==================== block 1
## config.mk

```make
export PLATFORM = sky130hd
export DESIGN_NAME = inst_fetch_sequencer
export DESIGN_NICKNAME = d
export VERILOG_FILES = /design/src/rtl/inst_fetch_sequencer.sv
export SDC_FILE = /design/constraint.sdc
export NUM_CORES = 1
export LEC_CHECK = 0
export CORE_MARGIN = 5
export CORE_UTILIZATION = 54
export CTS_BUF_LIST = sky130_fd_sc_hd__clkbuf_16
export DETAILED_ROUTE_END_ITERATION = 8
export PLACE_DENSITY = 0.76
export SYNTH_ARGS = -nofsm -noshare
export SYNTH_HDL_FRONTEND = slang
export SYNTH_SLANG_ARGS = --single-unit
```

## constraint.sdc

```tcl
create_clock -name clk -period 10 [get_ports clk]
set_input_delay 1.5 -clock clk [delete_from_list [all_inputs] [get_ports clk]]
set_output_delay 1.5 -clock clk [all_outputs]
set_load 0.02 [all_outputs]
```

## src/rtl/inst_fetch_sequencer.sv

```systemverilog
// Streams imem instruction blocks word-by-word to the decoder and prefetches the next block from DDR.
// Words reach inst_valid one cycle after imem_rd_valid; reads are credit-limited so the output FIFO never overflows.
module inst_fetch_sequencer #(
    parameter int         INST_DATA_WIDTH = 32,
    parameter int         INST_ADDR_WIDTH = 10,
    parameter int         AXI_ADDR_WIDTH  = 42,
    parameter int         MEM_REQ_W       = 16,
    parameter int         FIFO_DEPTH      = 4,
    parameter logic [3:0] END_OPCODE      = 4'hF
) (
    input  logic                       clk,
    input  logic                       reset,
    input  logic                       start,
    input  logic [AXI_ADDR_WIDTH-1:0]  base_addr,
    input  logic [MEM_REQ_W-1:0]       block_bytes,
    input  logic [15:0]                num_blocks,
    input  logic                       imem_block_ready,
    output logic                       imem_rd_req,
    output logic [INST_ADDR_WIDTH-1:0] imem_rd_addr,
    input  logic [INST_DATA_WIDTH-1:0] imem_rd_data,
    input  logic                       imem_rd_valid,
    output logic                       imem_rd_block_done,
    output logic [AXI_ADDR_WIDTH-1:0]  decoder_ld_addr,
    output logic [MEM_REQ_W-1:0]       decoder_ld_req_size,
    output logic                       decoder_ld_req_in,
    output logic [INST_DATA_WIDTH-1:0] inst_data,
    output logic                       inst_valid,
    input  logic                       inst_ready,
    output logic                       busy,
    output logic                       done,
    output logic                       overrun_err
);
    localparam int PW = $clog2(FIFO_DEPTH);
    localparam int CW = PW + 1;

    typedef enum logic [2:0] {S_IDLE, S_WAIT_BLK, S_FETCH, S_DRAIN, S_DONE} state_t;
    state_t state_q, state_d;

    logic [AXI_ADDR_WIDTH-1:0]  base_q, base_d, ld_addr_q, ld_addr_d, nxt_off;
    logic [MEM_REQ_W-1:0]       bytes_q, bytes_d, ld_size_q, ld_size_d;
    logic [15:0]                num_q, num_d, blk_cnt_q, blk_cnt_d;
    logic [INST_ADDR_WIDTH-1:0] rd_addr_q, rd_addr_d, ret_addr_q, ret_addr_d;
    logic                       end_seen_q, end_seen_d, top_issued_q, top_issued_d;
    logic                       overrun_q, overrun_d, ld_tgl_q, ld_tgl_d;
    logic [CW-1:0]              outstanding_q, outstanding_d, count_q, count_d;
    logic [PW-1:0]              wr_ptr_q, rd_ptr_q;
    logic [INST_DATA_WIDTH-1:0] fifo_mem [FIFO_DEPTH];

    logic        issue, push, pop, ret_is_end, drained;
    logic [CW:0] credit_used;
    logic [16:0] blk_nxt;

    assign blk_nxt     = {1'b0, blk_cnt_q} + 17'd1;
    assign nxt_off     = AXI_ADDR_WIDTH'(blk_nxt) * AXI_ADDR_WIDTH'(bytes_q);
    assign credit_used = (CW+1)'(count_q) + (CW+1)'(outstanding_q);
    // Buffered plus in-flight words never exceed the FIFO, so a returning word always has a slot.
    assign issue       = (state_q == S_FETCH) && !end_seen_q && !top_issued_q &&
                         (credit_used < (CW+1)'(FIFO_DEPTH));
    assign push        = imem_rd_valid && (state_q == S_FETCH) && !end_seen_q;
    assign pop         = (count_q != '0) && inst_ready;
    assign ret_is_end  = (imem_rd_data[INST_DATA_WIDTH-1 -: 4] == END_OPCODE) || (&ret_addr_q);
    assign drained     = (count_q == '0) && (outstanding_q == '0);

    always_comb begin
        state_d       = state_q;
        base_d        = base_q;
        bytes_d       = bytes_q;
        num_d         = num_q;
        blk_cnt_d     = blk_cnt_q;
        rd_addr_d     = rd_addr_q;
        ret_addr_d    = ret_addr_q;
        end_seen_d    = end_seen_q;
        top_issued_d  = top_issued_q;
        overrun_d     = overrun_q;
        ld_addr_d     = ld_addr_q;
        ld_size_d     = ld_size_q;
        ld_tgl_d      = ld_tgl_q;
        outstanding_d = outstanding_q;
        count_d       = count_q;

        if (issue)
            outstanding_d = outstanding_d + CW'(1);
        if (imem_rd_valid && (outstanding_q != '0))
            outstanding_d = outstanding_d - CW'(1);
        if (push && !pop)
            count_d = count_q + CW'(1);
        else if (!push && pop)
            count_d = count_q - CW'(1);

        case (state_q)
            S_IDLE: begin
                if (start) begin
                    base_d    = base_addr;
                    bytes_d   = block_bytes;
                    num_d     = num_blocks;
                    blk_cnt_d = '0;
                    overrun_d = 1'b0;
                    state_d   = (num_blocks == 16'd0) ? S_DONE : S_WAIT_BLK;
                end
            end
            S_WAIT_BLK: begin
                if (imem_block_ready) begin
                    state_d      = S_FETCH;
                    rd_addr_d    = '0;
                    ret_addr_d   = '0;
                    end_seen_d   = 1'b0;
                    top_issued_d = 1'b0;
                    if (blk_nxt < {1'b0, num_q}) begin
                        ld_addr_d = base_q + nxt_off;
                        ld_size_d = bytes_q;
                        ld_tgl_d  = !ld_tgl_q;
                    end
                end
            end
            S_FETCH: begin
                if (issue) begin
                    rd_addr_d = rd_addr_q + INST_ADDR_WIDTH'(1);
                    // Top of imem reached without END: stop here rather than wrap.
                    if (&rd_addr_q) begin
                        top_issued_d = 1'b1;
                        overrun_d    = 1'b1;
                    end
                end
                if (push) begin
                    ret_addr_d = ret_addr_q + INST_ADDR_WIDTH'(1);
                    if (ret_is_end)
                        end_seen_d = 1'b1;
                end
                if (end_seen_q)
                    state_d = S_DRAIN;
            end
            S_DRAIN: begin
                if (drained) begin
                    blk_cnt_d = blk_cnt_q + 16'd1;
                    state_d   = (blk_nxt == {1'b0, num_q}) ? S_DONE : S_WAIT_BLK;
                end
            end
            S_DONE:  state_d = S_IDLE;
            default: state_d = S_IDLE;
        endcase
    end

    always_ff @(posedge clk) begin
        if (reset) begin
            state_q       <= S_IDLE;
            base_q        <= '0;
            bytes_q       <= '0;
            num_q         <= '0;
            blk_cnt_q     <= '0;
            rd_addr_q     <= '0;
            ret_addr_q    <= '0;
            end_seen_q    <= 1'b0;
            top_issued_q  <= 1'b0;
            overrun_q     <= 1'b0;
            ld_addr_q     <= '0;
            ld_size_q     <= '0;
            ld_tgl_q      <= 1'b0;
            outstanding_q <= '0;
            count_q       <= '0;
            wr_ptr_q      <= '0;
            rd_ptr_q      <= '0;
        end else begin
            state_q       <= state_d;
            base_q        <= base_d;
            bytes_q       <= bytes_d;
            num_q         <= num_d;
            blk_cnt_q     <= blk_cnt_d;
            rd_addr_q     <= rd_addr_d;
            ret_addr_q    <= ret_addr_d;
            end_seen_q    <= end_seen_d;
            top_issued_q  <= top_issued_d;
            overrun_q     <= overrun_d;
            ld_addr_q     <= ld_addr_d;
            ld_size_q     <= ld_size_d;
            ld_tgl_q      <= ld_tgl_d;
            outstanding_q <= outstanding_d;
            count_q       <= count_d;
            if (push)
                wr_ptr_q <= wr_ptr_q + PW'(1);
            if (pop)
                rd_ptr_q <= rd_ptr_q + PW'(1);
        end
    end

    always_ff @(posedge clk) begin
        if (push)
            fifo_mem[wr_ptr_q] <= imem_rd_data;
    end

    assign imem_rd_req         = issue;
    assign imem_rd_addr        = rd_addr_q;
    assign imem_rd_block_done  = (state_q == S_DRAIN) && drained;
    assign decoder_ld_addr     = ld_addr_q;
    assign decoder_ld_req_size = ld_size_q;
    assign decoder_ld_req_in   = ld_tgl_q;
    assign inst_valid          = (count_q != '0);
    assign inst_data           = inst_valid ? fifo_mem[rd_ptr_q] : '0;
    assign busy                = (state_q == S_WAIT_BLK) || (state_q == S_FETCH) || (state_q == S_DRAIN);
    assign done                = (state_q == S_DONE);
    assign overrun_err         = overrun_q;
endmodule
```

Block 1, clock network drawn from the DEF:
The bar under the picture is 50 microns long.
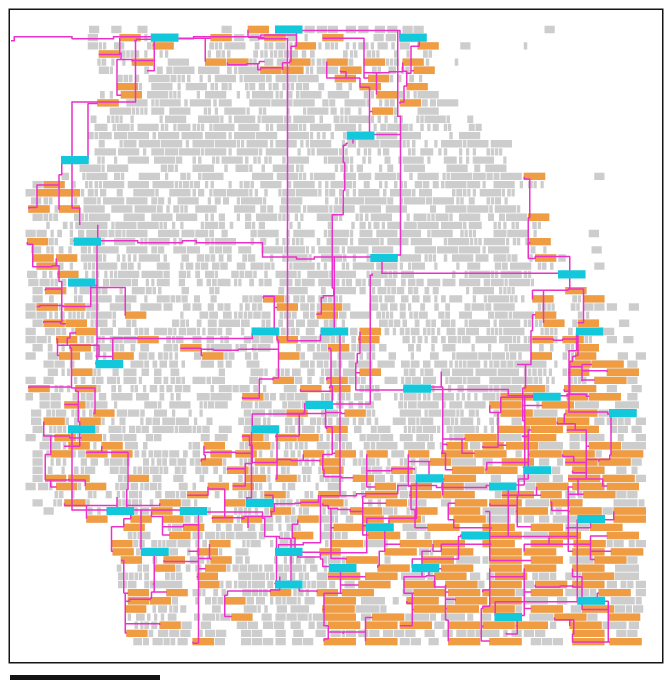
Key: clock wires = magenta [length 4230 microns]; clock-net drivers = cyan [count 35]; flip-flops = orange [count 315]
Position of the flops: widely spread. There are 36 routed clock nets.

Block 1, pin map:
Pins as bars across the die edge, other pins in grey.
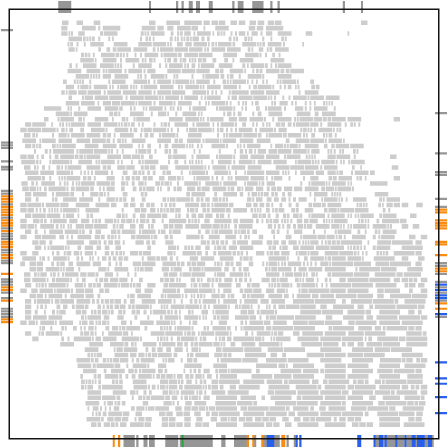
Key: imem_rd_req = green [pins 1, direction output, edge bottom]; inst_data = blue [pins 32, direction output, edge 22 bottom, 10 right]; decoder_ld_addr = orange [pins 42, direction output, edge 22 left, 13 right, 7 bottom]
All pins by edge: 102 bottom, 50 left, 37 right, 30 top.

==> flow_metrics.tcl <==
# collected from the flow reports
set metrics [dict create \
    min_delay_path_class "reg -> reg" \
    placedInstanceArea_sq_um 25800 \
    intPower_mw 2.60 \
    cp_cell_sequence "and3_1, and3_1, and3_4, xor2_1, nand2_1, fa_1, fa_1, fa_1, inv_1, fa_1, fa_1, inv_1, fa_1, inv_1, ha_1, and2_1, and3_1, nor3_1, a211oi_1, or2_2, a21o_1, a2111oi_0" \
    post_synthesis_sequential_area_ratio_pct 32.7 \
    seq_power_share_pct 39.4 \
    row_count 76 \
    outcome "finished clean" \
    yosysMostFrequentCell "sky130_fd_sc_hd__nand2_1" \
    hold_wc_startpoint "decoder_ld_req_size[15]" \
    antenna_violating_nets_post_route 0 \
    setup_viol_count_final 0 \
    postLayoutCoreUtil_pct 63.0 \
    post-route-cell-area_sq_um 27000 \
    asyncSetResetFlopFracSynth_pct 0 \
    critPathLaunchType "register" \
    worst_ep_required_time_ns 10.42 \
    final_common_cell "sky130_fd_sc_hd__nand2_1" \
    core_utilization_before_placement_pct 54.2 \
    vdd.ir_drop.worst_mv 0.110 \
    grt_use_met3_pct 4.66 \
    crit_arrival_ns 8.80 \
    openroad_warning_count 32 \
    path_max_fanout 13 \
    first_global_vias 18800 \
]
Block 1, placed cells, one colour a class:
Fill, decap, tap and diode cells in grey.
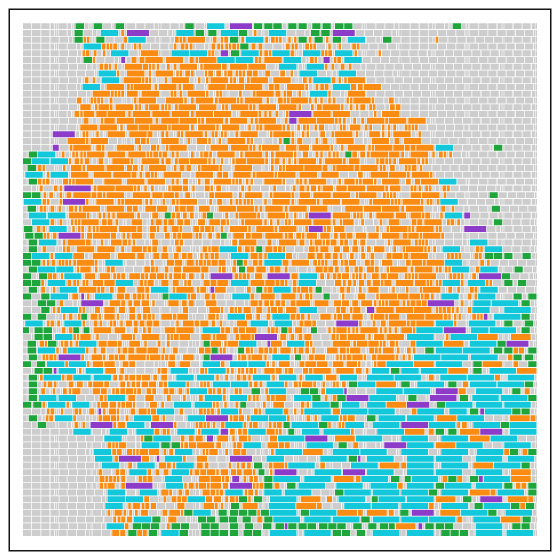
Key: sequential cells = cyan [cells 315]; remaining buffers and delay cells = green [cells 247]; remaining logic cells = orange [cells 2003]; clock drivers and dummy loads = purple [cells 64]

-- registers in the layout, indices dropped and copies added, names as in the netlist, 10 cells and up, named ones only --
| signal | cells |
|---|---|
| blk_cnt_q | 16 |
| bytes_q | 16 |
| imem_rd_addr | 10 |
| ret_addr_q | 10 |
| fifo_mem | 128 |
| base_q | 42 |
| decoder_ld_addr | 42 |
| decoder_ld_req_size | 16 |
| num_q | 16 |
-- cell families (layout without fill, tap and decap cells) --
kind of cell,Yosys count,count (layout),share of synthesized area [%]
buf+inv,511,685,8.44
compound gates,318,318,8.08
simple gates,832,832,16.8
flops,315,315,32.7
mux,39,39,3.41
fa+ha+maj,382,382,28.4
xor+xnor,58,58,2.19
-- how the worst max path moves through the flow --
stage | from | endpoint | cells after the start
final | blk_cnt_q[2] | decoder_ld_addr[39] | 22
after global routing | blk_cnt_q[2] | decoder_ld_addr[37] | 23
after CTS | blk_cnt_q[2] | decoder_ld_addr[37] | 22
after detailed placement | blk_cnt_q[2] | decoder_ld_addr[37] | 22
after global placement | blk_cnt_q[1] | decoder_ld_addr[39] | 22
after floorplan | blk_cnt_q[2] | decoder_ld_addr[38] | 28

==================== block 2
**src/rtl/knn_class_voter_pkg.sv**
```systemverilog
// Shared types and constants for the KNN voter and sorter.
// Widths for labels and vote counters come from clog2_min1 so that K=1 still yields one bit.
package knn_pkg;

  localparam int unsigned KNN_K           = 5;
  localparam int unsigned KNN_NUM_CLASSES = 2;

  typedef enum logic [1:0] {
    COLLECT = 2'd0,
    SCAN    = 2'd1,
    DONE    = 2'd2
  } voter_state_e;

  // ceil(log2(n)), never less than 1
  function automatic int unsigned clog2_min1(input int unsigned n);
    return (n <= 32'd2) ? 32'd1 : $clog2(n);
  endfunction

endpackage

```
**src/rtl/knn_class_voter_if.sv**
```systemverilog
// Label stream and result port of the KNN class voter.
// The slave modport is the voter side; the master modport is the sorter/result-register side.
interface knn_class_voter_if #(
  parameter int unsigned K           = knn_pkg::KNN_K,
  parameter int unsigned NUM_CLASSES = knn_pkg::KNN_NUM_CLASSES
);
  localparam int unsigned CLASS_W = knn_pkg::clog2_min1(NUM_CLASSES);
  localparam int unsigned CNT_W   = knn_pkg::clog2_min1(K + 1);

  logic               i_label_valid;
  logic               o_label_ready;
  logic [CLASS_W-1:0] i_label;
  logic               o_group_valid;
  logic               i_group_ready;
  logic [CLASS_W-1:0] o_group;
  logic [CNT_W-1:0]   o_votes;
  logic               o_tie;
  logic               o_bad_label;

  modport slave (
    input  i_label_valid, i_label, i_group_ready,
    output o_label_ready, o_group_valid, o_group, o_votes, o_tie, o_bad_label
  );

  modport master (
    output i_label_valid, i_label, i_group_ready,
    input  o_label_ready, o_group_valid, o_group, o_votes, o_tie, o_bad_label
  );

endinterface

```
**src/rtl/knn_vote_counter_bank.sv**
```systemverilog
// NUM_CLASSES saturating vote counters with one increment port, a bulk clear
// and a combinational read port selected by index (out-of-range index reads 0).
module knn_vote_counter_bank #(
  parameter int unsigned K           = knn_pkg::KNN_K,
  parameter int unsigned NUM_CLASSES = knn_pkg::KNN_NUM_CLASSES
) (
  input  logic                                          clk,
  input  logic                                          rst,
  input  logic                                          i_inc,
  input  logic [knn_pkg::clog2_min1(NUM_CLASSES)-1:0]  i_inc_idx,
  input  logic                                          i_clr,
  input  logic [knn_pkg::clog2_min1(NUM_CLASSES)-1:0]  i_rd_idx,
  output logic [knn_pkg::clog2_min1(K+1)-1:0]          o_rd_cnt_c
);
  import knn_pkg::*;

  localparam int unsigned CLASS_W = clog2_min1(NUM_CLASSES);
  localparam int unsigned CNT_W   = clog2_min1(K + 1);

  logic [CNT_W-1:0] r_cnt [NUM_CLASSES];
  logic [CNT_W-1:0] w_rd_cnt;

  // Count votes, saturating at K; clear wins over increment
  always_ff @(posedge clk or posedge rst) begin
    if (rst) begin
      for (int i = 0; i < int'(NUM_CLASSES); i++) r_cnt[i] <= '0;
    end else if (i_clr) begin
      for (int i = 0; i < int'(NUM_CLASSES); i++) r_cnt[i] <= '0;
    end else if (i_inc) begin
      for (int i = 0; i < int'(NUM_CLASSES); i++) begin
        if (i_inc_idx == CLASS_W'(i) && r_cnt[i] != CNT_W'(K))
          r_cnt[i] <= r_cnt[i] + CNT_W'(1);
      end
    end
  end

  // Read mux by index
  always_comb begin
    w_rd_cnt = '0;
    for (int i = 0; i < int'(NUM_CLASSES); i++) begin
      if (i_rd_idx == CLASS_W'(i)) w_rd_cnt = r_cnt[i];
    end
  end

  assign o_rd_cnt_c = w_rd_cnt;

endmodule

```
**src/rtl/knn_class_voter.sv**
```systemverilog
// KNN majority voter: collects K class labels, scans the per-class vote
// counters for the winner and offers it on a valid/ready result port.
// Optional: define KNN_VOTER_NEAREST_TIEBREAK_EN to break ties in favour of
// the nearest neighbour's class instead of the lowest class index.
module knn_class_voter
  import knn_pkg::*;
#(
  parameter int unsigned K           = KNN_K,
  parameter int unsigned NUM_CLASSES = KNN_NUM_CLASSES
) (
  input logic               clk,
  input logic               rst,
  knn_class_voter_if.slave  bus
);

  localparam int unsigned CLASS_W = clog2_min1(NUM_CLASSES);
  localparam int unsigned CNT_W   = clog2_min1(K + 1);

  voter_state_e       r_state;
  voter_state_e       w_next_state;

  logic [CNT_W-1:0]   r_lbl_cnt;
  logic [CLASS_W-1:0] r_scan_idx;
  logic [CLASS_W-1:0] r_best;
  logic [CNT_W-1:0]   r_best_cnt;
  logic               r_tie;
  logic               r_bad;

  logic               r_label_ready;
  logic               r_group_valid;
  logic [CLASS_W-1:0] r_group;
  logic [CNT_W-1:0]   r_votes;
  logic               r_out_tie;
  logic               r_out_bad;

  logic               w_accept;
  logic               w_in_range;
  logic               w_inc;
  logic               w_clr;
  logic               w_fire;
  logic               w_scan_last;
  logic [CLASS_W-1:0] w_rd_idx;
  logic [CNT_W-1:0]   w_rd_cnt;
  logic [CLASS_W-1:0] w_win_group;

  assign w_in_range  = (32'(bus.i_label) < NUM_CLASSES);
  assign w_scan_last = (r_scan_idx == CLASS_W'(NUM_CLASSES - 1));

`ifdef KNN_VOTER_NEAREST_TIEBREAK_EN
  logic [CLASS_W-1:0] r_first_label;
  logic               w_pick_first;

  // In DONE the read port looks up the nearest neighbour's class count
  assign w_rd_idx     = (r_state == DONE) ? r_first_label : r_scan_idx;
  assign w_pick_first = r_tie && (32'(r_first_label) < NUM_CLASSES) && (w_rd_cnt == r_best_cnt);
  assign w_win_group  = w_pick_first ? r_first_label : r_best;

  // Remember the first label of each round
  always_ff @(posedge clk or posedge rst) begin
    if (rst) begin
      r_first_label <= '0;
    end else if (r_state == COLLECT && w_accept && r_lbl_cnt == '0) begin
      r_first_label <= bus.i_label;
    end
  end
`else
  assign w_rd_idx    = r_scan_idx;
  assign w_win_group = r_best;
`endif

  knn_vote_counter_bank #(
    .K           (K),
    .NUM_CLASSES (NUM_CLASSES)
  ) u_bank (
    .clk        (clk),
    .rst        (rst),
    .i_inc      (w_inc),
    .i_inc_idx  (bus.i_label),
    .i_clr      (w_clr),
    .i_rd_idx   (w_rd_idx),
    .o_rd_cnt_c (w_rd_cnt)
  );

  // State register
  always_ff @(posedge clk or posedge rst) begin
    if (rst) r_state <= COLLECT;
    else     r_state <= w_next_state;
  end

  // Next-state and handshake decode
  always_comb begin
    w_next_state = r_state;
    w_accept     = 1'b0;
    w_inc        = 1'b0;
    w_clr        = 1'b0;
    w_fire       = 1'b0;
    case (r_state)
      COLLECT: begin
        w_accept = bus.i_label_valid && r_label_ready;
        w_inc    = w_accept && w_in_range;
        if (w_accept && r_lbl_cnt == CNT_W'(K - 1)) w_next_state = SCAN;
      end
      SCAN: begin
        if (w_scan_last) w_next_state = DONE;
      end
      DONE: begin
        w_fire = r_group_valid && bus.i_group_ready;
        if (w_fire) begin
          w_clr        = 1'b1;
          w_next_state = COLLECT;
        end
      end
      default: w_next_state = COLLECT;
    endcase
  end

  // Label counting, winner scan and result registers
  always_ff @(posedge clk or posedge rst) begin
    if (rst) begin
      r_lbl_cnt     <= '0;
      r_scan_idx    <= '0;
      r_best        <= '0;
      r_best_cnt    <= '0;
      r_tie         <= 1'b0;
      r_bad         <= 1'b0;
      r_label_ready <= 1'b1;
      r_group_valid <= 1'b0;
      r_group       <= '0;
      r_votes       <= '0;
      r_out_tie     <= 1'b0;
      r_out_bad     <= 1'b0;
    end else begin
      r_label_ready <= (w_next_state == COLLECT);
      case (r_state)
        COLLECT: begin
          if (w_accept) begin
            r_lbl_cnt <= r_lbl_cnt + CNT_W'(1);
            if (!w_in_range) r_bad <= 1'b1;
          end
        end
        SCAN: begin
          r_scan_idx <= w_scan_last ? '0 : r_scan_idx + CLASS_W'(1);
          if (w_rd_cnt > r_best_cnt) begin
            r_best     <= r_scan_idx;
            r_best_cnt <= w_rd_cnt;
            r_tie      <= 1'b0;
          end else if (w_rd_cnt == r_best_cnt) begin
            r_tie <= 1'b1;
          end
        end
        DONE: begin
          if (!r_group_valid) begin
            r_group_valid <= 1'b1;
            r_group       <= w_win_group;
            r_votes       <= r_best_cnt;
            r_out_tie     <= r_tie;
            r_out_bad     <= r_bad;
          end else if (w_fire) begin
            r_group_valid <= 1'b0;
            r_lbl_cnt     <= '0;
            r_scan_idx    <= '0;
            r_best        <= '0;
            r_best_cnt    <= '0;
            r_tie         <= 1'b0;
            r_bad         <= 1'b0;
          end
        end
        default: ;
      endcase
    end
  end

  assign bus.o_label_ready = r_label_ready;
  assign bus.o_group_valid = r_group_valid;
  assign bus.o_group       = r_group;
  assign bus.o_votes       = r_votes;
  assign bus.o_tie         = r_out_tie;
  assign bus.o_bad_label   = r_out_bad;

endmodule
```
**src/flat_wrapper.sv**
```systemverilog
// flat-port wrapper written by rule: the top's interface ports become plain ports
module knn_class_voter_flat import knn_pkg::*;
#(
  parameter int unsigned K           = KNN_K,
  parameter int unsigned NUM_CLASSES = KNN_NUM_CLASSES
)
  (clk, rst, bus_i_label_valid, bus_i_label, bus_i_group_ready, bus_o_label_ready, bus_o_group_valid, bus_o_group, bus_o_votes, bus_o_tie, bus_o_bad_label);
  knn_class_voter_if #(.K(K), .NUM_CLASSES(NUM_CLASSES)) bus_i ();
  input logic clk;
  input logic rst;
  input wire logic [$bits(bus_i.i_label_valid)-1:0] bus_i_label_valid;
  input wire logic [$bits(bus_i.i_label)-1:0] bus_i_label;
  input wire logic [$bits(bus_i.i_group_ready)-1:0] bus_i_group_ready;
  output wire logic [$bits(bus_i.o_label_ready)-1:0] bus_o_label_ready;
  output wire logic [$bits(bus_i.o_group_valid)-1:0] bus_o_group_valid;
  output wire logic [$bits(bus_i.o_group)-1:0] bus_o_group;
  output wire logic [$bits(bus_i.o_votes)-1:0] bus_o_votes;
  output wire logic [$bits(bus_i.o_tie)-1:0] bus_o_tie;
  output wire logic [$bits(bus_i.o_bad_label)-1:0] bus_o_bad_label;
  assign bus_i.i_label_valid = bus_i_label_valid;
  assign bus_i.i_label = bus_i_label;
  assign bus_i.i_group_ready = bus_i_group_ready;
  assign bus_o_label_ready = bus_i.o_label_ready;
  assign bus_o_group_valid = bus_i.o_group_valid;
  assign bus_o_group = bus_i.o_group;
  assign bus_o_votes = bus_i.o_votes;
  assign bus_o_tie = bus_i.o_tie;
  assign bus_o_bad_label = bus_i.o_bad_label;
  knn_class_voter #(.K(K), .NUM_CLASSES(NUM_CLASSES)) u_core (.clk(clk), .rst(rst), .bus(bus_i));
endmodule
```
**config.mk**
```make
export PLATFORM = sky130hd
export DESIGN_NAME = knn_class_voter_flat
export DESIGN_NICKNAME = d
export VERILOG_FILES = /design/src/rtl/knn_class_voter_pkg.sv /design/src/rtl/knn_class_voter_if.sv /design/src/rtl/knn_vote_counter_bank.sv /design/src/rtl/knn_class_voter.sv /design/src/flat_wrapper.sv
export SDC_FILE = /design/constraint.sdc
export NUM_CORES = 1
export LEC_CHECK = 0
export ABC_AREA = 1
export CELL_PAD_IN_SITES_DETAIL_PLACEMENT = 1
export CELL_PAD_IN_SITES_GLOBAL_PLACEMENT = 2
export CORE_MARGIN = 1
export CORE_UTILIZATION = 35
export CTS_CLUSTER_DIAMETER = 40
export DETAILED_ROUTE_END_ITERATION = 10
export PLACE_DENSITY = 0.94
export RECOVER_POWER = 100
export SLEW_MARGIN = 20
export SYNTH_ARGS = -nofsm -noshare
export SYNTH_HDL_FRONTEND = slang
export SYNTH_HIERARCHICAL = 1
export SYNTH_SLANG_ARGS = --single-unit
```
**constraint.sdc**
```tcl
create_clock -name clk -period 3.6 [get_ports clk]
set_clock_uncertainty 0.1 [all_clocks]
set_input_delay 0.72 -clock clk [delete_from_list [all_inputs] [get_ports clk]]
set_output_delay 0.72 -clock clk [all_outputs]
set_load 0.03 [all_outputs]
```
Block 2, metal layers overlaid:
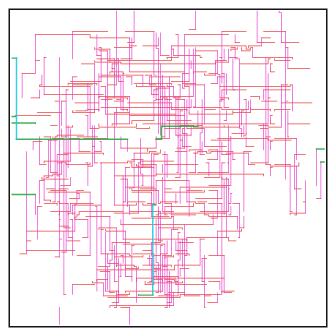
Key: M3 = green [wire length 51.5 microns]; M2 = magenta [wire length 1670 microns]; M1 = red [wire length 1510 microns]; M4 = cyan [wire length 36.0 microns]

Block 2, placement view:
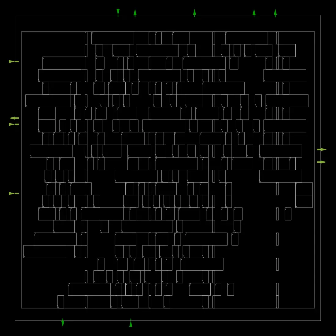
Seq/total area: 36.6%
std cell rows: 22
final core area utilization: 43.2%

==> flow_metrics.tcl <==
# collected from the flow reports
set metrics [dict create \
    outcome "finished clean" \
    critical_path.reg2reg.startpoint "u_core/r_state[1]" \
    dr.max_layer_used "met4" \
    cell_count_final_fillers_out 252 \
    path_max_fanout 2 \
    critPathLaunchType "register" \
    timing.setup.tns_ns 0 \
    regMostFlops "u_core/u_bank/r_cnt" \
    tritoncts.num_buffers 3 \
    post_synth_num_cell_types 24 \
    setup_viol_count_final 0 \
    crit_path_end_kind "primary output" \
    place_inst 248 \
    mappedNetlistArea_sq_um 1440 \
    critPathMaxStageDelay_ns 0.74 \
    global_route_wire_length_before_repair_microns 5680 \
    crit_slowest_cell "sky130_fd_sc_hd__dlygate4sd3_1" \
    power.switching_fraction_pct 46.2 \
    chip_area_sq_um 4380 \
]
## final timing paths
check	cells past startpoint	slack (ns)	to
hold reg to reg	2	0.37	u_core/bus.o_group
setup reg to reg	6	1.34	u_core/r_lbl_cnt[0]
max in group asynchronous	2	2.04	u_core/bus.o_votes[1]
min in group asynchronous	2	0.74	u_core/u_bank/r_cnt[0]
setup / recovery	1	1.24	bus_o_label_ready
hold / removal	2	0.37	u_core/bus.o_group
## layout make-up
cell class	count	share of cell area, %
Inverter	33	7.54
Tap cell	48	3.66
Sequential cell	24	36.6
Clock inverter	1	1.83
Multi-Input combinational cell	132	41.1
Timing Repair Buffer	11	6.70
Clock buffer	3	2.51
## synth_stat cells (all sizes together)
master / n / area [sq um]
ha: 9 / 113
buf: 2 / 12.5
dfrtp: 23 / 576
nor2: 19 / 104
o21ai: 15 / 82.6
xnor2: 1 / 8.76
nand4: 2 / 12.5
a21oi: 4 / 23.8
conb: 1 / 3.75
nand2: 65 / 254
o21bai: 2 / 15.0
nand3: 13 / 80.1
a31oi: 1 / 6.26
dfstp: 1 / 26.3
inv: 33 / 124

==================== block 3
Block 3, placement view:
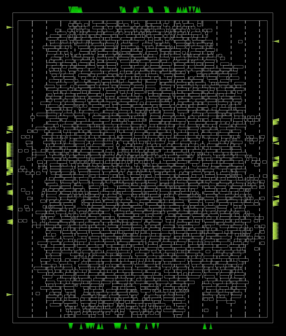
Block 3, pin map:
Pins as bars across the die edge, other pins in grey.
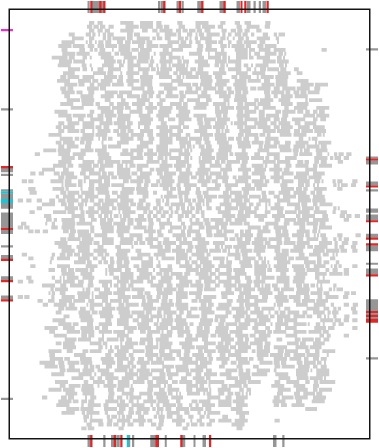
Block 3, metal layers overlaid:
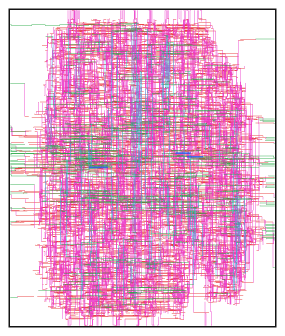
==> config.mk <==
export PLATFORM = sky130hd
export DESIGN_NAME = register_file
export DESIGN_NICKNAME = d
export VERILOG_FILES = /design/src/rtl/register_file_pkg.sv /design/src/rtl/register_file_word.sv /design/src/rtl/register_file_write_decoder.sv /design/src/rtl/register_file.sv
export SDC_FILE = /design/constraint.sdc
export NUM_CORES = 2
export LEC_CHECK = 0
export CAP_MARGIN = 20
export CELL_PAD_IN_SITES_DETAIL_PLACEMENT = 1
export CELL_PAD_IN_SITES_GLOBAL_PLACEMENT = 2
export CORE_ASPECT_RATIO = 1.2
export CORE_MARGIN = 5
export CORE_UTILIZATION = 45
export DETAILED_ROUTE_END_ITERATION = 8
export PLACE_DENSITY = 0.86
export SYNTH_ARGS = -nofsm -noshare
export SYNTH_HDL_FRONTEND = slang
export SYNTH_SLANG_ARGS = --single-unit
==> constraint.sdc <==
create_clock -name clk -period 44.5 [get_ports clk]
set_clock_uncertainty 0.1 [all_clocks]
set_input_delay 11.125 -clock clk [delete_from_list [all_inputs] [get_ports clk]]
set_output_delay 11.125 -clock clk [all_outputs]
set_load 0.02 [all_outputs]
==> src/rtl/register_file_pkg.sv <==
// Shared constants for the general-purpose register file: geometry and
// named register indices used by the datapath and benches.
package register_file_pkg;

  localparam int RF_NUM_REGS = 16;
  localparam int RF_WIDTH    = 32;
  localparam int RF_ADDR_W   = 4;

  localparam logic [RF_ADDR_W-1:0] REG_SP = 4'd13;
  localparam logic [RF_ADDR_W-1:0] REG_LR = 4'd14;
  localparam logic [RF_ADDR_W-1:0] REG_PC = 4'd15;

endpackage

==> src/rtl/register_file_word.sv <==
// One storage word: load-enabled register with asynchronous active-high clear.
module register_file_word #(
  parameter int WIDTH = 32
) (
  input  logic             clk,
  input  logic             clr,
  input  logic             load,
  input  logic [WIDTH-1:0] d,
  output logic [WIDTH-1:0] q
);

  // Word storage; clear overrides any pending load.
  always_ff @(posedge clk or posedge clr) begin
    if (clr) begin
      q <= '0;
    end else if (load) begin
      q <= d;
    end else begin
      q <= q;
    end
  end

endmodule

==> src/rtl/register_file_write_decoder.sv <==
// Write-address decoder: ADDR_W-bit address to NUM_REGS-wide one-hot load
// vector, all-zero when the write is not enabled.
module register_file_write_decoder #(
  parameter int NUM_REGS = 16,
  parameter int ADDR_W   = 4
) (
  input  logic              enable,
  input  logic [ADDR_W-1:0] addr,
  output logic [NUM_REGS-1:0] onehot
);

  // One-hot load vector generation.
  always_comb begin
    onehot = '0;
    if (enable) begin
      onehot[addr] = 1'b1;
    end else begin
      onehot = '0;
    end
  end

endmodule

==> src/rtl/register_file.sv <==
// Sixteen-entry register file: one synchronous write port, three combinational
// read ports with write-first bypass, asynchronous clear of every word.
module register_file
  import register_file_pkg::*;
#(
  parameter int NUM_REGS = RF_NUM_REGS,
  parameter int WIDTH    = RF_WIDTH,
  parameter int ADDR_W   = RF_ADDR_W
) (
  input  logic              clk,
  input  logic              clr,
  input  logic              write_enable,
  input  logic [ADDR_W-1:0] write_addr,
  input  logic [WIDTH-1:0]  write_data,
  input  logic [ADDR_W-1:0] read_addr_a,
  input  logic [ADDR_W-1:0] read_addr_b,
  input  logic [ADDR_W-1:0] read_addr_c,
  output logic [WIDTH-1:0]  read_data_a,
  output logic [WIDTH-1:0]  read_data_b,
  output logic [WIDTH-1:0]  read_data_c
);

  logic [NUM_REGS-1:0]            load_vec;
  logic [NUM_REGS-1:0][WIDTH-1:0] words;

  // Shared read path: clear forces zero, a same-cycle write to the selected
  // address is forwarded, otherwise the stored word is returned.
  function automatic logic [WIDTH-1:0] read_port(
    input logic [ADDR_W-1:0]              raddr,
    input logic [NUM_REGS-1:0][WIDTH-1:0] store,
    input logic                           clear,
    input logic                           wen,
    input logic [ADDR_W-1:0]              waddr,
    input logic [WIDTH-1:0]               wdata
  );
    logic [WIDTH-1:0] value;
    if (clear) begin
      value = '0;
    end else if (wen && (raddr == waddr)) begin
      value = wdata;
    end else begin
      value = store[raddr];
    end
    return value;
  endfunction

  register_file_write_decoder #(
    .NUM_REGS (NUM_REGS),
    .ADDR_W   (ADDR_W)
  ) u_write_decoder (
    .enable (write_enable),
    .addr   (write_addr),
    .onehot (load_vec)
  );

  for (genvar i = 0; i < NUM_REGS; i++) begin : g_word
    register_file_word #(
      .WIDTH (WIDTH)
    ) u_word (
      .clk  (clk),
      .clr  (clr),
      .load (load_vec[i]),
      .d    (write_data),
      .q    (words[i])
    );
  end

  assign read_data_a = read_port(read_addr_a, words, clr, write_enable, write_addr, write_data);
  assign read_data_b = read_port(read_addr_b, words, clr, write_enable, write_addr, write_data);
  assign read_data_c = read_port(read_addr_c, words, clr, write_enable, write_addr, write_data);

endmodule

==> flow_metrics.tcl <==
# collected from the flow reports
set metrics [dict create \
    antenna_found_initial 5 \
    top_power_group "registers" \
    cp_cell_sequence "clkdlybuf4s50_1, inv_8, buf_12, buf_4, nand2_1, o22ai_1, clkdlybuf4s50_1" \
    number_of_hold_violations_in_the_final_report 0 \
    htree_num_levels 2 \
    chip_area_sq_um 76200 \
    route.detailed.wl_per_inst_microns 35.2 \
    netlist_top_cells_count "sky130_fd_sc_hd__dfrtp_1, sky130_fd_sc_hd__mux2_2, sky130_fd_sc_hd__mux4_2" \
    die_x_microns 253 \
    portion_of_the_layout_cell_area_used_by_non_clock_buffers_pct 5.24 \
    r2r_end "g_word[8].u_word.q[3]" \
    clock_insertion_delay_worst_skew_ns 0.62 \
    outcome "finished clean" \
    nMultiInputCombCells 1370 \
    fmax_mhz 38.0 \
    timing.setup.tns_ns 0 \
    final_layout_size_suffix_gt1_share_pct 48.9 \
    core_utilization_before_placement_pct 45.6 \
    critical-path-top-delay-family "buffers and inverters" \
    drtPass1Iterations 5 \
    critPathMaxStageDelay_ns 0.80 \
    setup.reg_to_reg.worst_slack_ns 43.53 \
    timing.max_cap.violations 0 \
    critPathMostFrequentCell "sky130_fd_sc_hd__clkdlybuf4s50_1" \
    clockRootBuffer "sky130_fd_sc_hd__clkbuf_16" \
    ios 147 \
    area_leaders "sky130_fd_sc_hd__dfrtp_1, sky130_fd_sc_hd__mux4_2, sky130_fd_sc_hd__mux2_2" \
    grt_util_met1_pct 37.0 \
]
About 'placement view' of block 3:
FFs & Latches: 512
Cell Count, Final, Fillers Out: 3101
Seq/total area: 35.8%

About 'pin map' of block 3:
Key: clk = magenta [pins 1, direction input, edge left]; read_addr_b = cyan [pins 4, direction input, edge 3 left, 1 bottom]; read_data_a = red [pins 32, direction output, edge 10 top, 10 right, 7 bottom, 5 left]

About 'metal layers overlaid' of block 3:
Key: M1 = red [wire length 41.2 mm]; M5 = blue [wire length 43.2 microns]; M2 = magenta [wire length 53.4 mm]; M4 = cyan [wire length 5060 microns]; M3 = green [wire length 9350 microns]

## how the worst min path moves through the flow
stage	slack, ns	startpoint	to
finish	0.43	g_word[11].u_word.q[4]	g_word[11].u_word.q[4]
floorplan	0.39	g_word[10].u_word.q[31]	g_word[10].u_word.q[31]
detailed placement	0.42	g_word[11].u_word.q[8]	g_word[11].u_word.q[8]
global placement	0.40	g_word[10].u_word.q[10]	g_word[10].u_word.q[10]
global route	0.47	g_word[1].u_word.q[15]	g_word[1].u_word.q[15]
CTS	0.44	g_word[11].u_word.q[8]	g_word[11].u_word.q[8]
## cell families (layout without fill, tap and decap cells)
kind of cell	Yosys count	count (layout)	share of synthesized area, %
muxes	896	896	45.2
DFF	512	512	40.2
AOI/OAI and AO/OA	293	293	7.94
buffers and inverters	243	299	4.00
and+or+nand+nor	172	172	2.35
xor gates and xnor gates	9	9	0.247
other	0	2	0
## metrics by stage
| step | std cells | util (%) |
|---|---|---|
| after detailed placement | 2999 | 48.4 |
| after global placement | 2999 | 48.4 |
| after global routing | 3099 | 51.2 |
| final | 3101 | 51.2 |
| after CTS | 3099 | 51.2 |
| after floorplan | 2125 | - |

==================== block 4
`config.mk`:
```
export PLATFORM = sky130hd
export DESIGN_NAME = pc_fetch_unit
export DESIGN_NICKNAME = d
export VERILOG_FILES = /design/src/rtl/pc_fetch_unit.sv
export SDC_FILE = /design/constraint.sdc
export NUM_CORES = 1
export LEC_CHECK = 0
export ABC_CLOCK_PERIOD_IN_PS = 7760
export CAP_MARGIN = 5
export CELL_PAD_IN_SITES_DETAIL_PLACEMENT = 1
export CELL_PAD_IN_SITES_GLOBAL_PLACEMENT = 2
export CORE_MARGIN = 2
export CORE_UTILIZATION = 30
export CTS_CLUSTER_DIAMETER = 40
export DETAILED_ROUTE_END_ITERATION = 10
export GPL_TIMING_DRIVEN = 1
export PLACE_DENSITY_LB_ADDON = 0.1
export SLEW_MARGIN = 20
export SYNTH_ARGS = -nofsm -noshare
export SYNTH_HDL_FRONTEND = slang
export SYNTH_SLANG_ARGS = --single-unit
```
`constraint.sdc`:
```
create_clock -name clock -period 7.76 [get_ports clock]
set_input_delay 1.552 -clock clock [delete_from_list [all_inputs] [get_ports clock]]
set_output_delay 1.552 -clock clock [all_outputs]
set_load 0.02 [all_outputs]
```
`src/rtl/pc_fetch_unit.sv`:
```
// Program-counter stage feeding instruction memory: next-PC selection, run/halt/fault
// state machine and a saturating fetch counter. Optional redirect statistics under PC_REDIRECT_STATS_EN.
module pc_fetch_unit #(
  parameter logic [31:0] RESET_PC   = 32'h0000_0000,
  parameter int unsigned IMEM_WORDS = 1024
) (
  input  logic        clock,
  input  logic        reset,
  input  logic        stall,
  input  logic        halt_req,
  input  logic        branch_taken,
  input  logic [15:0] branch_imm,
  input  logic        jump,
  input  logic [25:0] jump_target,
  input  logic        jump_reg,
  input  logic [31:0] jr_addr,
  output logic [31:0] pc,
  output logic [31:0] pc_plus4,
  output logic        halted,
  output logic        fault,
  output logic [31:0] fetch_count
`ifdef PC_REDIRECT_STATS_EN
  ,
  output logic [15:0] branch_count,
  output logic [15:0] jump_count
`endif
);

  typedef enum logic [1:0] {
    ST_RUN   = 2'd0,
    ST_HALT  = 2'd1,
    ST_FAULT = 2'd2
  } state_t;

  // Widened by one bit so a full 4 GiB address map still compares correctly.
  localparam logic [32:0] IMEM_BYTES = 33'(IMEM_WORDS) * 33'd4;

  state_t      r_state;
  state_t      w_state_next;
  logic [31:0] r_pc;
  logic [31:0] r_fetch_count;
  logic        r_halted;
  logic        r_fault;
  logic [31:0] w_pc_plus4;
  logic [31:0] w_branch_target;
  logic [31:0] w_jump_target;
  logic [31:0] w_next_pc;
  logic        w_next_bad;
  logic        w_advance;

  assign w_pc_plus4      = r_pc + 32'd4;
  assign w_branch_target = w_pc_plus4 + {{14{branch_imm[15]}}, branch_imm, 2'b00};
  assign w_jump_target   = {w_pc_plus4[31:28], jump_target, 2'b00};

  // NOTE: every signal written in always_comb gets a default first, otherwise a latch is inferred.
  always_comb begin
    w_next_pc = w_pc_plus4;
    if (jump_reg)          w_next_pc = jr_addr;
    else if (jump)         w_next_pc = w_jump_target;
    else if (branch_taken) w_next_pc = w_branch_target;
  end

  // Running off the end of memory faults instead of wrapping back to zero.
  assign w_next_bad = (w_next_pc[1:0] != 2'b00) || ({1'b0, w_next_pc} >= IMEM_BYTES);

  always_comb begin
    w_state_next = r_state;
    w_advance    = 1'b0;
    case (r_state)
      ST_RUN: begin
        if (halt_req) begin
          w_state_next = ST_HALT;
        end else if (!stall) begin
          if (w_next_bad) w_state_next = ST_FAULT;
          else            w_advance    = 1'b1;
        end
      end
      ST_HALT:  w_state_next = ST_HALT;
      ST_FAULT: w_state_next = ST_FAULT;
      default:  w_state_next = ST_FAULT;
    endcase
  end

  // NOTE: sequential state uses non-blocking assignments so every register samples pre-edge values.
  always_ff @(posedge clock or posedge reset) begin
    if (reset) begin
      r_state       <= ST_RUN;
      r_pc          <= RESET_PC;
      r_fetch_count <= 32'd0;
      r_halted      <= 1'b0;
      r_fault       <= 1'b0;
    end else begin
      r_state  <= w_state_next;
      r_halted <= (w_state_next == ST_HALT);
      r_fault  <= (w_state_next == ST_FAULT);
      if (w_advance) begin
        r_pc <= w_next_pc;
        if (r_fetch_count != 32'hFFFF_FFFF) r_fetch_count <= r_fetch_count + 32'd1;
      end
    end
  end

`ifdef PC_REDIRECT_STATS_EN
  logic [15:0] r_branch_count;
  logic [15:0] r_jump_count;
  logic        w_branch_won;
  logic        w_jump_won;

  assign w_branch_won = branch_taken && !jump && !jump_reg;
  assign w_jump_won   = jump || jump_reg;

  always_ff @(posedge clock or posedge reset) begin
    if (reset) begin
      r_branch_count <= 16'd0;
      r_jump_count   <= 16'd0;
    end else if (w_advance) begin
      if (w_branch_won && r_branch_count != 16'hFFFF) r_branch_count <= r_branch_count + 16'd1;
      if (w_jump_won && r_jump_count != 16'hFFFF)     r_jump_count   <= r_jump_count + 16'd1;
    end
  end

  assign branch_count = r_branch_count;
  assign jump_count   = r_jump_count;
`endif

  assign pc          = r_pc;
  assign pc_plus4    = w_pc_plus4;
  assign halted      = r_halted;
  assign fault       = r_fault;
  assign fetch_count = r_fetch_count;

endmodule

```
Block 4, metal layers overlaid:
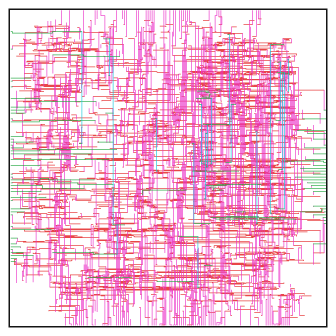
Key: M4 = cyan [wire length 698 microns]; M1 = red [wire length 11200 microns]; M3 = green [wire length 1120 microns]; M2 = magenta [wire length 12600 microns]

==> flow_metrics.tcl <==
# collected from the flow reports
set metrics [dict create \
    outcome "finished clean" \
    timing.critical_path.depth 15 \
    fa_ha_area_share_pct 7.18 \
    grt_util_all_layers_pct 23.6 \
    final-max-slew-violation-count 0 \
    clk_transition_reported_paths_ns 0.06 \
    crit_arrival_ns 6.66 \
    wl_microns 25600 \
    critical-path-top-delay-family "AND-OR/OR-AND gates" \
    crit_slowest_cell "sky130_fd_sc_hd__and4b_2" \
    worst_hold_slack_ns 0.492 \
    net_switching_power_mw 0.238 \
    grt_util_met1_pct 29.4 \
    ios 179 \
    period_used_pct 82.5 \
    synth_area_per_cell_sq_um 8.08 \
    fmax_mhz 156 \
    asyncSetResetFlopFracSynth_pct 100 \
    synth.cellmix.xorXnorShare_pct 10.3 \
    openroad_warning_count 29 \
    setup.reg_to_reg.worst_slack_ns 1.59 \
    timing.max_cap.violations 0 \
    synth_largest_type_area_fraction_pct 27.4 \
    tritoncts.num_buffers 9 \
    max-slew-margin-rel_pct 31.9 \
]
Block 4, pin map:
Pins as bars across the die edge, other pins in grey.
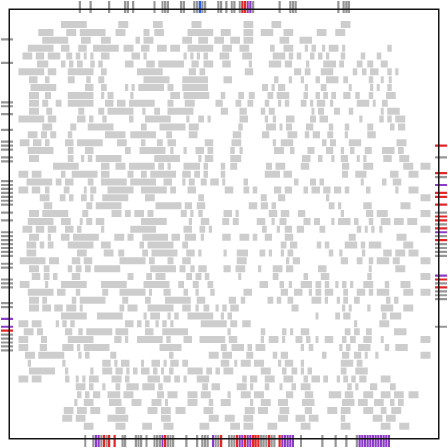
Key: jump_target = red [pins 26, direction input, edge 12 bottom, 11 right, 2 top, 1 left]; halt_req = blue [pins 1, direction input, edge top]; jr_addr = purple [pins 32, direction input, edge 25 bottom, 3 right, 2 top, 2 left]
All pins by edge: 73 bottom, 42 left, 36 top, 28 right.

==> state kept, by name (all words and copies together), names as in the netlist <==
| register | cells |
|---|---|
| fault | 1 |
| fetch_count | 32 |
| halted | 1 |
| pc | 32 |
| r_state | 2 |
==> cell type report <==
| type | count | share of cell area (%) |
|---|---|---|
| Clock buffer | 9 | 2.66 |
| Clock inverter | 7 | 0.517 |
| Timing Repair Buffer | 185 | 21.8 |
| Multi-Input combinational cell | 648 | 50.4 |
| Tap cell | 270 | 3.99 |
| Inverter | 14 | 0.620 |
| Sequential cell | 68 | 20.1 |
==> routing by layer <==
layer	part of all wire (%)	up-vias
met2	49	155
met4	2.7	0
met5	0	-
met3	4.4	42
li1	-	3152
met1	44	3316
==> through the flow <==
step,utilization [%],instance area [sq um]
2_1_floorplan,-,6210
3_3_place_gp,40.4,8210
3_5_place_dp,40.4,8210
4_1_cts,41.8,8480
5_1_grt,41.8,8480
6_report,41.8,8480

==================== block 5
`config.mk`:
```
export PLATFORM = sky130hd
export DESIGN_NAME = axis_shutdown_mc
export DESIGN_NICKNAME = d
export VERILOG_FILES = /design/src/rtl/axis_shutdown_pkg.sv /design/src/rtl/axis_shutdown_ch.sv /design/src/rtl/axis_shutdown_mc.sv
export SDC_FILE = /design/constraint.sdc
export NUM_CORES = 1
export LEC_CHECK = 0
export CORE_AREA = 4 4 128 130
export CTS_BUF_LIST = sky130_fd_sc_hd__clkbuf_2
export CTS_CLUSTER_SIZE = 16
export DETAILED_ROUTE_END_ITERATION = 10
export DIE_AREA = 0 0 132 134
export PLACE_DENSITY = 0.57
export SYNTH_ARGS = -nofsm -noshare
export SYNTH_HDL_FRONTEND = slang
export SYNTH_SLANG_ARGS = --single-unit
```
`constraint.sdc`:
```
create_clock -name clk -period 1.75 [get_ports clk]
set_input_delay 0.35 -clock clk [delete_from_list [all_inputs] [get_ports clk]]
set_output_delay 0.35 -clock clk [all_outputs]
set_load 0.01 [all_outputs]
```
`src/rtl/axis_shutdown_pkg.sv`:
```
// Shared types for the multi-channel AXI-Stream shutdown gate: the per-channel
// state enum and the width helper for the stall counter.
package axis_shutdown_pkg;

   // Per-channel gate state
   typedef enum logic [1:0] {
      RUN   = 2'd0,   // pass-through
      DRAIN = 2'd1,   // pass-through, waiting for the open packet to close
      OFF   = 2'd2,   // gated, shutdown acknowledged
      SKIP  = 2'd3    // discarding the orphaned remainder of a packet
   } ch_state_t;

   // Bits needed to hold a stall count of 0..timeout_cycles (at least 1)
   function automatic int stall_cnt_width(input int timeout_cycles);
      int w;
      w = $clog2(timeout_cycles + 1);
      return (w < 1) ? 1 : w;
   endfunction

endpackage

```
`src/rtl/axis_shutdown_ch.sv`:
```
// One channel of the shutdown gate: FSM, open-packet tracker, optional stall
// counter and the valid/ready gating. Data, keep, user and last are wired
// straight through; only tvalid/tready are gated.
// Optional feature: define AXIS_SHUTDOWN_TIMEOUT_EN to build the stall counter
// and forced shutdown; otherwise DRAIN waits indefinitely and timeout_flag is 0.
module axis_shutdown_ch
   import axis_shutdown_pkg::*;
#(
   parameter int C_AXIS_TDATA_WIDTH   = 32,
   parameter int C_AXIS_TUSER_WIDTH   = 1,
   parameter int C_TREADY_IN_SHUTDOWN = 0,
   parameter int C_TIMEOUT_CYCLES     = 1024
) (
   input  logic                            clk,
   input  logic                            rst,
   input  logic                            shutdown_req,
   output logic                            shutdown_ack,
   output logic                            timeout_flag,
   input  logic [C_AXIS_TDATA_WIDTH-1:0]   s_axis_tdata,
   input  logic [C_AXIS_TDATA_WIDTH/8-1:0] s_axis_tkeep,
   input  logic [C_AXIS_TUSER_WIDTH-1:0]   s_axis_tuser,
   input  logic                            s_axis_tlast,
   input  logic                            s_axis_tvalid,
   output logic                            s_axis_tready,
   output logic [C_AXIS_TDATA_WIDTH-1:0]   m_axis_tdata,
   output logic [C_AXIS_TDATA_WIDTH/8-1:0] m_axis_tkeep,
   output logic [C_AXIS_TUSER_WIDTH-1:0]   m_axis_tuser,
   output logic                            m_axis_tlast,
   output logic                            m_axis_tvalid,
   input  logic                            m_axis_tready
);

   localparam logic TREADY_OFF = (C_TREADY_IN_SHUTDOWN != 0);

   ch_state_t state_reg, state_next;
   logic      in_pkt_reg, in_pkt_next;
   logic      ack_reg;
   logic      timeout_reg, timeout_next;
   logic      pass;
   logic      accept;
   logic      timeout_hit;

   assign pass   = (state_reg == RUN) || (state_reg == DRAIN);
   assign accept = s_axis_tvalid & s_axis_tready;

   // Any accepted beat, whatever the state, moves the packet boundary tracker
   assign in_pkt_next = accept ? ~s_axis_tlast : in_pkt_reg;

   assign m_axis_tdata  = s_axis_tdata;
   assign m_axis_tkeep  = s_axis_tkeep;
   assign m_axis_tuser  = s_axis_tuser;
   assign m_axis_tlast  = s_axis_tlast;
   assign m_axis_tvalid = pass & s_axis_tvalid;

   assign shutdown_ack = ack_reg;
   assign timeout_flag = timeout_reg;

   // Upstream ready: follow downstream while passing, fixed value while gated
   always_comb begin
      s_axis_tready = m_axis_tready;
      case (state_reg)
         OFF:     s_axis_tready = TREADY_OFF;
         SKIP:    s_axis_tready = 1'b1;
         default: s_axis_tready = m_axis_tready;
      endcase
   end

`ifdef AXIS_SHUTDOWN_TIMEOUT_EN
   localparam int            CW    = stall_cnt_width(C_TIMEOUT_CYCLES);
   localparam logic [CW-1:0] LIMIT = CW'(C_TIMEOUT_CYCLES);

   logic [CW-1:0] stall_cnt_reg;

   // Count consecutive DRAIN cycles without an accepted beat; saturate at LIMIT
   always_ff @(posedge clk) begin
      if (rst) begin
         stall_cnt_reg <= '0;
      end else if ((state_reg == DRAIN) && !accept) begin
         if (stall_cnt_reg != LIMIT) begin
            stall_cnt_reg <= stall_cnt_reg + CW'(1);
         end
      end else begin
         stall_cnt_reg <= '0;
      end
   end

   // A beat arriving in the limit cycle wins over the timeout
   assign timeout_hit = (state_reg == DRAIN) && !accept && (stall_cnt_reg == LIMIT);
`else
   logic unused_timeout_cfg;
   assign unused_timeout_cfg = (C_TIMEOUT_CYCLES == 0);
   assign timeout_hit        = 1'b0;
`endif

   // Next-state: withdrawing the request out of DRAIN takes priority so a
   // cancelled shutdown never produces an acknowledge
   always_comb begin
      state_next   = state_reg;
      timeout_next = 1'b0;
      case (state_reg)
         RUN: begin
            if (shutdown_req) begin
               state_next = in_pkt_next ? DRAIN : OFF;
            end
         end
         DRAIN: begin
            if (!shutdown_req) begin
               state_next = RUN;
            end else if (accept && s_axis_tlast) begin
               state_next = OFF;
            end else if (timeout_hit) begin
               state_next   = OFF;
               timeout_next = 1'b1;
            end
         end
         OFF: begin
            if (!shutdown_req) begin
               state_next = in_pkt_next ? SKIP : RUN;
            end
         end
         SKIP: begin
            if (shutdown_req) begin
               state_next = OFF;
            end else if (accept && s_axis_tlast) begin
               state_next = RUN;
            end
         end
         default: state_next = RUN;
      endcase
   end

   // State, packet tracker and registered status outputs
   always_ff @(posedge clk) begin
      if (rst) begin
         state_reg   <= RUN;
         in_pkt_reg  <= 1'b0;
         ack_reg     <= 1'b0;
         timeout_reg <= 1'b0;
      end else begin
         state_reg   <= state_next;
         in_pkt_reg  <= in_pkt_next;
         ack_reg     <= (state_next == OFF);
         timeout_reg <= timeout_next;
      end
   end

endmodule

```
`src/rtl/axis_shutdown_mc.sv`:
```
// Multi-channel packet-aware AXI-Stream shutdown gate. Each channel is an
// independent axis_shutdown_ch; this level only slices the flat buses.
// Optional feature: AXIS_SHUTDOWN_TIMEOUT_EN enables stall timeouts per channel.
// A reset mid-packet loses packet state; the rest of that packet is forwarded.
module axis_shutdown_mc
   import axis_shutdown_pkg::*;
#(
   parameter int C_NUM_CHANNELS       = 4,
   parameter int C_AXIS_TDATA_WIDTH   = 32,
   parameter int C_AXIS_TUSER_WIDTH   = 1,
   parameter int C_TREADY_IN_SHUTDOWN = 0,
   parameter int C_TIMEOUT_CYCLES     = 1024
) (
   input  logic                                           clk,
   input  logic                                           rst,
   input  logic [C_NUM_CHANNELS-1:0]                      shutdown_req,
   output logic [C_NUM_CHANNELS-1:0]                      shutdown_ack,
   output logic [C_NUM_CHANNELS-1:0]                      timeout_flag,
   input  logic [C_NUM_CHANNELS*C_AXIS_TDATA_WIDTH-1:0]   s_axis_tdata,
   input  logic [C_NUM_CHANNELS*C_AXIS_TDATA_WIDTH/8-1:0] s_axis_tkeep,
   input  logic [C_NUM_CHANNELS*C_AXIS_TUSER_WIDTH-1:0]   s_axis_tuser,
   input  logic [C_NUM_CHANNELS-1:0]                      s_axis_tlast,
   input  logic [C_NUM_CHANNELS-1:0]                      s_axis_tvalid,
   output logic [C_NUM_CHANNELS-1:0]                      s_axis_tready,
   output logic [C_NUM_CHANNELS*C_AXIS_TDATA_WIDTH-1:0]   m_axis_tdata,
   output logic [C_NUM_CHANNELS*C_AXIS_TDATA_WIDTH/8-1:0] m_axis_tkeep,
   output logic [C_NUM_CHANNELS*C_AXIS_TUSER_WIDTH-1:0]   m_axis_tuser,
   output logic [C_NUM_CHANNELS-1:0]                      m_axis_tlast,
   output logic [C_NUM_CHANNELS-1:0]                      m_axis_tvalid,
   input  logic [C_NUM_CHANNELS-1:0]                      m_axis_tready
);

   localparam int W  = C_AXIS_TDATA_WIDTH;
   localparam int KW = C_AXIS_TDATA_WIDTH / 8;
   localparam int U  = C_AXIS_TUSER_WIDTH;

   // One independent gate per channel, channel gi on slice gi of every bus
   generate
      for (genvar gi = 0; gi < C_NUM_CHANNELS; gi++) begin : g_ch
         axis_shutdown_ch #(
            .C_AXIS_TDATA_WIDTH   (W),
            .C_AXIS_TUSER_WIDTH   (U),
            .C_TREADY_IN_SHUTDOWN (C_TREADY_IN_SHUTDOWN),
            .C_TIMEOUT_CYCLES     (C_TIMEOUT_CYCLES)
         ) u_ch (
            .clk           (clk),
            .rst           (rst),
            .shutdown_req  (shutdown_req[gi]),
            .shutdown_ack  (shutdown_ack[gi]),
            .timeout_flag  (timeout_flag[gi]),
            .s_axis_tdata  (s_axis_tdata[gi*W +: W]),
            .s_axis_tkeep  (s_axis_tkeep[gi*KW +: KW]),
            .s_axis_tuser  (s_axis_tuser[gi*U +: U]),
            .s_axis_tlast  (s_axis_tlast[gi]),
            .s_axis_tvalid (s_axis_tvalid[gi]),
            .s_axis_tready (s_axis_tready[gi]),
            .m_axis_tdata  (m_axis_tdata[gi*W +: W]),
            .m_axis_tkeep  (m_axis_tkeep[gi*KW +: KW]),
            .m_axis_tuser  (m_axis_tuser[gi*U +: U]),
            .m_axis_tlast  (m_axis_tlast[gi]),
            .m_axis_tvalid (m_axis_tvalid[gi]),
            .m_axis_tready (m_axis_tready[gi])
         );
      end
   endgenerate

endmodule

```
Block 5, placed cells, one colour a class:
Fill, decap, tap and diode cells in grey.
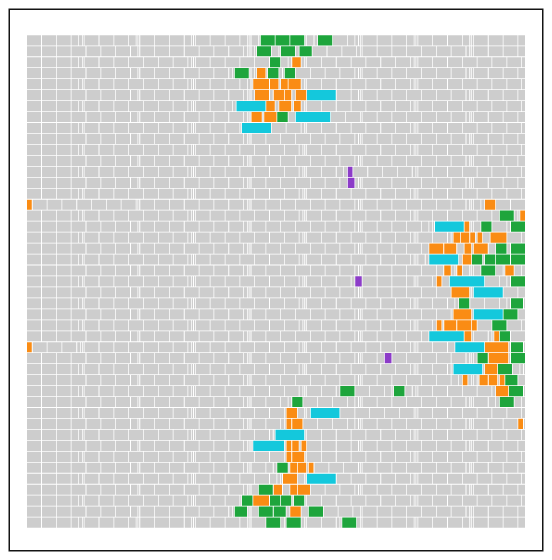
Key: remaining logic cells = orange [cells 68]; remaining buffers and delay cells = green [cells 51]; clock drivers and dummy loads = purple [cells 4]; sequential cells = cyan [cells 16]

Block 5, pin map:
Pins as bars across the die edge, other pins in grey.
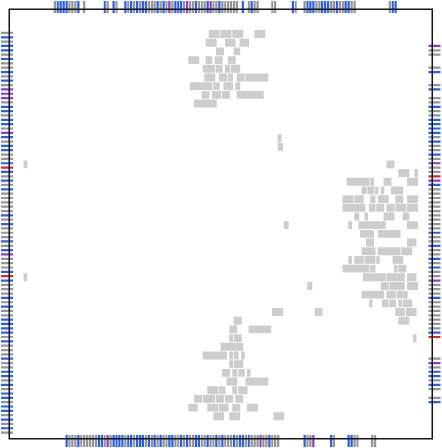
Key: timeout_flag = red [pins 4, direction output, edge 2 right, 2 left]; m_axis_tkeep = purple [pins 16, direction output, edge 5 left, 5 right, 3 bottom, 3 top]; s_axis_tdata = blue [pins 128, direction input, edge 40 left, 34 bottom, 34 top, 20 right]
All pins by edge: 93 left, 85 bottom, 83 top, 73 right.

[routing by layer]
metal  GRT usage [%]  wire (microns)
met5               0               0
met4            6.18             470
met3            2.33             597
met2            5.82            1620
met1            2.50            1020
[cells in the final DEF (no fill, tap or decap), drive strengths merged, types with 2 or more instances in the layout]
master / Yosys / layout
clkbuf: 1 / 3
inv: 3 / 3
nor2b: 5 / 5
clkdlybuf4s50: 0 / 25
a311oi: 2 / 2
nor3b: 3 / 3
nor2: 8 / 8
a21oi: 7 / 7
clkdlybuf4s15: 0 / 2
mux2: 3 / 3
or2: 2 / 2
nand2: 4 / 4
a31oi: 2 / 2
mux2i: 2 / 2
conb: 1 / 4
a211oi: 3 / 3
xnor2: 2 / 2
nor3: 3 / 3
dlygate4sd2: 0 / 6
dfxtp: 16 / 16
buf: 168 / 18
[area by class of cell]
class | instances | area [sq um] | area share (%)
timing repair buffer | 51 | 458 | 30.4
multi-input combinational | 65 | 449 | 29.8
sequential | 16 | 333 | 22.1
tap | 188 | 235 | 15.6
clock buffer | 3 | 15.0 | 0.998
inverter | 3 | 11.3 | 0.748
clock inverter | 1 | 3.75 | 0.249
==> flow_metrics.tcl <==
# collected from the flow reports
set metrics [dict create \
    outcome "finished clean" \
    worst_hold_slack_ns 0.480 \
    number_of_hold_violations_in_the_final_report 0 \
    first_global_vias 968 \
    core_area_sq_um 15100 \
    synth_largest_type_area_fraction_pct 62.1 \
    comb-power_mw 0.284 \
    initialDrtViolationCount 9 \
    row_count 45 \
    seq_cell_power_mw 0.414 \
    worst_hold_path.endpoint "g_ch[1].u_ch.in_pkt_reg" \
    antenna-diode-count 0 \
    crit_path_end_kind "primary output" \
    synth.area.mux_share_pct 2.65 \
    cts_setup_buffers 1 \
    hold_wc_startpoint "g_ch[1].u_ch.in_pkt_reg" \
    htree_num_levels 1 \
    antenna_violating_nets_post_route 0 \
    ctsHoldBuffers 0 \
    antenna_found_initial 0 \
    synth_top_flop_cell "sky130_fd_sc_hd__dfxtp_1" \
    r2r_end "g_ch[2].u_ch.state_reg[1]" \
    final_layout_size_suffix_gt1_share_pct 25.9 \
    yosys_cells 250 \
    clockNetworkPower_mw 0.187 \
    die_x_microns 132 \
]

==================== block 6
Block 6, clock network drawn from the DEF:
The bar under the picture is 50 microns long.
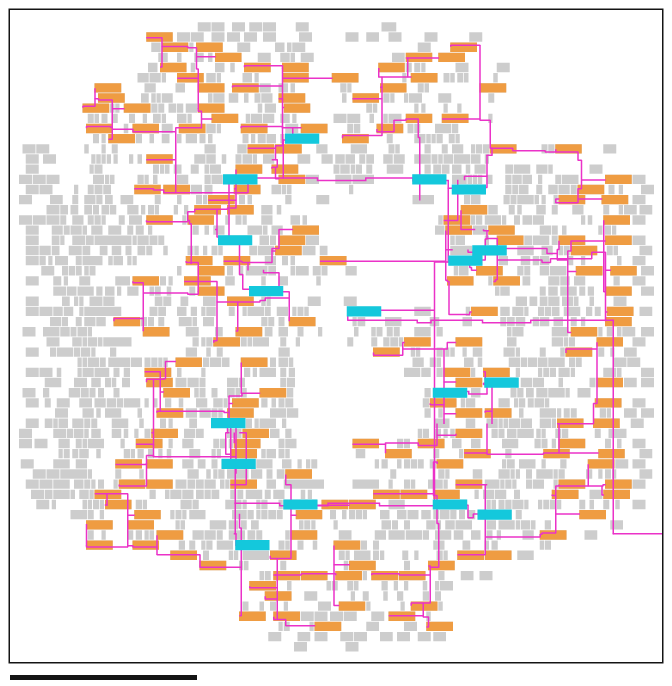
Block 6, metal layers overlaid:
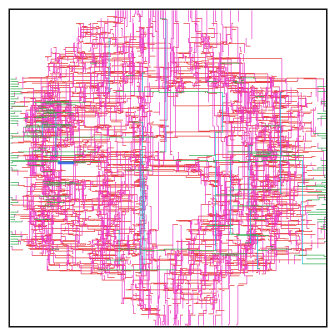
**config.mk**
```make
export PLATFORM = sky130hd
export DESIGN_NAME = imem_loader
export DESIGN_NICKNAME = d
export VERILOG_FILES = /design/src/rtl/imem_loader.sv
export SDC_FILE = /design/constraint.sdc
export NUM_CORES = 1
export LEC_CHECK = 0
export ABC_CLOCK_PERIOD_IN_PS = 5100
export CORE_MARGIN = 2
export CORE_UTILIZATION = 35
export DETAILED_ROUTE_END_ITERATION = 16
export GPL_ROUTABILITY_DRIVEN = 0
export PLACE_DENSITY = 0.66
export RECOVER_POWER = 100
export SYNTH_ARGS = -nofsm -noshare
export SYNTH_HDL_FRONTEND = slang
export SYNTH_SLANG_ARGS = --single-unit
```
**constraint.sdc**
```tcl
create_clock -name clk -period 5.1 [get_ports clk]
set_input_delay 1.02 -clock clk [delete_from_list [all_inputs] [get_ports clk]]
set_output_delay 1.02 -clock clk [all_outputs]
set_load 0.02 [all_outputs]
```
**src/rtl/imem_loader.sv**
```systemverilog
// imem_loader: fills instruction memory from a little-endian byte stream.
// Ports: clk/rst, start+base_addr+word_count, s_valid/s_data/s_ready, mem_we/addr/wdata, busy/done/error/checksum.
module imem_loader #(
    parameter int MEM_DEPTH         = 1024,
    parameter int INSTRUCTION_WIDTH = 32,
    parameter int CNT_WIDTH         = 11
) (
    input  logic                         clk,
    input  logic                         rst,
    input  logic                         start,
    input  logic [31:0]                  base_addr,
    input  logic [CNT_WIDTH-1:0]         word_count,
    input  logic                         s_valid,
    input  logic [7:0]                   s_data,
    output logic                         s_ready,
    output logic                         mem_we,
    output logic [31:0]                  mem_addr,
    output logic [INSTRUCTION_WIDTH-1:0] mem_wdata,
    output logic                         busy,
    output logic                         done,
    output logic                         error,
    output logic [31:0]                  checksum
);

    typedef enum logic [1:0] {
        S_IDLE,
        S_LOAD,
        S_DONE
    } state_t;

    state_t                 state_q;
    logic [31:0]            base_q;
    logic [CNT_WIDTH-1:0]   count_q;
    logic [CNT_WIDTH-1:0]   word_idx_q;
    logic [1:0]             byte_idx_q;
    logic [23:0]            buf_q;
    logic                   mem_we_q;
    logic [31:0]            mem_addr_q;
    logic [31:0]            mem_wdata_q;
    logic                   busy_q;
    logic                   done_q;
    logic                   error_q;
    logic [31:0]            checksum_q;

    logic [31:0]            word_d;
    logic [32:0]            end_d;
    logic                   range_err_d;
    logic [CNT_WIDTH-1:0]   word_idx_d;
    logic                   last_word_d;
    logic [31:0]            addr_d;

    // Byte 3 completes the word directly from the input bus.
    assign word_d      = {s_data, buf_q};
    // 33-bit sum so a huge base_addr cannot wrap past the depth check.
    assign end_d       = {1'b0, base_addr} + 33'(word_count);
    assign range_err_d = end_d > 33'(MEM_DEPTH);
    assign word_idx_d  = word_idx_q + CNT_WIDTH'(1);
    assign last_word_d = (word_idx_d == count_q);
    assign addr_d      = base_q + 32'(word_idx_q);

    always_ff @(posedge clk) begin
        if (rst) begin
            state_q     <= S_IDLE;
            base_q      <= '0;
            count_q     <= '0;
            word_idx_q  <= '0;
            byte_idx_q  <= '0;
            buf_q       <= '0;
            mem_we_q    <= 1'b0;
            mem_addr_q  <= '0;
            mem_wdata_q <= '0;
            busy_q      <= 1'b0;
            done_q      <= 1'b0;
            error_q     <= 1'b0;
            checksum_q  <= '0;
        end else begin
            mem_we_q <= 1'b0;
            unique case (state_q)
                S_IDLE, S_DONE: begin
                    if (start) begin
                        base_q     <= base_addr;
                        count_q    <= word_count;
                        word_idx_q <= '0;
                        byte_idx_q <= '0;
                        buf_q      <= '0;
                        checksum_q <= '0;
                        error_q    <= 1'b0;
                        done_q     <= 1'b0;
                        if (word_count == '0) begin
                            state_q <= S_DONE;
                            done_q  <= 1'b1;
                        end else if (range_err_d) begin
                            state_q <= S_DONE;
                            done_q  <= 1'b1;
                            error_q <= 1'b1;
                        end else begin
                            state_q <= S_LOAD;
                            busy_q  <= 1'b1;
                        end
                    end
                end
                S_LOAD: begin
                    if (s_valid) begin
                        if (byte_idx_q == 2'd3) begin
                            mem_we_q    <= 1'b1;
                            mem_addr_q  <= addr_d;
                            mem_wdata_q <= word_d;
                            checksum_q  <= checksum_q + word_d;
                            word_idx_q  <= word_idx_d;
                            byte_idx_q  <= '0;
                            if (last_word_d) begin
                                state_q <= S_DONE;
                                busy_q  <= 1'b0;
                                done_q  <= 1'b1;
                            end
                        end else begin
                            buf_q[8*byte_idx_q +: 8] <= s_data;
                            byte_idx_q <= byte_idx_q + 2'd1;
                        end
                    end
                end
                default: state_q <= S_IDLE;
            endcase
        end
    end

    assign s_ready   = (state_q == S_LOAD);
    assign mem_we    = mem_we_q;
    assign mem_addr  = mem_addr_q;
    assign mem_wdata = mem_wdata_q;
    assign busy      = busy_q;
    assign done      = done_q;
    assign error     = error_q;
    assign checksum  = checksum_q;

endmodule

```
==> flow_metrics.tcl <==
# collected from the flow reports
set metrics [dict create \
    outcome "complete, but fails checks" \
    failed_checks "capacitance limit, slew limit" \
    crit_start "s_valid" \
    routedLengthMet1_microns 12800 \
    chipHeight_microns 175 \
    setup_viol_count_final 0 \
    fa_ha_area_share_pct 7.72 \
    timing.max_cap.violations 4 \
    nMultiInputCombCells 1027 \
    htree_num_levels 4 \
    viasPerCell 5.31 \
    combAreaFraction_pct 48.9 \
    timing.setup.tns_ns 0 \
    fillers 2885 \
    synthDominantAreaCellType "sky130_fd_sc_hd__dfxtp_1" \
    layout-area-overhead-vs-synth_pct 24.0 \
    antenna-diode-count 1 \
    final-max-slew-violation-count 230 \
    synthTopLogicFamily "simple AND/OR/NAND/NOR gates" \
    timing.critical_path.to "checksum[14]" \
    drtPass1Iterations 5 \
    chip_area_sq_um 30500 \
    power_density_nw_per_um2 249 \
]
Notes on 'clock network drawn from the DEF' of block 6 above:
Key: clock wires = magenta [length 2380 microns]; clock-net drivers = cyan [count 17]; flip-flops = orange [count 182]
There are 18 routed clock nets. Position of the flops: widely spread.

Notes on 'metal layers overlaid' of block 6 above:
Key: M4 = cyan [wire length 634 microns]; M1 = red [wire length 12800 microns]; M2 = magenta [wire length 13300 microns]; M5 = blue [wire length 7.40 microns]; M3 = green [wire length 1550 microns]

-- state kept, by name, indices dropped and copies added (netlist names) --
| name | flops |
|---|---|
| error | 1 |
| mem_we | 1 |
| base_q | 32 |
| mem_wdata | 32 |
| mem_addr | 32 |
| busy | 1 |
| done | 1 |
| checksum | 32 |
| buf_q | 24 |
| word_idx_q | 11 |
| count_q | 11 |
| byte_idx_q | 2 |
| state_q | 2 |
-- per-stage QoR --
| step | util [%] | cell area [sq um] | worst slack (ns) | hold WS, ns |
|---|---|---|---|---|
| floorplan | - | 10200 | 1.50 | 0.441 |
| global placement | 41.9 | 12000 | 0.822 | 0.441 |
| detailed placement | 41.9 | 12000 | 0.723 | 0.446 |
| CTS | 44.1 | 12700 | 1.16 | 0.457 |
| global route | 44.0 | 12600 | 0.525 | 0.465 |
| finish | 44.0 | 12600 | 0.849 | 0.450 |
-- cells in the final DEF, fill, tap and decap left out, drive strengths merged, types with 35 or more instances in the layout --
cell type,n
nand2,253
a21oi,180
nand3,82
xor2,44
inv,35
nor2,79
xnor2,41
dfxtp,182
o21ai,42
ha,58
clkdlybuf4s50,50
dlygate4sd3,104

==================== block 7
`src/rtl/cpu_pkg.sv`:
```
// Shared CPU definitions: bus widths, reset PC, halt word, instruction fields and fetch states.
package cpu_pkg;

   localparam int unsigned BITS_DATA = 32;
   localparam int unsigned BITS_ADDR = 16;
   localparam logic [BITS_ADDR-1:0] RESET_PC = 16'h0000;
   localparam logic [BITS_DATA-1:0] HLT_WORD = 32'hFFFFFFFF;

   localparam int unsigned OPCODE_MSB = 31;
   localparam int unsigned OPCODE_LSB = 27;
   localparam int unsigned REG_A_MSB  = 26;
   localparam int unsigned REG_A_LSB  = 24;
   localparam int unsigned REG_B_MSB  = 23;
   localparam int unsigned REG_B_LSB  = 16;
   localparam int unsigned IMM_MSB    = 15;
   localparam int unsigned IMM_LSB    = 0;

   typedef enum logic {
      RUN  = 1'b0,
      HALT = 1'b1
   } state_e;

   function automatic logic [4:0] get_opcode(input logic [BITS_DATA-1:0] word);
      return word[OPCODE_MSB:OPCODE_LSB];
   endfunction

endpackage

```
`src/rtl/fetch_pc_counter.sv`:
```
// Program counter register: load has priority over increment; increment wraps at the top.
module fetch_pc_counter #(
   parameter int unsigned           BITS_ADDR = 16,
   parameter logic [BITS_ADDR-1:0] RESET_PC  = '0
) (
   input  logic                 clk,
   input  logic                 reset,
   input  logic                 load,
   input  logic [BITS_ADDR-1:0] load_pc,
   input  logic                 inc,
   output logic [BITS_ADDR-1:0] pc
);

   logic [BITS_ADDR-1:0] pc_d, pc_q;

   always_comb begin
      pc_d = pc_q;
      if (load) begin
         pc_d = load_pc;
      end else if (inc) begin
         pc_d = pc_q + 1'b1;
      end
   end

   always_ff @(posedge clk or posedge reset) begin
      if (reset) begin
         pc_q <= RESET_PC;
      end else begin
         pc_q <= pc_d;
      end
   end

   assign pc = pc_q;

endmodule

```
`src/rtl/fetch_mem_ctrl.sv`:
```
// Instruction fetch and memory port arbiter: data accesses win the port, fetch fills a
// single registered instruction slot with a valid/ready handshake.
module fetch_mem_ctrl
   import cpu_pkg::*;
#(
   parameter int unsigned           BITS_DATA = cpu_pkg::BITS_DATA,
   parameter int unsigned           BITS_ADDR = cpu_pkg::BITS_ADDR,
   parameter logic [BITS_ADDR-1:0] RESET_PC  = cpu_pkg::RESET_PC,
   parameter logic [BITS_DATA-1:0] HLT_WORD  = cpu_pkg::HLT_WORD
) (
   input  logic                 clk,
   input  logic                 reset,
   output logic [BITS_ADDR-1:0] mem_address,
   output logic [BITS_DATA-1:0] mem_wdata,
   output logic                 mem_write,
   input  logic [BITS_DATA-1:0] mem_rdata,
   output logic [BITS_DATA-1:0] instr,
   output logic [BITS_ADDR-1:0] instr_pc,
   output logic                 instr_valid,
   input  logic                 instr_ready,
   input  logic                 redirect,
   input  logic [BITS_ADDR-1:0] redirect_pc,
   input  logic                 dreq,
   input  logic                 dwe,
   input  logic [BITS_ADDR-1:0] daddr,
   input  logic [BITS_DATA-1:0] dwdata,
   output logic [BITS_DATA-1:0] drdata,
   output logic                 dack,
   output logic                 halted
);

   state_e               state_d, state_q;
   logic [BITS_DATA-1:0] instr_d, instr_q;
   logic [BITS_ADDR-1:0] instr_pc_d, instr_pc_q;
   logic                 instr_valid_d, instr_valid_q;
   logic [BITS_ADDR-1:0] pc;
   logic                 running, redirect_en, fetch_en, is_hlt;

   assign running     = (state_q == RUN);
   assign redirect_en = redirect & running;
   assign fetch_en    = running & ~dreq & ~redirect & (~instr_valid_q | instr_ready);
   assign is_hlt      = (mem_rdata == HLT_WORD);

   // Write enable is gated by reset so a held store cannot corrupt memory during reset.
   always_comb begin
      mem_address = dreq ? daddr : pc;
      mem_write   = dreq & dwe & ~reset;
      mem_wdata   = dwdata;
      dack        = dreq;
      drdata      = mem_rdata;
   end

   always_comb begin
      state_d       = state_q;
      instr_d       = instr_q;
      instr_pc_d    = instr_pc_q;
      instr_valid_d = instr_valid_q;
      if (redirect_en) begin
         instr_valid_d = 1'b0;
      end else if (fetch_en && is_hlt) begin
         state_d       = HALT;
         instr_valid_d = 1'b0;
      end else if (fetch_en) begin
         instr_d       = mem_rdata;
         instr_pc_d    = pc;
         instr_valid_d = 1'b1;
      end else if (instr_valid_q && instr_ready) begin
         instr_valid_d = 1'b0;
      end
   end

   always_ff @(posedge clk or posedge reset) begin
      if (reset) begin
         state_q       <= RUN;
         instr_q       <= '0;
         instr_pc_q    <= '0;
         instr_valid_q <= 1'b0;
      end else begin
         state_q       <= state_d;
         instr_q       <= instr_d;
         instr_pc_q    <= instr_pc_d;
         instr_valid_q <= instr_valid_d;
      end
   end

   fetch_pc_counter #(
      .BITS_ADDR(BITS_ADDR),
      .RESET_PC (RESET_PC)
   ) u_pc (
      .clk    (clk),
      .reset  (reset),
      .load   (redirect_en),
      .load_pc(redirect_pc),
      .inc    (fetch_en & ~is_hlt),
      .pc     (pc)
   );

   assign instr       = instr_q;
   assign instr_pc    = instr_pc_q;
   assign instr_valid = instr_valid_q;
   assign halted      = (state_q == HALT);

endmodule

```
`config.mk`:
```
export PLATFORM = sky130hd
export DESIGN_NAME = fetch_mem_ctrl
export DESIGN_NICKNAME = d
export VERILOG_FILES = /design/src/rtl/cpu_pkg.sv /design/src/rtl/fetch_pc_counter.sv /design/src/rtl/fetch_mem_ctrl.sv
export SDC_FILE = /design/constraint.sdc
export NUM_CORES = 1
export LEC_CHECK = 0
export ABC_AREA = 1
export CAP_MARGIN = 10
export CORE_ASPECT_RATIO = 1.2
export CORE_UTILIZATION = 34
export CTS_CLUSTER_SIZE = 12
export DETAILED_ROUTE_END_ITERATION = 10
export PLACE_DENSITY = 0.82
export SYNTH_ARGS = -nofsm -noshare
export SYNTH_HDL_FRONTEND = slang
export SYNTH_SLANG_ARGS = --single-unit
```
`constraint.sdc`:
```
create_clock -name clk -period 2.37 [get_ports clk]
set_input_delay 0.5925 -clock clk [delete_from_list [all_inputs] [get_ports clk]]
set_output_delay 0.5925 -clock clk [all_outputs]
set_load 0.05 [all_outputs]
```
Block 7, placement view:
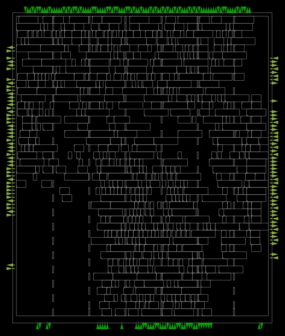
FFs & Latches: 66
final core area utilization: 57.1%
std cell rows: 42
Cell Count, Final, Fillers Out: 789
fill cell instance count of the final layout: 947

==> flow_metrics.tcl <==
# collected from the flow reports
set metrics [dict create \
    outcome "finished clean" \
    globalRoute.totalOverflow 0 \
    timing.setup.tns_ns 0 \
    synth-area-yosys_sq_um 3830 \
    drcViolationCount 0 \
    global_route_wire_length_before_repair_microns 18800 \
    synth_largest_type_area_fraction_pct 43.1 \
    antenna_found_initial 1 \
    core_area_sq_um 11000 \
    antenna_violating_nets_post_route 0 \
    post-route-cell-area_sq_um 6270 \
    fmax_mhz 452 \
    placedInstanceArea_sq_um 5960 \
    worst_hold_path.endpoint "instr[12]" \
    clockNetworkPower_mw 1.24 \
    asyncSetResetFlopFracSynth_pct 100 \
    yosys_cells 514 \
    ctsHoldBuffers 0 \
    timing.clock.skew_ns 0.00703 \
    core_utilization_before_placement_pct 34.9 \
]
Block 7, placed cells, one colour a class:
Fill, decap, tap and diode cells in grey.
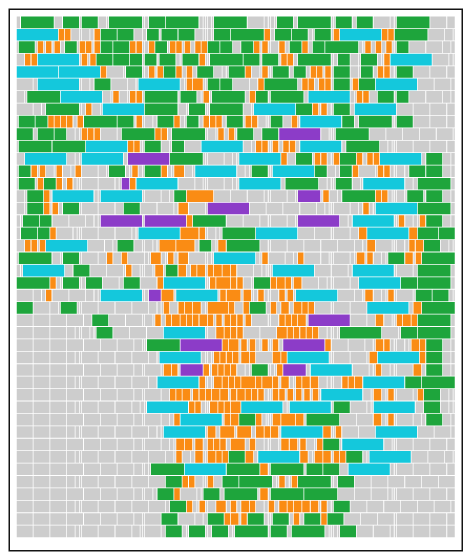
Key: clock drivers and dummy loads = purple [cells 14]; remaining logic cells = orange [cells 365]; remaining buffers and delay cells = green [cells 211]; sequential cells = cyan [cells 66]

## sequential cells by signal (all words and copies together), names as in the netlist
name,flops
u_pc.pc,16
instr_valid,1
instr_pc,16
instr,32
halted,1
## area by class of cell
cell class | count | area [sq um]
Sequential cell | 66 | 1650
Timing Repair Buffer | 211 | 2600
Fill cell | 947 | 4720
Clock buffer | 12 | 267
Inverter | 24 | 90.1
Tap cell | 132 | 165
Clock inverter | 2 | 12.5
Antenna cell | 1 | 2.50
Multi-Input combinational cell | 341 | 1480
## timing repair
item | CTS | global route
setup buffers | 0 | 0
resized | 1 | 5
cloned | 0 | 1
endpoints found under the setup margin | 1 | 11
## kinds of logic (layout without fill, tap and decap cells)
kind of cell	after synthesis	in the layout	synth area share (%)
buffers and inverters	107	249	18.4
adder cells (fa/ha/maj)	1	1	0.326
XOR/XNOR	7	7	1.60
AND-OR/OR-AND	38	38	5.32
flip-flops	66	66	43.1
other	0	1	0
AND/OR/NAND/NOR	295	295	31.2

==================== block 8
Block 8, clock network drawn from the DEF:
The bar under the picture is 50 microns long.
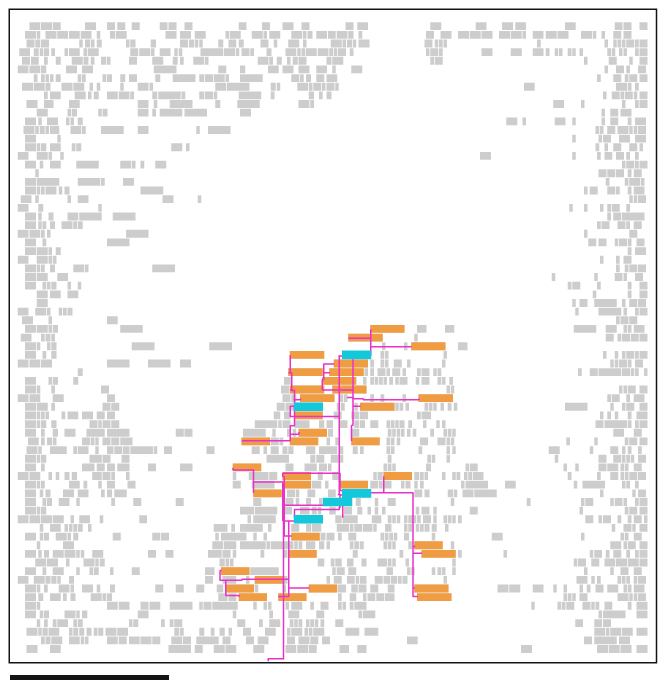
Block 8, pin map:
Pins as bars across the die edge, other pins in grey.
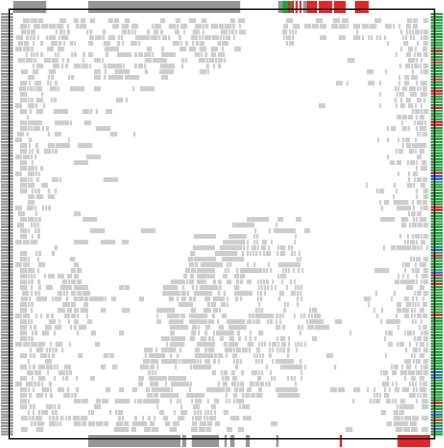
Block 8, placement view:
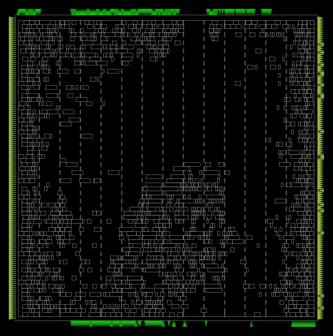
--- src/rtl/mem_arbiter_nch.sv ---
// N-channel memory arbiter with tag tracking.
// Routes each returned data beat to the channel that issued the load.
module mem_arbiter_nch #(
  parameter int NUM_CH  = 2,
  parameter int RR_MODE = 0,
  parameter int XLEN    = 32,
  parameter int CH_W    = (NUM_CH > 1) ? $clog2(NUM_CH) : 1
) (
  input  logic                           clock,
  input  logic                           reset,
  input  logic [NUM_CH-1:0][1:0]         ch2ctrl_command,
  input  logic [NUM_CH-1:0][XLEN-1:0]    ch2ctrl_addr,
  input  logic [NUM_CH-1:0][63:0]        ch2ctrl_data,
  output logic [NUM_CH-1:0][3:0]         ctrl2ch_response,
  output logic [NUM_CH-1:0][63:0]        ctrl2ch_data,
  output logic [NUM_CH-1:0][3:0]         ctrl2ch_tag,
  output logic [1:0]                     proc2mem_command,
  output logic [XLEN-1:0]                proc2mem_addr,
  output logic [63:0]                    proc2mem_data,
  input  logic [3:0]                     mem2proc_response,
  input  logic [63:0]                    mem2proc_data,
  input  logic [3:0]                     mem2proc_tag,
  output logic [NUM_CH-1:0]              grant,
  output logic [3:0]                     outstanding,
  output logic                           orphan_err
);

  localparam logic [1:0] BUS_NONE  = 2'd0;
  localparam logic [1:0] BUS_LOAD  = 2'd1;
  localparam logic [1:0] BUS_STORE = 2'd2;

  logic [NUM_CH-1:0] req;
  logic [CH_W-1:0]   rr_ptr;
  logic [CH_W-1:0]   gidx;
  logic              gvalid;
  logic              g_act;
  logic [1:0]        gcmd;
  logic              resp_ok;
  logic              alloc;
  logic              ret_hit;
  logic [CH_W-1:0]   ret_owner;
  logic [15:0]       valid_q;
  logic [15:0]       valid_d;
  logic [CH_W-1:0]   owner_q [16];
  logic [3:0]        outst_q;
  logic [3:0]        cnt;
  logic [CH_W:0]     sum;
  logic [CH_W-1:0]   base;

  always_comb begin
    for (int i = 0; i < NUM_CH; i++) begin
      req[i] = ch2ctrl_command[i] != BUS_NONE;
    end
  end

  // Scan starts at rr_ptr in round-robin mode, else at channel 0.
  always_comb begin
    gvalid = 1'b0;
    gidx   = '0;
    sum    = '0;
    base   = (RR_MODE != 0) ? rr_ptr : '0;
    for (int k = 0; k < NUM_CH; k++) begin
      sum = {1'b0, base} + (CH_W+1)'(k);
      if (sum >= (CH_W+1)'(NUM_CH)) begin
        sum = sum - (CH_W+1)'(NUM_CH);
      end
      if (!gvalid && req[sum[CH_W-1:0]]) begin
        gvalid = 1'b1;
        gidx   = sum[CH_W-1:0];
      end
    end
  end

  assign g_act   = gvalid && !reset;
  assign gcmd    = ch2ctrl_command[gidx];
  assign resp_ok = g_act && (mem2proc_response != 4'd0);
  assign alloc   = resp_ok && (gcmd == BUS_LOAD);

  assign ret_hit   = (mem2proc_tag != 4'd0) && valid_q[mem2proc_tag];
  assign ret_owner = owner_q[mem2proc_tag];

  assign grant = g_act ? (NUM_CH'(1) << gidx) : '0;

  assign proc2mem_command = g_act ? gcmd : BUS_NONE;
  assign proc2mem_addr    = g_act ? ch2ctrl_addr[gidx] : '0;
  assign proc2mem_data    = (g_act && gcmd == BUS_STORE) ?
                            ch2ctrl_data[gidx] : 64'd0;

  always_comb begin
    for (int i = 0; i < NUM_CH; i++) begin
      ctrl2ch_response[i] = (g_act && gidx == CH_W'(i)) ?
                            mem2proc_response : 4'd0;
      ctrl2ch_tag[i]  = 4'd0;
      ctrl2ch_data[i] = 64'd0;
      if (!reset && ret_hit && ret_owner == CH_W'(i)) begin
        ctrl2ch_tag[i]  = mem2proc_tag;
        ctrl2ch_data[i] = mem2proc_data;
      end
    end
  end

  // A reallocated tag is only a collision if it is not retiring now.
  assign orphan_err = !reset && (
    ((mem2proc_tag != 4'd0) && !valid_q[mem2proc_tag]) ||
    (alloc && valid_q[mem2proc_response] &&
     !(ret_hit && mem2proc_tag == mem2proc_response)));

  always_comb begin
    valid_d = valid_q;
    if (ret_hit) valid_d[mem2proc_tag] = 1'b0;
    if (alloc) valid_d[mem2proc_response] = 1'b1;
    cnt = '0;
    for (int j = 0; j < 16; j++) begin
      cnt = cnt + 4'(valid_d[j]);
    end
  end

  always_ff @(posedge clock or posedge reset) begin
    if (reset) begin
      valid_q <= '0;
      rr_ptr  <= '0;
      outst_q <= '0;
    end else begin
      valid_q <= valid_d;
      outst_q <= cnt;
      if (resp_ok) begin
        rr_ptr <= (gidx == CH_W'(NUM_CH-1)) ? '0 : gidx + 1'b1;
      end
    end
  end

  always_ff @(posedge clock) begin
    if (alloc) owner_q[mem2proc_response] <= gidx;
  end

  assign outstanding = reset ? 4'd0 : outst_q;

endmodule

--- config.mk ---
export PLATFORM = sky130hd
export DESIGN_NAME = mem_arbiter_nch
export DESIGN_NICKNAME = d
export VERILOG_FILES = /design/src/rtl/mem_arbiter_nch.sv
export SDC_FILE = /design/constraint.sdc
export NUM_CORES = 1
export LEC_CHECK = 0
export ABC_AREA = 1
export CORE_AREA = 2 2 201 203
export DETAILED_ROUTE_END_ITERATION = 10
export DIE_AREA = 0 0 203 205
export PLACE_DENSITY = 0.52
export REMOVE_ABC_BUFFERS = 1
export SLEW_MARGIN = 0
export SYNTH_ARGS = -nofsm -noshare
export SYNTH_HDL_FRONTEND = slang
export SYNTH_SLANG_ARGS = --single-unit
--- constraint.sdc ---
create_clock -name clock -period 4.7 [get_ports clock]
set_clock_uncertainty 0.2 [all_clocks]
set_input_delay 0.94 -clock clock [delete_from_list [all_inputs] [get_ports clock]]
set_output_delay 0.94 -clock clock [all_outputs]
set_load 0.03 [all_outputs]
==> flow_metrics.tcl <==
# collected from the flow reports
set metrics [dict create \
    synth_top_flop_cell "sky130_fd_sc_hd__dfrtp_1" \
    initialDrtViolationCount 407 \
    failed_checks "setup timing" \
    grt_use_met3_pct 3.28 \
    antenna_violating_nets_post_route 0 \
    post-route-min-period_ns 4.91 \
    outcome "complete, but fails checks" \
    portBuffers 518 \
    route.detailed.wl_per_inst_microns 17.5 \
    globalRoute.totalOverflow 0 \
    clockNetworkPower_mw 0.352 \
    ff_count 36 \
    setup_viol_count_final 3 \
    setup.reg_to_reg.worst_slack_ns 0.77 \
    final.setup.worst_slack_ns -0.211 \
    largestRegisters "owner_q x16, valid_q x16, outst_q x4" \
    final_common_cell "sky130_fd_sc_hd__buf_4" \
    crit_path_end_kind "register" \
    post-route-cell-area_sq_um 11300 \
    timing.max_cap.violations 0 \
    worst_ep_required_time_ns 4.68 \
    grt_util_all_layers_pct 15.6 \
    ios 519 \
    seq-cell-share_pct 8.69 \
]
Notes on 'clock network drawn from the DEF' of block 8 above:
Key: clock-net drivers = cyan [count 5]; flip-flops = orange [count 36]; clock wires = magenta [length 563 microns]
There are 6 routed clock nets.

Notes on 'pin map' of block 8 above:
Key: mem2proc_data = red [pins 64, direction input, edge 29 top, 18 bottom, 17 right]; ctrl2ch_tag = blue [pins 8, direction output, edge right]; ctrl2ch_data = green [pins 128, direction output, edge 124 right, 4 top]

Notes on 'placement view' of block 8 above:
std cell rows: 73
core area: 39400 sq um

==> repair_timing <==
action | in CTS | in global routing
pin swaps | 18 | 19
endpoints found under the setup margin | 7 | 20
gates resized | 73 | 23
hold endpoints to repair | 0 | 0
buffers inserted | 22 | 5
==> per-stage QoR <==
stage          std cells  setup slack [ns]  utilization [%]  hold slack (ns)
2_1_floorplan        834             -3.39                -            0.154
6_report            1982            -0.211             28.7            0.185
3_5_place_dp        1946             -1.19             27.3            0.172
5_1_grt             1981            -0.363             28.7            0.196
4_1_cts             1976            -0.329             28.4            0.185
3_3_place_gp        1946             -1.08             27.3            0.166
==> how the worst max path moves through the flow <==
stage	startpoint	endpoint	depth (start not counted)
2_1_floorplan	ch2ctrl_command[3]	outst_q[2]	17
3_3_place_gp	ch2ctrl_command[2]	outst_q[2]	20
3_5_place_dp	ch2ctrl_command[3]	outst_q[2]	20
4_1_cts	ch2ctrl_command[2]	outst_q[1]	20
5_1_grt	mem2proc_tag[2]	outst_q[1]	17
6_report	ch2ctrl_command[2]	outst_q[1]	20
==> per-layer routing <==
layer	up-vias	routed length [microns]
li1	3806	-
met5	-	0
met4	0	802
met2	369	18700
met1	3376	12600
met3	41	2550

==================== block 9
Block 9, placed cells, one colour a class:
Fill, decap, tap and diode cells in grey.
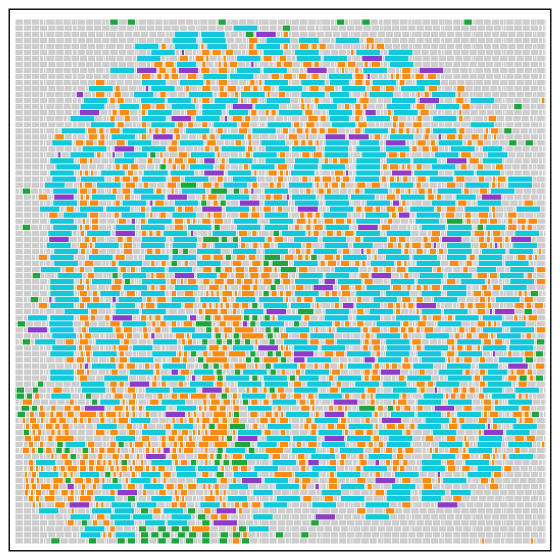
===== src/rtl/mono_data_rx_mc.sv =====
// mono_data_rx_mc: multi-channel MONOPIX serial data receiver.
// Serves up to four token/data/read lanes round-robin on a single clock.
// For the selected lane it runs the freeze/read/serial-shift handshake.
// It then packs each hit into a tagged 32-bit word in a first-word-fall-through FIFO.
// Optional feature macro: MONO_RX_TS_EN (adds a timestamp word after every hit word).
module mono_data_rx_mc #(
  parameter int unsigned CHANNELS   = 4,
  parameter int unsigned DATA_BITS  = 26,
  parameter int unsigned FIFO_DEPTH = 16,
  parameter logic [1:0]  IDENTIFIER = 2'b00
) (
  input  logic                BUS_CLK,
  input  logic                BUS_RST_N,
  input  logic                CONF_EN,
  input  logic [CHANNELS-1:0] CONF_CH_MASK,
  input  logic [3:0]          CONF_DIV,
  input  logic [63:0]         TIMESTAMP,
  input  logic [CHANNELS-1:0] RX_TOKEN,
  input  logic [CHANNELS-1:0] RX_DATA,
  output logic                RX_CLK,
  output logic                RX_FREEZE,
  output logic [CHANNELS-1:0] RX_READ,
  input  logic                FIFO_READ,
  output logic                FIFO_EMPTY,
  output logic [31:0]         FIFO_DATA,
  output logic [7:0]          LOST_COUNT,
  output logic                BUSY
);

  localparam int unsigned AW       = $clog2(FIFO_DEPTH);
  localparam int unsigned CW       = AW + 1;
  localparam logic [4:0]  LAST_BIT = 5'(DATA_BITS - 1);

  typedef enum logic [2:0] {
    S_IDLE, S_FREEZE, S_READ, S_SHIFT, S_STORE, S_SETTLE
  } state_t;

  state_t              state_q, state_d;
  logic [CHANNELS-1:0] tok_s1_q, tok_s2_q;
  logic [CHANNELS-1:0] req;
  logic [5:0]          cnt_q, cnt_d;
  logic [4:0]          bit_q, bit_d;
  logic [1:0]          ch_q, ch_d, last_q, last_d;
  logic [DATA_BITS-1:0] sr_q, sr_d;
  logic                rx_clk_q, rx_clk_d;
  logic                freeze_q, freeze_d;
  logic                busy_q, busy_d;
  logic [CHANNELS-1:0] read_q, read_d;
  logic [7:0]          lost_q, lost_d;
  logic [5:0]          h, two_h;
  logic [1:0]          rr_sel;
  logic                rr_found;
  int unsigned         idx;
  logic                rx_bit;
  logic [26:0]         hit_data27;
  logic [31:0]         hit_word;
  logic                wr_en;
  logic [31:0]         wr_data;

  logic [31:0]         mem_q [FIFO_DEPTH];
  logic [AW-1:0]       wp_q, wp_d, rp_q, rp_d;
  logic [CW-1:0]       fcnt_q, fcnt_d;
  logic                do_rd;
  logic [31:0]         head;
  logic                empty_q, empty_d;
  logic [31:0]         fdata_q, fdata_d;

`ifdef MONO_RX_TS_EN
  logic [26:0]         ts_q, ts_d;
  logic                store_ok_q, store_ok_d;
  logic [31:0]         ts_word;
  logic                unused_ts;
  assign unused_ts = ^TIMESTAMP[63:27];
`else
  logic                unused_ts;
  assign unused_ts = ^TIMESTAMP;
`endif

  // Round-robin pick of the next requesting lane after the last one served
  always_comb begin
    req      = tok_s2_q & CONF_CH_MASK;
    rr_sel   = last_q;
    rr_found = 1'b0;
    idx      = 0;
    for (int unsigned i = 1; i <= CHANNELS; i++) begin
      idx = (32'(last_q) + i) % CHANNELS;
      for (int unsigned j = 0; j < CHANNELS; j++) begin
        if (!rr_found && (j == idx) && req[j]) begin
          rr_found = 1'b1;
          rr_sel   = 2'(j);
        end
      end
    end
  end

  // Serial bit of the selected lane and the packed hit word
  always_comb begin
    rx_bit = 1'b0;
    for (int unsigned j = 0; j < CHANNELS; j++) begin
      if (32'(ch_q) == j) rx_bit = RX_DATA[j];
    end
    hit_data27                  = '0;
    hit_data27[DATA_BITS-1:0]   = sr_q;
    hit_word                    = {IDENTIFIER, 1'b0, ch_q, hit_data27};
`ifdef MONO_RX_TS_EN
    ts_word                     = {IDENTIFIER, 1'b1, ch_q, ts_q};
`endif
  end

  // Readout sequencer: next state, counters, FIFO write request, registered outputs
  always_comb begin
    h        = {2'b00, CONF_DIV} + 6'd1;
    two_h    = {h[4:0], 1'b0};
    state_d  = state_q;
    cnt_d    = cnt_q;
    bit_d    = bit_q;
    ch_d     = ch_q;
    last_d   = last_q;
    sr_d     = sr_q;
    lost_d   = lost_q;
    wr_en    = 1'b0;
    wr_data  = hit_word;
`ifdef MONO_RX_TS_EN
    store_ok_d = store_ok_q;
    ts_d       = ts_q;
`endif
    case (state_q)
      S_IDLE: begin
        if (CONF_EN && rr_found) begin
          ch_d    = rr_sel;
          last_d  = rr_sel;
          state_d = S_FREEZE;
          cnt_d   = '0;
        end
      end
      S_FREEZE: begin
        if (cnt_q == two_h - 6'd1) begin
          state_d = S_READ;
          cnt_d   = '0;
        end else begin
          cnt_d = cnt_q + 6'd1;
        end
      end
      S_READ: begin
        if (cnt_q == two_h - 6'd1) begin
          state_d = S_SHIFT;
          cnt_d   = '0;
          bit_d   = '0;
        end else begin
          cnt_d = cnt_q + 6'd1;
        end
      end
      S_SHIFT: begin
        if (cnt_q == h - 6'd1) sr_d = (sr_q << 1) | DATA_BITS'(rx_bit);
        if (cnt_q == two_h - 6'd1) begin
          cnt_d = '0;
          if (bit_q == LAST_BIT) state_d = S_STORE;
          else                   bit_d   = bit_q + 5'd1;
        end else begin
          cnt_d = cnt_q + 6'd1;
        end
      end
      S_STORE: begin
`ifdef MONO_RX_TS_EN
        // Space for the whole pair is reserved in the first cycle so the
        // timestamp word can never land without its hit word.
        if (cnt_q == '0) begin
          if (fcnt_q <= CW'(FIFO_DEPTH - 2)) begin
            wr_en      = 1'b1;
            store_ok_d = 1'b1;
          end else begin
            store_ok_d = 1'b0;
            lost_d     = (lost_q == 8'hFF) ? lost_q : lost_q + 8'd1;
          end
          cnt_d = 6'd1;
        end else begin
          wr_en   = store_ok_q;
          wr_data = ts_word;
          state_d = S_SETTLE;
          cnt_d   = '0;
        end
`else
        if (fcnt_q == CW'(FIFO_DEPTH)) lost_d = (lost_q == 8'hFF) ? lost_q : lost_q + 8'd1;
        else                           wr_en  = 1'b1;
        state_d = S_SETTLE;
        cnt_d   = '0;
`endif
      end
      S_SETTLE: begin
        if (cnt_q == 6'd3) begin
          cnt_d = '0;
          if (CONF_EN && rr_found) begin
            ch_d    = rr_sel;
            last_d  = rr_sel;
            state_d = S_READ;
          end else begin
            state_d = S_IDLE;
          end
        end else begin
          cnt_d = cnt_q + 6'd1;
        end
      end
      default: state_d = S_IDLE;
    endcase
`ifdef MONO_RX_TS_EN
    if (state_d == S_READ && state_q != S_READ) ts_d = TIMESTAMP[26:0];
`endif
    rx_clk_d = (state_d == S_SHIFT) && (cnt_d < h);
    busy_d   = (state_d != S_IDLE);
    freeze_d = (state_d != S_IDLE);
    read_d   = '0;
    for (int unsigned j = 0; j < CHANNELS; j++) begin
      read_d[j] = (state_d == S_READ) && (32'(ch_d) == j);
    end
  end

  // FIFO pointers, occupancy and registered head word
  always_comb begin
    do_rd = FIFO_READ && (fcnt_q != '0);
    wp_d  = wr_en ? wp_q + 1'b1 : wp_q;
    rp_d  = do_rd ? rp_q + 1'b1 : rp_q;
    case ({wr_en, do_rd})
      2'b10:   fcnt_d = fcnt_q + 1'b1;
      2'b01:   fcnt_d = fcnt_q - 1'b1;
      default: fcnt_d = fcnt_q;
    endcase
    // The slot being written this cycle becomes the head only when it is the
    // sole entry left, so it is forwarded instead of read from storage.
    head    = (wr_en && (rp_d == wp_q)) ? wr_data : mem_q[rp_d];
    empty_d = (fcnt_d == '0);
    fdata_d = empty_d ? '0 : head;
  end

  // FIFO storage
  always_ff @(posedge BUS_CLK) begin
    if (wr_en) mem_q[wp_q] <= wr_data;
  end

  // State, synchroniser and output registers
  always_ff @(posedge BUS_CLK or negedge BUS_RST_N) begin
    if (!BUS_RST_N) begin
      state_q  <= S_IDLE;
      tok_s1_q <= '0;
      tok_s2_q <= '0;
      cnt_q    <= '0;
      bit_q    <= '0;
      ch_q     <= '0;
      last_q   <= 2'(CHANNELS - 1);
      sr_q     <= '0;
      rx_clk_q <= 1'b0;
      freeze_q <= 1'b0;
      busy_q   <= 1'b0;
      read_q   <= '0;
      lost_q   <= '0;
      wp_q     <= '0;
      rp_q     <= '0;
      fcnt_q   <= '0;
      empty_q  <= 1'b1;
      fdata_q  <= '0;
`ifdef MONO_RX_TS_EN
      ts_q       <= '0;
      store_ok_q <= 1'b0;
`endif
    end else begin
      state_q  <= state_d;
      tok_s1_q <= RX_TOKEN;
      tok_s2_q <= tok_s1_q;
      cnt_q    <= cnt_d;
      bit_q    <= bit_d;
      ch_q     <= ch_d;
      last_q   <= last_d;
      sr_q     <= sr_d;
      rx_clk_q <= rx_clk_d;
      freeze_q <= freeze_d;
      busy_q   <= busy_d;
      read_q   <= read_d;
      lost_q   <= lost_d;
      wp_q     <= wp_d;
      rp_q     <= rp_d;
      fcnt_q   <= fcnt_d;
      empty_q  <= empty_d;
      fdata_q  <= fdata_d;
`ifdef MONO_RX_TS_EN
      ts_q       <= ts_d;
      store_ok_q <= store_ok_d;
`endif
    end
  end

  assign RX_CLK     = rx_clk_q;
  assign RX_FREEZE  = freeze_q;
  assign RX_READ    = read_q;
  assign BUSY       = busy_q;
  assign LOST_COUNT = lost_q;
  assign FIFO_EMPTY = empty_q;
  assign FIFO_DATA  = fdata_q;

endmodule


===== config.mk =====
export PLATFORM = sky130hd
export DESIGN_NAME = mono_data_rx_mc
export DESIGN_NICKNAME = d
export VERILOG_FILES = /design/src/rtl/mono_data_rx_mc.sv
export SDC_FILE = /design/constraint.sdc
export NUM_CORES = 1
export LEC_CHECK = 0
export CELL_PAD_IN_SITES_DETAIL_PLACEMENT = 1
export CELL_PAD_IN_SITES_GLOBAL_PLACEMENT = 1
export CORE_MARGIN = 2
export CORE_UTILIZATION = 46
export DETAILED_ROUTE_END_ITERATION = 6
export PLACE_DENSITY = 0.77
export SLEW_MARGIN = 15
export SYNTH_ARGS = -nofsm -noshare
export SYNTH_HDL_FRONTEND = slang
export SYNTH_SLANG_ARGS = --single-unit

===== constraint.sdc =====
create_clock -name BUS_CLK -period 3.86 [get_ports BUS_CLK]
set_input_delay 0.772 -clock BUS_CLK [delete_from_list [all_inputs] [get_ports BUS_CLK]]
set_output_delay 0.772 -clock BUS_CLK [all_outputs]
set_load 0.02 [all_outputs]

==> flow_metrics.tcl <==
# collected from the flow reports
set metrics [dict create \
    power_density_nw_per_um2 705 \
    htree_num_levels 2 \
    yosys_register_bits 556 \
    antenna-diode-count 0 \
    core_area_sq_um 56600 \
    outcome "finished clean" \
    comb_area_sq_um 9500 \
    crit_slowest_cell "sky130_fd_sc_hd__or4_4" \
    seq-cell-share_pct 53.5 \
    final_layout_size_suffix_gt1_share_pct 22.0 \
    top_power_group "combinational logic" \
    period_used_pct 93.9 \
    viasPerCell 6.59 \
    vdd.ir_drop.worst_mv 0.504 \
    synth-area-yosys_sq_um 26400 \
    path_max_fanout 14 \
    setup.reg_to_reg.worst_slack_ns 0.24 \
    syn_inst 1960 \
    largest_net_degree_at_the_start_of_global_routing 160 \
    clock_insertion_delay_worst_skew_ns 0.63 \
    grt_setup_unrepaired "no" \
    dpl.hpwl_microns 48700 \
    path_class "reg -> reg" \
    first_global_vias 20200 \
    number_of_hold_violations_in_the_final_report 0 \
    row_count 87 \
]
About 'placed cells, one colour a class' of block 9:
Key: remaining buffers and delay cells = green [cells 166]; sequential cells = cyan [cells 556]; remaining logic cells = orange [cells 1246]; clock drivers and dummy loads = purple [cells 105]

[sequential cells by signal, indices dropped and copies added, names as in the netlist]
signal,cells
mem_q,448
FIFO_DATA,28
sr_q,26
LOST_COUNT,8
cnt_q,6
bit_q,5
fcnt_q,5
RX_READ,4
rp_q,4
tok_s1_q,4
tok_s2_q,4
wp_q,4
state_q,3
ch_q,2
last_q,2
BUSY,1
FIFO_EMPTY,1
RX_CLK,1
[what timing repair did]
action,CTS,global route
gates resized,0,2
setup buffers,0,1
hold buffers,0,0
endpoints found under the setup margin,0,26
[routing by layer]
metal | track usage [%] | share of wire [%] | vias to the layer above
met3 | 4.79 | 7.0 | 261
li1 | - | - | 7910
met4 | 13.4 | 4.7 | 0
met1 | 34.3 | 38 | 9676
met2 | 48.8 | 50 | 808
met5 | 0 | 0 | -
[through the flow]
step | setup WS (ns) | utilization, % | hold slack, ns | instance area (sq um)
finish | 0.236 | 53.4 | 0.296 | 30200
floorplan | 0.00130 | - | 0.331 | 26400
detailed placement | -0.393 | 50.1 | 0.336 | 28400
global route | 0.0226 | 53.4 | 0.337 | 30200
CTS | 0.128 | 53.4 | 0.310 | 30200
global placement | -0.172 | 50.1 | 0.337 | 28400

==================== block 10
Block 10, metal layers overlaid:
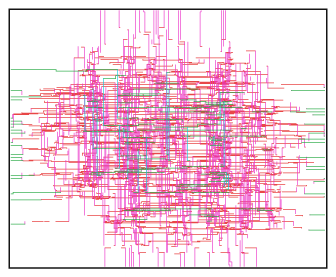
Block 10, pin map:
Pins as bars across the die edge, other pins in grey.
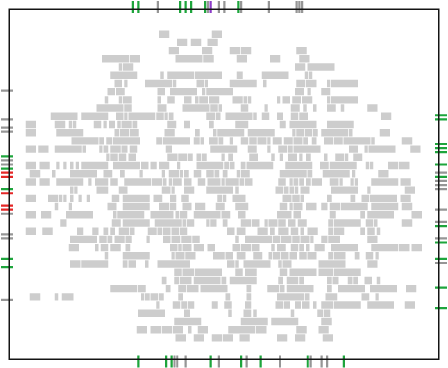
===== config.mk =====
export PLATFORM = sky130hd
export DESIGN_NAME = sll_32_sequential
export DESIGN_NICKNAME = d
export VERILOG_FILES = /design/src/rtl/shift_pkg.sv /design/src/rtl/sll_stage_mux.sv /design/src/rtl/sll_32_sequential.sv
export SDC_FILE = /design/constraint.sdc
export NUM_CORES = 1
export LEC_CHECK = 0
export CORE_ASPECT_RATIO = 0.8
export CORE_MARGIN = 5
export CORE_UTILIZATION = 34
export DETAILED_ROUTE_END_ITERATION = 16
export PLACE_DENSITY = 0.62
export SLEW_MARGIN = 20
export SYNTH_ARGS = -nofsm -noshare
export SYNTH_HDL_FRONTEND = slang
export SYNTH_SLANG_ARGS = --single-unit

===== constraint.sdc =====
create_clock -name clk -period 6 [get_ports clk]
set_input_delay 0.9 -clock clk [delete_from_list [all_inputs] [get_ports clk]]
set_output_delay 0.9 -clock clk [all_outputs]
set_load 0.01 [all_outputs]

===== src/rtl/shift_pkg.sv =====
// Shared types and constants for the sequential logical-left shifter.
// Imported by the stage mux and by the top-level FSM.
package shift_pkg;

    localparam int SHIFT_STAGES = 5;
    localparam int STAGE_W      = 3;

    typedef enum logic [1:0] {
        IDLE,
        SHIFT,
        DONE
    } shift_state_t;

endpackage : shift_pkg


===== src/rtl/sll_stage_mux.sv =====
// One stage of the logarithmic left shifter: shift by 16/8/4/2/1 for sel 0..4.
// It is purely combinational; zeros enter from bit 0.
module sll_stage_mux
    import shift_pkg::*;
(
    output logic [31:0]        y,
    input  logic [31:0]        x,
    input  logic               en,
    input  logic [STAGE_W-1:0] sel
);

    logic [31:0] shifted;

    // Select the candidate row for this stage. Out-of-range sel passes x through.
    always_comb begin
        case (sel)
            3'd0:    shifted = {x[15:0], 16'b0};
            3'd1:    shifted = {x[23:0],  8'b0};
            3'd2:    shifted = {x[27:0],  4'b0};
            3'd3:    shifted = {x[29:0],  2'b0};
            3'd4:    shifted = {x[30:0],  1'b0};
            default: shifted = x;
        endcase
    end

    for (genvar i = 0; i < 32; i++) begin : g_bit_mux
        assign y[i] = en ? shifted[i] : x[i];
    end

endmodule : sll_stage_mux


===== src/rtl/sll_32_sequential.sv =====
// Multi-cycle 32-bit logical left shifter: s = a << b[4:0], one log-shifter stage per clock.
// Uses a start/busy/done handshake with a fixed latency of five shift cycles.
module sll_32_sequential
    import shift_pkg::*;
#(
    parameter int WIDTH  = 32,
    parameter int STAGES = SHIFT_STAGES
) (
    input  logic             clk,
    input  logic             rst,
    input  logic             start,
    input  logic [WIDTH-1:0] a,
    input  logic [4:0]       b,
    output logic             busy,
    output logic             done,
    output logic [WIDTH-1:0] s
);

    shift_state_t        state_q, state_d;
    logic [WIDTH-1:0]    acc_q,   acc_d;
    logic [4:0]          amt_q,   amt_d;
    logic [STAGE_W-1:0]  stage_q, stage_d;
    logic [WIDTH-1:0]    s_q,     s_d;
    logic                busy_q,  busy_d;
    logic                done_q,  done_d;

    logic [4:0]          stage_bit;
    logic                stage_en;
    logic [WIDTH-1:0]    stage_y;

    // Stage k consumes amount bit 4-k, so the large shift goes first.
    assign stage_bit = 5'b10000 >> stage_q;
    assign stage_en  = |(amt_q & stage_bit);

    sll_stage_mux u_stage_mux (
        .y   (stage_y),
        .x   (acc_q),
        .en  (stage_en),
        .sel (stage_q)
    );

    always_comb begin
        // NOTE: every variable gets a default before the case so no path leaves
        // it unassigned, which would otherwise infer a latch.
        state_d = state_q;
        acc_d   = acc_q;
        amt_d   = amt_q;
        stage_d = stage_q;
        s_d     = s_q;
        busy_d  = busy_q;
        done_d  = 1'b0;

        case (state_q)
            IDLE: begin
                if (start) begin
                    acc_d   = a;
                    amt_d   = b;
                    stage_d = '0;
                    busy_d  = 1'b1;
                    state_d = SHIFT;
                end
            end
            SHIFT: begin
                acc_d   = stage_y;
                stage_d = stage_q + 3'd1;
                if (stage_q == STAGE_W'(STAGES - 1)) begin
                    s_d     = stage_y;
                    busy_d  = 1'b0;
                    done_d  = 1'b1;
                    state_d = DONE;
                end
            end
            DONE: begin
                // A start in the done cycle is accepted directly (back-to-back).
                if (start) begin
                    acc_d   = a;
                    amt_d   = b;
                    stage_d = '0;
                    busy_d  = 1'b1;
                    state_d = SHIFT;
                end else begin
                    state_d = IDLE;
                end
            end
            default: state_d = IDLE;
        endcase
    end

    // NOTE: sequential state uses non-blocking assignments so all registers
    // update together from values sampled before the edge.
    always_ff @(posedge clk or posedge rst) begin
        if (rst) begin
            state_q <= IDLE;
            acc_q   <= '0;
            amt_q   <= '0;
            stage_q <= '0;
            s_q     <= '0;
            busy_q  <= 1'b0;
            done_q  <= 1'b0;
        end else begin
            state_q <= state_d;
            acc_q   <= acc_d;
            amt_q   <= amt_d;
            stage_q <= stage_d;
            s_q     <= s_d;
            busy_q  <= busy_d;
            done_q  <= done_d;
        end
    end

    assign busy = busy_q;
    assign done = done_q;
    assign s    = s_q;

endmodule : sll_32_sequential

==> flow_metrics.tcl <==
# collected from the flow reports
set metrics [dict create \
    global_route_wire_length_before_repair_microns 24400 \
    largest_net_degree_at_the_start_of_global_routing 77 \
    synth.area.mux_share_pct 2.99 \
    seq_power_share_pct 30.1 \
    power_density_nw_per_um2 622 \
    dr.max_layer_used "met4" \
    drtPass1Iterations 6 \
    antenna-diode-count 0 \
    cts_setup_buffers 0 \
    hold_wc_startpoint "amt_q[4]" \
    grt_util_all_layers_pct 18.7 \
    min_delay_path_class "reg -> reg" \
    synthDominantAreaCellType "sky130_fd_sc_hd__dfrtp_1" \
    post_cts_resized 0 \
    cts_tree "yes" \
    chip_area_sq_um 16400 \
    timing.max_cap.violations 0 \
    first_global_vias 4439 \
    crit_buf_inv 1 \
    outcome "finished clean" \
]
## Picture notes: 'metal layers overlaid' of block 10
Key: M2 = magenta [wire length 6670 microns]; M3 = green [wire length 1190 microns]; M1 = red [wire length 6910 microns]; M4 = cyan [wire length 363 microns]

## Picture notes: 'pin map' of block 10
Key: b = red [pins 5, direction input, edge left]; done = purple [pins 1, direction output, edge top]; s = green [pins 32, direction output, edge 12 right, 8 bottom, 7 top, 5 left]
All pins by edge: 20 left, 20 right, 17 top, 17 bottom.

## power by group through the flow
stage | clock network, mW | logic, mW | registers, mW
2_1_floorplan | 0 | 1.36 | 1.00
3_3_place_gp | 0 | 1.91 | 1.08
3_5_place_dp | 0 | 1.96 | 1.09
4_1_cts | 0.557 | 1.97 | 1.08
5_1_grt | 0.575 | 2.17 | 1.12
6_report | 0.551 | 1.98 | 1.09
## stage by stage
| stage | utilization [%] | hold WS (ns) | std cells | power (mW) |
|---|---|---|---|---|
| after floorplan | - | 0.440 | 531 | 2.36 |
| after global placement | 40.6 | 0.458 | 738 | 2.99 |
| after detailed placement | 40.6 | 0.468 | 738 | 3.05 |
| after CTS | 42.7 | 0.483 | 752 | 3.61 |
| after global routing | 42.8 | 0.500 | 752 | 3.86 |
| final | 42.8 | 0.477 | 752 | 3.62 |
## cells by family (layout without fill, tap and decap cells)
group	count (synthesis)	after routing
fa+ha+maj	5	5
buf+inv	78	119
flops	76	76
compound gates	168	168
mux	14	14
simple gates	190	190
## layout make-up
class                      instances  share of cell area (%)
multi-input combinational        377                    43.1
tap                              180                    3.87
clock inverter                     2                   0.602
inverter                          22                    1.42
sequential                        76                    32.7
timing repair buffer              83                    13.9
clock buffer                      12                    4.41

==================== block 11
### config.mk
export PLATFORM = sky130hd
export DESIGN_NAME = oem8_frame_ctrl
export DESIGN_NICKNAME = d
export VERILOG_FILES = /design/src/rtl/oem_pkg.sv /design/src/rtl/oem_frame_buf.sv /design/src/rtl/oem8_frame_ctrl.sv
export SDC_FILE = /design/constraint.sdc
export NUM_CORES = 1
export LEC_CHECK = 0
export CORE_ASPECT_RATIO = 0.9
export CORE_UTILIZATION = 43
export DETAILED_ROUTE_END_ITERATION = 6
export PLACE_DENSITY = 0.72
export SKIP_CTS_REPAIR_TIMING = 1
export SYNTH_ARGS = -nofsm -noshare
export SYNTH_HDL_FRONTEND = slang
export SYNTH_SLANG_ARGS = --single-unit
### constraint.sdc
create_clock -name clk -period 4.1 [get_ports clk]
set_input_delay 0.82 -clock clk [delete_from_list [all_inputs] [get_ports clk]]
set_output_delay 0.82 -clock clk [all_outputs]
set_load 0.02 [all_outputs]
### src/rtl/oem_pkg.sv
// Shared types and constants for the 8-element frame controller.
// Holds element/frame geometry, the pad value used for short frames,
// the controller state enum and a helper that builds a padded frame.
package oem_pkg;

  localparam int unsigned ELEM_W  = 6;
  localparam int unsigned FRAME_N = 8;
  localparam int unsigned FRAME_W = ELEM_W * FRAME_N;
  localparam int unsigned IDX_W   = 3;
  localparam int unsigned LEN_W   = 4;

  localparam logic [ELEM_W-1:0] PAD_VAL = 6'h3F;

  typedef enum logic [1:0] {
    FILL  = 2'd0,
    SORT  = 2'd1,
    DRAIN = 2'd2
  } state_e;

  // Keep slots below k, put data in slot k, pad every slot above k.
  function automatic logic [FRAME_W-1:0] pad_frame(
    input logic [FRAME_W-1:0] frame,
    input logic [IDX_W-1:0]   k,
    input logic [ELEM_W-1:0]  data
  );
    logic [FRAME_N-1:0][ELEM_W-1:0] f;
    f = frame;
    for (int unsigned j = 0; j < FRAME_N; j++) begin
      if (j == 32'(k)) begin
        f[j] = data;
      end else if (j > 32'(k)) begin
        f[j] = PAD_VAL;
      end
    end
    return f;
  endfunction

endpackage

### src/rtl/oem_frame_buf.sv
// 8 x 6-bit register file used for both the input and output frame buffers.
// Ports:
//   clk, rst      clock and synchronous active-high reset (clears contents)
//   we/waddr/wdata single-element write port
//   ld/ldata      parallel load of the whole frame (wins over we)
//   raddr/rdata   read mux
//   q             whole frame, element k in bits [6k+5:6k]
module oem_frame_buf
  import oem_pkg::*;
(
  input  logic               clk,
  input  logic               rst,
  input  logic               we,
  input  logic [IDX_W-1:0]   waddr,
  input  logic [ELEM_W-1:0]  wdata,
  input  logic               ld,
  input  logic [FRAME_W-1:0] ldata,
  input  logic [IDX_W-1:0]   raddr,
  output logic [ELEM_W-1:0]  rdata,
  output logic [FRAME_W-1:0] q
);

  logic [FRAME_N-1:0][ELEM_W-1:0] mem;

  // Storage update: reset, whole-frame load, or single write.
  always_ff @(posedge clk) begin
    if (rst) begin
      mem <= '0;
    end else if (ld) begin
      mem <= ldata;
    end else if (we) begin
      mem[waddr] <= wdata;
    end
  end

  assign rdata = mem[raddr];
  assign q     = mem;

endmodule

### src/rtl/oem8_frame_ctrl.sv
// Frame controller around an external 8-input sorter: collects a frame of
// up to 8 elements, waits SORT_WAIT cycles for the sorter, then streams the
// sorted frame out with a valid/ready handshake.
// Ports:
//   clk, rst          clock, synchronous active-high reset
//   in_valid/in_ready/in_data   upstream element handshake
//   in_last           short-frame terminator (only with OEM_PARTIAL_FLUSH_EN)
//   sort_in/sort_out  frame to / sorted frame from the external sorter
//   out_valid/out_ready/out_data/out_last  downstream element handshake
//   busy              high whenever not collecting input
// Build option: define OEM_PARTIAL_FLUSH_EN for short-frame support.
module oem8_frame_ctrl
  import oem_pkg::*;
#(
  parameter int unsigned SORT_WAIT = 1
) (
  input  logic               clk,
  input  logic               rst,
  input  logic               in_valid,
  output logic               in_ready,
  input  logic [ELEM_W-1:0]  in_data,
`ifdef OEM_PARTIAL_FLUSH_EN
  input  logic               in_last,
`endif
  output logic [FRAME_W-1:0] sort_in,
  input  logic [FRAME_W-1:0] sort_out,
  output logic               out_valid,
  input  logic               out_ready,
  output logic [ELEM_W-1:0]  out_data,
  output logic               out_last,
  output logic               busy
);

  localparam int unsigned WAIT_W = 4;
  localparam logic [WAIT_W-1:0] WAIT_LAST = WAIT_W'(SORT_WAIT - 1);
  localparam logic [LEN_W-1:0]  FULL_LEN  = LEN_W'(FRAME_N);

  state_e state, state_nx;

  logic [IDX_W-1:0]   cnt;
  logic [IDX_W-1:0]   idx;
  logic [WAIT_W-1:0]  wcnt;
  logic [LEN_W-1:0]   len;

  logic               in_last_c;
  logic               accept;
  logic               short_end;
  logic               full_end;
  logic               drain_hs;
  logic               frame_end;
  logic               obuf_ld;
  logic [FRAME_W-1:0] ibuf_q;
  logic [FRAME_W-1:0] ibuf_ldata;
  logic [ELEM_W-1:0]  ibuf_unused_rd;
  logic [FRAME_W-1:0] obuf_unused_q;

`ifdef OEM_PARTIAL_FLUSH_EN
  assign in_last_c = in_last;
`else
  assign in_last_c = 1'b0;
`endif

  assign accept     = in_valid & in_ready;
  assign short_end  = accept & in_last_c;
  assign full_end   = accept & (cnt == IDX_W'(FRAME_N - 1));
  assign drain_hs   = out_valid & out_ready;
  assign frame_end  = drain_hs & out_last;
  assign out_last   = out_valid & (LEN_W'(idx) == (len - LEN_W'(1)));
  assign ibuf_ldata = pad_frame(ibuf_q, cnt, in_data);
  assign sort_in    = ibuf_q;

  // Short-frame terminator loads the padded frame in one shot.
  oem_frame_buf ibuf (
    .clk   (clk),
    .rst   (rst),
    .we    (accept & ~short_end),
    .waddr (cnt),
    .wdata (in_data),
    .ld    (short_end),
    .ldata (ibuf_ldata),
    .raddr (cnt),
    .rdata (ibuf_unused_rd),
    .q     (ibuf_q)
  );

  oem_frame_buf obuf (
    .clk   (clk),
    .rst   (rst),
    .we    (1'b0),
    .waddr ('0),
    .wdata ('0),
    .ld    (obuf_ld),
    .ldata (sort_out),
    .raddr (idx),
    .rdata (out_data),
    .q     (obuf_unused_q)
  );

  // Next-state logic.
  always_comb begin
    state_nx = state;
    obuf_ld  = 1'b0;
    unique case (state)
      FILL: begin
        if (full_end || short_end) state_nx = SORT;
      end
      SORT: begin
        if (wcnt == WAIT_LAST) begin
          obuf_ld  = 1'b1;
          state_nx = DRAIN;
        end
      end
      DRAIN: begin
        if (frame_end) state_nx = FILL;
      end
      default: state_nx = FILL;
    endcase
  end

  // State register; handshake flags are registered copies of the next state.
  always_ff @(posedge clk) begin
    if (rst) begin
      state     <= FILL;
      in_ready  <= 1'b1;
      out_valid <= 1'b0;
      busy      <= 1'b0;
    end else begin
      state     <= state_nx;
      in_ready  <= (state_nx == FILL);
      out_valid <= (state_nx == DRAIN);
      busy      <= (state_nx != FILL);
    end
  end

  // Fill/drain pointers and sorter wait counter.
  always_ff @(posedge clk) begin
    if (rst) begin
      cnt  <= '0;
      idx  <= '0;
      wcnt <= '0;
    end else begin
      if (accept) cnt <= cnt + IDX_W'(1);
      if (state == SORT) wcnt <= (wcnt == WAIT_LAST) ? '0 : wcnt + WAIT_W'(1);
      if (drain_hs) idx <= idx + IDX_W'(1);
      if (frame_end) begin
        cnt <= '0;
        idx <= '0;
      end
    end
  end

`ifdef OEM_PARTIAL_FLUSH_EN
  // Frame length: set by the terminating accept, back to full after drain.
  always_ff @(posedge clk) begin
    if (rst) begin
      len <= FULL_LEN;
    end else if (short_end) begin
      len <= LEN_W'(cnt) + LEN_W'(1);
    end else if (full_end || frame_end) begin
      len <= FULL_LEN;
    end
  end
`else
  assign len = FULL_LEN;
`endif

endmodule

Block 11, pin map:
Pins as bars across the die edge, other pins in grey.
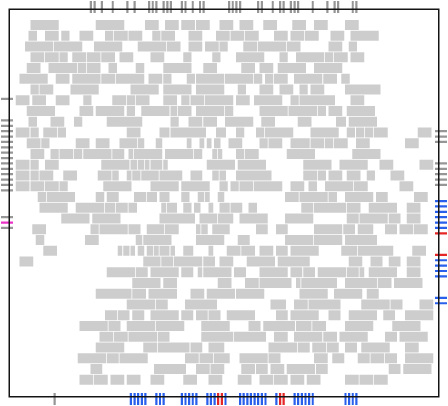
Key: out_data = red [pins 6, direction output, edge 4 bottom, 2 right]; out_last = magenta [pins 1, direction output, edge left]; sort_out = blue [pins 48, direction input, edge 36 bottom, 12 right]
All pins by edge: 41 bottom, 35 top, 22 right, 18 left.

Block 11, placement view:
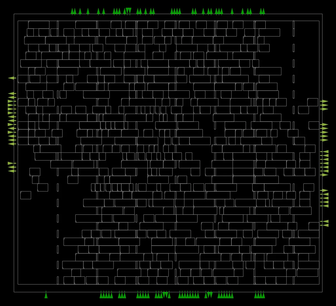
std cell rows: 34
FFs & Latches: 111
final core area utilization: 59.7%
fill cell instance count of the final layout: 818

## area by class of cell
type / count / share of cell area, %
clock buffer: 12 / 4.22
clock inverter: 3 / 0.343
inverter: 2 / 0.129
multi-input combinational: 233 / 34.3
sequential: 111 / 38.1
tap: 126 / 2.70
timing repair buffer: 119 / 20.2
## final timing paths
path / to / from / depth (start not counted) / slack [ns]
worst max-delay path: out_data[2] / idx[0] / 3 / 0.68
worst min-delay path: ibuf.q[33] / ibuf.q[33] / 2 / 0.48
worst max register to register: in_ready / idx[0] / 6 / 1.89
worst min register to register: ibuf.q[33] / ibuf.q[33] / 2 / 0.48
## worst min-delay path, delay by kind of cell (launching register included)
family | cells | cell delay (ns)
DFF | 1 | 0.31
and+or+nand+nor | 1 | 0.06
muxes | 1 | 0.05
## stage by stage
stage	utilization, %	worst slack, ns	hold slack, ns	instances	power (mW)
after floorplan	-	1.78	0.443	377	1.19
after global placement	57.0	1.02	0.459	591	1.28
after detailed placement	57.0	0.969	0.460	591	1.28
after CTS	59.7	0.592	0.480	606	2.07
after global routing	59.7	0.501	0.494	606	2.12
final	59.7	0.676	0.476	606	2.05
==> flow_metrics.tcl <==
# collected from the flow reports
set metrics [dict create \
    layout_top_cells_excl_fill_tap "sky130_fd_sc_hd__clkdlybuf4s50_1, sky130_fd_sc_hd__dfxtp_1, sky130_fd_sc_hd__nand2b_1" \
    netlist_top_cells_count "sky130_fd_sc_hd__dfxtp_1, sky130_fd_sc_hd__nand2b_1, sky130_fd_sc_hd__a22o_1, sky130_fd_sc_hd__mux2i_1" \
    synth.yosys.warnings 0 \
    max-slew-margin-rel_pct 46.8 \
    synth_area_per_cell_sq_um 11.6 \
    mappedNetlistArea_sq_um 4370 \
    period_used_pct 83.5 \
    layout-area-overhead-vs-synth_pct 33.6 \
    drcViolationCount 0 \
    comb_area_sq_um 2000 \
    ctsLongestPathBuffers 2 \
    clk_transition_reported_paths_ns 0.06 \
    cts_tree "yes" \
    critical-path-top-delay-family "multiplexers" \
    post-route-min-period_ns 3.42 \
    final_common_cell "sky130_fd_sc_hd__clkdlybuf4s50_1" \
    net_switching_power_mw 0.444 \
    antenna-diode-count 0 \
    outcome "finished clean" \
    asyncSetResetFlopFracSynth_pct 0 \
    placedInstanceArea_sq_um 5570 \
    path_max_fanout 13 \
    place.gp.congestion 0.813 \
    initialDrtViolationCount 173 \
    grt_use_met3_pct 6.24 \
    critPathLaunchType "register" \
    synthesis.nets 441 \
    yosys_register_bits 111 \
]

==================== block 12
Block 12, placement view:
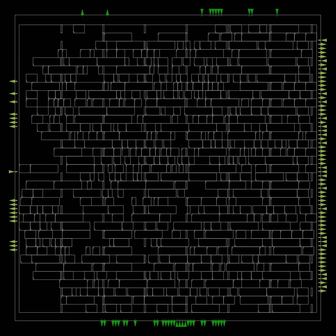
===== src/rtl/udp_pkt_pkg.sv =====
// rtl/udp_pkt_pkg.sv - shared states, constants and field positions for the UDP packet dispatcher
package udp_pkt_pkg;

    typedef enum logic [2:0] {
        S_IDLE,
        S_RD_SYNC,
        S_CHK_SYNC,
        S_RD_HDR,
        S_DEC_HDR,
        S_STREAM,
        S_DRAIN,
        S_DONE
    } state_t;

    localparam logic [31:0] DEF_SYNC_WORD = 32'h3A87C5D7;
    localparam int          DEF_NUM_CH    = 5;
    localparam logic [39:0] DEF_CH_CODES  = {8'h0B, 8'h0A, 8'h04, 8'h02, 8'h01};

    localparam int TYPE_MSB = 31;
    localparam int TYPE_LSB = 24;
    localparam int LEN_MSB  = 15;
    localparam int LEN_LSB  = 0;

    function automatic logic [31:0] swap_hw(input logic [31:0] w);
        return {w[15:0], w[31:16]};
    endfunction

endpackage


===== src/rtl/udp_pkt_dispatch_if.sv =====
// rtl/udp_pkt_dispatch_if.sv - receive-RAM read port and payload stream bundle
interface udp_pkt_dispatch_if #(
    parameter int DATA_W = 32,
    parameter int ADDR_W = 10,
    parameter int NUM_CH = 5
);
    logic [ADDR_W-1:0] ram_addr;
    logic [DATA_W-1:0] ram_data;
    logic [DATA_W-1:0] data_out;
    logic              data_vld;
    logic [NUM_CH-1:0] ch_en;
    logic              pkt_done;

    modport master (output ram_addr, input ram_data, output data_out, output data_vld,
                    output ch_en, output pkt_done);
    modport slave  (input ram_addr, output ram_data, input data_out, input data_vld,
                    input ch_en, input pkt_done);
endinterface


===== src/rtl/udp_toggle_sync.sv =====
// rtl/udp_toggle_sync.sv - pingpong synchroniser, edge detect and pending/overrun flag
module udp_toggle_sync (
    input  logic clk,
    input  logic nRST,
    input  logic i_toggle,
    input  logic i_clr,
    output logic o_pending,
    output logic o_overrun
);
    logic r_sync1, r_sync2, r_edge, r_pending, r_overrun;
    logic w_toggle;

    assign w_toggle  = r_sync2 ^ r_edge;
    assign o_pending = r_pending;
    assign o_overrun = r_overrun;

    // A toggle in the same cycle the FSM consumes pending re-arms it without an overrun
    always_ff @(posedge clk or negedge nRST) begin
        if (!nRST) begin
            r_sync1   <= 1'b0;
            r_sync2   <= 1'b0;
            r_edge    <= 1'b0;
            r_pending <= 1'b0;
            r_overrun <= 1'b0;
        end else begin
            r_sync1   <= i_toggle;
            r_sync2   <= r_sync1;
            r_edge    <= r_sync2;
            r_pending <= w_toggle | (r_pending & ~i_clr);
            r_overrun <= w_toggle & r_pending & ~i_clr;
        end
    end
endmodule


===== src/rtl/udp_pkt_dispatch.sv =====
// rtl/udp_pkt_dispatch.sv - reads a completed RAM bank, checks sync/type/length, streams payload to a channel
// Optional checksum word after the payload: PKT_CHKSUM_EN
module udp_pkt_dispatch
    import udp_pkt_pkg::*;
#(
    parameter int                  DATA_W    = 32,
    parameter int                  ADDR_W    = 10,
    parameter int                  HDR_ADDR  = 11,
    parameter logic [31:0]         SYNC_WORD = DEF_SYNC_WORD,
    parameter int                  NUM_CH    = DEF_NUM_CH,
    parameter logic [8*NUM_CH-1:0] CH_CODES  = DEF_CH_CODES,
    parameter int                  MAX_LEN   = 256,
    parameter int                  RAM_LAT   = 2
)(
    input  logic               clk,
    input  logic               nRST,
    input  logic               pingpong,
    udp_pkt_dispatch_if.master bus,
    output logic               err_sync,
    output logic               err_type,
    output logic               err_overrun,
`ifdef PKT_CHKSUM_EN
    output logic               err_chk,
`endif
    output logic [15:0]        pkt_cnt,
    output logic [15:0]        drop_cnt
);
    localparam int BW = ADDR_W - 1;
    localparam int IW = (NUM_CH > 1) ? $clog2(NUM_CH) : 1;
    localparam int WW = (RAM_LAT > 1) ? $clog2(RAM_LAT) : 1;
    localparam logic [15:0]   LEN_CLAMP = 16'(MAX_LEN);
    localparam logic [BW-1:0] A_SYNC    = BW'(HDR_ADDR);
    localparam logic [BW-1:0] A_HDR     = BW'(HDR_ADDR + 1);
    localparam logic [BW-1:0] A_PAY     = BW'(HDR_ADDR + 2);

    state_t              r_state, w_state;
    logic [ADDR_W-1:0]   r_addr, w_addr;
    logic [WW-1:0]       r_wait, w_wait;
    logic [16:0]         r_cnt, w_cnt;
    logic [IW-1:0]       r_idx, w_idx, w_hit_idx;
    logic [15:0]         w_len_raw, w_len;
    logic [RAM_LAT-1:0]  r_vpipe;
    logic                w_hit, w_take, w_pending, w_overrun, w_issue, w_start;
    logic                w_err_sync, w_err_type, w_done, w_pipe_busy, w_vin;
    logic                r_data_vld, r_pkt_done, r_err_sync, r_err_type;
    logic [DATA_W-1:0]   r_data_out;
    logic [15:0]         r_pkt_cnt, r_drop_cnt;

    udp_toggle_sync u_sync (
        .clk       (clk),
        .nRST      (nRST),
        .i_toggle  (pingpong),
        .i_clr     (w_take),
        .o_pending (w_pending),
        .o_overrun (w_overrun)
    );

    // Lowest matching index wins when a code is duplicated
    always_comb begin
        w_hit     = 1'b0;
        w_hit_idx = '0;
        for (int i = NUM_CH - 1; i >= 0; i--) begin
            if (bus.ram_data[TYPE_MSB:TYPE_LSB] == CH_CODES[8*i +: 8]) begin
                w_hit     = 1'b1;
                w_hit_idx = IW'(i);
            end
        end
    end

    assign w_len_raw = bus.ram_data[LEN_MSB:LEN_LSB];
    assign w_len     = (w_len_raw > LEN_CLAMP) ? LEN_CLAMP : w_len_raw;

    always_comb begin
        w_state    = r_state;
        w_addr     = r_addr;
        w_wait     = r_wait;
        w_cnt      = r_cnt;
        w_idx      = r_idx;
        w_take     = 1'b0;
        w_issue    = 1'b0;
        w_start    = 1'b0;
        w_err_sync = 1'b0;
        w_err_type = 1'b0;
        w_done     = 1'b0;
        case (r_state)
            S_IDLE: if (w_pending) begin
                w_take  = 1'b1;
                w_addr  = {r_addr[BW], A_SYNC};
                w_wait  = '0;
                w_state = S_RD_SYNC;
            end
            S_RD_SYNC, S_RD_HDR: begin
                if (r_wait == WW'(RAM_LAT - 1)) begin
                    w_wait  = '0;
                    w_state = (r_state == S_RD_SYNC) ? S_CHK_SYNC : S_DEC_HDR;
                end else begin
                    w_wait = r_wait + WW'(1);
                end
            end
            S_CHK_SYNC: begin
                if (bus.ram_data == SYNC_WORD) begin
                    w_addr  = {r_addr[BW], A_HDR};
                    w_state = S_RD_HDR;
                end else begin
                    w_err_sync = 1'b1;
                    w_addr     = {~r_addr[BW], r_addr[BW-1:0]};
                    w_state    = S_IDLE;
                end
            end
            S_DEC_HDR: begin
                if (!w_hit) begin
                    w_err_type = 1'b1;
                    w_addr     = {~r_addr[BW], r_addr[BW-1:0]};
                    w_state    = S_IDLE;
                end else if (w_len == 16'd0) begin
                    w_done  = 1'b1;
                    w_addr  = {~r_addr[BW], r_addr[BW-1:0]};
                    w_state = S_IDLE;
                end else begin
                    w_idx   = w_hit_idx;
                    w_addr  = {r_addr[BW], A_PAY};
                    w_start = 1'b1;
`ifdef PKT_CHKSUM_EN
                    w_cnt   = {1'b0, w_len} + 17'd1;
`else
                    w_cnt   = {1'b0, w_len};
`endif
                    w_state = S_STREAM;
                end
            end
            S_STREAM: begin
                w_issue = 1'b1;
                w_addr  = {r_addr[BW], r_addr[BW-1:0] + BW'(1)};
                w_cnt   = r_cnt - 17'd1;
                if (r_cnt == 17'd1)
                    w_state = S_DRAIN;
            end
            S_DRAIN: if (!w_pipe_busy) w_state = S_DONE;
            S_DONE: begin
                w_done  = 1'b1;
                w_addr  = {~r_addr[BW], r_addr[BW-1:0]};
                w_state = S_IDLE;
            end
            default: w_state = S_IDLE;
        endcase
    end

`ifdef PKT_CHKSUM_EN
    // The final read of a packet is the checksum word and never reaches data_vld
    logic [RAM_LAT-1:0] r_cpipe;
    logic [DATA_W-1:0]  r_sum, r_chk_word;
    logic               r_err_chk, w_last_issue;

    assign w_last_issue = w_issue && (r_cnt == 17'd1);
    assign w_vin        = w_issue & ~w_last_issue;
    assign w_pipe_busy  = (|r_vpipe) | (|r_cpipe);
    assign err_chk      = r_err_chk;

    always_ff @(posedge clk or negedge nRST) begin
        if (!nRST) begin
            r_cpipe    <= '0;
            r_sum      <= '0;
            r_chk_word <= '0;
            r_err_chk  <= 1'b0;
        end else begin
            r_cpipe   <= (r_cpipe << 1) | RAM_LAT'(w_last_issue);
            r_err_chk <= w_done && (r_state == S_DONE) && (r_sum != r_chk_word);
            if (w_start)
                r_sum <= '0;
            else if (r_vpipe[RAM_LAT-1])
                r_sum <= r_sum + bus.ram_data;
            if (r_cpipe[RAM_LAT-1])
                r_chk_word <= bus.ram_data;
        end
    end
`else
    assign w_vin       = w_issue;
    assign w_pipe_busy = |r_vpipe;
`endif

    always_ff @(posedge clk or negedge nRST) begin
        if (!nRST) begin
            r_state    <= S_IDLE;
            r_addr     <= '0;
            r_wait     <= '0;
            r_cnt      <= '0;
            r_idx      <= '0;
            r_vpipe    <= '0;
            r_data_vld <= 1'b0;
            r_data_out <= '0;
            r_pkt_done <= 1'b0;
            r_err_sync <= 1'b0;
            r_err_type <= 1'b0;
            r_pkt_cnt  <= '0;
            r_drop_cnt <= '0;
        end else begin
            r_state    <= w_state;
            r_addr     <= w_addr;
            r_wait     <= w_wait;
            r_cnt      <= w_cnt;
            r_idx      <= w_idx;
            r_vpipe    <= (r_vpipe << 1) | RAM_LAT'(w_vin);
            r_data_vld <= r_vpipe[RAM_LAT-1];
            r_data_out <= r_vpipe[RAM_LAT-1] ? swap_hw(bus.ram_data) : '0;
            r_pkt_done <= w_done;
            r_err_sync <= w_err_sync;
            r_err_type <= w_err_type;
            r_pkt_cnt  <= r_pkt_cnt + 16'(w_done);
            r_drop_cnt <= r_drop_cnt + 16'(w_overrun) + 16'(w_err_sync | w_err_type);
        end
    end

    assign bus.ram_addr = r_addr;
    assign bus.data_out = r_data_out;
    assign bus.data_vld = r_data_vld;
    assign bus.ch_en    = r_data_vld ? (NUM_CH'(1) << r_idx) : '0;
    assign bus.pkt_done = r_pkt_done;
    assign err_sync     = r_err_sync;
    assign err_type     = r_err_type;
    assign err_overrun  = w_overrun;
    assign pkt_cnt      = r_pkt_cnt;
    assign drop_cnt     = r_drop_cnt;
endmodule


===== src/flat_wrapper.sv =====
// flat-port wrapper written by rule: the top's interface ports become plain ports
module udp_pkt_dispatch_flat import udp_pkt_pkg::*;
#(
    parameter int                  DATA_W    = 32,
    parameter int                  ADDR_W    = 10,
    parameter int                  HDR_ADDR  = 11,
    parameter logic [31:0]         SYNC_WORD = DEF_SYNC_WORD,
    parameter int                  NUM_CH    = DEF_NUM_CH,
    parameter logic [8*NUM_CH-1:0] CH_CODES  = DEF_CH_CODES,
    parameter int                  MAX_LEN   = 256,
    parameter int                  RAM_LAT   = 2
)
  (clk, nRST, pingpong, err_sync, err_type, err_overrun, pkt_cnt, drop_cnt, bus_ram_addr, bus_ram_data, bus_data_out, bus_data_vld, bus_ch_en, bus_pkt_done);
  udp_pkt_dispatch_if #(.DATA_W(DATA_W), .ADDR_W(ADDR_W), .NUM_CH(NUM_CH)) bus_i ();
  input  logic clk;
  input  logic nRST;
  input  logic pingpong;
  output logic err_sync;
  output logic err_type;
  output logic err_overrun;
  output logic [15:0] pkt_cnt;
  output logic [15:0] drop_cnt;
  output wire logic [$bits(bus_i.ram_addr)-1:0] bus_ram_addr;
  input wire logic [$bits(bus_i.ram_data)-1:0] bus_ram_data;
  output wire logic [$bits(bus_i.data_out)-1:0] bus_data_out;
  output wire logic [$bits(bus_i.data_vld)-1:0] bus_data_vld;
  output wire logic [$bits(bus_i.ch_en)-1:0] bus_ch_en;
  output wire logic [$bits(bus_i.pkt_done)-1:0] bus_pkt_done;
  assign bus_ram_addr = bus_i.ram_addr;
  assign bus_i.ram_data = bus_ram_data;
  assign bus_data_out = bus_i.data_out;
  assign bus_data_vld = bus_i.data_vld;
  assign bus_ch_en = bus_i.ch_en;
  assign bus_pkt_done = bus_i.pkt_done;
  udp_pkt_dispatch #(.DATA_W(DATA_W), .ADDR_W(ADDR_W), .HDR_ADDR(HDR_ADDR), .SYNC_WORD(SYNC_WORD), .NUM_CH(NUM_CH), .CH_CODES(CH_CODES), .MAX_LEN(MAX_LEN), .RAM_LAT(RAM_LAT)) u_core (.clk(clk), .nRST(nRST), .pingpong(pingpong), .bus(bus_i), .err_sync(err_sync), .err_type(err_type), .err_overrun(err_overrun), .pkt_cnt(pkt_cnt), .drop_cnt(drop_cnt));
endmodule

===== config.mk =====
export PLATFORM = sky130hd
export DESIGN_NAME = udp_pkt_dispatch_flat
export DESIGN_NICKNAME = d
export VERILOG_FILES = /design/src/rtl/udp_pkt_pkg.sv /design/src/rtl/udp_pkt_dispatch_if.sv /design/src/rtl/udp_toggle_sync.sv /design/src/rtl/udp_pkt_dispatch.sv /design/src/flat_wrapper.sv
export SDC_FILE = /design/constraint.sdc
export NUM_CORES = 1
export LEC_CHECK = 0
export CAP_MARGIN = 20
export CORE_UTILIZATION = 50
export DETAILED_ROUTE_END_ITERATION = 16
export GPL_TIMING_DRIVEN = 0
export HOLD_SLACK_MARGIN = 0.05
export PLACE_DENSITY = 0.93
export SLEW_MARGIN = 0
export SYNTH_ARGS = -nofsm -noshare
export SYNTH_HDL_FRONTEND = slang
export SYNTH_SLANG_ARGS = --single-unit

===== constraint.sdc =====
create_clock -name clk -period 3.3 [get_ports clk]
set_input_delay 0.66 -clock clk [delete_from_list [all_inputs] [get_ports clk]]
set_output_delay 0.66 -clock clk [all_outputs]
set_load 0.01 [all_outputs]

==> flow_metrics.tcl <==
# collected from the flow reports
set metrics [dict create \
    worst_ep_required_time_ns 3.55 \
    largest_net_degree_at_the_start_of_global_routing 61 \
    core_utilization_before_placement_pct 52.5 \
    critPathMaxStageDelay_ns 0.48 \
    clock-sinks 109 \
    path_max_fanout 4 \
    nMultiInputCombCells 316 \
    synthDominantAreaCellType "sky130_fd_sc_hd__dfrtp_1" \
    clockNetworkAreaShare_pct 2.94 \
    final_layout_size_suffix_gt1_share_pct 9.27 \
    globalRoute.totalOverflow 0 \
    ios 119 \
    drtPass1Iterations 5 \
    asyncSetResetFlopFracSynth_pct 100 \
    fa_ha_area_share_pct 1.93 \
    clk_transition_reported_paths_ns 0.11 \
    outcome "finished clean" \
]
About 'placement view' of block 12:
final core area utilization: 71.2%
core area: 9370 sq um
Cell Count, Final, Fillers Out: 723
std cell rows: 35
fill cell instance count of the final layout: 699

## layer usage
| layer | global-route usage, % | up-vias | part of all wire [%] |
|---|---|---|---|
| met3 | 4.62 | 28 | 6.9 |
| met2 | 41.4 | 182 | 49 |
| met4 | 8.58 | 0 | 2.3 |
| met5 | 0 | - | 0 |
| met1 | 32.0 | 2013 | 41 |
| li1 | - | 1890 | - |
## state kept, by name, indices dropped and copies added (netlist names), 2 cells and up
signal,flops
u_core.r_vpipe,2
u_core.r_cnt,17
u_core.r_idx,3
u_core.drop_cnt,16
u_core.r_state,3
u_core.bus.ram_addr,10
u_core.pkt_cnt,16
u_core.bus.data_out,32
## report_power, final
group,internal [mW],switching (mW),total (mW)
clock,0.359,0.454,0.812
sequential,1.59,0.245,1.83
combinational,0.615,0.661,1.28
## critical path, delay by kind of cell
kind,cells,cell delay [ns]
AND-OR/OR-AND,1,0.21
XOR/XNOR,1,0.16
adder cells (fa/ha/maj),2,0.40
buffers and inverters,1,0.48
AND/OR/NAND/NOR,7,1.60

==================== block 13
===== config.mk =====
export PLATFORM = sky130hd
export DESIGN_NAME = reg_io_bridge
export DESIGN_NICKNAME = d
export VERILOG_FILES = /design/src/rtl/reg_io_bridge_pkg.sv /design/src/rtl/reg_io_bridge_hex_to_seg7.sv /design/src/rtl/reg_io_bridge.sv
export SDC_FILE = /design/constraint.sdc
export NUM_CORES = 1
export LEC_CHECK = 0
export CORE_UTILIZATION = 49
export CTS_BUF_LIST = sky130_fd_sc_hd__clkbuf_16
export DETAILED_ROUTE_END_ITERATION = 10
export PLACE_DENSITY_LB_ADDON = 0.05
export RECOVER_POWER = 25
export SLEW_MARGIN = 25
export SYNTH_ARGS = -nofsm -noshare
export SYNTH_HDL_FRONTEND = slang
export SYNTH_HIERARCHICAL = 1
export SYNTH_SLANG_ARGS = --single-unit

===== constraint.sdc =====
create_clock -name clock -period 3.8 [get_ports clock]
set_input_delay 0.76 -clock clock [delete_from_list [all_inputs] [get_ports clock]]
set_output_delay 0.76 -clock clock [all_outputs]
set_load 0.01 [all_outputs]

===== src/rtl/reg_io_bridge_pkg.sv =====
// Shared types and constants for reg_io_bridge: input FSM states, hex decode table, digit count.
// Pure declarations; no logic, no latency, no flow control.
// Used by reg_io_bridge and hex_to_seg7 via import reg_io_bridge_pkg::*.
package reg_io_bridge_pkg;

    typedef enum logic [1:0] {
        ST_IDLE     = 2'd0,
        ST_DEBOUNCE = 2'd1,
        ST_PULSE    = 2'd2,
        ST_HOLD     = 2'd3
    } in_state_t;

    localparam int NUM_DIGITS = 8;

    // Active-low {dp,g,f,e,d,c,b,a}; dp is always off.
    localparam logic [7:0] HEX_SEG [16] = '{
        8'hC0, 8'hF9, 8'hA4, 8'hB0, 8'h99, 8'h92, 8'h82, 8'hF8,
        8'h80, 8'h90, 8'h88, 8'h83, 8'hC6, 8'hA1, 8'h86, 8'h8E
    };

endpackage


===== src/rtl/reg_io_bridge_hex_to_seg7.sv =====
// Purpose: hex nibble to active-low seven-segment pattern (dp off).
// Latency: purely combinational, zero cycles.
// Backpressure: none, output follows input continuously.
module hex_to_seg7
    import reg_io_bridge_pkg::*;
(
    input  logic [3:0] hex,
    output logic [7:0] seg
);

    assign seg = HEX_SEG[hex];

endmodule


===== src/rtl/reg_io_bridge.sv =====
// Purpose: switch-to-$t9 injector behind a debounced button, plus 8-digit hex display of $t8/$k0.
// Latency: outter_input fires 2 + DEBOUNCE_CYCLES + 1 cycles after a press; display is free-running.
// Backpressure: none; one strobe per press. SW_SIGN_EXT_EN selects sign- vs zero-extension of sw.
module reg_io_bridge
    import reg_io_bridge_pkg::*;
#(
    parameter int DEBOUNCE_CYCLES = 20000,
    parameter int SCAN_DIV        = 50000
) (
    input  logic        clock,
    input  logic        reset,
    input  logic [15:0] sw,
    input  logic        confirm_btn,
    input  logic        display_sel,
    input  logic [31:0] ram_reg_i,
    input  logic [31:0] ram_reg_i2,
    output logic        outter_input,
    output logic [31:0] outter_t9,
    output logic        busy,
    output logic [7:0]  seg_an,
    output logic [7:0]  seg_out
);

    localparam int DEB_W  = $clog2(DEBOUNCE_CYCLES + 1);
    localparam int SCAN_W = $clog2(SCAN_DIV + 1);
    localparam int DIG_W  = $clog2(NUM_DIGITS);

    localparam logic [DEB_W-1:0]  DEB_LAST  = DEB_W'(DEBOUNCE_CYCLES - 1);
    localparam logic [SCAN_W-1:0] SCAN_LAST = SCAN_W'(SCAN_DIV - 1);
    localparam logic [DIG_W-1:0]  DIG_LAST  = DIG_W'(NUM_DIGITS - 1);

    logic              btn_meta;
    logic              btn_s;
    in_state_t         state;
    logic [DEB_W-1:0]  deb_cnt;
    logic [31:0]       sw_ext;
    logic [SCAN_W-1:0] scan_cnt;
    logic [DIG_W-1:0]  digit_idx;
    logic [31:0]       snapshot;
    logic [3:0]        cur_nibble;

`ifdef SW_SIGN_EXT_EN
    assign sw_ext = {{16{sw[15]}}, sw};
`else
    assign sw_ext = {16'h0000, sw};
`endif

    always_ff @(posedge clock or negedge reset) begin
        if (!reset) begin
            btn_meta <= 1'b0;
            btn_s    <= 1'b0;
        end else begin
            btn_meta <= confirm_btn;
            btn_s    <= btn_meta;
        end
    end

    always_ff @(posedge clock or negedge reset) begin
        if (!reset) begin
            state        <= ST_IDLE;
            deb_cnt      <= '0;
            outter_input <= 1'b0;
            outter_t9    <= '0;
            busy         <= 1'b0;
        end else begin
            outter_input <= 1'b0;
            case (state)
                ST_IDLE: begin
                    if (btn_s) begin
                        state   <= ST_DEBOUNCE;
                        deb_cnt <= '0;
                        busy    <= 1'b1;
                    end
                end
                ST_DEBOUNCE: begin
                    if (!btn_s) begin
                        state <= ST_IDLE;
                        busy  <= 1'b0;
                    end else if (deb_cnt == DEB_LAST) begin
                        state        <= ST_PULSE;
                        outter_input <= 1'b1;
                        outter_t9    <= sw_ext;
                    end else begin
                        deb_cnt <= deb_cnt + DEB_W'(1);
                    end
                end
                ST_PULSE: begin
                    state <= ST_HOLD;
                end
                ST_HOLD: begin
                    // Stay here while held so a long press yields one strobe only.
                    if (!btn_s) begin
                        state <= ST_IDLE;
                        busy  <= 1'b0;
                    end
                end
                default: begin
                    state <= ST_IDLE;
                    busy  <= 1'b0;
                end
            endcase
        end
    end

    always_ff @(posedge clock or negedge reset) begin
        if (!reset) begin
            scan_cnt  <= '0;
            digit_idx <= '0;
            snapshot  <= '0;
        end else if (scan_cnt == SCAN_LAST) begin
            scan_cnt <= '0;
            if (digit_idx == DIG_LAST) begin
                digit_idx <= '0;
                // Refresh only at scan start so all eight digits come from one value.
                snapshot  <= display_sel ? ram_reg_i2 : ram_reg_i;
            end else begin
                digit_idx <= digit_idx + DIG_W'(1);
            end
        end else begin
            scan_cnt <= scan_cnt + SCAN_W'(1);
        end
    end

    always_comb begin
        seg_an            = '1;
        seg_an[digit_idx] = 1'b0;
    end

    assign cur_nibble = snapshot[{digit_idx, 2'b00} +: 4];

    hex_to_seg7 u_hex_to_seg7 (
        .hex (cur_nibble),
        .seg (seg_out)
    );

endmodule


==> flow_metrics.tcl <==
# collected from the flow reports
set metrics [dict create \
    outcome "complete, but fails checks" \
    failed_checks "capacitance limit, slew limit" \
    final-max-slew-violation-count 78 \
    grt_most_used_layer "met2" \
    transition_time_of_the_tightest_slew_check_pin_ns 1.88 \
    tritoncts.num_buffers 9 \
    power_density_nw_per_um2 341 \
    chip_area_sq_um 10500 \
    design.final.nets 668 \
    drtPass1Iterations 4 \
    mappedNetlistArea_sq_um 4940 \
    clock_insertion_delay_worst_skew_ns 0.33 \
    period_used_pct 94.3 \
    wl_met2_microns 5770 \
    wl_microns 11200 \
    cts_tree "yes" \
    openroad_warning_count 32 \
    path_max_fanout 6 \
    synth-simple-area-share_pct 13.9 \
    comb_area_sq_um 2460 \
    number_of_hold_violations_in_the_final_report 0 \
    asyncSetResetFlopFracSynth_pct 100 \
    clock-sinks 88 \
    antenna_violating_nets_post_route 0 \
    timing.max_cap.violations 1 \
    seq_cell_power_mw 0.958 \
    synth_top_flop_cell "sky130_fd_sc_hd__dfrtp_1" \
    synth_largest_type_area_fraction_pct 44.6 \
    grt_use_met3_pct 3.97 \
]
## stage by stage
step	instances	instance area, sq um	setup slack (ns)	total power [mW]	hold slack [ns]
4_1_cts	711	6470	0.0702	2.23	0.360
3_5_place_dp	695	6100	0.326	1.15	0.346
5_1_grt	711	6480	0.0399	2.29	0.365
2_1_floorplan	487	5000	0.532	1.05	0.331
3_3_place_gp	695	6100	0.472	1.15	0.336
6_report	711	6480	0.216	2.21	0.356
## layout make-up
class / instances / share of cell area (%)
Multi-Input combinational cell: 336 / 38.0
Sequential cell: 88 / 34.0
Timing Repair Buffer: 124 / 18.9
Clock buffer: 9 / 3.48
Tap cell: 133 / 2.57
Clock inverter: 7 / 2.18
Inverter: 14 / 0.811
## logic make-up (layout without fill, tap and decap cells)
kind of cell	after synthesis	in the layout
flops	88	88
simple gates	116	116
compound gates	104	104
other cells	2	17
xor+xnor	18	18
fa+ha+maj	11	11
buf+inv	63	154
mux	70	70
## flip-flops by register name, indices dropped and copies added (netlist names), named ones only
name          flops
snapshot         32
outter_t9        16
scan_cnt         16
deb_cnt          15
digit_idx         3
btn_meta          1
btn_s             1
busy              1
outter_input      1
state             1
Block 13, placement view:
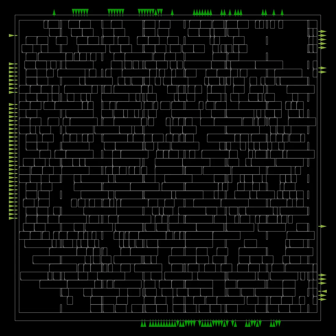
well tap count: 133
fill cell instance count of the final layout: 803
core area: 9770 sq um
FFs & Latches: 88
Cell Count, Final, Fillers Out: 711

Block 13, placed cells, one colour a class:
Fill, decap, tap and diode cells in grey.
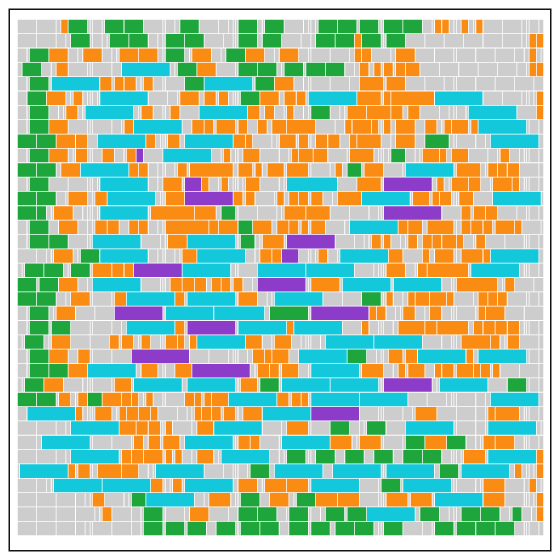
Key: sequential cells = cyan [cells 88]; remaining buffers and delay cells = green [cells 124]; remaining logic cells = orange [cells 350]; clock drivers and dummy loads = purple [cells 16]

Block 13, metal layers overlaid:
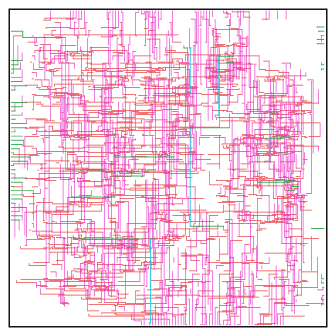
Key: M4 = cyan [wire length 231 microns]; M2 = magenta [wire length 5770 microns]; M3 = green [wire length 341 microns]; M1 = red [wire length 4820 microns]


==================== block 14
Block 14, placement view:
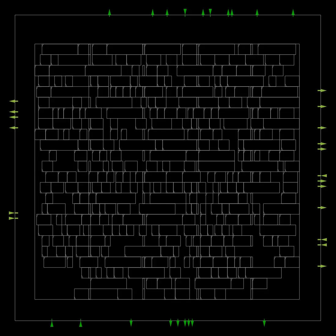
Block 14, clock network drawn from the DEF:
The bar under the picture is 20 microns long.
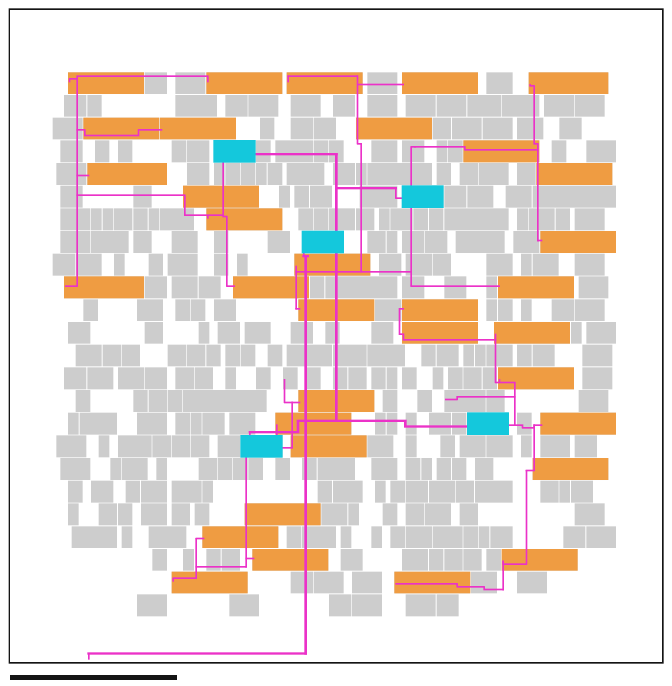
`src/rtl/can_fault_counters_if.sv`:
```
// ---------------------------------------------------------------------------
// can_fault_counters_if
// Purpose : bundles the MACFSM request/bit-sample inputs and the fault
//           confinement status outputs of can_fault_counters.
// Signals :
//   inc_tec8, dec_tec            transmit error / success requests (level)
//   inc_rec1, inc_rec8, dec_rec  receive error / success requests (level)
//   bit_tick, rx_bit             bit sample strobe and sampled level (1=recessive)
//   tec_count, rec_count         low 8 bits of TEC / REC
//   err_warning                  either counter at or above the warning limit
//   fault_state, bus_off         00 active, 01 passive, 10 bus-off
//   recov_count                  bus-off recovery sequences completed
// Modports: master drives the requests, slave is the counter block.
// ---------------------------------------------------------------------------
interface can_fault_counters_if #(
    parameter int RECOV_SEQ = 128
);
    localparam int RW = $clog2(RECOV_SEQ + 1);

    logic          inc_tec8;
    logic          dec_tec;
    logic          inc_rec1;
    logic          inc_rec8;
    logic          dec_rec;
    logic          bit_tick;
    logic          rx_bit;
    logic [7:0]    tec_count;
    logic [7:0]    rec_count;
    logic          err_warning;
    logic [1:0]    fault_state;
    logic          bus_off;
    logic [RW-1:0] recov_count;

    modport master (
        output inc_tec8, dec_tec, inc_rec1, inc_rec8, dec_rec, bit_tick, rx_bit,
        input  tec_count, rec_count, err_warning, fault_state, bus_off, recov_count
    );

    modport slave (
        input  inc_tec8, dec_tec, inc_rec1, inc_rec8, dec_rec, bit_tick, rx_bit,
        output tec_count, rec_count, err_warning, fault_state, bus_off, recov_count
    );
endinterface

```
`src/rtl/can_fault_counters.sv`:
```
// ---------------------------------------------------------------------------
// can_fault_counters
// Purpose : CAN fault confinement. Holds TEC and REC, derives the
//           error-active / error-passive / bus-off state and performs the
//           bus-off recovery (RECOV_SEQ runs of RECOV_BITS recessive bits).
// Ports   :
//   clock  system clock, rising edge
//   reset  asynchronous active-high reset, clears all state
//   bus    can_fault_counters_if.slave (requests in, status out)
// ---------------------------------------------------------------------------
module can_fault_counters #(
    parameter int CNT_W       = 9,
    parameter int WARN_LIM    = 96,
    parameter int PASSIVE_LIM = 128,
    parameter int BUSOFF_LIM  = 256,
    parameter int REC_RELOAD  = 120,
    parameter int RECOV_BITS  = 11,
    parameter int RECOV_SEQ   = 128
) (
    input  logic                 clock,
    input  logic                 reset,
    can_fault_counters_if.slave  bus
);
    localparam int RW = $clog2(RECOV_SEQ + 1);
    localparam int BW = $clog2(RECOV_BITS + 1);

    localparam logic [CNT_W-1:0] L_WARN    = CNT_W'(WARN_LIM);
    localparam logic [CNT_W-1:0] L_PASSIVE = CNT_W'(PASSIVE_LIM);
    localparam logic [CNT_W-1:0] L_BUSOFF  = CNT_W'(BUSOFF_LIM);
    localparam logic [CNT_W-1:0] L_RELOAD  = CNT_W'(REC_RELOAD);
    localparam logic [CNT_W-1:0] L_SAT     = {CNT_W{1'b1}};
    localparam logic [BW-1:0]    L_BITS_M1 = BW'(RECOV_BITS - 1);
    localparam logic [RW-1:0]    L_SEQ     = RW'(RECOV_SEQ);

    typedef enum logic [1:0] {
        ST_ACTIVE  = 2'b00,
        ST_PASSIVE = 2'b01,
        ST_BUSOFF  = 2'b10
    } state_t;

    state_t           r_state;
    logic [CNT_W-1:0] r_tec;
    logic [CNT_W-1:0] r_rec;
    logic             r_tec_edge;
    logic             r_rec_edge;
    logic [BW-1:0]    r_bit_cnt;
    logic [RW-1:0]    r_recov;

    logic             w_tec_grp;
    logic             w_rec_grp;
    logic             w_in_busoff;
    logic             w_tec_acc;
    logic             w_rec_acc;
    logic [CNT_W-1:0] w_tec_nxt;
    logic [CNT_W-1:0] w_rec_nxt;
    logic [CNT_W:0]   w_rec_sum;
    logic [BW-1:0]    w_bit_nxt;
    logic [RW-1:0]    w_recov_nxt;
    logic             w_recov_done;
    state_t           w_state_nxt;

    // Request grouping and edge acceptance; bus-off freezes both counters.
    always_comb begin
        w_tec_grp   = bus.inc_tec8 | bus.dec_tec;
        w_rec_grp   = bus.inc_rec1 | bus.inc_rec8 | bus.dec_rec;
        w_in_busoff = (r_state == ST_BUSOFF);
        w_tec_acc   = w_tec_grp & ~r_tec_edge & ~w_in_busoff;
        w_rec_acc   = w_rec_grp & ~r_rec_edge & ~w_in_busoff;
    end

    // TEC next value: +8 below the bus-off limit, -1 above zero, +8 wins.
    always_comb begin
        w_tec_nxt = r_tec;
        if (w_tec_acc) begin
            if (bus.inc_tec8) begin
                if (r_tec < L_BUSOFF) begin
                    w_tec_nxt = r_tec + CNT_W'(8);
                end else begin
                    w_tec_nxt = r_tec;
                end
            end else if (r_tec != '0) begin
                w_tec_nxt = r_tec - CNT_W'(1);
            end else begin
                w_tec_nxt = r_tec;
            end
        end else begin
            w_tec_nxt = r_tec;
        end
    end

    // REC next value: saturating increments, reload-or-decrement on success.
    always_comb begin
        w_rec_sum = {1'b0, r_rec} + (CNT_W+1)'(bus.inc_rec8 ? 4'd8 : 4'd1);
        w_rec_nxt = r_rec;
        if (w_rec_acc) begin
            if (bus.inc_rec8 | bus.inc_rec1) begin
                if (w_rec_sum > {1'b0, L_SAT}) begin
                    w_rec_nxt = L_SAT;
                end else begin
                    w_rec_nxt = w_rec_sum[CNT_W-1:0];
                end
            end else if (r_rec >= L_PASSIVE) begin
                w_rec_nxt = L_RELOAD;
            end else if (r_rec != '0) begin
                w_rec_nxt = r_rec - CNT_W'(1);
            end else begin
                w_rec_nxt = r_rec;
            end
        end else begin
            w_rec_nxt = r_rec;
        end
    end

    // Bus-off recovery: count runs of recessive bits; a dominant bit restarts the run.
    always_comb begin
        w_bit_nxt   = r_bit_cnt;
        w_recov_nxt = r_recov;
        if (w_in_busoff && bus.bit_tick) begin
            if (bus.rx_bit) begin
                if (r_bit_cnt == L_BITS_M1) begin
                    w_bit_nxt   = '0;
                    w_recov_nxt = r_recov + RW'(1);
                end else begin
                    w_bit_nxt   = r_bit_cnt + BW'(1);
                end
            end else begin
                w_bit_nxt = '0;
            end
        end else begin
            w_bit_nxt   = r_bit_cnt;
            w_recov_nxt = r_recov;
        end
        w_recov_done = w_in_busoff && (w_recov_nxt == L_SEQ);
    end

    // Next fault state from next counter values so it moves with the counters.
    always_comb begin
        w_state_nxt = r_state;
        case (r_state)
            ST_BUSOFF: begin
                w_state_nxt = w_recov_done ? ST_ACTIVE : ST_BUSOFF;
            end
            default: begin
                // Active, passive and the unused encoding all re-evaluate from the counters.
                if (w_tec_nxt >= L_BUSOFF) begin
                    w_state_nxt = ST_BUSOFF;
                end else if ((w_tec_nxt >= L_PASSIVE) || (w_rec_nxt >= L_PASSIVE)) begin
                    w_state_nxt = ST_PASSIVE;
                end else begin
                    w_state_nxt = ST_ACTIVE;
                end
            end
        endcase
    end

    // State registers; completing recovery clears every counter on the same edge.
    always_ff @(posedge clock or posedge reset) begin
        if (reset) begin
            r_state    <= ST_ACTIVE;
            r_tec      <= '0;
            r_rec      <= '0;
            r_tec_edge <= 1'b0;
            r_rec_edge <= 1'b0;
            r_bit_cnt  <= '0;
            r_recov    <= '0;
        end else begin
            r_state    <= w_state_nxt;
            r_tec_edge <= w_tec_grp;
            r_rec_edge <= w_rec_grp;
            if (w_recov_done) begin
                r_tec     <= '0;
                r_rec     <= '0;
                r_bit_cnt <= '0;
                r_recov   <= '0;
            end else begin
                r_tec     <= w_tec_nxt;
                r_rec     <= w_rec_nxt;
                r_bit_cnt <= w_bit_nxt;
                r_recov   <= w_recov_nxt;
            end
        end
    end

    assign bus.tec_count   = r_tec[7:0];
    assign bus.rec_count   = r_rec[7:0];
    assign bus.err_warning = (r_tec >= L_WARN) | (r_rec >= L_WARN);
    assign bus.fault_state = r_state;
    assign bus.bus_off     = (r_state == ST_BUSOFF);
    assign bus.recov_count = r_recov;
endmodule

```
`src/flat_wrapper.sv`:
```
// flat-port wrapper written by rule: the top's interface ports become plain ports
module can_fault_counters_flat 
#(
    parameter int CNT_W       = 9,
    parameter int WARN_LIM    = 96,
    parameter int PASSIVE_LIM = 128,
    parameter int BUSOFF_LIM  = 256,
    parameter int REC_RELOAD  = 120,
    parameter int RECOV_BITS  = 11,
    parameter int RECOV_SEQ   = 128
)
  (clock, reset, bus_inc_tec8, bus_dec_tec, bus_inc_rec1, bus_inc_rec8, bus_dec_rec, bus_bit_tick, bus_rx_bit, bus_tec_count, bus_rec_count, bus_err_warning, bus_fault_state, bus_bus_off, bus_recov_count);
  can_fault_counters_if #(.RECOV_SEQ(RECOV_SEQ)) bus_i ();
  input  logic clock;
  input  logic reset;
  input wire logic [$bits(bus_i.inc_tec8)-1:0] bus_inc_tec8;
  input wire logic [$bits(bus_i.dec_tec)-1:0] bus_dec_tec;
  input wire logic [$bits(bus_i.inc_rec1)-1:0] bus_inc_rec1;
  input wire logic [$bits(bus_i.inc_rec8)-1:0] bus_inc_rec8;
  input wire logic [$bits(bus_i.dec_rec)-1:0] bus_dec_rec;
  input wire logic [$bits(bus_i.bit_tick)-1:0] bus_bit_tick;
  input wire logic [$bits(bus_i.rx_bit)-1:0] bus_rx_bit;
  output wire logic [$bits(bus_i.tec_count)-1:0] bus_tec_count;
  output wire logic [$bits(bus_i.rec_count)-1:0] bus_rec_count;
  output wire logic [$bits(bus_i.err_warning)-1:0] bus_err_warning;
  output wire logic [$bits(bus_i.fault_state)-1:0] bus_fault_state;
  output wire logic [$bits(bus_i.bus_off)-1:0] bus_bus_off;
  output wire logic [$bits(bus_i.recov_count)-1:0] bus_recov_count;
  assign bus_i.inc_tec8 = bus_inc_tec8;
  assign bus_i.dec_tec = bus_dec_tec;
  assign bus_i.inc_rec1 = bus_inc_rec1;
  assign bus_i.inc_rec8 = bus_inc_rec8;
  assign bus_i.dec_rec = bus_dec_rec;
  assign bus_i.bit_tick = bus_bit_tick;
  assign bus_i.rx_bit = bus_rx_bit;
  assign bus_tec_count = bus_i.tec_count;
  assign bus_rec_count = bus_i.rec_count;
  assign bus_err_warning = bus_i.err_warning;
  assign bus_fault_state = bus_i.fault_state;
  assign bus_bus_off = bus_i.bus_off;
  assign bus_recov_count = bus_i.recov_count;
  can_fault_counters #(.CNT_W(CNT_W), .WARN_LIM(WARN_LIM), .PASSIVE_LIM(PASSIVE_LIM), .BUSOFF_LIM(BUSOFF_LIM), .REC_RELOAD(REC_RELOAD), .RECOV_BITS(RECOV_BITS), .RECOV_SEQ(RECOV_SEQ)) u_core (.clock(clock), .reset(reset), .bus(bus_i));
endmodule
```
`config.mk`:
```
export PLATFORM = sky130hd
export DESIGN_NAME = can_fault_counters_flat
export DESIGN_NICKNAME = d
export VERILOG_FILES = /design/src/rtl/can_fault_counters_if.sv /design/src/rtl/can_fault_counters.sv /design/src/flat_wrapper.sv
export SDC_FILE = /design/constraint.sdc
export NUM_CORES = 1
export LEC_CHECK = 0
export CAP_MARGIN = 5
export CORE_MARGIN = 5
export CORE_UTILIZATION = 55
export DETAILED_ROUTE_END_ITERATION = 16
export GPL_TIMING_DRIVEN = 0
export PLACE_DENSITY = 0.79
export SYNTH_ARGS = -nofsm -noshare
export SYNTH_HDL_FRONTEND = slang
export SYNTH_SLANG_ARGS = --single-unit
```
`constraint.sdc`:
```
create_clock -name clock -period 2.55 [get_ports clock]
set_clock_uncertainty 0.15 [all_clocks]
set_input_delay 0.3825 -clock clock [delete_from_list [all_inputs] [get_ports clock]]
set_output_delay 0.3825 -clock clock [all_outputs]
set_load 0.01 [all_outputs]
```
==> flow_metrics.tcl <==
# collected from the flow reports
set metrics [dict create \
    fmax_mhz 397 \
    critPathMaxStageDelay_ns 0.50 \
    drcViolationCount 0 \
    setup.reg_to_reg.worst_slack_ns 0.10 \
    dp_slack_ns -0.512 \
    post_cts_resized 2 \
    timing.setup.tns_ns 0 \
    ios 37 \
    cts_tree "yes" \
    synth-simple-area-share_pct 22.6 \
    vdd.ir_drop.worst_mv 0.646 \
    outcome "finished clean" \
    ctsLongestPathBuffers 2 \
    via_count 2433 \
    worst_ep_required_time_ns 2.56 \
    min_delay_path_class "in -> async" \
    htree_num_levels 2 \
    openroad_warning_count 28 \
    r2r_end "u_core.r_rec[7]" \
    globalRoute.totalOverflow 0 \
    layout-area-overhead-vs-synth_pct 25.7 \
    post-route-cell-area_sq_um 3210 \
]
About 'placement view' of block 14:
Cell Count, Final, Fillers Out: 395
final core area utilization: 72.7%

About 'clock network drawn from the DEF' of block 14:
Key: flip-flops = orange [count 34]; clock-net drivers = cyan [count 5]; clock wires = magenta [length 517 microns]
Position of the flops: widely spread.

-- report_power, final --
part	leakage [nW]	switching [mW]	internal, mW
combinational	0.850	0.617	0.668
sequential	0.431	0.182	0.660
clock	0.0482	0.204	0.218
-- layout make-up --
type / count / area, sq um / area share, %
tap: 52 / 65.1 / 2.03
sequential: 34 / 855 / 26.6
buffer: 33 / 206 / 6.43
clock buffer: 7 / 86.3 / 2.69
clock inverter: 1 / 5.00 / 0.156
timing repair buffer: 43 / 433 / 13.5
multi-input combinational: 210 / 1500 / 46.8
inverter: 15 / 56.3 / 1.75
-- sequential cells by signal, indices dropped and copies added, names as in the netlist --
name / count
u_core.r_rec: 9
u_core.r_tec: 9
u_core.bus.recov_count: 8
u_core.r_bit_cnt: 4
u_core.bus.fault_state: 2
u_core.r_rec_edge: 1
u_core.r_tec_edge: 1
-- per-layer routing --
metal	global-route usage, %	wire length, microns	up-vias
met4	8.78	172	0
met5	0	0	-
met3	3.89	352	17
met1	25.6	2730	1154
li1	-	-	1178
met2	37.6	3420	84
-- cell families (layout without fill, tap and decap cells) --
family          Yosys count  after routing
buf+inv                  49             99
flops                    34             34
simple gates             94             94
compound gates           87             87
xor+xnor                 16             16
fa+ha+maj                10             10
mux                       3              3

==================== block 15
### src/rtl/ahb_to_apb_pm_master.sv
// AHB-Lite slave feeding the PM-side APB port of the APB2APB bridge.
// Each AHB transfer becomes one APB access. Read data and errors return on HRDATA/HRESP.
// Ports: PCLK_PM/PRESETN_PM are the clock and the async active-low reset.
//        H* is the AHB-Lite slave interface.
//        P*_PM is the bridge master port.
//        TIMEOUT_CLR/TIMEOUT_ERR are the sticky watchdog clear and flag.
module ahb_to_apb_pm_master #(
   parameter int unsigned TIMEOUT_CYCLES = 1024
) (
   input  logic        PCLK_PM,
   input  logic        PRESETN_PM,
   input  logic        HSEL,
   input  logic [31:0] HADDR,
   input  logic [1:0]  HTRANS,
   input  logic        HWRITE,
   input  logic [2:0]  HSIZE,
   input  logic        HREADY,
   input  logic [31:0] HWDATA,
   output logic [31:0] HRDATA,
   output logic        HREADYOUT,
   output logic        HRESP,
   output logic [31:0] PADDR_PM,
   output logic        PWRITE_PM,
   output logic        PENABLE_PM,
   output logic [31:0] PWDATA_PM,
   input  logic [31:0] PRDATA_PM,
   input  logic        PREADY_PM,
   input  logic        PSLVERR_PM,
   input  logic        TIMEOUT_CLR,
   output logic        TIMEOUT_ERR
);

   typedef enum logic [2:0] {
      S_IDLE,
      S_SETUP,
      S_ACCESS,
      S_DONE,
      S_ERR1,
      S_ERR2
   } state_t;

   localparam int unsigned CW =
      (TIMEOUT_CYCLES < 2) ? 1 : $clog2(TIMEOUT_CYCLES + 1);
   localparam logic [CW-1:0] WD_MAX = CW'(TIMEOUT_CYCLES);
   localparam logic [CW-1:0] WD_LAST =
      CW'((TIMEOUT_CYCLES == 0) ? 0 : TIMEOUT_CYCLES - 1);

   state_t        state;
   state_t        state_nxt;
   logic          accept;
   logic          size_ok;
   logic          open_st;
   logic          hready_d;
   logic          hresp_d;
   logic          penable_d;
   logic [CW-1:0] wd_cnt;
   logic          wd_hit;
   logic          unused_ok;

   assign unused_ok = HTRANS[0];
   assign accept    = HSEL & HREADY & HTRANS[1];
   assign size_ok   = (HSIZE <= 3'b010);

   // States in which HREADYOUT=1, i.e. a new address phase may be taken.
   assign open_st = (state == S_IDLE) | (state == S_DONE) |
                    (state == S_ERR2);

   always_ff @(posedge PCLK_PM or negedge PRESETN_PM) begin
      if (!PRESETN_PM) state <= S_IDLE;
      else             state <= state_nxt;
   end

   always_comb begin
      state_nxt = state;
      unique case (state)
         S_IDLE, S_DONE, S_ERR2: begin
            if (accept) state_nxt = size_ok ? S_SETUP : S_ERR1;
            else        state_nxt = S_IDLE;
         end
         S_SETUP:  state_nxt = S_ACCESS;
         S_ACCESS: begin
            if (PREADY_PM) state_nxt = PSLVERR_PM ? S_ERR1 : S_DONE;
         end
         S_ERR1:   state_nxt = S_ERR2;
         default:  state_nxt = S_IDLE;
      endcase
   end

   // Handshake outputs are decoded from the next state so that they
   // come out of flops, aligned with the state register.
   always_comb begin
      hready_d  = (state_nxt == S_IDLE) | (state_nxt == S_DONE) |
                  (state_nxt == S_ERR2);
      hresp_d   = (state_nxt == S_ERR1) | (state_nxt == S_ERR2);
      penable_d = (state_nxt == S_ACCESS);
   end

   always_ff @(posedge PCLK_PM or negedge PRESETN_PM) begin
      if (!PRESETN_PM) begin
         HREADYOUT  <= 1'b1;
         HRESP      <= 1'b0;
         PENABLE_PM <= 1'b0;
      end else begin
         HREADYOUT  <= hready_d;
         HRESP      <= hresp_d;
         PENABLE_PM <= penable_d;
      end
   end

   always_ff @(posedge PCLK_PM or negedge PRESETN_PM) begin
      if (!PRESETN_PM) begin
         PADDR_PM  <= '0;
         PWRITE_PM <= 1'b0;
         PWDATA_PM <= '0;
         HRDATA    <= '0;
      end else begin
         if (open_st && accept && size_ok) begin
            PADDR_PM  <= HADDR;
            PWRITE_PM <= HWRITE;
         end
         if (state == S_SETUP && PWRITE_PM) begin
            PWDATA_PM <= HWDATA;
         end
         if (state == S_ACCESS && PREADY_PM && !PWRITE_PM) begin
            HRDATA <= PRDATA_PM;
         end
      end
   end

   // The count saturates at the limit, so the flag is set only once per access.
   // A clear that arrives later in the same long access therefore sticks.
   assign wd_hit = (TIMEOUT_CYCLES != 0) && (state == S_ACCESS) &&
                   (wd_cnt == WD_LAST);

   always_ff @(posedge PCLK_PM or negedge PRESETN_PM) begin
      if (!PRESETN_PM) begin
         wd_cnt <= '0;
      end else if (state != S_ACCESS) begin
         wd_cnt <= '0;
      end else if (wd_cnt != WD_MAX) begin
         wd_cnt <= wd_cnt + 1'b1;
      end
   end

   always_ff @(posedge PCLK_PM or negedge PRESETN_PM) begin
      if (!PRESETN_PM)      TIMEOUT_ERR <= 1'b0;
      else if (wd_hit)      TIMEOUT_ERR <= 1'b1;
      else if (TIMEOUT_CLR) TIMEOUT_ERR <= 1'b0;
   end

endmodule
### config.mk
export PLATFORM = sky130hd
export DESIGN_NAME = ahb_to_apb_pm_master
export DESIGN_NICKNAME = d
export VERILOG_FILES = /design/src/rtl/ahb_to_apb_pm_master.sv
export SDC_FILE = /design/constraint.sdc
export NUM_CORES = 1
export LEC_CHECK = 0
export CAP_MARGIN = 20
export CORE_AREA = 3 3 109 121
export CTS_BUF_LIST = sky130_fd_sc_hd__clkbuf_8
export DETAILED_ROUTE_END_ITERATION = 7
export DIE_AREA = 0 0 112 124
export HOLD_SLACK_MARGIN = 0.15
export PLACE_DENSITY = 0.77
export REMOVE_ABC_BUFFERS = 1
export SLEW_MARGIN = 20
export SYNTH_ARGS = -nofsm -noshare
export SYNTH_HDL_FRONTEND = slang
export SYNTH_SLANG_ARGS = --single-unit
### constraint.sdc
create_clock -name PCLK_PM -period 1.7 [get_ports PCLK_PM]
set_clock_uncertainty 0.1 [all_clocks]
set_input_delay 0.34 -clock PCLK_PM [delete_from_list [all_inputs] [get_ports PCLK_PM]]
set_output_delay 0.34 -clock PCLK_PM [all_outputs]
set_load 0.02 [all_outputs]
Block 15, placement view:
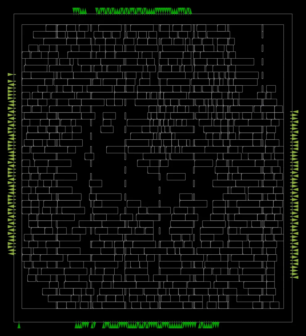
core area: 12000 sq um
final core area utilization: 65.3%
Cell Count, Final, Fillers Out: 726

==> flow_metrics.tcl <==
# collected from the flow reports
set metrics [dict create \
    route.detailed.wl_per_inst_microns 17.9 \
    failed_checks "setup timing" \
    crit_buf_inv 1 \
    final_layout_size_suffix_gt1_share_pct 31.5 \
    cts_setup_buffers 10 \
    min_delay_path_class "in -> async" \
    ios 210 \
    clock-sinks 115 \
    yosysMostFrequentCell "sky130_fd_sc_hd__dfrtp_1" \
    wl_microns 13000 \
    setup_viol_count_final 75 \
    final.setup.worst_slack_ns -0.236 \
    grt_use_met3_pct 5.59 \
    synth-area-yosys_sq_um 4650 \
    globalRoute.totalOverflow 0 \
    outcome "complete, but fails checks" \
    post_synth_num_cell_types 32 \
    chip_area_sq_um 13900 \
    r2r_end "HRDATA[12]" \
    viasPerCell 4.74 \
    crit_slowest_cell "sky130_fd_sc_hd__or3b_4" \
    placedInstanceArea_sq_um 7040 \
    timing.critical_path.to "HRDATA[12]" \
    antenna_found_initial 0 \
    grt_util_all_layers_pct 18.4 \
    first_global_vias 3741 \
    count_of_flip_flops_with_a_built_in_enable_after_synthesis 0 \
    fmax_mhz 517 \
    final-max-slew-violation-count 0 \
]
Block 15, placed cells, one colour a class:
Fill, decap, tap and diode cells in grey.
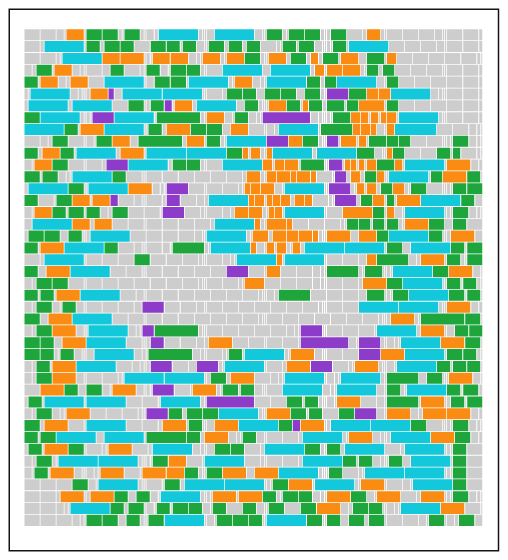
Key: sequential cells = cyan [cells 115]; remaining logic cells = orange [cells 175]; clock drivers and dummy loads = purple [cells 32]; remaining buffers and delay cells = green [cells 250]

==> kinds of logic (layout without fill, tap and decap cells) <==
family / Yosys count / after routing / share of synthesized area (%)
AND-OR/OR-AND: 16 / 16 / 1.99
XOR/XNOR: 10 / 10 / 1.88
adder cells (fa/ha/maj): 2 / 2 / 0.538
buffers and inverters: 19 / 287 / 2.26
flip-flops: 115 / 115 / 62.0
multiplexers: 98 / 98 / 26.1
AND/OR/NAND/NOR: 44 / 44 / 5.22
==> layout make-up <==
| class | count | area (sq um) |
|---|---|---|
| Fill cell | 897 | 4180 |
| Sequential cell | 115 | 2880 |
| Timing Repair Buffer | 250 | 2510 |
| Multi-Input combinational cell | 170 | 1830 |
| Clock buffer | 19 | 262 |
| Tap cell | 154 | 193 |
| Clock inverter | 13 | 158 |
| Inverter | 5 | 21.3 |
==> power by group <==
part	leakage (nW)	switching, mW	total, mW	internal, mW
combinational	2.19	2.98	6.28	3.30
clock	0.209	1.12	2.64	1.52
sequential	1.43	0.631	4.58	3.95

==================== block 16
Block 16, clock network drawn from the DEF:
The bar under the picture is 20 microns long.
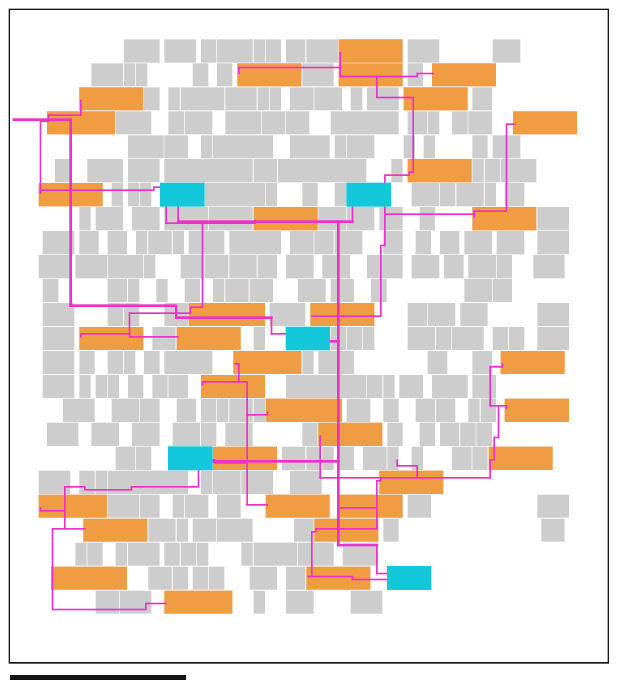
Block 16, metal layers overlaid:
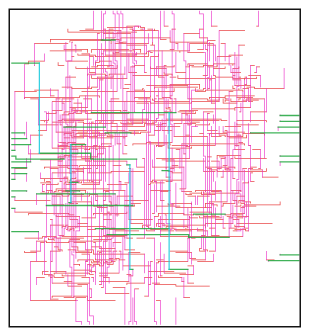
## src/rtl/queue_replay_ctrl_if.sv

```systemverilog
// Producer/consumer valid-ready bundle for queue_replay_ctrl.
// slave = controller side, master = producer/consumer side.
interface queue_replay_ctrl_if;
  logic       in_valid;
  logic [1:0] in_data;
  logic       in_last;
  logic       in_ready;
  logic       out_valid;
  logic [1:0] out_data;
  logic       out_last;
  logic       out_ready;

  modport slave (
    input  in_valid, in_data, in_last, out_ready,
    output in_ready, out_valid, out_data, out_last
  );

  modport master (
    output in_valid, in_data, in_last, out_ready,
    input  in_ready, out_valid, out_data, out_last
  );
endinterface

```

## src/rtl/queue_replay_ctrl.sv

```systemverilog
// Load/replay sequencer for the 2-bit, 256-entry symbol queue.
// Define QREPLAY_STATS_EN to add the sym_total_o handshake counter.
module queue_replay_ctrl #(
  parameter int PASS_W = 4,
  parameter int CNT_W  = 9
) (
  input  logic              clk,
  input  logic              rst,
  input  logic              load_i,
  input  logic              play_i,
  input  logic [PASS_W-1:0] num_passes_i,
  queue_replay_ctrl_if.slave s,
  output logic              busy_o,
  output logic              done_o,
  output logic              trunc_o,
  output logic [CNT_W-1:0]  length_o,
  output logic [PASS_W-1:0] pass_cnt_o,
  output logic              q_clear_o,
  output logic              q_enqueue_o,
  output logic              q_dequeue_o,
  output logic              q_rst_front_o,
  output logic [1:0]        q_data_in_o,
  input  logic [1:0]        q_data_out_i,
  input  logic              q_finish_i,
  input  logic              q_full_i
`ifdef QREPLAY_STATS_EN
  ,
  output logic [15:0]       sym_total_o
`endif
);

  typedef enum logic [2:0] {
    S_IDLE,
    S_CLEAR,
    S_LOAD,
    S_REWIND,
    S_FETCH,
    S_PRESENT,
    S_DONE
  } state_e;

  state_e            state_q;
  logic [CNT_W-1:0]  length_q;
  logic [CNT_W-1:0]  index_q;
  logic [PASS_W-1:0] pass_cnt_q;
  logic [PASS_W-1:0] passes_q;
  logic              trunc_q;
  logic [1:0]        hold_q;
  logic              fresh_q;

  logic in_hs;
  logic out_hs;
  logic last_sym;
  logic last_pass;

  assign in_hs  = (state_q == S_LOAD) && s.in_valid && !q_full_i;
  assign out_hs = (state_q == S_PRESENT) && s.out_ready;

  assign last_sym  = (index_q + CNT_W'(1)) == length_q;
  assign last_pass = ({1'b0, pass_cnt_q} + (PASS_W+1)'(1))
                     == {1'b0, passes_q};

  assign s.in_ready  = (state_q == S_LOAD) && !q_full_i;
  assign s.out_valid = (state_q == S_PRESENT);
  // queue data_out is only guaranteed the cycle after dequeue
  assign s.out_data  = fresh_q ? q_data_out_i : hold_q;
  assign s.out_last  = (state_q == S_PRESENT) && last_sym && last_pass;

  assign q_clear_o     = rst || (state_q == S_CLEAR);
  assign q_enqueue_o   = in_hs;
  assign q_dequeue_o   = (state_q == S_FETCH) && !q_finish_i;
  assign q_rst_front_o = (state_q == S_REWIND);
  assign q_data_in_o   = s.in_data;

  assign busy_o     = (state_q != S_IDLE);
  assign done_o     = (state_q == S_DONE);
  assign trunc_o    = trunc_q;
  assign length_o   = length_q;
  assign pass_cnt_o = pass_cnt_q;

  always_ff @(posedge clk) begin
    if (rst) begin
      state_q    <= S_IDLE;
      length_q   <= '0;
      index_q    <= '0;
      pass_cnt_q <= '0;
      passes_q   <= PASS_W'(1);
      trunc_q    <= 1'b0;
      hold_q     <= '0;
      fresh_q    <= 1'b0;
    end else begin
      fresh_q <= (state_q == S_FETCH) && !q_finish_i;
      if (fresh_q) begin
        hold_q <= q_data_out_i;
      end
      unique case (state_q)
        S_IDLE: begin
          if (load_i) begin
            state_q <= S_CLEAR;
          end else if (play_i) begin
            state_q    <= S_REWIND;
            pass_cnt_q <= '0;
            passes_q   <= (num_passes_i == '0) ? PASS_W'(1)
                                               : num_passes_i;
          end
        end
        S_CLEAR: begin
          length_q <= '0;
          trunc_q  <= 1'b0;
          state_q  <= S_LOAD;
        end
        S_LOAD: begin
          if (in_hs) begin
            length_q <= length_q + CNT_W'(1);
            if (s.in_last) begin
              state_q <= S_IDLE;
            end
          end else if (q_full_i) begin
            trunc_q <= 1'b1;
            state_q <= S_IDLE;
          end
        end
        S_REWIND: begin
          index_q <= '0;
          state_q <= S_FETCH;
        end
        S_FETCH: begin
          if (q_finish_i) begin
            pass_cnt_q <= pass_cnt_q + PASS_W'(1);
            state_q    <= last_pass ? S_DONE : S_REWIND;
          end else begin
            state_q <= S_PRESENT;
          end
        end
        S_PRESENT: begin
          if (s.out_ready) begin
            index_q <= index_q + CNT_W'(1);
            state_q <= S_FETCH;
          end
        end
        S_DONE: begin
          state_q <= S_IDLE;
        end
        default: begin
          state_q <= S_IDLE;
        end
      endcase
    end
  end

`ifdef QREPLAY_STATS_EN
  logic [15:0] sym_total_q;

  always_ff @(posedge clk) begin
    if (rst || state_q == S_CLEAR) begin
      sym_total_q <= '0;
    end else if (out_hs && sym_total_q != 16'hFFFF) begin
      sym_total_q <= sym_total_q + 16'd1;
    end
  end

  assign sym_total_o = sym_total_q;
`else
  logic unused_hs;
  assign unused_hs = out_hs;
`endif

endmodule

```

## src/flat_wrapper.sv

```systemverilog
// flat-port wrapper written by rule: the top's interface ports become plain ports
module queue_replay_ctrl_flat 
#(
  parameter int PASS_W = 4,
  parameter int CNT_W  = 9
)
  (clk, rst, load_i, play_i, num_passes_i, busy_o, done_o, trunc_o, length_o, pass_cnt_o, q_clear_o, q_enqueue_o, q_dequeue_o, q_rst_front_o, q_data_in_o, q_data_out_i, q_finish_i, q_full_i, s_in_valid, s_in_data, s_in_last, s_out_ready, s_in_ready, s_out_valid, s_out_data, s_out_last);
  queue_replay_ctrl_if s_i ();
  input  logic clk;
  input  logic rst;
  input  logic load_i;
  input  logic play_i;
  input  logic [PASS_W-1:0] num_passes_i;
  output logic busy_o;
  output logic done_o;
  output logic trunc_o;
  output logic [CNT_W-1:0] length_o;
  output logic [PASS_W-1:0] pass_cnt_o;
  output logic q_clear_o;
  output logic q_enqueue_o;
  output logic q_dequeue_o;
  output logic q_rst_front_o;
  output logic [1:0] q_data_in_o;
  input  logic [1:0] q_data_out_i;
  input  logic q_finish_i;
  input  logic q_full_i;
  input wire logic [$bits(s_i.in_valid)-1:0] s_in_valid;
  input wire logic [$bits(s_i.in_data)-1:0] s_in_data;
  input wire logic [$bits(s_i.in_last)-1:0] s_in_last;
  input wire logic [$bits(s_i.out_ready)-1:0] s_out_ready;
  output wire logic [$bits(s_i.in_ready)-1:0] s_in_ready;
  output wire logic [$bits(s_i.out_valid)-1:0] s_out_valid;
  output wire logic [$bits(s_i.out_data)-1:0] s_out_data;
  output wire logic [$bits(s_i.out_last)-1:0] s_out_last;
  assign s_i.in_valid = s_in_valid;
  assign s_i.in_data = s_in_data;
  assign s_i.in_last = s_in_last;
  assign s_i.out_ready = s_out_ready;
  assign s_in_ready = s_i.in_ready;
  assign s_out_valid = s_i.out_valid;
  assign s_out_data = s_i.out_data;
  assign s_out_last = s_i.out_last;
  queue_replay_ctrl #(.PASS_W(PASS_W), .CNT_W(CNT_W)) u_core (.clk(clk), .rst(rst), .load_i(load_i), .play_i(play_i), .num_passes_i(num_passes_i), .s(s_i), .busy_o(busy_o), .done_o(done_o), .trunc_o(trunc_o), .length_o(length_o), .pass_cnt_o(pass_cnt_o), .q_clear_o(q_clear_o), .q_enqueue_o(q_enqueue_o), .q_dequeue_o(q_dequeue_o), .q_rst_front_o(q_rst_front_o), .q_data_in_o(q_data_in_o), .q_data_out_i(q_data_out_i), .q_finish_i(q_finish_i), .q_full_i(q_full_i));
endmodule
```

## config.mk

```make
export PLATFORM = sky130hd
export DESIGN_NAME = queue_replay_ctrl_flat
export DESIGN_NICKNAME = d
export VERILOG_FILES = /design/src/rtl/queue_replay_ctrl_if.sv /design/src/rtl/queue_replay_ctrl.sv /design/src/flat_wrapper.sv
export SDC_FILE = /design/constraint.sdc
export NUM_CORES = 1
export LEC_CHECK = 0
export CAP_MARGIN = 20
export CORE_ASPECT_RATIO = 1.1
export CORE_MARGIN = 3
export CORE_UTILIZATION = 45
export DETAILED_ROUTE_END_ITERATION = 8
export GPL_TIMING_DRIVEN = 0
export PLACE_DENSITY = 0.75
export SLEW_MARGIN = 5
export SYNTH_ARGS = -nofsm -noshare
export SYNTH_HDL_FRONTEND = slang
export SYNTH_SLANG_ARGS = --single-unit
```

## constraint.sdc

```tcl
create_clock -name clk -period 1.7 [get_ports clk]
set_input_delay 0.255 -clock clk [delete_from_list [all_inputs] [get_ports clk]]
set_output_delay 0.255 -clock clk [all_outputs]
set_load 0.01 [all_outputs]
```

==> flow_metrics.tcl <==
# collected from the flow reports
set metrics [dict create \
    crit_slowest_cell "sky130_fd_sc_hd__dfxtp_4" \
    seq_power_share_pct 44.8 \
    setup_viol_count_final 2 \
    critPathMostFrequentCell "sky130_fd_sc_hd__and3_4" \
    drcViolationCount 0 \
    hold_wc_startpoint "rst" \
    critPathLaunchType "register" \
    post_cts_resized 41 \
    chip_area_sq_um 5020 \
    final_layout_size_suffix_gt1_share_pct 23.7 \
    cts_tree "yes" \
    final.setup.worst_slack_ns -0.393 \
    failed_checks "setup timing" \
    power_density_nw_per_um2 664 \
    area_leaders "sky130_fd_sc_hd__dfxtp_1, sky130_fd_sc_hd__a21oi_1, sky130_fd_sc_hd__xnor2_1" \
    comb_power_share_pct 21.1 \
    antenna-diode-count 0 \
    tritoncts.num_buffers 5 \
    crit_path_end_kind "primary output" \
    mappedNetlistArea_sq_um 1890 \
    outcome "complete, but fails checks" \
    yosysMostFrequentCell "sky130_fd_sc_hd__dfxtp_1" \
    grt_setup_unrepaired "yes" \
    synth_top_flop_cell "sky130_fd_sc_hd__dfxtp_1" \
    via_count 1875 \
    netlist_top_cells_count "sky130_fd_sc_hd__dfxtp_1, sky130_fd_sc_hd__nor2_1, sky130_fd_sc_hd__a21oi_1" \
]
## Picture notes: 'clock network drawn from the DEF' of block 16
Key: clock wires = magenta [length 493 microns]; clock-net drivers = cyan [count 5]; flip-flops = orange [count 33]
There are 6 routed clock nets.

## Picture notes: 'metal layers overlaid' of block 16
Key: M3 = green [wire length 270 microns]; M4 = cyan [wire length 95.9 microns]; M2 = magenta [wire length 2620 microns]; M1 = red [wire length 2180 microns]

==> final cells by class <==
class / instances / area [sq um] / share of cell area (%)
multi-input combinational: 180 / 1270 / 47.3
sequential: 33 / 677 / 25.1
timing repair buffer: 56 / 499 / 18.5
clock buffer: 7 / 86.3 / 3.21
buffer: 10 / 73.8 / 2.74
tap: 52 / 65.1 / 2.42
inverter: 5 / 18.8 / 0.697
==> cells by family after synthesis <==
| logic type | Yosys count | share of synthesized area, % |
|---|---|---|
| AND/OR/NAND/NOR | 103 | 31.1 |
| buffers and inverters | 17 | 4.50 |
| adder cells (fa/ha/maj) | 3 | 1.98 |
| multiplexers | 2 | 1.19 |
| AND-OR/OR-AND | 50 | 16.1 |
| XOR/XNOR | 22 | 10.2 |
| flip-flops | 33 | 34.9 |
==> how the worst max path moves through the flow <==
stage,start,end,depth (start not counted)
after floorplan,u_core.index_q[2],s_out_last,6
after global placement,u_core.pass_cnt_o[0],s_out_last,7
after detailed placement,u_core.pass_cnt_o[0],s_out_last,7
after CTS,u_core.pass_cnt_o[0],s_out_last,7
after global routing,u_core.pass_cnt_o[0],s_out_last,7
final,u_core.index_q[0],s_out_last,7

==================== block 17
Block 17, placed cells, one colour a class:
Fill, decap, tap and diode cells in grey.
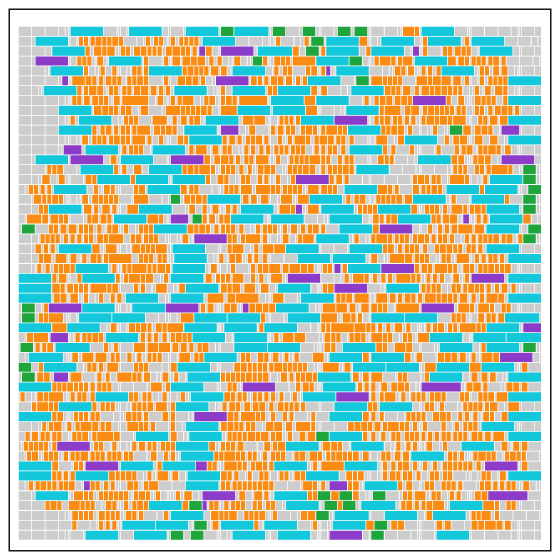
<file path="src/rtl/key_cond_pkg.sv">
// Shared types and constants for the push-button conditioner.
package key_cond_pkg;

    // Per-key debounce state machine.
    typedef enum logic [1:0] {
        RELEASED     = 2'd0,
        PRESS_PEND   = 2'd1,
        PRESSED      = 2'd2,
        RELEASE_PEND = 2'd3
    } key_state_t;

    // Depth of the input synchroniser chain.
    localparam int SYNC_STAGES = 2;

    // Raw pin level of a key that is not pressed (buttons are active-low).
    localparam logic KEY_RELEASED_LEVEL = 1'b1;

    function automatic int max_int(input int a, input int b);
        return (a > b) ? a : b;
    endfunction

    // Counter width for a counter that must reach n-1; never narrower than 1 bit.
    function automatic int cnt_width(input int n);
        return ($clog2(n) < 1) ? 1 : $clog2(n);
    endfunction

endpackage

</file>
<file path="src/rtl/key_debounce_ch.sv">
// One key channel: 2-FF synchroniser, debounce FSM, press/release pulses and
// optional auto-repeat. All outputs are registered.
//
// Handshake note: there is no valid/ready here; every pulse output is a
// single-cycle strobe, and key_level is a level that only changes together
// with a key_press or key_release strobe in the same cycle.
module key_debounce_ch
    import key_cond_pkg::*;
#(
    parameter int DEBOUNCE_CYCLES      = 500000,
    parameter int REPEAT_EN            = 1,
    parameter int REPEAT_DELAY_CYCLES  = 25000000,
    parameter int REPEAT_PERIOD_CYCLES = 5000000
) (
    input  logic       clk,
    input  logic       rst,
    input  logic       key_n,
    output logic       key_level,
    output logic       key_press,
    output logic       key_repeat,
    output logic       key_release,
    output logic [1:0] dbg_state
);

    localparam int DB_W    = cnt_width(DEBOUNCE_CYCLES);
    localparam int RPT_MAX = max_int(REPEAT_DELAY_CYCLES, REPEAT_PERIOD_CYCLES);
    localparam int RPT_W   = cnt_width(RPT_MAX);
    localparam bit RPT_ON  = (REPEAT_EN != 0);

    localparam logic [DB_W-1:0]  DB_LAST         = DB_W'(DEBOUNCE_CYCLES - 1);
    localparam logic [RPT_W-1:0] RPT_DELAY_LAST  = RPT_W'(REPEAT_DELAY_CYCLES - 1);
    localparam logic [RPT_W-1:0] RPT_PERIOD_LAST = RPT_W'(REPEAT_PERIOD_CYCLES - 1);

    logic [SYNC_STAGES-1:0] sync_q;
    logic                   s;

    key_state_t       state_q, state_d;
    logic [DB_W-1:0]  db_q, db_d;
    logic [RPT_W-1:0] rpt_q, rpt_d;
    logic             first_q, first_d;
    logic             level_d, press_d, repeat_d, release_d;
    logic [RPT_W-1:0] rpt_last;

    // Synchroniser: shift the raw pin in; resets to the released pin level.
    always_ff @(posedge clk or posedge rst) begin
        if (rst) begin
            sync_q <= {SYNC_STAGES{KEY_RELEASED_LEVEL}};
        end else begin
            sync_q <= {sync_q[SYNC_STAGES-2:0], key_n};
        end
    end

    // Synchronised key, 1 = pressed.
    assign s = ~sync_q[SYNC_STAGES-1];

    // State, counters and registered outputs.
    always_ff @(posedge clk or posedge rst) begin
        if (rst) begin
            state_q     <= RELEASED;
            db_q        <= '0;
            rpt_q       <= '0;
            first_q     <= 1'b0;
            key_level   <= 1'b0;
            key_press   <= 1'b0;
            key_repeat  <= 1'b0;
            key_release <= 1'b0;
        end else begin
            state_q     <= state_d;
            db_q        <= db_d;
            rpt_q       <= rpt_d;
            first_q     <= first_d;
            key_level   <= level_d;
            key_press   <= press_d;
            key_repeat  <= repeat_d;
            key_release <= release_d;
        end
    end

    // Next state, counter updates and pulse decisions for the coming edge.
    always_comb begin
        state_d   = state_q;
        db_d      = db_q;
        rpt_d     = rpt_q;
        first_d   = first_q;
        level_d   = key_level;
        press_d   = 1'b0;
        repeat_d  = 1'b0;
        release_d = 1'b0;
        rpt_last  = first_q ? RPT_PERIOD_LAST : RPT_DELAY_LAST;

        case (state_q)
            RELEASED: begin
                if (s) begin
                    state_d = PRESS_PEND;
                    db_d    = '0;
                end
            end
            PRESS_PEND: begin
                if (!s) begin
                    state_d = RELEASED;
                end else if (db_q == DB_LAST) begin
                    state_d = PRESSED;
                    db_d    = '0;
                    level_d = 1'b1;
                    press_d = 1'b1;
                    rpt_d   = '0;
                    first_d = 1'b0;
                end else begin
                    db_d = db_q + 1'b1;
                end
            end
            PRESSED: begin
                if (!s) begin
                    state_d = RELEASE_PEND;
                    db_d    = '0;
                end
            end
            RELEASE_PEND: begin
                if (s) begin
                    state_d = PRESSED;
                end else if (db_q == DB_LAST) begin
                    state_d   = RELEASED;
                    db_d      = '0;
                    level_d   = 1'b0;
                    release_d = 1'b1;
                end else begin
                    db_d = db_q + 1'b1;
                end
            end
            default: begin
                state_d = RELEASED;
            end
        endcase

        // Repeat timer runs while the key is held; a release on this edge
        // takes priority and suppresses any repeat.
        if ((state_q == PRESSED) || (state_q == RELEASE_PEND)) begin
            if (release_d) begin
                rpt_d = '0;
            end else if (rpt_q == rpt_last) begin
                rpt_d    = '0;
                first_d  = 1'b1;
                repeat_d = RPT_ON;
            end else begin
                rpt_d = rpt_q + 1'b1;
            end
        end
    end

    assign dbg_state = state_q;

endmodule

</file>
<file path="src/rtl/key_conditioner.sv">
// Conditions the active-low push-buttons for the key PIO: one independent
// debounce channel per key, plus the PIO-facing inverted level and the
// combined press/repeat event strobe used for edge capture.
module key_conditioner
    import key_cond_pkg::*;
#(
    parameter int NUM_KEYS             = 4,
    parameter int DEBOUNCE_CYCLES      = 500000,
    parameter int REPEAT_EN            = 1,
    parameter int REPEAT_DELAY_CYCLES  = 25000000,
    parameter int REPEAT_PERIOD_CYCLES = 5000000
) (
    input  logic                  clk_clk,
    input  logic                  reset_reset,
    input  logic [NUM_KEYS-1:0]   key_n_in,
    output logic [NUM_KEYS-1:0]   key_level,
    output logic [NUM_KEYS-1:0]   pio_keys_export,
    output logic [NUM_KEYS-1:0]   key_press,
    output logic [NUM_KEYS-1:0]   key_repeat,
    output logic [NUM_KEYS-1:0]   key_release,
    output logic [NUM_KEYS-1:0]   key_event,
    output logic [2*NUM_KEYS-1:0] dbg_state
);

    // One fully independent channel per key.
    for (genvar i = 0; i < NUM_KEYS; i++) begin : g_ch
        key_debounce_ch #(
            .DEBOUNCE_CYCLES      (DEBOUNCE_CYCLES),
            .REPEAT_EN            (REPEAT_EN),
            .REPEAT_DELAY_CYCLES  (REPEAT_DELAY_CYCLES),
            .REPEAT_PERIOD_CYCLES (REPEAT_PERIOD_CYCLES)
        ) u_ch (
            .clk         (clk_clk),
            .rst         (reset_reset),
            .key_n       (key_n_in[i]),
            .key_level   (key_level[i]),
            .key_press   (key_press[i]),
            .key_repeat  (key_repeat[i]),
            .key_release (key_release[i]),
            .dbg_state   (dbg_state[2*i +: 2])
        );
    end

    // Software reads clean active-low levels; edge capture sees presses and repeats.
    assign pio_keys_export = ~key_level;
    assign key_event       = key_press | key_repeat;

endmodule

</file>
<file path="config.mk">
export PLATFORM = sky130hd
export DESIGN_NAME = key_conditioner
export DESIGN_NICKNAME = d
export VERILOG_FILES = /design/src/rtl/key_cond_pkg.sv /design/src/rtl/key_debounce_ch.sv /design/src/rtl/key_conditioner.sv
export SDC_FILE = /design/constraint.sdc
export NUM_CORES = 1
export LEC_CHECK = 0
export ABC_AREA = 1
export CORE_MARGIN = 2
export CORE_UTILIZATION = 64
export DETAILED_ROUTE_END_ITERATION = 16
export PLACE_DENSITY = 0.79
export SLEW_MARGIN = 5
export SYNTH_ARGS = -nofsm -noshare
export SYNTH_HDL_FRONTEND = slang
export SYNTH_SLANG_ARGS = --single-unit
</file>
<file path="constraint.sdc">
create_clock -name clk_clk -period 23.4 [get_ports clk_clk]
set_clock_uncertainty 0.05 [all_clocks]
set_input_delay 5.85 -clock clk_clk [delete_from_list [all_inputs] [get_ports clk_clk]]
set_output_delay 5.85 -clock clk_clk [all_outputs]
set_load 0.02 [all_outputs]
</file>
==> flow_metrics.tcl <==
# collected from the flow reports
set metrics [dict create \
    outcome "finished clean" \
    post-route-min-period_ns 7.78 \
    synthesis.nets 1932 \
    clockNetworkAreaShare_pct 6.14 \
    critPathMostFrequentCell "sky130_fd_sc_hd__buf_4" \
    dominant-cell-class "combinational gates" \
    critical-path-top-delay-family "buffers and inverters" \
    largest_register_ffs 100 \
    worst_hold_slack_ns 0.304 \
    via_count 12100 \
    layout-area-overhead-vs-synth_pct 9.36 \
    htree_num_levels 1 \
    place_inst 2177 \
    routedLengthMet1_microns 13500 \
    final_common_cell "sky130_fd_sc_hd__nand2_1" \
]
About 'placed cells, one colour a class' of block 17:
Key: sequential cells = cyan [cells 212]; remaining buffers and delay cells = green [cells 40]; remaining logic cells = orange [cells 1655]; clock drivers and dummy loads = purple [cells 48]

cells in the mapped netlist (6+ instances only):
cell,n
sky130_fd_sc_hd__clkbuf_1,6
sky130_fd_sc_hd__xnor2_1,18
sky130_fd_sc_hd__nor2_2,15
sky130_fd_sc_hd__nand4_1,41
sky130_fd_sc_hd__nand3b_1,6
sky130_fd_sc_hd__dfstp_2,8
sky130_fd_sc_hd__o21ai_1,31
sky130_fd_sc_hd__ha_1,8
sky130_fd_sc_hd__nor2_4,18
sky130_fd_sc_hd__buf_2,11
sky130_fd_sc_hd__nor2_1,297
sky130_fd_sc_hd__a21oi_1,16
sky130_fd_sc_hd__nor3_1,43
sky130_fd_sc_hd__o21ai_2,10
sky130_fd_sc_hd__dfrtp_1,204
sky130_fd_sc_hd__nand2_2,11
sky130_fd_sc_hd__inv_1,227
sky130_fd_sc_hd__o21ai_0,52
sky130_fd_sc_hd__buf_4,17
sky130_fd_sc_hd__nand3_4,6
sky130_fd_sc_hd__inv_2,7
sky130_fd_sc_hd__buf_6,13
sky130_fd_sc_hd__nand3_2,6
sky130_fd_sc_hd__nand3_1,204
sky130_fd_sc_hd__nand2_1,557
sky130_fd_sc_hd__xor2_1,55

==================== block 18
## config.mk

```make
export PLATFORM = sky130hd
export DESIGN_NAME = i2c_cfg_sequencer_flat
export DESIGN_NICKNAME = d
export VERILOG_FILES = /design/src/rtl/i2c_cfg_sequencer_if.sv /design/src/rtl/i2c_cfg_sequencer.sv /design/src/flat_wrapper.sv
export SDC_FILE = /design/constraint.sdc
export NUM_CORES = 1
export LEC_CHECK = 0
export CAP_MARGIN = 30
export CELL_PAD_IN_SITES_DETAIL_PLACEMENT = 2
export CELL_PAD_IN_SITES_GLOBAL_PLACEMENT = 2
export CORE_MARGIN = 4
export CORE_UTILIZATION = 31
export CTS_CLUSTER_DIAMETER = 80
export DETAILED_ROUTE_END_ITERATION = 8
export PLACE_DENSITY_LB_ADDON = 0.1
export SYNTH_ARGS = -nofsm -noshare
export SYNTH_HDL_FRONTEND = slang
export SYNTH_SLANG_ARGS = --single-unit
export TNS_END_PERCENT = 30
```

## constraint.sdc

```tcl
create_clock -name i_clk -period 12.5 [get_ports i_clk]
set_input_delay 3.75 -clock i_clk [delete_from_list [all_inputs] [get_ports i_clk]]
set_output_delay 3.75 -clock i_clk [all_outputs]
set_load 0.01 [all_outputs]
```

## src/rtl/i2c_cfg_sequencer_if.sv

```systemverilog
// Host, i2c_master request/response and status signals of i2c_cfg_sequencer.
// With I2C_SEQ_READBACK_EN defined, the readback port pair rb_addr/rb_data is added.
interface i2c_cfg_sequencer_if #(
    parameter int DEPTH = 16
) ();
    localparam int ADDR_W = $clog2(DEPTH);

    logic              cfg_we;
    logic [ADDR_W-1:0] cfg_addr;
    logic [43:0]       cfg_data;
    logic [ADDR_W:0]   num_cmds;
    logic              start;

    logic              rv0_valid;
    logic              rv0_ready;
    logic [6:0]        rv0_slave_address;
    logic [1:0]        rv0_burst_count_wr;
    logic [1:0]        rv0_burst_count_rd;
    logic              rv0_rd_wrn;
    logic [31:0]       rv0_wdata;

    logic              rv1_valid;
    logic              rv1_ready;
    logic              rv1_nack;
    logic [31:0]       rv1_rdata;

    logic              busy;
    logic              done;
    logic              error;
    logic [ADDR_W-1:0] fail_index;
    logic [31:0]       rdata;

`ifdef I2C_SEQ_READBACK_EN
    logic [ADDR_W-1:0] rb_addr;
    logic [31:0]       rb_data;

    modport master (
        input  cfg_we, cfg_addr, cfg_data, num_cmds, start,
        input  rv0_ready, rv1_valid, rv1_nack, rv1_rdata, rb_addr,
        output rv0_valid, rv0_slave_address, rv0_burst_count_wr, rv0_burst_count_rd,
        output rv0_rd_wrn, rv0_wdata, rv1_ready, busy, done, error, fail_index, rdata, rb_data
    );
    modport slave (
        output cfg_we, cfg_addr, cfg_data, num_cmds, start,
        output rv0_ready, rv1_valid, rv1_nack, rv1_rdata, rb_addr,
        input  rv0_valid, rv0_slave_address, rv0_burst_count_wr, rv0_burst_count_rd,
        input  rv0_rd_wrn, rv0_wdata, rv1_ready, busy, done, error, fail_index, rdata, rb_data
    );
`else
    modport master (
        input  cfg_we, cfg_addr, cfg_data, num_cmds, start,
        input  rv0_ready, rv1_valid, rv1_nack, rv1_rdata,
        output rv0_valid, rv0_slave_address, rv0_burst_count_wr, rv0_burst_count_rd,
        output rv0_rd_wrn, rv0_wdata, rv1_ready, busy, done, error, fail_index, rdata
    );
    modport slave (
        output cfg_we, cfg_addr, cfg_data, num_cmds, start,
        output rv0_ready, rv1_valid, rv1_nack, rv1_rdata,
        input  rv0_valid, rv0_slave_address, rv0_burst_count_wr, rv0_burst_count_rd,
        input  rv0_rd_wrn, rv0_wdata, rv1_ready, busy, done, error, fail_index, rdata
    );
`endif
endinterface

```

## src/rtl/i2c_cfg_sequencer.sv

```systemverilog
// Replays a host-loaded table of I2C commands into i2c_master, retrying NACKed commands.
// Optional I2C_SEQ_READBACK_EN keeps every successful read result in a readback RAM.
module i2c_cfg_sequencer #(
    parameter int DEPTH       = 16,
    parameter int MAX_RETRIES = 3,
    parameter int GAP_CYCLES  = 8
) (
    input  logic                  i_clk,
    input  logic                  i_rst,
    i2c_cfg_sequencer_if.master   bus
);
    localparam int ADDR_W  = $clog2(DEPTH);
    localparam int RETRY_W = (MAX_RETRIES > 0) ? $clog2(MAX_RETRIES + 1) : 1;
    localparam int GAP_W   = (GAP_CYCLES > 1) ? $clog2(GAP_CYCLES) : 1;
    localparam logic [ADDR_W:0]    DEPTH_N   = (ADDR_W + 1)'(DEPTH);
    localparam logic [RETRY_W-1:0] RETRY_MAX = RETRY_W'(MAX_RETRIES);
    localparam logic [GAP_W-1:0]   GAP_LAST  = GAP_W'(GAP_CYCLES - 1);

    typedef enum logic [2:0] {
        S_IDLE, S_LOAD, S_ISSUE, S_WAIT, S_GAP, S_DONE, S_ERR
    } state_t;

    state_t              state;
    state_t              state_nxt;
    logic [43:0]         table_mem [DEPTH];
    logic [43:0]         req;
    logic [ADDR_W:0]     idx;
    logic [ADDR_W:0]     num;
    logic [RETRY_W-1:0]  retry;
    logic [GAP_W-1:0]    gap_cnt;
    logic                error_q;
    logic [ADDR_W-1:0]   fail_q;
    logic [31:0]         rdata_q;
    logic                start_ok;
    logic                resp_fire;
    logic                retry_left;

    function automatic logic [ADDR_W:0] clamp_num(input logic [ADDR_W:0] n);
        return (n > DEPTH_N) ? DEPTH_N : n;
    endfunction

    assign start_ok   = (state == S_IDLE) && bus.start;
    assign resp_fire  = (state == S_WAIT) && bus.rv1_valid;
    assign retry_left = (retry < RETRY_MAX);

    // Host writes only land while idle; a write coinciding with start lands before LOAD reads it.
    always_ff @(posedge i_clk) begin
        if (bus.cfg_we && (state == S_IDLE)) begin
            table_mem[bus.cfg_addr] <= bus.cfg_data;
        end
    end

    always_ff @(posedge i_clk) begin
        if (i_rst) begin
            state <= S_IDLE;
        end else begin
            state <= state_nxt;
        end
    end

    always_comb begin
        state_nxt     = state;
        bus.rv0_valid = 1'b0;
        bus.rv1_ready = 1'b0;
        bus.done      = 1'b0;
        case (state)
            S_IDLE: begin
                if (bus.start) begin
                    state_nxt = (bus.num_cmds == '0) ? S_DONE : S_LOAD;
                end
            end
            S_LOAD:  state_nxt = S_ISSUE;
            S_ISSUE: begin
                bus.rv0_valid = 1'b1;
                if (bus.rv0_ready) begin
                    state_nxt = S_WAIT;
                end
            end
            S_WAIT: begin
                bus.rv1_ready = 1'b1;
                if (bus.rv1_valid) begin
                    state_nxt = (!bus.rv1_nack || retry_left) ? S_GAP : S_ERR;
                end
            end
            S_GAP: begin
                if (gap_cnt == GAP_LAST) begin
                    state_nxt = (idx == num) ? S_DONE : S_LOAD;
                end
            end
            S_DONE: begin
                bus.done  = 1'b1;
                state_nxt = S_IDLE;
            end
            S_ERR:   state_nxt = S_IDLE;
            default: state_nxt = S_IDLE;
        endcase
    end

    always_ff @(posedge i_clk) begin
        if (i_rst) begin
            req     <= '0;
            idx     <= '0;
            num     <= '0;
            retry   <= '0;
            gap_cnt <= '0;
            error_q <= 1'b0;
            fail_q  <= '0;
            rdata_q <= '0;
        end else begin
            if (start_ok) begin
                idx     <= '0;
                retry   <= '0;
                num     <= clamp_num(bus.num_cmds);
                error_q <= 1'b0;
            end
            if (state == S_LOAD) begin
                req <= table_mem[idx[ADDR_W-1:0]];
            end
            // Gap counter restarts every time the FSM enters GAP.
            if (state == S_GAP) begin
                gap_cnt <= gap_cnt + 1'b1;
            end else begin
                gap_cnt <= '0;
            end
            if (resp_fire) begin
                if (!bus.rv1_nack) begin
                    retry <= '0;
                    idx   <= idx + 1'b1;
                    if (req[32]) begin
                        rdata_q <= bus.rv1_rdata;
                    end
                end else if (retry_left) begin
                    retry <= retry + 1'b1;
                end else begin
                    error_q <= 1'b1;
                    fail_q  <= idx[ADDR_W-1:0];
                end
            end
        end
    end

    assign bus.rv0_slave_address  = req[43:37];
    assign bus.rv0_burst_count_wr = req[36:35];
    assign bus.rv0_burst_count_rd = req[34:33];
    assign bus.rv0_rd_wrn         = req[32];
    assign bus.rv0_wdata          = req[31:0];
    assign bus.busy               = (state != S_IDLE);
    assign bus.error              = error_q;
    assign bus.fail_index         = fail_q;
    assign bus.rdata              = rdata_q;

`ifdef I2C_SEQ_READBACK_EN
    logic [31:0] rb_mem [DEPTH];

    always_ff @(posedge i_clk) begin
        if (!i_rst && resp_fire && !bus.rv1_nack && req[32]) begin
            rb_mem[idx[ADDR_W-1:0]] <= bus.rv1_rdata;
        end
    end

    always_ff @(posedge i_clk) begin
        if (i_rst) begin
            bus.rb_data <= '0;
        end else begin
            bus.rb_data <= rb_mem[bus.rb_addr];
        end
    end
`endif
endmodule

```

## src/flat_wrapper.sv

```systemverilog
// flat-port wrapper written by rule: the top's interface ports become plain ports
module i2c_cfg_sequencer_flat 
#(
    parameter int DEPTH       = 16,
    parameter int MAX_RETRIES = 3,
    parameter int GAP_CYCLES  = 8
)
  (i_clk, i_rst, bus_cfg_we, bus_cfg_addr, bus_cfg_data, bus_num_cmds, bus_start, bus_rv0_ready, bus_rv1_valid, bus_rv1_nack, bus_rv1_rdata, bus_rv0_valid, bus_rv0_slave_address, bus_rv0_burst_count_wr, bus_rv0_burst_count_rd, bus_rv0_rd_wrn, bus_rv0_wdata, bus_rv1_ready, bus_busy, bus_done, bus_error, bus_fail_index, bus_rdata);
  i2c_cfg_sequencer_if #(.DEPTH(DEPTH)) bus_i ();
  input  logic i_clk;
  input  logic i_rst;
  input wire logic [$bits(bus_i.cfg_we)-1:0] bus_cfg_we;
  input wire logic [$bits(bus_i.cfg_addr)-1:0] bus_cfg_addr;
  input wire logic [$bits(bus_i.cfg_data)-1:0] bus_cfg_data;
  input wire logic [$bits(bus_i.num_cmds)-1:0] bus_num_cmds;
  input wire logic [$bits(bus_i.start)-1:0] bus_start;
  input wire logic [$bits(bus_i.rv0_ready)-1:0] bus_rv0_ready;
  input wire logic [$bits(bus_i.rv1_valid)-1:0] bus_rv1_valid;
  input wire logic [$bits(bus_i.rv1_nack)-1:0] bus_rv1_nack;
  input wire logic [$bits(bus_i.rv1_rdata)-1:0] bus_rv1_rdata;
  output wire logic [$bits(bus_i.rv0_valid)-1:0] bus_rv0_valid;
  output wire logic [$bits(bus_i.rv0_slave_address)-1:0] bus_rv0_slave_address;
  output wire logic [$bits(bus_i.rv0_burst_count_wr)-1:0] bus_rv0_burst_count_wr;
  output wire logic [$bits(bus_i.rv0_burst_count_rd)-1:0] bus_rv0_burst_count_rd;
  output wire logic [$bits(bus_i.rv0_rd_wrn)-1:0] bus_rv0_rd_wrn;
  output wire logic [$bits(bus_i.rv0_wdata)-1:0] bus_rv0_wdata;
  output wire logic [$bits(bus_i.rv1_ready)-1:0] bus_rv1_ready;
  output wire logic [$bits(bus_i.busy)-1:0] bus_busy;
  output wire logic [$bits(bus_i.done)-1:0] bus_done;
  output wire logic [$bits(bus_i.error)-1:0] bus_error;
  output wire logic [$bits(bus_i.fail_index)-1:0] bus_fail_index;
  output wire logic [$bits(bus_i.rdata)-1:0] bus_rdata;
  assign bus_i.cfg_we = bus_cfg_we;
  assign bus_i.cfg_addr = bus_cfg_addr;
  assign bus_i.cfg_data = bus_cfg_data;
  assign bus_i.num_cmds = bus_num_cmds;
  assign bus_i.start = bus_start;
  assign bus_i.rv0_ready = bus_rv0_ready;
  assign bus_i.rv1_valid = bus_rv1_valid;
  assign bus_i.rv1_nack = bus_rv1_nack;
  assign bus_i.rv1_rdata = bus_rv1_rdata;
  assign bus_rv0_valid = bus_i.rv0_valid;
  assign bus_rv0_slave_address = bus_i.rv0_slave_address;
  assign bus_rv0_burst_count_wr = bus_i.rv0_burst_count_wr;
  assign bus_rv0_burst_count_rd = bus_i.rv0_burst_count_rd;
  assign bus_rv0_rd_wrn = bus_i.rv0_rd_wrn;
  assign bus_rv0_wdata = bus_i.rv0_wdata;
  assign bus_rv1_ready = bus_i.rv1_ready;
  assign bus_busy = bus_i.busy;
  assign bus_done = bus_i.done;
  assign bus_error = bus_i.error;
  assign bus_fail_index = bus_i.fail_index;
  assign bus_rdata = bus_i.rdata;
  i2c_cfg_sequencer #(.DEPTH(DEPTH), .MAX_RETRIES(MAX_RETRIES), .GAP_CYCLES(GAP_CYCLES)) u_core (.i_clk(i_clk), .i_rst(i_rst), .bus(bus_i));
endmodule
```

Block 18, pin map:
Pins as bars across the die edge, other pins in grey.
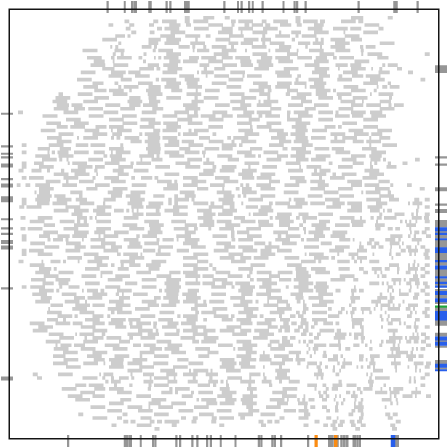
Key: bus_rv1_nack = green [pins 1, direction input, edge right]; bus_rv1_rdata = blue [pins 32, direction input, edge 29 right, 3 bottom]; bus_cfg_addr = orange [pins 4, direction input, edge bottom]
All pins by edge: 81 right, 46 bottom, 28 top, 22 left.

Block 18, clock network drawn from the DEF:
The bar under the picture is 100 microns long.
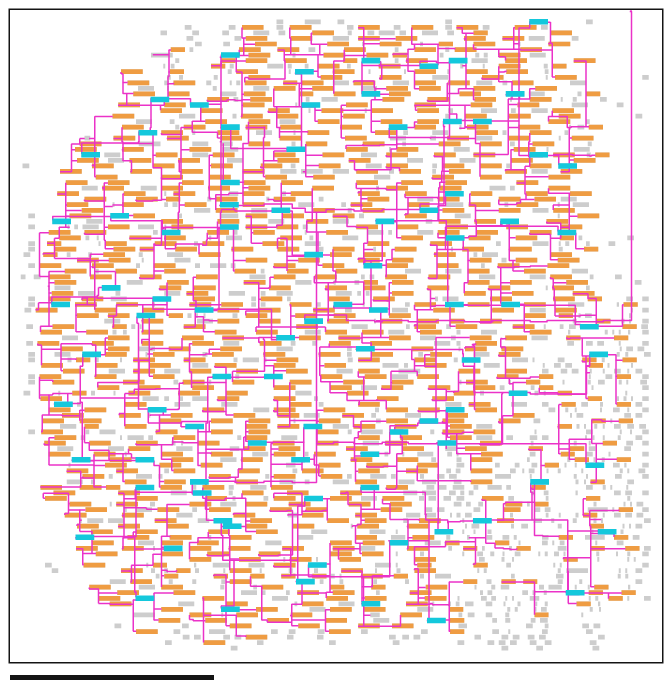
Key: clock wires = magenta [length 11100 microns]; clock-net drivers = cyan [count 89]; flip-flops = orange [count 803]
Position of the flops: widely spread. There are 90 routed clock nets.

==> flow_metrics.tcl <==
# collected from the flow reports
set metrics [dict create \
    outcome "finished clean" \
    top_power_group "registers" \
    layout-area-overhead-vs-synth_pct 20.5 \
    synth_largest_type_area_fraction_pct 70.1 \
    tritoncts.num_buffers 89 \
    die_x_microns 320 \
    critical-path-top-delay-family "simple AND/OR/NAND/NOR gates" \
    cp_cell_sequence "clkdlybuf4s50_1, or4b_1, or3_4, nor2_4, buf_4" \
    synth_top_flop_cell "sky130_fd_sc_hd__edfxtp_1" \
    postLayoutCoreUtil_pct 37.7 \
    drcViolationCount 0 \
    timing.setup.tns_ns 0 \
    chipHeight_microns 320 \
    transition_time_of_the_tightest_slew_check_pin_ns 0.941 \
    critical_path.reg2reg.startpoint "u_core.idx[0]" \
    yosys_register_bits 803 \
    critPathLaunchType "input port" \
]
[cell usage after synthesis, types with 4 or more instances]
library cell and count:
sky130_fd_sc_hd__mux2i_1 6, sky130_fd_sc_hd__a21oi_1 44, sky130_fd_sc_hd__mux4_2 176, sky130_fd_sc_hd__a211oi_1 44
sky130_fd_sc_hd__nand2b_1 5, sky130_fd_sc_hd__nor3b_1 4, sky130_fd_sc_hd__buf_2 27, sky130_fd_sc_hd__buf_6 12
sky130_fd_sc_hd__ha_1 4, sky130_fd_sc_hd__clkbuf_1 35, sky130_fd_sc_hd__dfxtp_1 99, sky130_fd_sc_hd__nor4_1 43
sky130_fd_sc_hd__nand2_1 75, sky130_fd_sc_hd__nor2_1 73, sky130_fd_sc_hd__nor2b_1 43, sky130_fd_sc_hd__buf_4 16
sky130_fd_sc_hd__nor3_1 11, sky130_fd_sc_hd__edfxtp_1 704, sky130_fd_sc_hd__o22ai_1 43, sky130_fd_sc_hd__xnor2_1 5
sky130_fd_sc_hd__nand3_1 5
[layer usage]
metal,vias to the layer above,part of all wire (%)
met3,80,4.0
met1,8368,44
met4,0,1.4
met5,-,0
li1,6622,-
met2,308,51

==================== block 19
`config.mk`:
```
export PLATFORM = sky130hd
export DESIGN_NAME = instr_delay_sched
export DESIGN_NICKNAME = d
export VERILOG_FILES = /design/src/rtl/instr_delay_pkg.sv /design/src/rtl/count_ones.sv /design/src/rtl/instr_delay_fifo.sv /design/src/rtl/instr_delay_sched.sv
export SDC_FILE = /design/constraint.sdc
export NUM_CORES = 1
export LEC_CHECK = 0
export CORE_MARGIN = 3
export CORE_UTILIZATION = 27
export CTS_BUF_LIST = sky130_fd_sc_hd__clkbuf_8 sky130_fd_sc_hd__clkbuf_16
export CTS_CLUSTER_SIZE = 14
export DETAILED_ROUTE_END_ITERATION = 16
export GPL_ROUTABILITY_DRIVEN = 0
export SYNTH_ARGS = -nofsm -noshare
export SYNTH_HDL_FRONTEND = slang
export SYNTH_HIERARCHICAL = 1
export SYNTH_SLANG_ARGS = --single-unit
```
`constraint.sdc`:
```
create_clock -name clk -period 10.1 [get_ports clk]
set_input_delay 1.01 -clock clk [delete_from_list [all_inputs] [get_ports clk]]
set_output_delay 1.01 -clock clk [all_outputs]
set_load 0.01 [all_outputs]
```
`src/rtl/instr_delay_pkg.sv`:
```
// Shared types and sizing for the instruction-deferral scheduler.
package instr_delay_pkg;

  localparam int NUM_INSTR     = 4;
  localparam int NUM_DATA_BITS = 64;
  localparam int DEPTH         = 4;
  localparam int MAX_WAIT      = 8;
  localparam int AGE_W         = 4;
  localparam int CNTWIDTH      = $clog2(NUM_INSTR + 1);
  localparam int LANE_W        = $clog2(NUM_INSTR);
  localparam int PTR_W         = $clog2(DEPTH);

  typedef enum logic {
    PASS  = 1'b0,
    FORCE = 1'b1
  } sched_state_e;

  typedef struct packed {
    logic [LANE_W-1:0]        lane;
    logic [NUM_DATA_BITS-1:0] data;
    logic [AGE_W-1:0]         ts;
  } deferred_entry_t;

  function automatic logic is_onehot(input logic [NUM_INSTR-1:0] v);
    int cnt;
    cnt = 0;
    for (int i = 0; i < NUM_INSTR; i++) begin
      cnt = cnt + int'(v[i]);
    end
    return (cnt == 1);
  endfunction

  function automatic logic [LANE_W-1:0] onehot_idx(input logic [NUM_INSTR-1:0] v);
    logic [LANE_W-1:0] idx;
    idx = '0;
    for (int i = 0; i < NUM_INSTR; i++) begin
      if (v[i]) begin
        idx = idx | LANE_W'(i);
      end else begin
        idx = idx;
      end
    end
    return idx;
  endfunction

endpackage

```
`src/rtl/count_ones.sv`:
```
// Population count of a WIDTH-bit vector.
module count_ones #(
  parameter int WIDTH = 4
) (
  input  logic [WIDTH-1:0]               bits_i,
  output logic [$clog2(WIDTH+1)-1:0]     count_o
);
  localparam int CW = $clog2(WIDTH + 1);

  // Sum the set bits.
  always_comb begin
    count_o = '0;
    for (int i = 0; i < WIDTH; i++) begin
      count_o = count_o + CW'(bits_i[i]);
    end
  end
endmodule

```
`src/rtl/instr_delay_fifo.sv`:
```
// Deferred-entry FIFO: storage, pointers, occupancy flags, head/second-entry peek, parked-lane mask.
module instr_delay_fifo
  import instr_delay_pkg::*;
(
  input  logic                  clk,
  input  logic                  rst_n,
  input  logic                  push_i,
  input  logic                  pop_i,
  input  deferred_entry_t       push_entry_i,
  output deferred_entry_t       head_o,
  output logic [AGE_W-1:0]      next_ts_o,
  output logic                  empty_o,
  output logic                  full_o,
  output logic                  single_o,
  output logic [NUM_INSTR-1:0]  pending_o
);

  deferred_entry_t     mem_q [DEPTH];
  logic [DEPTH-1:0]    vld_q;
  logic [PTR_W-1:0]    wr_ptr_q;
  logic [PTR_W-1:0]    rd_ptr_q;
  logic [PTR_W:0]      count_q;
  logic                push_ok_s;
  logic                pop_ok_s;

  assign empty_o   = (count_q == '0);
  assign full_o    = (count_q == (PTR_W+1)'(DEPTH));
  assign single_o  = (count_q == (PTR_W+1)'(1));
  assign push_ok_s = push_i && !full_o;
  assign pop_ok_s  = pop_i && !empty_o;
  assign head_o    = mem_q[rd_ptr_q];
  assign next_ts_o = mem_q[rd_ptr_q + PTR_W'(1)].ts;

  // Storage, valid flags and pointers.
  always_ff @(posedge clk or negedge rst_n) begin
    if (!rst_n) begin
      for (int i = 0; i < DEPTH; i++) begin
        mem_q[i] <= '0;
      end
      vld_q    <= '0;
      wr_ptr_q <= '0;
      rd_ptr_q <= '0;
      count_q  <= '0;
    end else begin
      if (push_ok_s) begin
        mem_q[wr_ptr_q] <= push_entry_i;
        vld_q[wr_ptr_q] <= 1'b1;
        wr_ptr_q        <= wr_ptr_q + PTR_W'(1);
      end
      if (pop_ok_s) begin
        vld_q[rd_ptr_q] <= 1'b0;
        rd_ptr_q        <= rd_ptr_q + PTR_W'(1);
      end
      case ({push_ok_s, pop_ok_s})
        2'b10:   count_q <= count_q + (PTR_W+1)'(1);
        2'b01:   count_q <= count_q - (PTR_W+1)'(1);
        default: count_q <= count_q;
      endcase
    end
  end

  // Lanes of every occupied slot, decoded straight from storage.
  always_comb begin
    pending_o = '0;
    for (int i = 0; i < DEPTH; i++) begin
      if (vld_q[i]) begin
        pending_o = pending_o | (NUM_INSTR'(1) << mem_q[i].lane);
      end else begin
        pending_o = pending_o;
      end
    end
  end
endmodule

```
`src/rtl/instr_delay_sched.sv`:
```
// Instruction deferral scheduler: strips one lane into a FIFO and replays it on idle or forced cycles.
// Optional statistics counters are enabled by defining INSTR_DELAY_SCHED_STATS_EN.
module instr_delay_sched
  import instr_delay_pkg::*;
(
  input  logic                      clk,
  input  logic                      rst_n,
  input  logic                      in_valid,
  output logic                      in_ready,
  input  logic [NUM_INSTR-1:0]      instructions,
  input  logic [NUM_DATA_BITS-1:0]  data_in,
  input  logic                      delay_req,
  input  logic [NUM_INSTR-1:0]      delay_sel,
  output logic                      out_valid,
  output logic [NUM_INSTR-1:0]      out_instr,
  output logic [NUM_DATA_BITS-1:0]  out_data,
  output logic                      out_replay,
  output logic [CNTWIDTH-1:0]       out_count,
  output logic                      delay_drop,
  output logic [NUM_INSTR-1:0]      pending
`ifdef INSTR_DELAY_SCHED_STATS_EN
  ,
  output logic [15:0]               stat_delayed,
  output logic [15:0]               stat_dropped,
  output logic [15:0]               stat_forced
`endif
);

  sched_state_e              state_q, state_d;
  logic [AGE_W-1:0]          now_q;
  deferred_entry_t           head_s, push_entry_s;
  logic [AGE_W-1:0]          next_ts_s, nh_ts_s, nh_age_s;
  logic                      empty_s, full_s, single_s, nh_valid_s;
  logic                      accept_s, legal_s, push_s, pop_s, force_pop_s;
  logic                      out_valid_d, out_replay_d, delay_drop_d;
  logic [NUM_INSTR-1:0]      out_instr_d;
  logic [NUM_DATA_BITS-1:0]  out_data_d;
  logic [CNTWIDTH-1:0]       out_count_d;
  logic                      out_valid_q, out_replay_q, delay_drop_q;
  logic [NUM_INSTR-1:0]      out_instr_q;
  logic [NUM_DATA_BITS-1:0]  out_data_q;
  logic [CNTWIDTH-1:0]       out_count_q;

  instr_delay_fifo u_fifo (
    .clk          (clk),
    .rst_n        (rst_n),
    .push_i       (push_s),
    .pop_i        (pop_s),
    .push_entry_i (push_entry_s),
    .head_o       (head_s),
    .next_ts_o    (next_ts_s),
    .empty_o      (empty_s),
    .full_o       (full_s),
    .single_o     (single_s),
    .pending_o    (pending)
  );

  count_ones #(.WIDTH(NUM_INSTR)) u_cnt (
    .bits_i  (out_instr_d),
    .count_o (out_count_d)
  );

  assign push_entry_s = '{lane: onehot_idx(delay_sel), data: data_in, ts: now_q};

  // Issue selection: forced replay, accepted input, or opportunistic replay.
  always_comb begin
    in_ready     = 1'b0;
    accept_s     = 1'b0;
    legal_s      = 1'b0;
    force_pop_s  = 1'b0;
    pop_s        = 1'b0;
    out_valid_d  = 1'b0;
    out_instr_d  = '0;
    out_data_d   = '0;
    out_replay_d = 1'b0;
    delay_drop_d = 1'b0;
    case (state_q)
      PASS: begin
        in_ready = 1'b1;
        accept_s = in_valid;
        legal_s  = in_valid && delay_req && is_onehot(delay_sel) &&
                   (|(delay_sel & instructions)) && !full_s;
        pop_s    = !in_valid && !empty_s;
      end
      FORCE: begin
        force_pop_s = !empty_s;
        pop_s       = !empty_s;
      end
      default: begin
        in_ready = 1'b0;
      end
    endcase
    if (pop_s) begin
      out_valid_d  = 1'b1;
      out_instr_d  = NUM_INSTR'(1) << head_s.lane;
      out_data_d   = head_s.data;
      out_replay_d = 1'b1;
    end else if (accept_s) begin
      out_valid_d  = 1'b1;
      out_instr_d  = legal_s ? (instructions & ~delay_sel) : instructions;
      out_data_d   = data_in;
      delay_drop_d = delay_req && !legal_s;
    end else begin
      out_valid_d  = 1'b0;
    end
  end

  assign push_s = legal_s;

  // FORCE is entered for exactly the cycles in which the head is at age MAX_WAIT-1,
  // so the next-cycle head and its age are predicted here.
  always_comb begin
    nh_valid_s = !empty_s;
    nh_ts_s    = head_s.ts;
    if (pop_s) begin
      nh_valid_s = !single_s;
      nh_ts_s    = next_ts_s;
    end else if (push_s && empty_s) begin
      nh_valid_s = 1'b1;
      nh_ts_s    = now_q;
    end else begin
      nh_valid_s = !empty_s;
      nh_ts_s    = head_s.ts;
    end
    nh_age_s = now_q + AGE_W'(1) - nh_ts_s;
    state_d  = (nh_valid_s && (nh_age_s >= AGE_W'(MAX_WAIT - 1))) ? FORCE : PASS;
  end

  // State, timestamp counter and registered issue outputs.
  always_ff @(posedge clk or negedge rst_n) begin
    if (!rst_n) begin
      state_q      <= PASS;
      now_q        <= '0;
      out_valid_q  <= 1'b0;
      out_instr_q  <= '0;
      out_data_q   <= '0;
      out_replay_q <= 1'b0;
      out_count_q  <= '0;
      delay_drop_q <= 1'b0;
    end else begin
      state_q      <= state_d;
      now_q        <= now_q + AGE_W'(1);
      out_valid_q  <= out_valid_d;
      out_instr_q  <= out_instr_d;
      out_data_q   <= out_data_d;
      out_replay_q <= out_replay_d;
      out_count_q  <= out_count_d;
      delay_drop_q <= delay_drop_d;
    end
  end

  assign out_valid  = out_valid_q;
  assign out_instr  = out_instr_q;
  assign out_data   = out_data_q;
  assign out_replay = out_replay_q;
  assign out_count  = out_count_q;
  assign delay_drop = delay_drop_q;

`ifdef INSTR_DELAY_SCHED_STATS_EN
  logic [15:0] stat_delayed_q, stat_dropped_q, stat_forced_q;

  // Saturating event counters.
  always_ff @(posedge clk or negedge rst_n) begin
    if (!rst_n) begin
      stat_delayed_q <= 16'd0;
      stat_dropped_q <= 16'd0;
      stat_forced_q  <= 16'd0;
    end else begin
      if (push_s && (stat_delayed_q != 16'hFFFF)) stat_delayed_q <= stat_delayed_q + 16'd1;
      if (delay_drop_d && (stat_dropped_q != 16'hFFFF)) stat_dropped_q <= stat_dropped_q + 16'd1;
      if (force_pop_s && (stat_forced_q != 16'hFFFF)) stat_forced_q <= stat_forced_q + 16'd1;
    end
  end

  assign stat_delayed = stat_delayed_q;
  assign stat_dropped = stat_dropped_q;
  assign stat_forced  = stat_forced_q;
`endif

endmodule

```
Block 19, placement view:
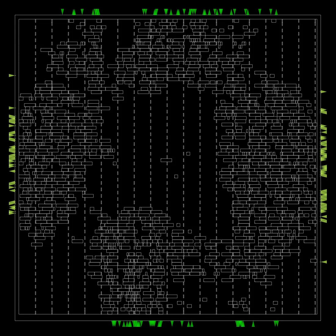
core area: 61900 sq um
std cell rows: 91

Block 19, cells coloured by instance:
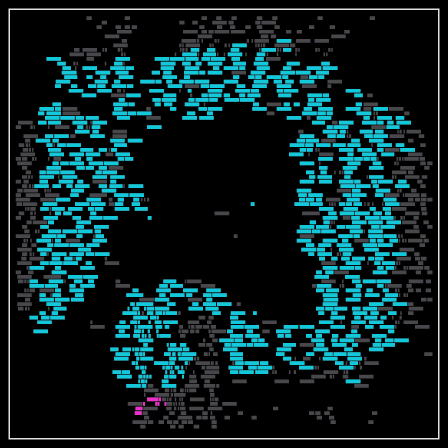
Key: u_cnt = magenta [cells 8]; u_fifo = cyan [cells 721, where widely spread]
Another 578 cells are not coloured.

Block 19, metal layers overlaid:
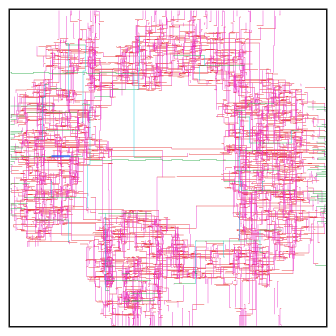
Key: M5 = blue [wire length 13.8 microns]; M1 = red [wire length 17700 microns]; M2 = magenta [wire length 18400 microns]; M4 = cyan [wire length 664 microns]; M3 = green [wire length 1450 microns]

==> flow_metrics.tcl <==
# collected from the flow reports
set metrics [dict create \
    ctsLongestPathBuffers 3 \
    synthDominantAreaCellType "sky130_fd_sc_hd__dfrtp_1" \
    layout-area-overhead-vs-synth_pct 22.7 \
    critical-path-top-delay-family "AND-OR/OR-AND gates" \
    initialDrtViolationCount 464 \
    dp_slack_ns 3.86 \
    globalRoute.totalOverflow 0 \
    tritoncts.num_buffers 45 \
    layout_top_cells_excl_fill_tap "sky130_fd_sc_hd__dfrtp_1, sky130_fd_sc_hd__clkdlybuf4s50_1, sky130_fd_sc_hd__nand2_1" \
    antenna-diode-count 0 \
    clock-sinks 370 \
    antenna_violating_nets_post_route 0 \
    asyncSetResetFlopFracSynth_pct 100 \
    timing.critical_path.to "u_fifo/mem_q[68]" \
    fillers 6022 \
    largest_net_degree_at_the_start_of_global_routing 128 \
    outcome "finished clean" \
    hold_wc_startpoint "u_fifo/mem_q[45]" \
    post-route-cell-area_sq_um 20800 \
    worstRegToRegCells 10 \
    transition_time_of_the_tightest_slew_check_pin_ns 0.990 \
    viasPerCell 4.47 \
    grt_most_used_layer "met2" \
    power_density_nw_per_um2 278 \
    yosysMostFrequentCell "sky130_fd_sc_hd__dfrtp_1" \
    count_of_flip_flops_with_a_built_in_enable_after_synthesis 0 \
    worst_ep_required_time_ns 10.54 \
    ctsHoldBuffers 0 \
    portBuffers 154 \
]
[area by class of cell]
cell class                 instances  area [sq um]  area share [%]
inverter                          23          86.3           0.415
multi-input combinational        670          7210            34.7
sequential                       370          9270            44.6
tap                              837          1050            5.04
clock inverter                    20           206           0.994
clock buffer                      58          1330            6.39
timing repair buffer             166          1640            7.88
[flip-flops by register name, indices dropped and copies added (netlist names)]
| register | flops |
|---|---|
| u_fifo/mem_q | 280 |
| out_data | 64 |
| now_q | 4 |
| out_instr | 4 |
| u_fifo/vld_q | 4 |
| out_count | 3 |
| u_fifo/count_q | 3 |
| u_fifo/rd_ptr_q | 2 |
| u_fifo/wr_ptr_q | 2 |
| delay_drop | 1 |
| out_replay | 1 |
| out_valid | 1 |
| state_q | 1 |
[logic make-up after synthesis]
| group | after synthesis | share of synthesized area (%) |
|---|---|---|
| simple gates | 175 | 4.40 |
| mux | 363 | 32.1 |
| xor+xnor | 9 | 0.547 |
| compound gates | 99 | 3.36 |
| flops | 370 | 54.7 |
| buf+inv | 93 | 3.02 |
| fa+ha+maj | 24 | 1.91 |
[power breakdown]
part	leakage [nW]	switching, mW	internal (mW)
registers	4.96	0.354	2.00
logic	4.07	0.690	1.08
clock network	0.778	0.634	1.02

==================== block 20
### src/rtl/crc8_pkg.sv
// -----------------------------------------------------------------------------
// crc8_pkg
// Shared CRC-8 definitions for the serial CRC-8 generator and checker.
//   CRC8_POLY    : generator polynomial D8+D2+D+1 (implicit D8 term dropped)
//   CRC8_INIT    : register seed at start of every frame
//   crc8_state_e : checker frame FSM states
//   crc8_next()  : one MSB-first serial CRC step, no final XOR
// -----------------------------------------------------------------------------
package crc8_pkg;

  localparam logic [7:0] CRC8_POLY = 8'h07;
  localparam logic [7:0] CRC8_INIT = 8'hFF;

  typedef enum logic [1:0] {
    IDLE    = 2'd0,
    PAYLOAD = 2'd1,
    CRC     = 2'd2
  } crc8_state_e;

  // Shift one data bit into the CRC; the polynomial is folded in when the
  // bit leaving the top of the register differs from the incoming bit.
  function automatic logic [7:0] crc8_next(input logic [7:0] crc, input logic din);
    logic fb;
    fb        = crc[7] ^ din;
    crc8_next = {crc[6:0], 1'b0} ^ (fb ? CRC8_POLY : 8'h00);
  endfunction

endpackage

### src/rtl/crc8_serial_lfsr.sv
// -----------------------------------------------------------------------------
// crc8_serial_lfsr
// Bit-serial CRC-8 register. On an enabled cycle it absorbs bit_in; with seed
// also high the step starts from CRC8_INIT instead of the held value, so the
// first bit of a frame is consumed on the same cycle the register restarts.
//   clk, rst_n : clock, asynchronous active-low reset (state -> CRC8_INIT)
//   seed       : restart from CRC8_INIT on this enabled step
//   enable     : absorb bit_in this cycle; otherwise hold
//   bit_in     : serial data bit, MSB first
//   crc        : current register contents
// -----------------------------------------------------------------------------
module crc8_serial_lfsr
  import crc8_pkg::*;
(
  input  logic       clk,
  input  logic       rst_n,
  input  logic       seed,
  input  logic       enable,
  input  logic       bit_in,
  output logic [7:0] crc
);

  logic [7:0] crc_r;

  // CRC register: seed/advance on enabled cycles, hold otherwise.
  always_ff @(posedge clk or negedge rst_n) begin
    if (!rst_n) begin
      crc_r <= CRC8_INIT;
    end else if (enable) begin
      crc_r <= crc8_next(seed ? CRC8_INIT : crc_r, bit_in);
    end else begin
      crc_r <= crc_r;
    end
  end

  assign crc = crc_r;

endmodule

### src/rtl/crc8_serial_check.sv
// -----------------------------------------------------------------------------
// crc8_serial_check
// Serial CRC-8 receive checker. Takes a frame of PAYLOAD_BYTES*8 payload bits
// followed by 8 CRC bits (MSB first), emits the payload as bytes, recomputes
// the CRC and flags pass/fail per frame. A new sof mid-frame aborts the frame.
//   PAYLOAD_BYTES : payload bytes per frame (1..64)
//   clk, rst_n    : clock, asynchronous active-low reset
//   bit_in        : serial bit, sampled when bit_valid is high
//   bit_valid     : qualifies bit_in; gaps allowed
//   sof           : start of frame, with the first payload bit
//   byte_out      : last assembled payload byte (first bit received in [7])
//   byte_valid    : pulse, byte_out updated
//   frame_done    : pulse after the last CRC bit
//   crc_ok/crc_err: pulse with frame_done, received CRC matched / mismatched
//   abort         : pulse, frame truncated by a new sof
//   crc_calc      : computed CRC of the last completed frame, held
//   err_cnt       : saturating count of crc_err and abort events
//                   (present only when CRC8_CHK_ERRCNT_EN is defined)
// -----------------------------------------------------------------------------
module crc8_serial_check
  import crc8_pkg::*;
#(
  parameter int PAYLOAD_BYTES = 4
) (
  input  logic        clk,
  input  logic        rst_n,
  input  logic        bit_in,
  input  logic        bit_valid,
  input  logic        sof,
  output logic [7:0]  byte_out,
  output logic        byte_valid,
  output logic        frame_done,
  output logic        crc_ok,
  output logic        crc_err,
  output logic        abort,
  output logic [7:0]  crc_calc
`ifdef CRC8_CHK_ERRCNT_EN
  ,
  output logic [15:0] err_cnt
`endif
);

  localparam int PAY_BITS = PAYLOAD_BYTES * 8;
  localparam int CNT_W    = $clog2(PAY_BITS + 8);
  localparam logic [CNT_W-1:0] LAST_PAY = CNT_W'(PAY_BITS - 1);
  localparam logic [CNT_W-1:0] LAST_CRC = CNT_W'(PAY_BITS + 7);
  localparam logic [CNT_W-1:0] CNT_ONE  = CNT_W'(1);
  localparam logic [CNT_W-1:0] CNT_ZERO = {CNT_W{1'b0}};

  crc8_state_e      state_r, state_nxt_s;
  // cnt_r holds the in-frame index of the most recently sampled bit.
  logic [CNT_W-1:0] cnt_r, cnt_nxt_s, idx_s;
  // Only 7 bits of the received CRC (and of a payload byte) need storing:
  // the final bit is combined live on the cycle it arrives.
  logic [6:0]       cap_r, cap_nxt_s;
  logic [6:0]       byte_sr_r, byte_sr_nxt_s;
  logic [7:0]       crc_s, cap_fin_s;
  logic             start_s, crc_last_s, crc_match_s;
  logic             lfsr_en_s, lfsr_seed_s;
  logic             byte_load_s, done_s, abort_s;

  assign start_s     = sof & bit_valid;
  assign idx_s       = cnt_r + CNT_ONE;
  assign crc_last_s  = (state_r == CRC) && bit_valid && (idx_s == LAST_CRC);
  assign cap_fin_s   = {cap_r, bit_in};
  assign crc_match_s = (cap_fin_s == crc_s);

  crc8_serial_lfsr u_lfsr (
    .clk    (clk),
    .rst_n  (rst_n),
    .seed   (lfsr_seed_s),
    .enable (lfsr_en_s),
    .bit_in (bit_in),
    .crc    (crc_s)
  );

  // FSM state register.
  always_ff @(posedge clk or negedge rst_n) begin
    if (!rst_n) begin
      state_r <= IDLE;
    end else begin
      state_r <= state_nxt_s;
    end
  end

  // Next-state and datapath control. A sampled sof always restarts a frame;
  // it aborts the old one unless that bit also completes the old CRC field,
  // in which case the old frame still finishes normally.
  always_comb begin
    state_nxt_s   = state_r;
    cnt_nxt_s     = cnt_r;
    cap_nxt_s     = cap_r;
    byte_sr_nxt_s = byte_sr_r;
    lfsr_en_s     = 1'b0;
    lfsr_seed_s   = 1'b0;
    byte_load_s   = 1'b0;
    done_s        = 1'b0;
    abort_s       = 1'b0;
    if (start_s) begin
      state_nxt_s   = PAYLOAD;
      lfsr_en_s     = 1'b1;
      lfsr_seed_s   = 1'b1;
      cnt_nxt_s     = CNT_ZERO;
      cap_nxt_s     = 7'h00;
      byte_sr_nxt_s = {6'h00, bit_in};
      abort_s       = (state_r == PAYLOAD) || ((state_r == CRC) && !crc_last_s);
      done_s        = crc_last_s;
    end else if (bit_valid) begin
      case (state_r)
        IDLE: begin
          state_nxt_s = IDLE;
        end
        PAYLOAD: begin
          lfsr_en_s     = 1'b1;
          cnt_nxt_s     = idx_s;
          byte_sr_nxt_s = {byte_sr_r[5:0], bit_in};
          byte_load_s   = (idx_s[2:0] == 3'd7);
          if (idx_s == LAST_PAY) begin
            state_nxt_s = CRC;
          end else begin
            state_nxt_s = PAYLOAD;
          end
        end
        CRC: begin
          if (crc_last_s) begin
            done_s      = 1'b1;
            state_nxt_s = IDLE;
            cnt_nxt_s   = CNT_ZERO;
          end else begin
            state_nxt_s = CRC;
            cnt_nxt_s   = idx_s;
            cap_nxt_s   = {cap_r[5:0], bit_in};
          end
        end
        default: begin
          state_nxt_s = IDLE;
        end
      endcase
    end else begin
      state_nxt_s = state_r;
    end
  end

  // Frame datapath registers and registered output pulses.
  always_ff @(posedge clk or negedge rst_n) begin
    if (!rst_n) begin
      cnt_r      <= CNT_ZERO;
      cap_r      <= 7'h00;
      byte_sr_r  <= 7'h00;
      byte_out   <= 8'h00;
      byte_valid <= 1'b0;
      frame_done <= 1'b0;
      crc_ok     <= 1'b0;
      crc_err    <= 1'b0;
      abort      <= 1'b0;
      crc_calc   <= 8'h00;
    end else begin
      cnt_r      <= cnt_nxt_s;
      cap_r      <= cap_nxt_s;
      byte_sr_r  <= byte_sr_nxt_s;
      byte_valid <= byte_load_s;
      frame_done <= done_s;
      crc_ok     <= done_s & crc_match_s;
      crc_err    <= done_s & ~crc_match_s;
      abort      <= abort_s;
      if (byte_load_s) begin
        byte_out <= {byte_sr_r, bit_in};
      end else begin
        byte_out <= byte_out;
      end
      // crc_s is still the frozen value of the finishing frame even when a
      // new frame seeds the register on this same edge.
      if (done_s) begin
        crc_calc <= crc_s;
      end else begin
        crc_calc <= crc_calc;
      end
    end
  end

`ifdef CRC8_CHK_ERRCNT_EN
  logic err_inc_s;
  assign err_inc_s = (done_s & ~crc_match_s) | abort_s;

  // Saturating link error counter, stepped with the crc_err/abort pulses.
  always_ff @(posedge clk or negedge rst_n) begin
    if (!rst_n) begin
      err_cnt <= 16'h0000;
    end else if (err_inc_s && (err_cnt != 16'hFFFF)) begin
      err_cnt <= err_cnt + 16'h0001;
    end else begin
      err_cnt <= err_cnt;
    end
  end
`endif

endmodule
### config.mk
export PLATFORM = sky130hd
export DESIGN_NAME = crc8_serial_check
export DESIGN_NICKNAME = d
export VERILOG_FILES = /design/src/rtl/crc8_pkg.sv /design/src/rtl/crc8_serial_lfsr.sv /design/src/rtl/crc8_serial_check.sv
export SDC_FILE = /design/constraint.sdc
export NUM_CORES = 1
export LEC_CHECK = 0
export ABC_CLOCK_PERIOD_IN_PS = 2800
export CAP_MARGIN = 20
export CORE_MARGIN = 2
export CORE_UTILIZATION = 55
export DETAILED_ROUTE_END_ITERATION = 6
export PLACE_DENSITY = 0.88
export SLEW_MARGIN = 20
export SYNTH_ARGS = -nofsm -noshare
export SYNTH_HDL_FRONTEND = slang
export SYNTH_HIERARCHICAL = 1
export SYNTH_SLANG_ARGS = --single-unit
### constraint.sdc
create_clock -name clk -period 2.8 [get_ports clk]
set_input_delay 0.56 -clock clk [delete_from_list [all_inputs] [get_ports clk]]
set_output_delay 0.56 -clock clk [all_outputs]
set_load 0.03 [all_outputs]
Block 20, placement view:
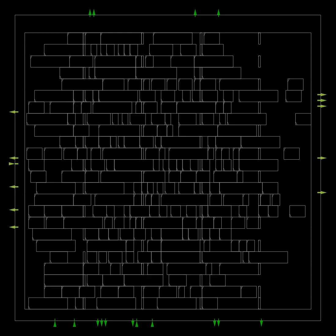
fill cell instance count of the final layout: 322
final core area utilization: 66.7%
Cell Count, Final, Fillers Out: 310
Seq/total area: 43.7%
well tap count: 52

==> flow_metrics.tcl <==
# collected from the flow reports
set metrics [dict create \
    outcome "finished clean" \
    grt_util_all_layers_pct 20.6 \
    row_count 24 \
    power_density_nw_per_um2 698 \
    htree_num_levels 2 \
    place.gp.congestion 0.921 \
    place_inst 302 \
    ff_count 51 \
    core_utilization_before_placement_pct 57.9 \
    path_max_fanout 13 \
    syn_inst 232 \
    largest_net_degree_at_the_start_of_global_routing 31 \
    post-route-cell-area_sq_um 2940 \
    top_power_group "registers" \
    worst_ep_required_time_ns 2.99 \
    globalRoute.totalOverflow 0 \
    antenna-diode-count 0 \
    portion_of_the_layout_cell_area_used_by_non_clock_buffers_pct 9.35 \
    ctsHoldBuffers 0 \
    portBuffers 25 \
    synth_largest_type_area_fraction_pct 42.1 \
    final_layout_size_suffix_gt1_share_pct 18.6 \
    layout-area-overhead-vs-synth_pct 15.1 \
    final.setup.worst_slack_ns 0.455 \
]
-- state kept, by name (all words and copies together) (netlist names) --
name,cells
byte_out,8
crc_calc,8
u_lfsr/crc,8
byte_sr_r,7
cap_r,7
cnt_r,6
state_r,2
abort,1
byte_valid,1
crc_err,1
crc_ok,1
frame_done,1
-- logic make-up after synthesis --
logic type,after synthesis,share of synthesized area [%]
simple gates,75,15.1
flops,51,50.3
compound gates,41,11.7
mux,26,12.1
buf+inv,22,4.45
xor+xnor,13,4.45
fa+ha+maj,4,1.96
-- worst max-delay path: stages, from the launching register on --
cell                       delay [ns]
sky130_fd_sc_hd__dfrtp_1         0.50
sky130_fd_sc_hd__inv_1           0.08
sky130_fd_sc_hd__ha_1            0.25
sky130_fd_sc_hd__nand2b_1        0.20
sky130_fd_sc_hd__nor4b_2         0.08
sky130_fd_sc_hd__o221ai_2        0.72
sky130_fd_sc_hd__mux2_2          0.41
-- metal layers --
layer | up-vias | part of all wire [%] | track usage [%]
li1 | 854 | - | -
met1 | 864 | 48 | 30.3
met2 | 49 | 46 | 29.8
met3 | 8 | 3.8 | 4.72
met4 | 0 | 1.9 | 8.18
met5 | - | 0 | 0

==================== block 21
File: src/rtl/alu_pkg.sv
// ---------------------------------------------------------------------------
// alu_pkg
// Shared definitions for the sequential execute-stage ALU:
//   - op_e     : 3-bit opcode encoding seen on the op port
//   - FLAG_*   : bit positions inside the {Z,V,N} flag register
//   - state_e  : control FSM states (single-cycle idle vs. iterative shift)
// ---------------------------------------------------------------------------
package alu_pkg;

  typedef enum logic [2:0] {
    OP_ADD  = 3'b000,
    OP_SUB  = 3'b001,
    OP_NAND = 3'b010,
    OP_XOR  = 3'b011,
    OP_SLL  = 3'b100,
    OP_SRA  = 3'b101,
    OP_ROR  = 3'b110,
    OP_ILL  = 3'b111
  } op_e;

  localparam int FLAG_Z = 2;
  localparam int FLAG_V = 1;
  localparam int FLAG_N = 0;

  typedef enum logic {
    ST_IDLE  = 1'b0,
    ST_SHIFT = 1'b1
  } state_e;

endpackage

File: src/rtl/addsub_nbit.sv
// ---------------------------------------------------------------------------
// addsub_nbit
// Purely combinational WIDTH-bit two's-complement adder/subtractor with
// signed-overflow detection. Saturation is applied by the caller.
// Ports:
//   i_a, i_b : operands
//   i_sub    : 0 = i_a + i_b, 1 = i_a - i_b
//   o_y      : wrapped WIDTH-bit result
//   o_ovf    : signed overflow of the operation
// ---------------------------------------------------------------------------
module addsub_nbit #(
  parameter int WIDTH = 16
) (
  input  logic [WIDTH-1:0] i_a,
  input  logic [WIDTH-1:0] i_b,
  input  logic             i_sub,
  output logic [WIDTH-1:0] o_y,
  output logic             o_ovf
);

  logic w_signA;
  logic w_signB;
  logic w_signY;

  assign o_y     = i_sub ? (i_a - i_b) : (i_a + i_b);
  assign w_signA = i_a[WIDTH-1];
  assign w_signB = i_b[WIDTH-1];
  assign w_signY = o_y[WIDTH-1];

  // Add overflows when both operands share a sign the result lacks;
  // subtract overflows when the operand signs differ and the result sign
  // no longer matches the minuend.
  always_comb begin
    o_ovf = 1'b0;
    if (i_sub) begin
      o_ovf = (w_signA != w_signB) && (w_signY != w_signA);
    end else begin
      o_ovf = (w_signA == w_signB) && (w_signY != w_signA);
    end
  end

endmodule

File: src/rtl/alu_seq.sv
// ---------------------------------------------------------------------------
// alu_seq
// Handshaked WIDTH-bit execute-stage ALU. Arithmetic/logic ops finish in one
// cycle; SLL/SRA/ROR by k >= 1 iterate one bit per cycle while in_ready is
// held low. Results, err and the {Z,V,N} flags are registered; out_valid is
// a one-cycle pulse marking new values.
// Ports:
//   clk, rst            : clock, synchronous active-high reset
//   in_valid / in_ready : operation handshake (accept when both high)
//   op, sat             : opcode, saturate enable for ADD/SUB
//   a, b                : operands; b[SHW-1:0] is the shift amount
//   result, out_valid   : registered result and its valid pulse
//   err                 : illegal opcode, qualified by out_valid
//   flags               : persistent {Z,V,N} flag register
// ---------------------------------------------------------------------------
module alu_seq
  import alu_pkg::*;
#(
  parameter int WIDTH = 16,
  parameter int SHW   = $clog2(WIDTH)
) (
  input  logic             clk,
  input  logic             rst,
  input  logic             in_valid,
  output logic             in_ready,
  input  logic [2:0]       op,
  input  logic             sat,
  input  logic [WIDTH-1:0] a,
  input  logic [WIDTH-1:0] b,
  output logic [WIDTH-1:0] result,
  output logic             out_valid,
  output logic             err,
  output logic [2:0]       flags
);

  state_e           r_state;
  state_e           w_stateNext;
  logic [WIDTH-1:0] r_acc;
  logic [SHW-1:0]   r_cnt;
  op_e              r_shOp;
  logic [WIDTH-1:0] r_result;
  logic             r_outValid;
  logic             r_err;
  logic [2:0]       r_flags;

  op_e              w_op;
  logic             w_inReady;
  logic             w_accept;
  logic             w_isShift;
  logic [SHW-1:0]   w_k;
  logic [WIDTH-1:0] w_sum;
  logic             w_ovf;
  logic [WIDTH-1:0] w_satRes;
  logic [WIDTH-1:0] w_singleRes;
  logic [WIDTH-1:0] w_accShifted;

  assign w_op      = op_e'(op);
  assign w_k       = b[SHW-1:0];
  assign w_isShift = (w_op == OP_SLL) || (w_op == OP_SRA) || (w_op == OP_ROR);
  assign w_accept  = in_valid && w_inReady;

  // One step of the iterative shifter for the latched shift opcode.
  function automatic logic [WIDTH-1:0] shiftOne(input op_e f_op,
                                                input logic [WIDTH-1:0] f_val);
    logic [WIDTH-1:0] f_out;
    f_out = f_val;
    case (f_op)
      OP_SLL:  f_out = {f_val[WIDTH-2:0], 1'b0};
      OP_SRA:  f_out = {f_val[WIDTH-1], f_val[WIDTH-1:1]};
      OP_ROR:  f_out = {f_val[0], f_val[WIDTH-1:1]};
      default: f_out = f_val;
    endcase
    return f_out;
  endfunction

  assign w_accShifted = shiftOne(r_shOp, r_acc);

  addsub_nbit #(
    .WIDTH (WIDTH)
  ) u_addsub (
    .i_a   (a),
    .i_b   (b),
    .i_sub (w_op == OP_SUB),
    .o_y   (w_sum),
    .o_ovf (w_ovf)
  );

  // Saturation clamps toward the sign of a: with an overflow, a positive
  // a always means the true result exceeded the max positive value, for
  // both ADD and SUB.
  always_comb begin
    w_satRes = w_sum;
    if (sat && w_ovf) begin
      w_satRes = a[WIDTH-1] ? {1'b1, {(WIDTH-1){1'b0}}}
                            : {1'b0, {(WIDTH-1){1'b1}}};
    end
  end

  // Result for everything that completes in the accept cycle. A shift only
  // lands here when k = 0, in which case it passes a through unchanged.
  always_comb begin
    w_singleRes = '0;
    case (w_op)
      OP_ADD, OP_SUB:         w_singleRes = w_satRes;
      OP_NAND:                w_singleRes = ~(a & b);
      OP_XOR:                 w_singleRes = a ^ b;
      OP_SLL, OP_SRA, OP_ROR: w_singleRes = a;
      default:                w_singleRes = '0;
    endcase
  end

  // FSM state register.
  always_ff @(posedge clk) begin
    if (rst) begin
      r_state <= ST_IDLE;
    end else begin
      r_state <= w_stateNext;
    end
  end

  // Next state and in_ready. in_ready is suppressed during reset so nothing
  // offered then is taken; the IDLE transition repeats the accept condition
  // directly to keep in_ready out of its own fan-in.
  always_comb begin
    w_stateNext = r_state;
    w_inReady   = 1'b0;
    case (r_state)
      ST_IDLE: begin
        w_inReady = !rst;
        if (in_valid && !rst && w_isShift && (w_k != '0)) begin
          w_stateNext = ST_SHIFT;
        end
      end
      ST_SHIFT: begin
        if (r_cnt == SHW'(1)) begin
          w_stateNext = ST_IDLE;
        end
      end
      default: w_stateNext = ST_IDLE;
    endcase
  end

  // Datapath and flag register. out_valid and err default low every cycle
  // so each completion produces exactly one pulse. V and N are only touched
  // by ADD/SUB; illegal ops leave all flags alone.
  always_ff @(posedge clk) begin
    if (rst) begin
      r_acc      <= '0;
      r_cnt      <= '0;
      r_shOp     <= OP_ADD;
      r_result   <= '0;
      r_outValid <= 1'b0;
      r_err      <= 1'b0;
      r_flags    <= 3'b000;
    end else begin
      r_outValid <= 1'b0;
      r_err      <= 1'b0;
      if (w_accept) begin
        case (w_op)
          OP_ADD, OP_SUB: begin
            r_result       <= w_singleRes;
            r_flags[FLAG_Z] <= (w_singleRes == '0);
            r_flags[FLAG_V] <= w_ovf;
            r_flags[FLAG_N] <= w_singleRes[WIDTH-1];
            r_outValid     <= 1'b1;
          end
          OP_NAND, OP_XOR: begin
            r_result       <= w_singleRes;
            r_flags[FLAG_Z] <= (w_singleRes == '0);
            r_outValid     <= 1'b1;
          end
          OP_SLL, OP_SRA, OP_ROR: begin
            if (w_k == '0) begin
              r_result       <= w_singleRes;
              r_flags[FLAG_Z] <= (w_singleRes == '0);
              r_outValid     <= 1'b1;
            end else begin
              r_acc  <= a;
              r_cnt  <= w_k;
              r_shOp <= w_op;
            end
          end
          default: begin
            r_result   <= '0;
            r_err      <= 1'b1;
            r_outValid <= 1'b1;
          end
        endcase
      end else if (r_state == ST_SHIFT) begin
        r_acc <= w_accShifted;
        r_cnt <= r_cnt - SHW'(1);
        if (r_cnt == SHW'(1)) begin
          r_result       <= w_accShifted;
          r_flags[FLAG_Z] <= (w_accShifted == '0);
          r_outValid     <= 1'b1;
        end
      end
    end
  end

  assign in_ready  = w_inReady;
  assign result    = r_result;
  assign out_valid = r_outValid;
  assign err       = r_err;
  assign flags     = r_flags;

endmodule

File: config.mk
export PLATFORM = sky130hd
export DESIGN_NAME = alu_seq
export DESIGN_NICKNAME = d
export VERILOG_FILES = /design/src/rtl/alu_pkg.sv /design/src/rtl/addsub_nbit.sv /design/src/rtl/alu_seq.sv
export SDC_FILE = /design/constraint.sdc
export NUM_CORES = 1
export LEC_CHECK = 0
export ABC_AREA = 1
export CORE_ASPECT_RATIO = 0.75
export CORE_MARGIN = 4
export CORE_UTILIZATION = 45
export DETAILED_ROUTE_END_ITERATION = 12
export PLACE_DENSITY = 0.68
export SLEW_MARGIN = 20
export SYNTH_ARGS = -nofsm -noshare
export SYNTH_HDL_FRONTEND = slang
export SYNTH_SLANG_ARGS = --single-unit
export TNS_END_PERCENT = 50
File: constraint.sdc
create_clock -name clk -period 4.24 [get_ports clk]
set_input_delay 0.636 -clock clk [delete_from_list [all_inputs] [get_ports clk]]
set_output_delay 0.636 -clock clk [all_outputs]
set_load 0.005 [all_outputs]
Block 21, placement view:
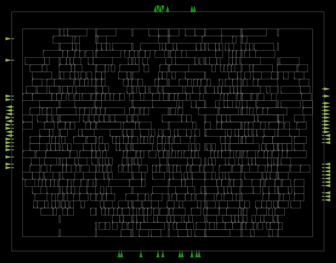
Cell Count, Final, Fillers Out: 811
FFs & Latches: 45
Seq/total area: 17.1%

Block 21, placed cells, one colour a class:
Fill, decap, tap and diode cells in grey.
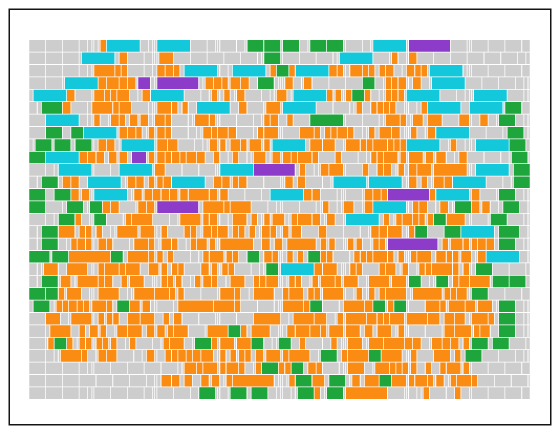
Key: sequential cells = cyan [cells 45]; remaining logic cells = orange [cells 563]; clock drivers and dummy loads = purple [cells 8]; remaining buffers and delay cells = green [cells 87]

==> flow_metrics.tcl <==
# collected from the flow reports
set metrics [dict create \
    clockRootBuffer "sky130_fd_sc_hd__clkbuf_16" \
    drtPass1Iterations 5 \
    outcome "finished clean" \
    nonClockInverterCount 80 \
    drcViolationCount 0 \
    timing.max_cap.violations 0 \
    post_synthesis_sequential_area_ratio_pct 21.9 \
    antenna_violating_nets_post_route 0 \
    seq_power_share_pct 30.5 \
    clk_transition_reported_paths_ns 0.07 \
    intPower_mw 0.987 \
    synthDominantAreaCellType "sky130_fd_sc_hd__dfxtp_1" \
    synthesis.nets 704 \
    mappedNetlistArea_sq_um 4120 \
    combAreaFraction_pct 55.7 \
    timing.clock.skew_ns 0.00954 \
    clockNetworkAreaShare_pct 3.25 \
    setup.reg_to_reg.worst_slack_ns 1.94 \
    post_synth_num_cell_types 46 \
    crit_path_end_kind "register" \
    path_class "in -> reg" \
    via_count 4668 \
    period_used_pct 94.3 \
    nWellTaps 108 \
    top_power_group "combinational logic" \
    crit_start "op[1]" \
]
metal layers:
layer / track usage, % / routed length, microns / vias to the layer above
met5: 0 / 0 / -
met4: 6.46 / 213 / 0
met3: 4.70 / 1050 / 24
met2: 35.7 / 5800 / 189
met1: 36.8 / 6660 / 2166
li1: - / - / 2289
logic make-up after synthesis:
kind of cell | count (synthesis) | synth area share (%)
simple gates | 232 | 24.0
compound gates | 187 | 27.5
buf+inv | 103 | 9.79
flops | 45 | 21.9
fa+ha+maj | 35 | 10.8
xor+xnor | 28 | 5.96
stage by stage:
step / worst slack (ns) / power, mW
CTS: 0.147 / 1.51
detailed placement: -0.144 / 1.06
floorplan: 0.765 / 0.853
global placement: -0.0147 / 1.05
finish: 0.244 / 1.55
global route: -0.0390 / 1.64
how the worst min path moves through the flow:
| stage | slack, ns | to | startpoint |
|---|---|---|---|
| after detailed placement | 0.48 | r_shOp[2] | r_shOp[2] |
| after global placement | 0.47 | r_shOp[2] | r_shOp[2] |
| final | 0.48 | r_shOp[2] | r_shOp[2] |
| after global routing | 0.52 | r_shOp[2] | r_shOp[2] |
| after floorplan | 0.45 | r_shOp[2] | r_shOp[2] |
| after CTS | 0.49 | r_shOp[2] | r_shOp[2] |


==> gallery <==
Metal layers overlaid.
shot_01.png
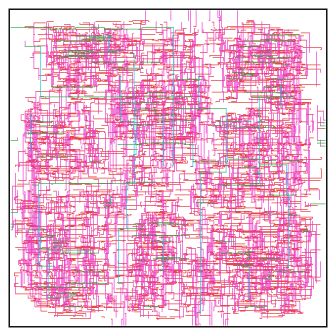
shot_02.png
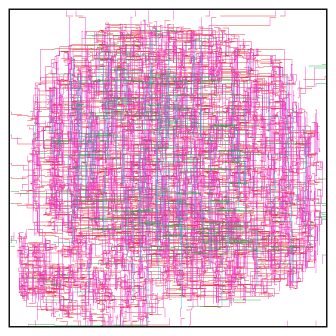
shot_03.png
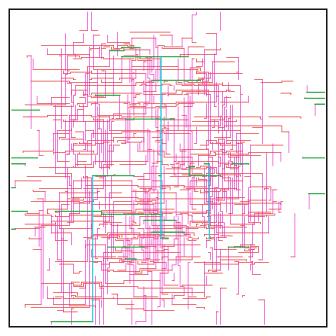
shot_04.png
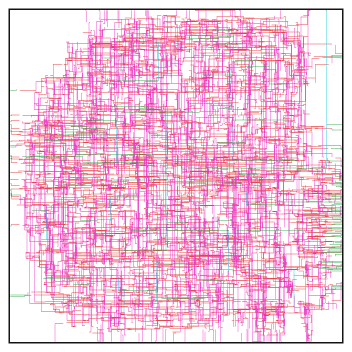
shot_05.png
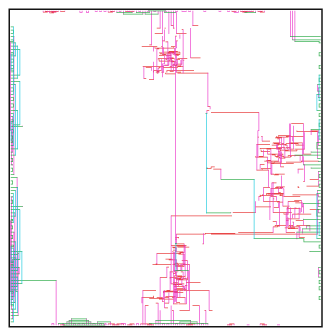
shot_06.png
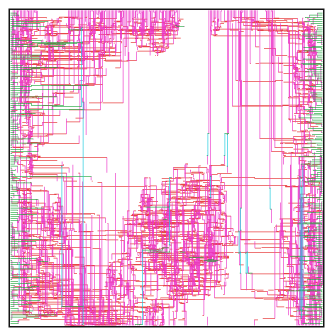
shot_05.png -> block 5
shot_01.png -> block 17
shot_06.png -> block 8
shot_02.png -> block 9
shot_04.png -> block 18
shot_03.png -> block 20
- least wire: shot_05.png

Key to shot_06.png:
Key: M1 = red [wire length 12600 microns]; M4 = cyan [wire length 802 microns]; M3 = green [wire length 2550 microns]; M2 = magenta [wire length 18700 microns]


==> notes/layouts.md <==
Pictures saved along the way, in no particular order.

Clock network drawn from the DEF.
panel A
The bar under the picture is 20 microns long.
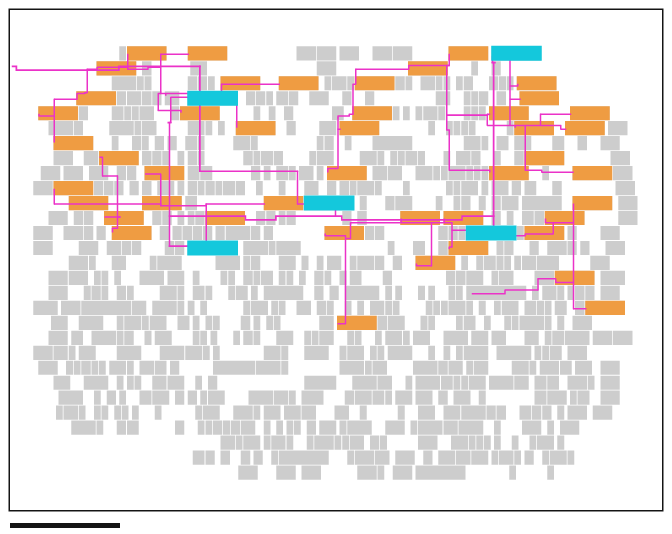
panel B
The bar under the picture is 50 microns long.
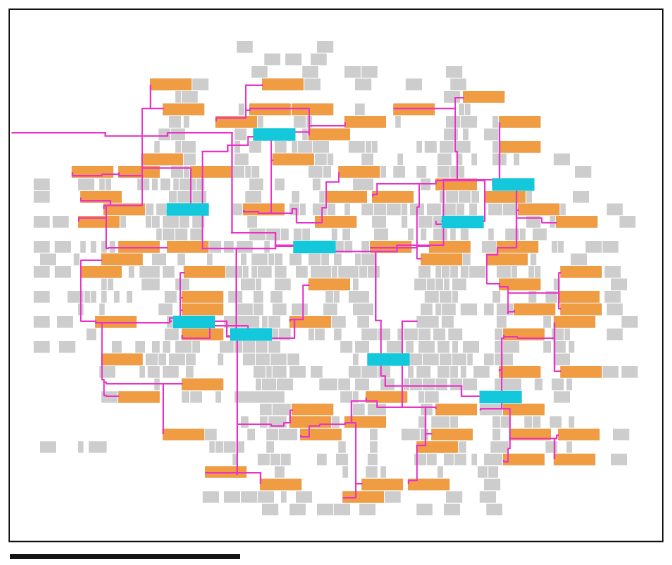
panel C
The bar under the picture is 100 microns long.
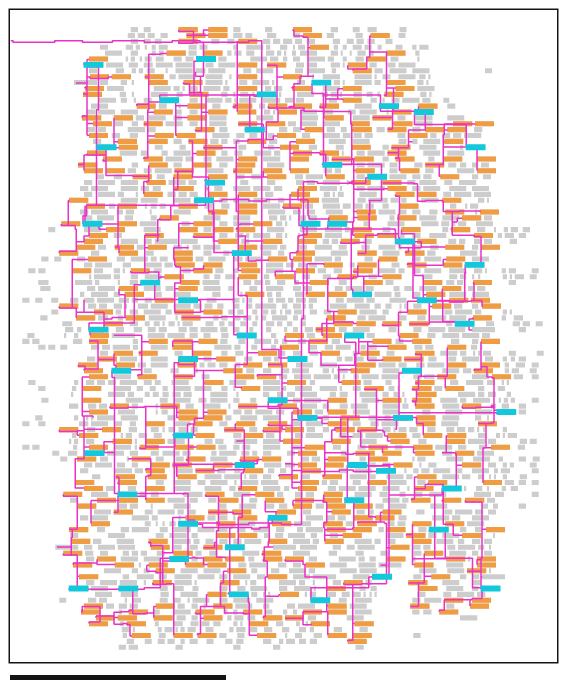
panel D
The bar under the picture is 50 microns long.
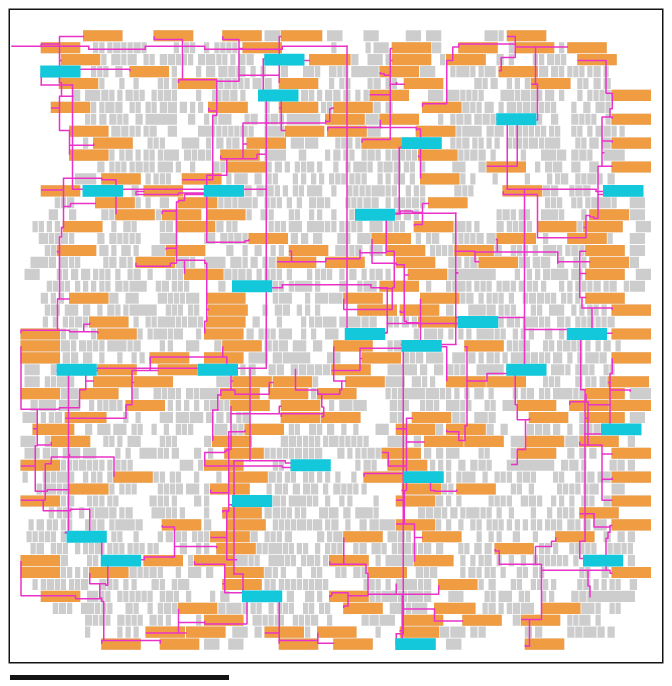
panel E
The bar under the picture is 50 microns long.
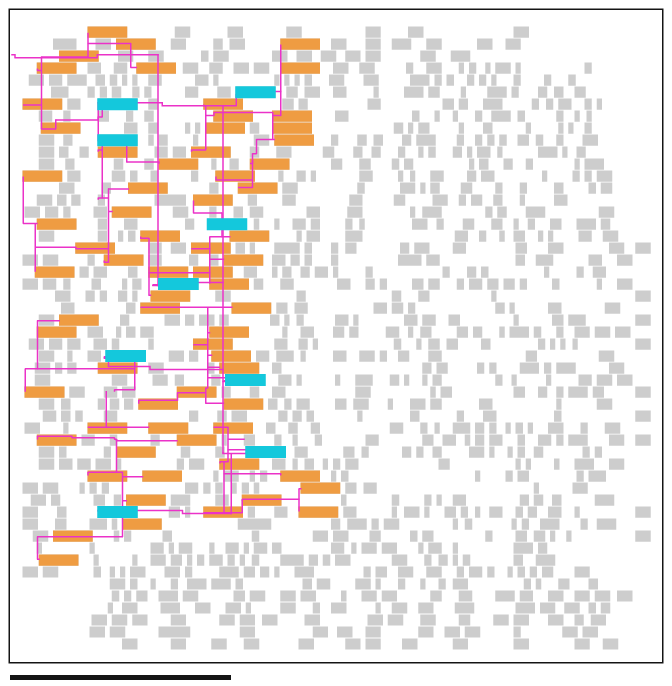
panel F
The bar under the picture is 20 microns long.
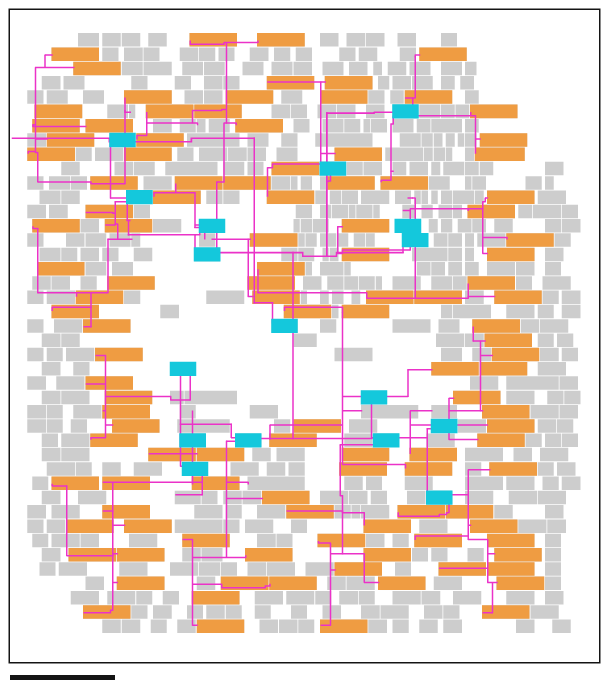
- panel C = block 3
- panel B = block 10
- panel A = block 21
- panel E = block 4
- panel D = block 17
- panel F = block 15
The one with the smallest die is panel A.

Key to panel A:
Key: clock wires = magenta [length 655 microns]; clock-net drivers = cyan [count 5]; flip-flops = orange [count 45]
There are 6 routed clock nets.

Power figures rest on the tool's default switching activity, not on a simulated workload.
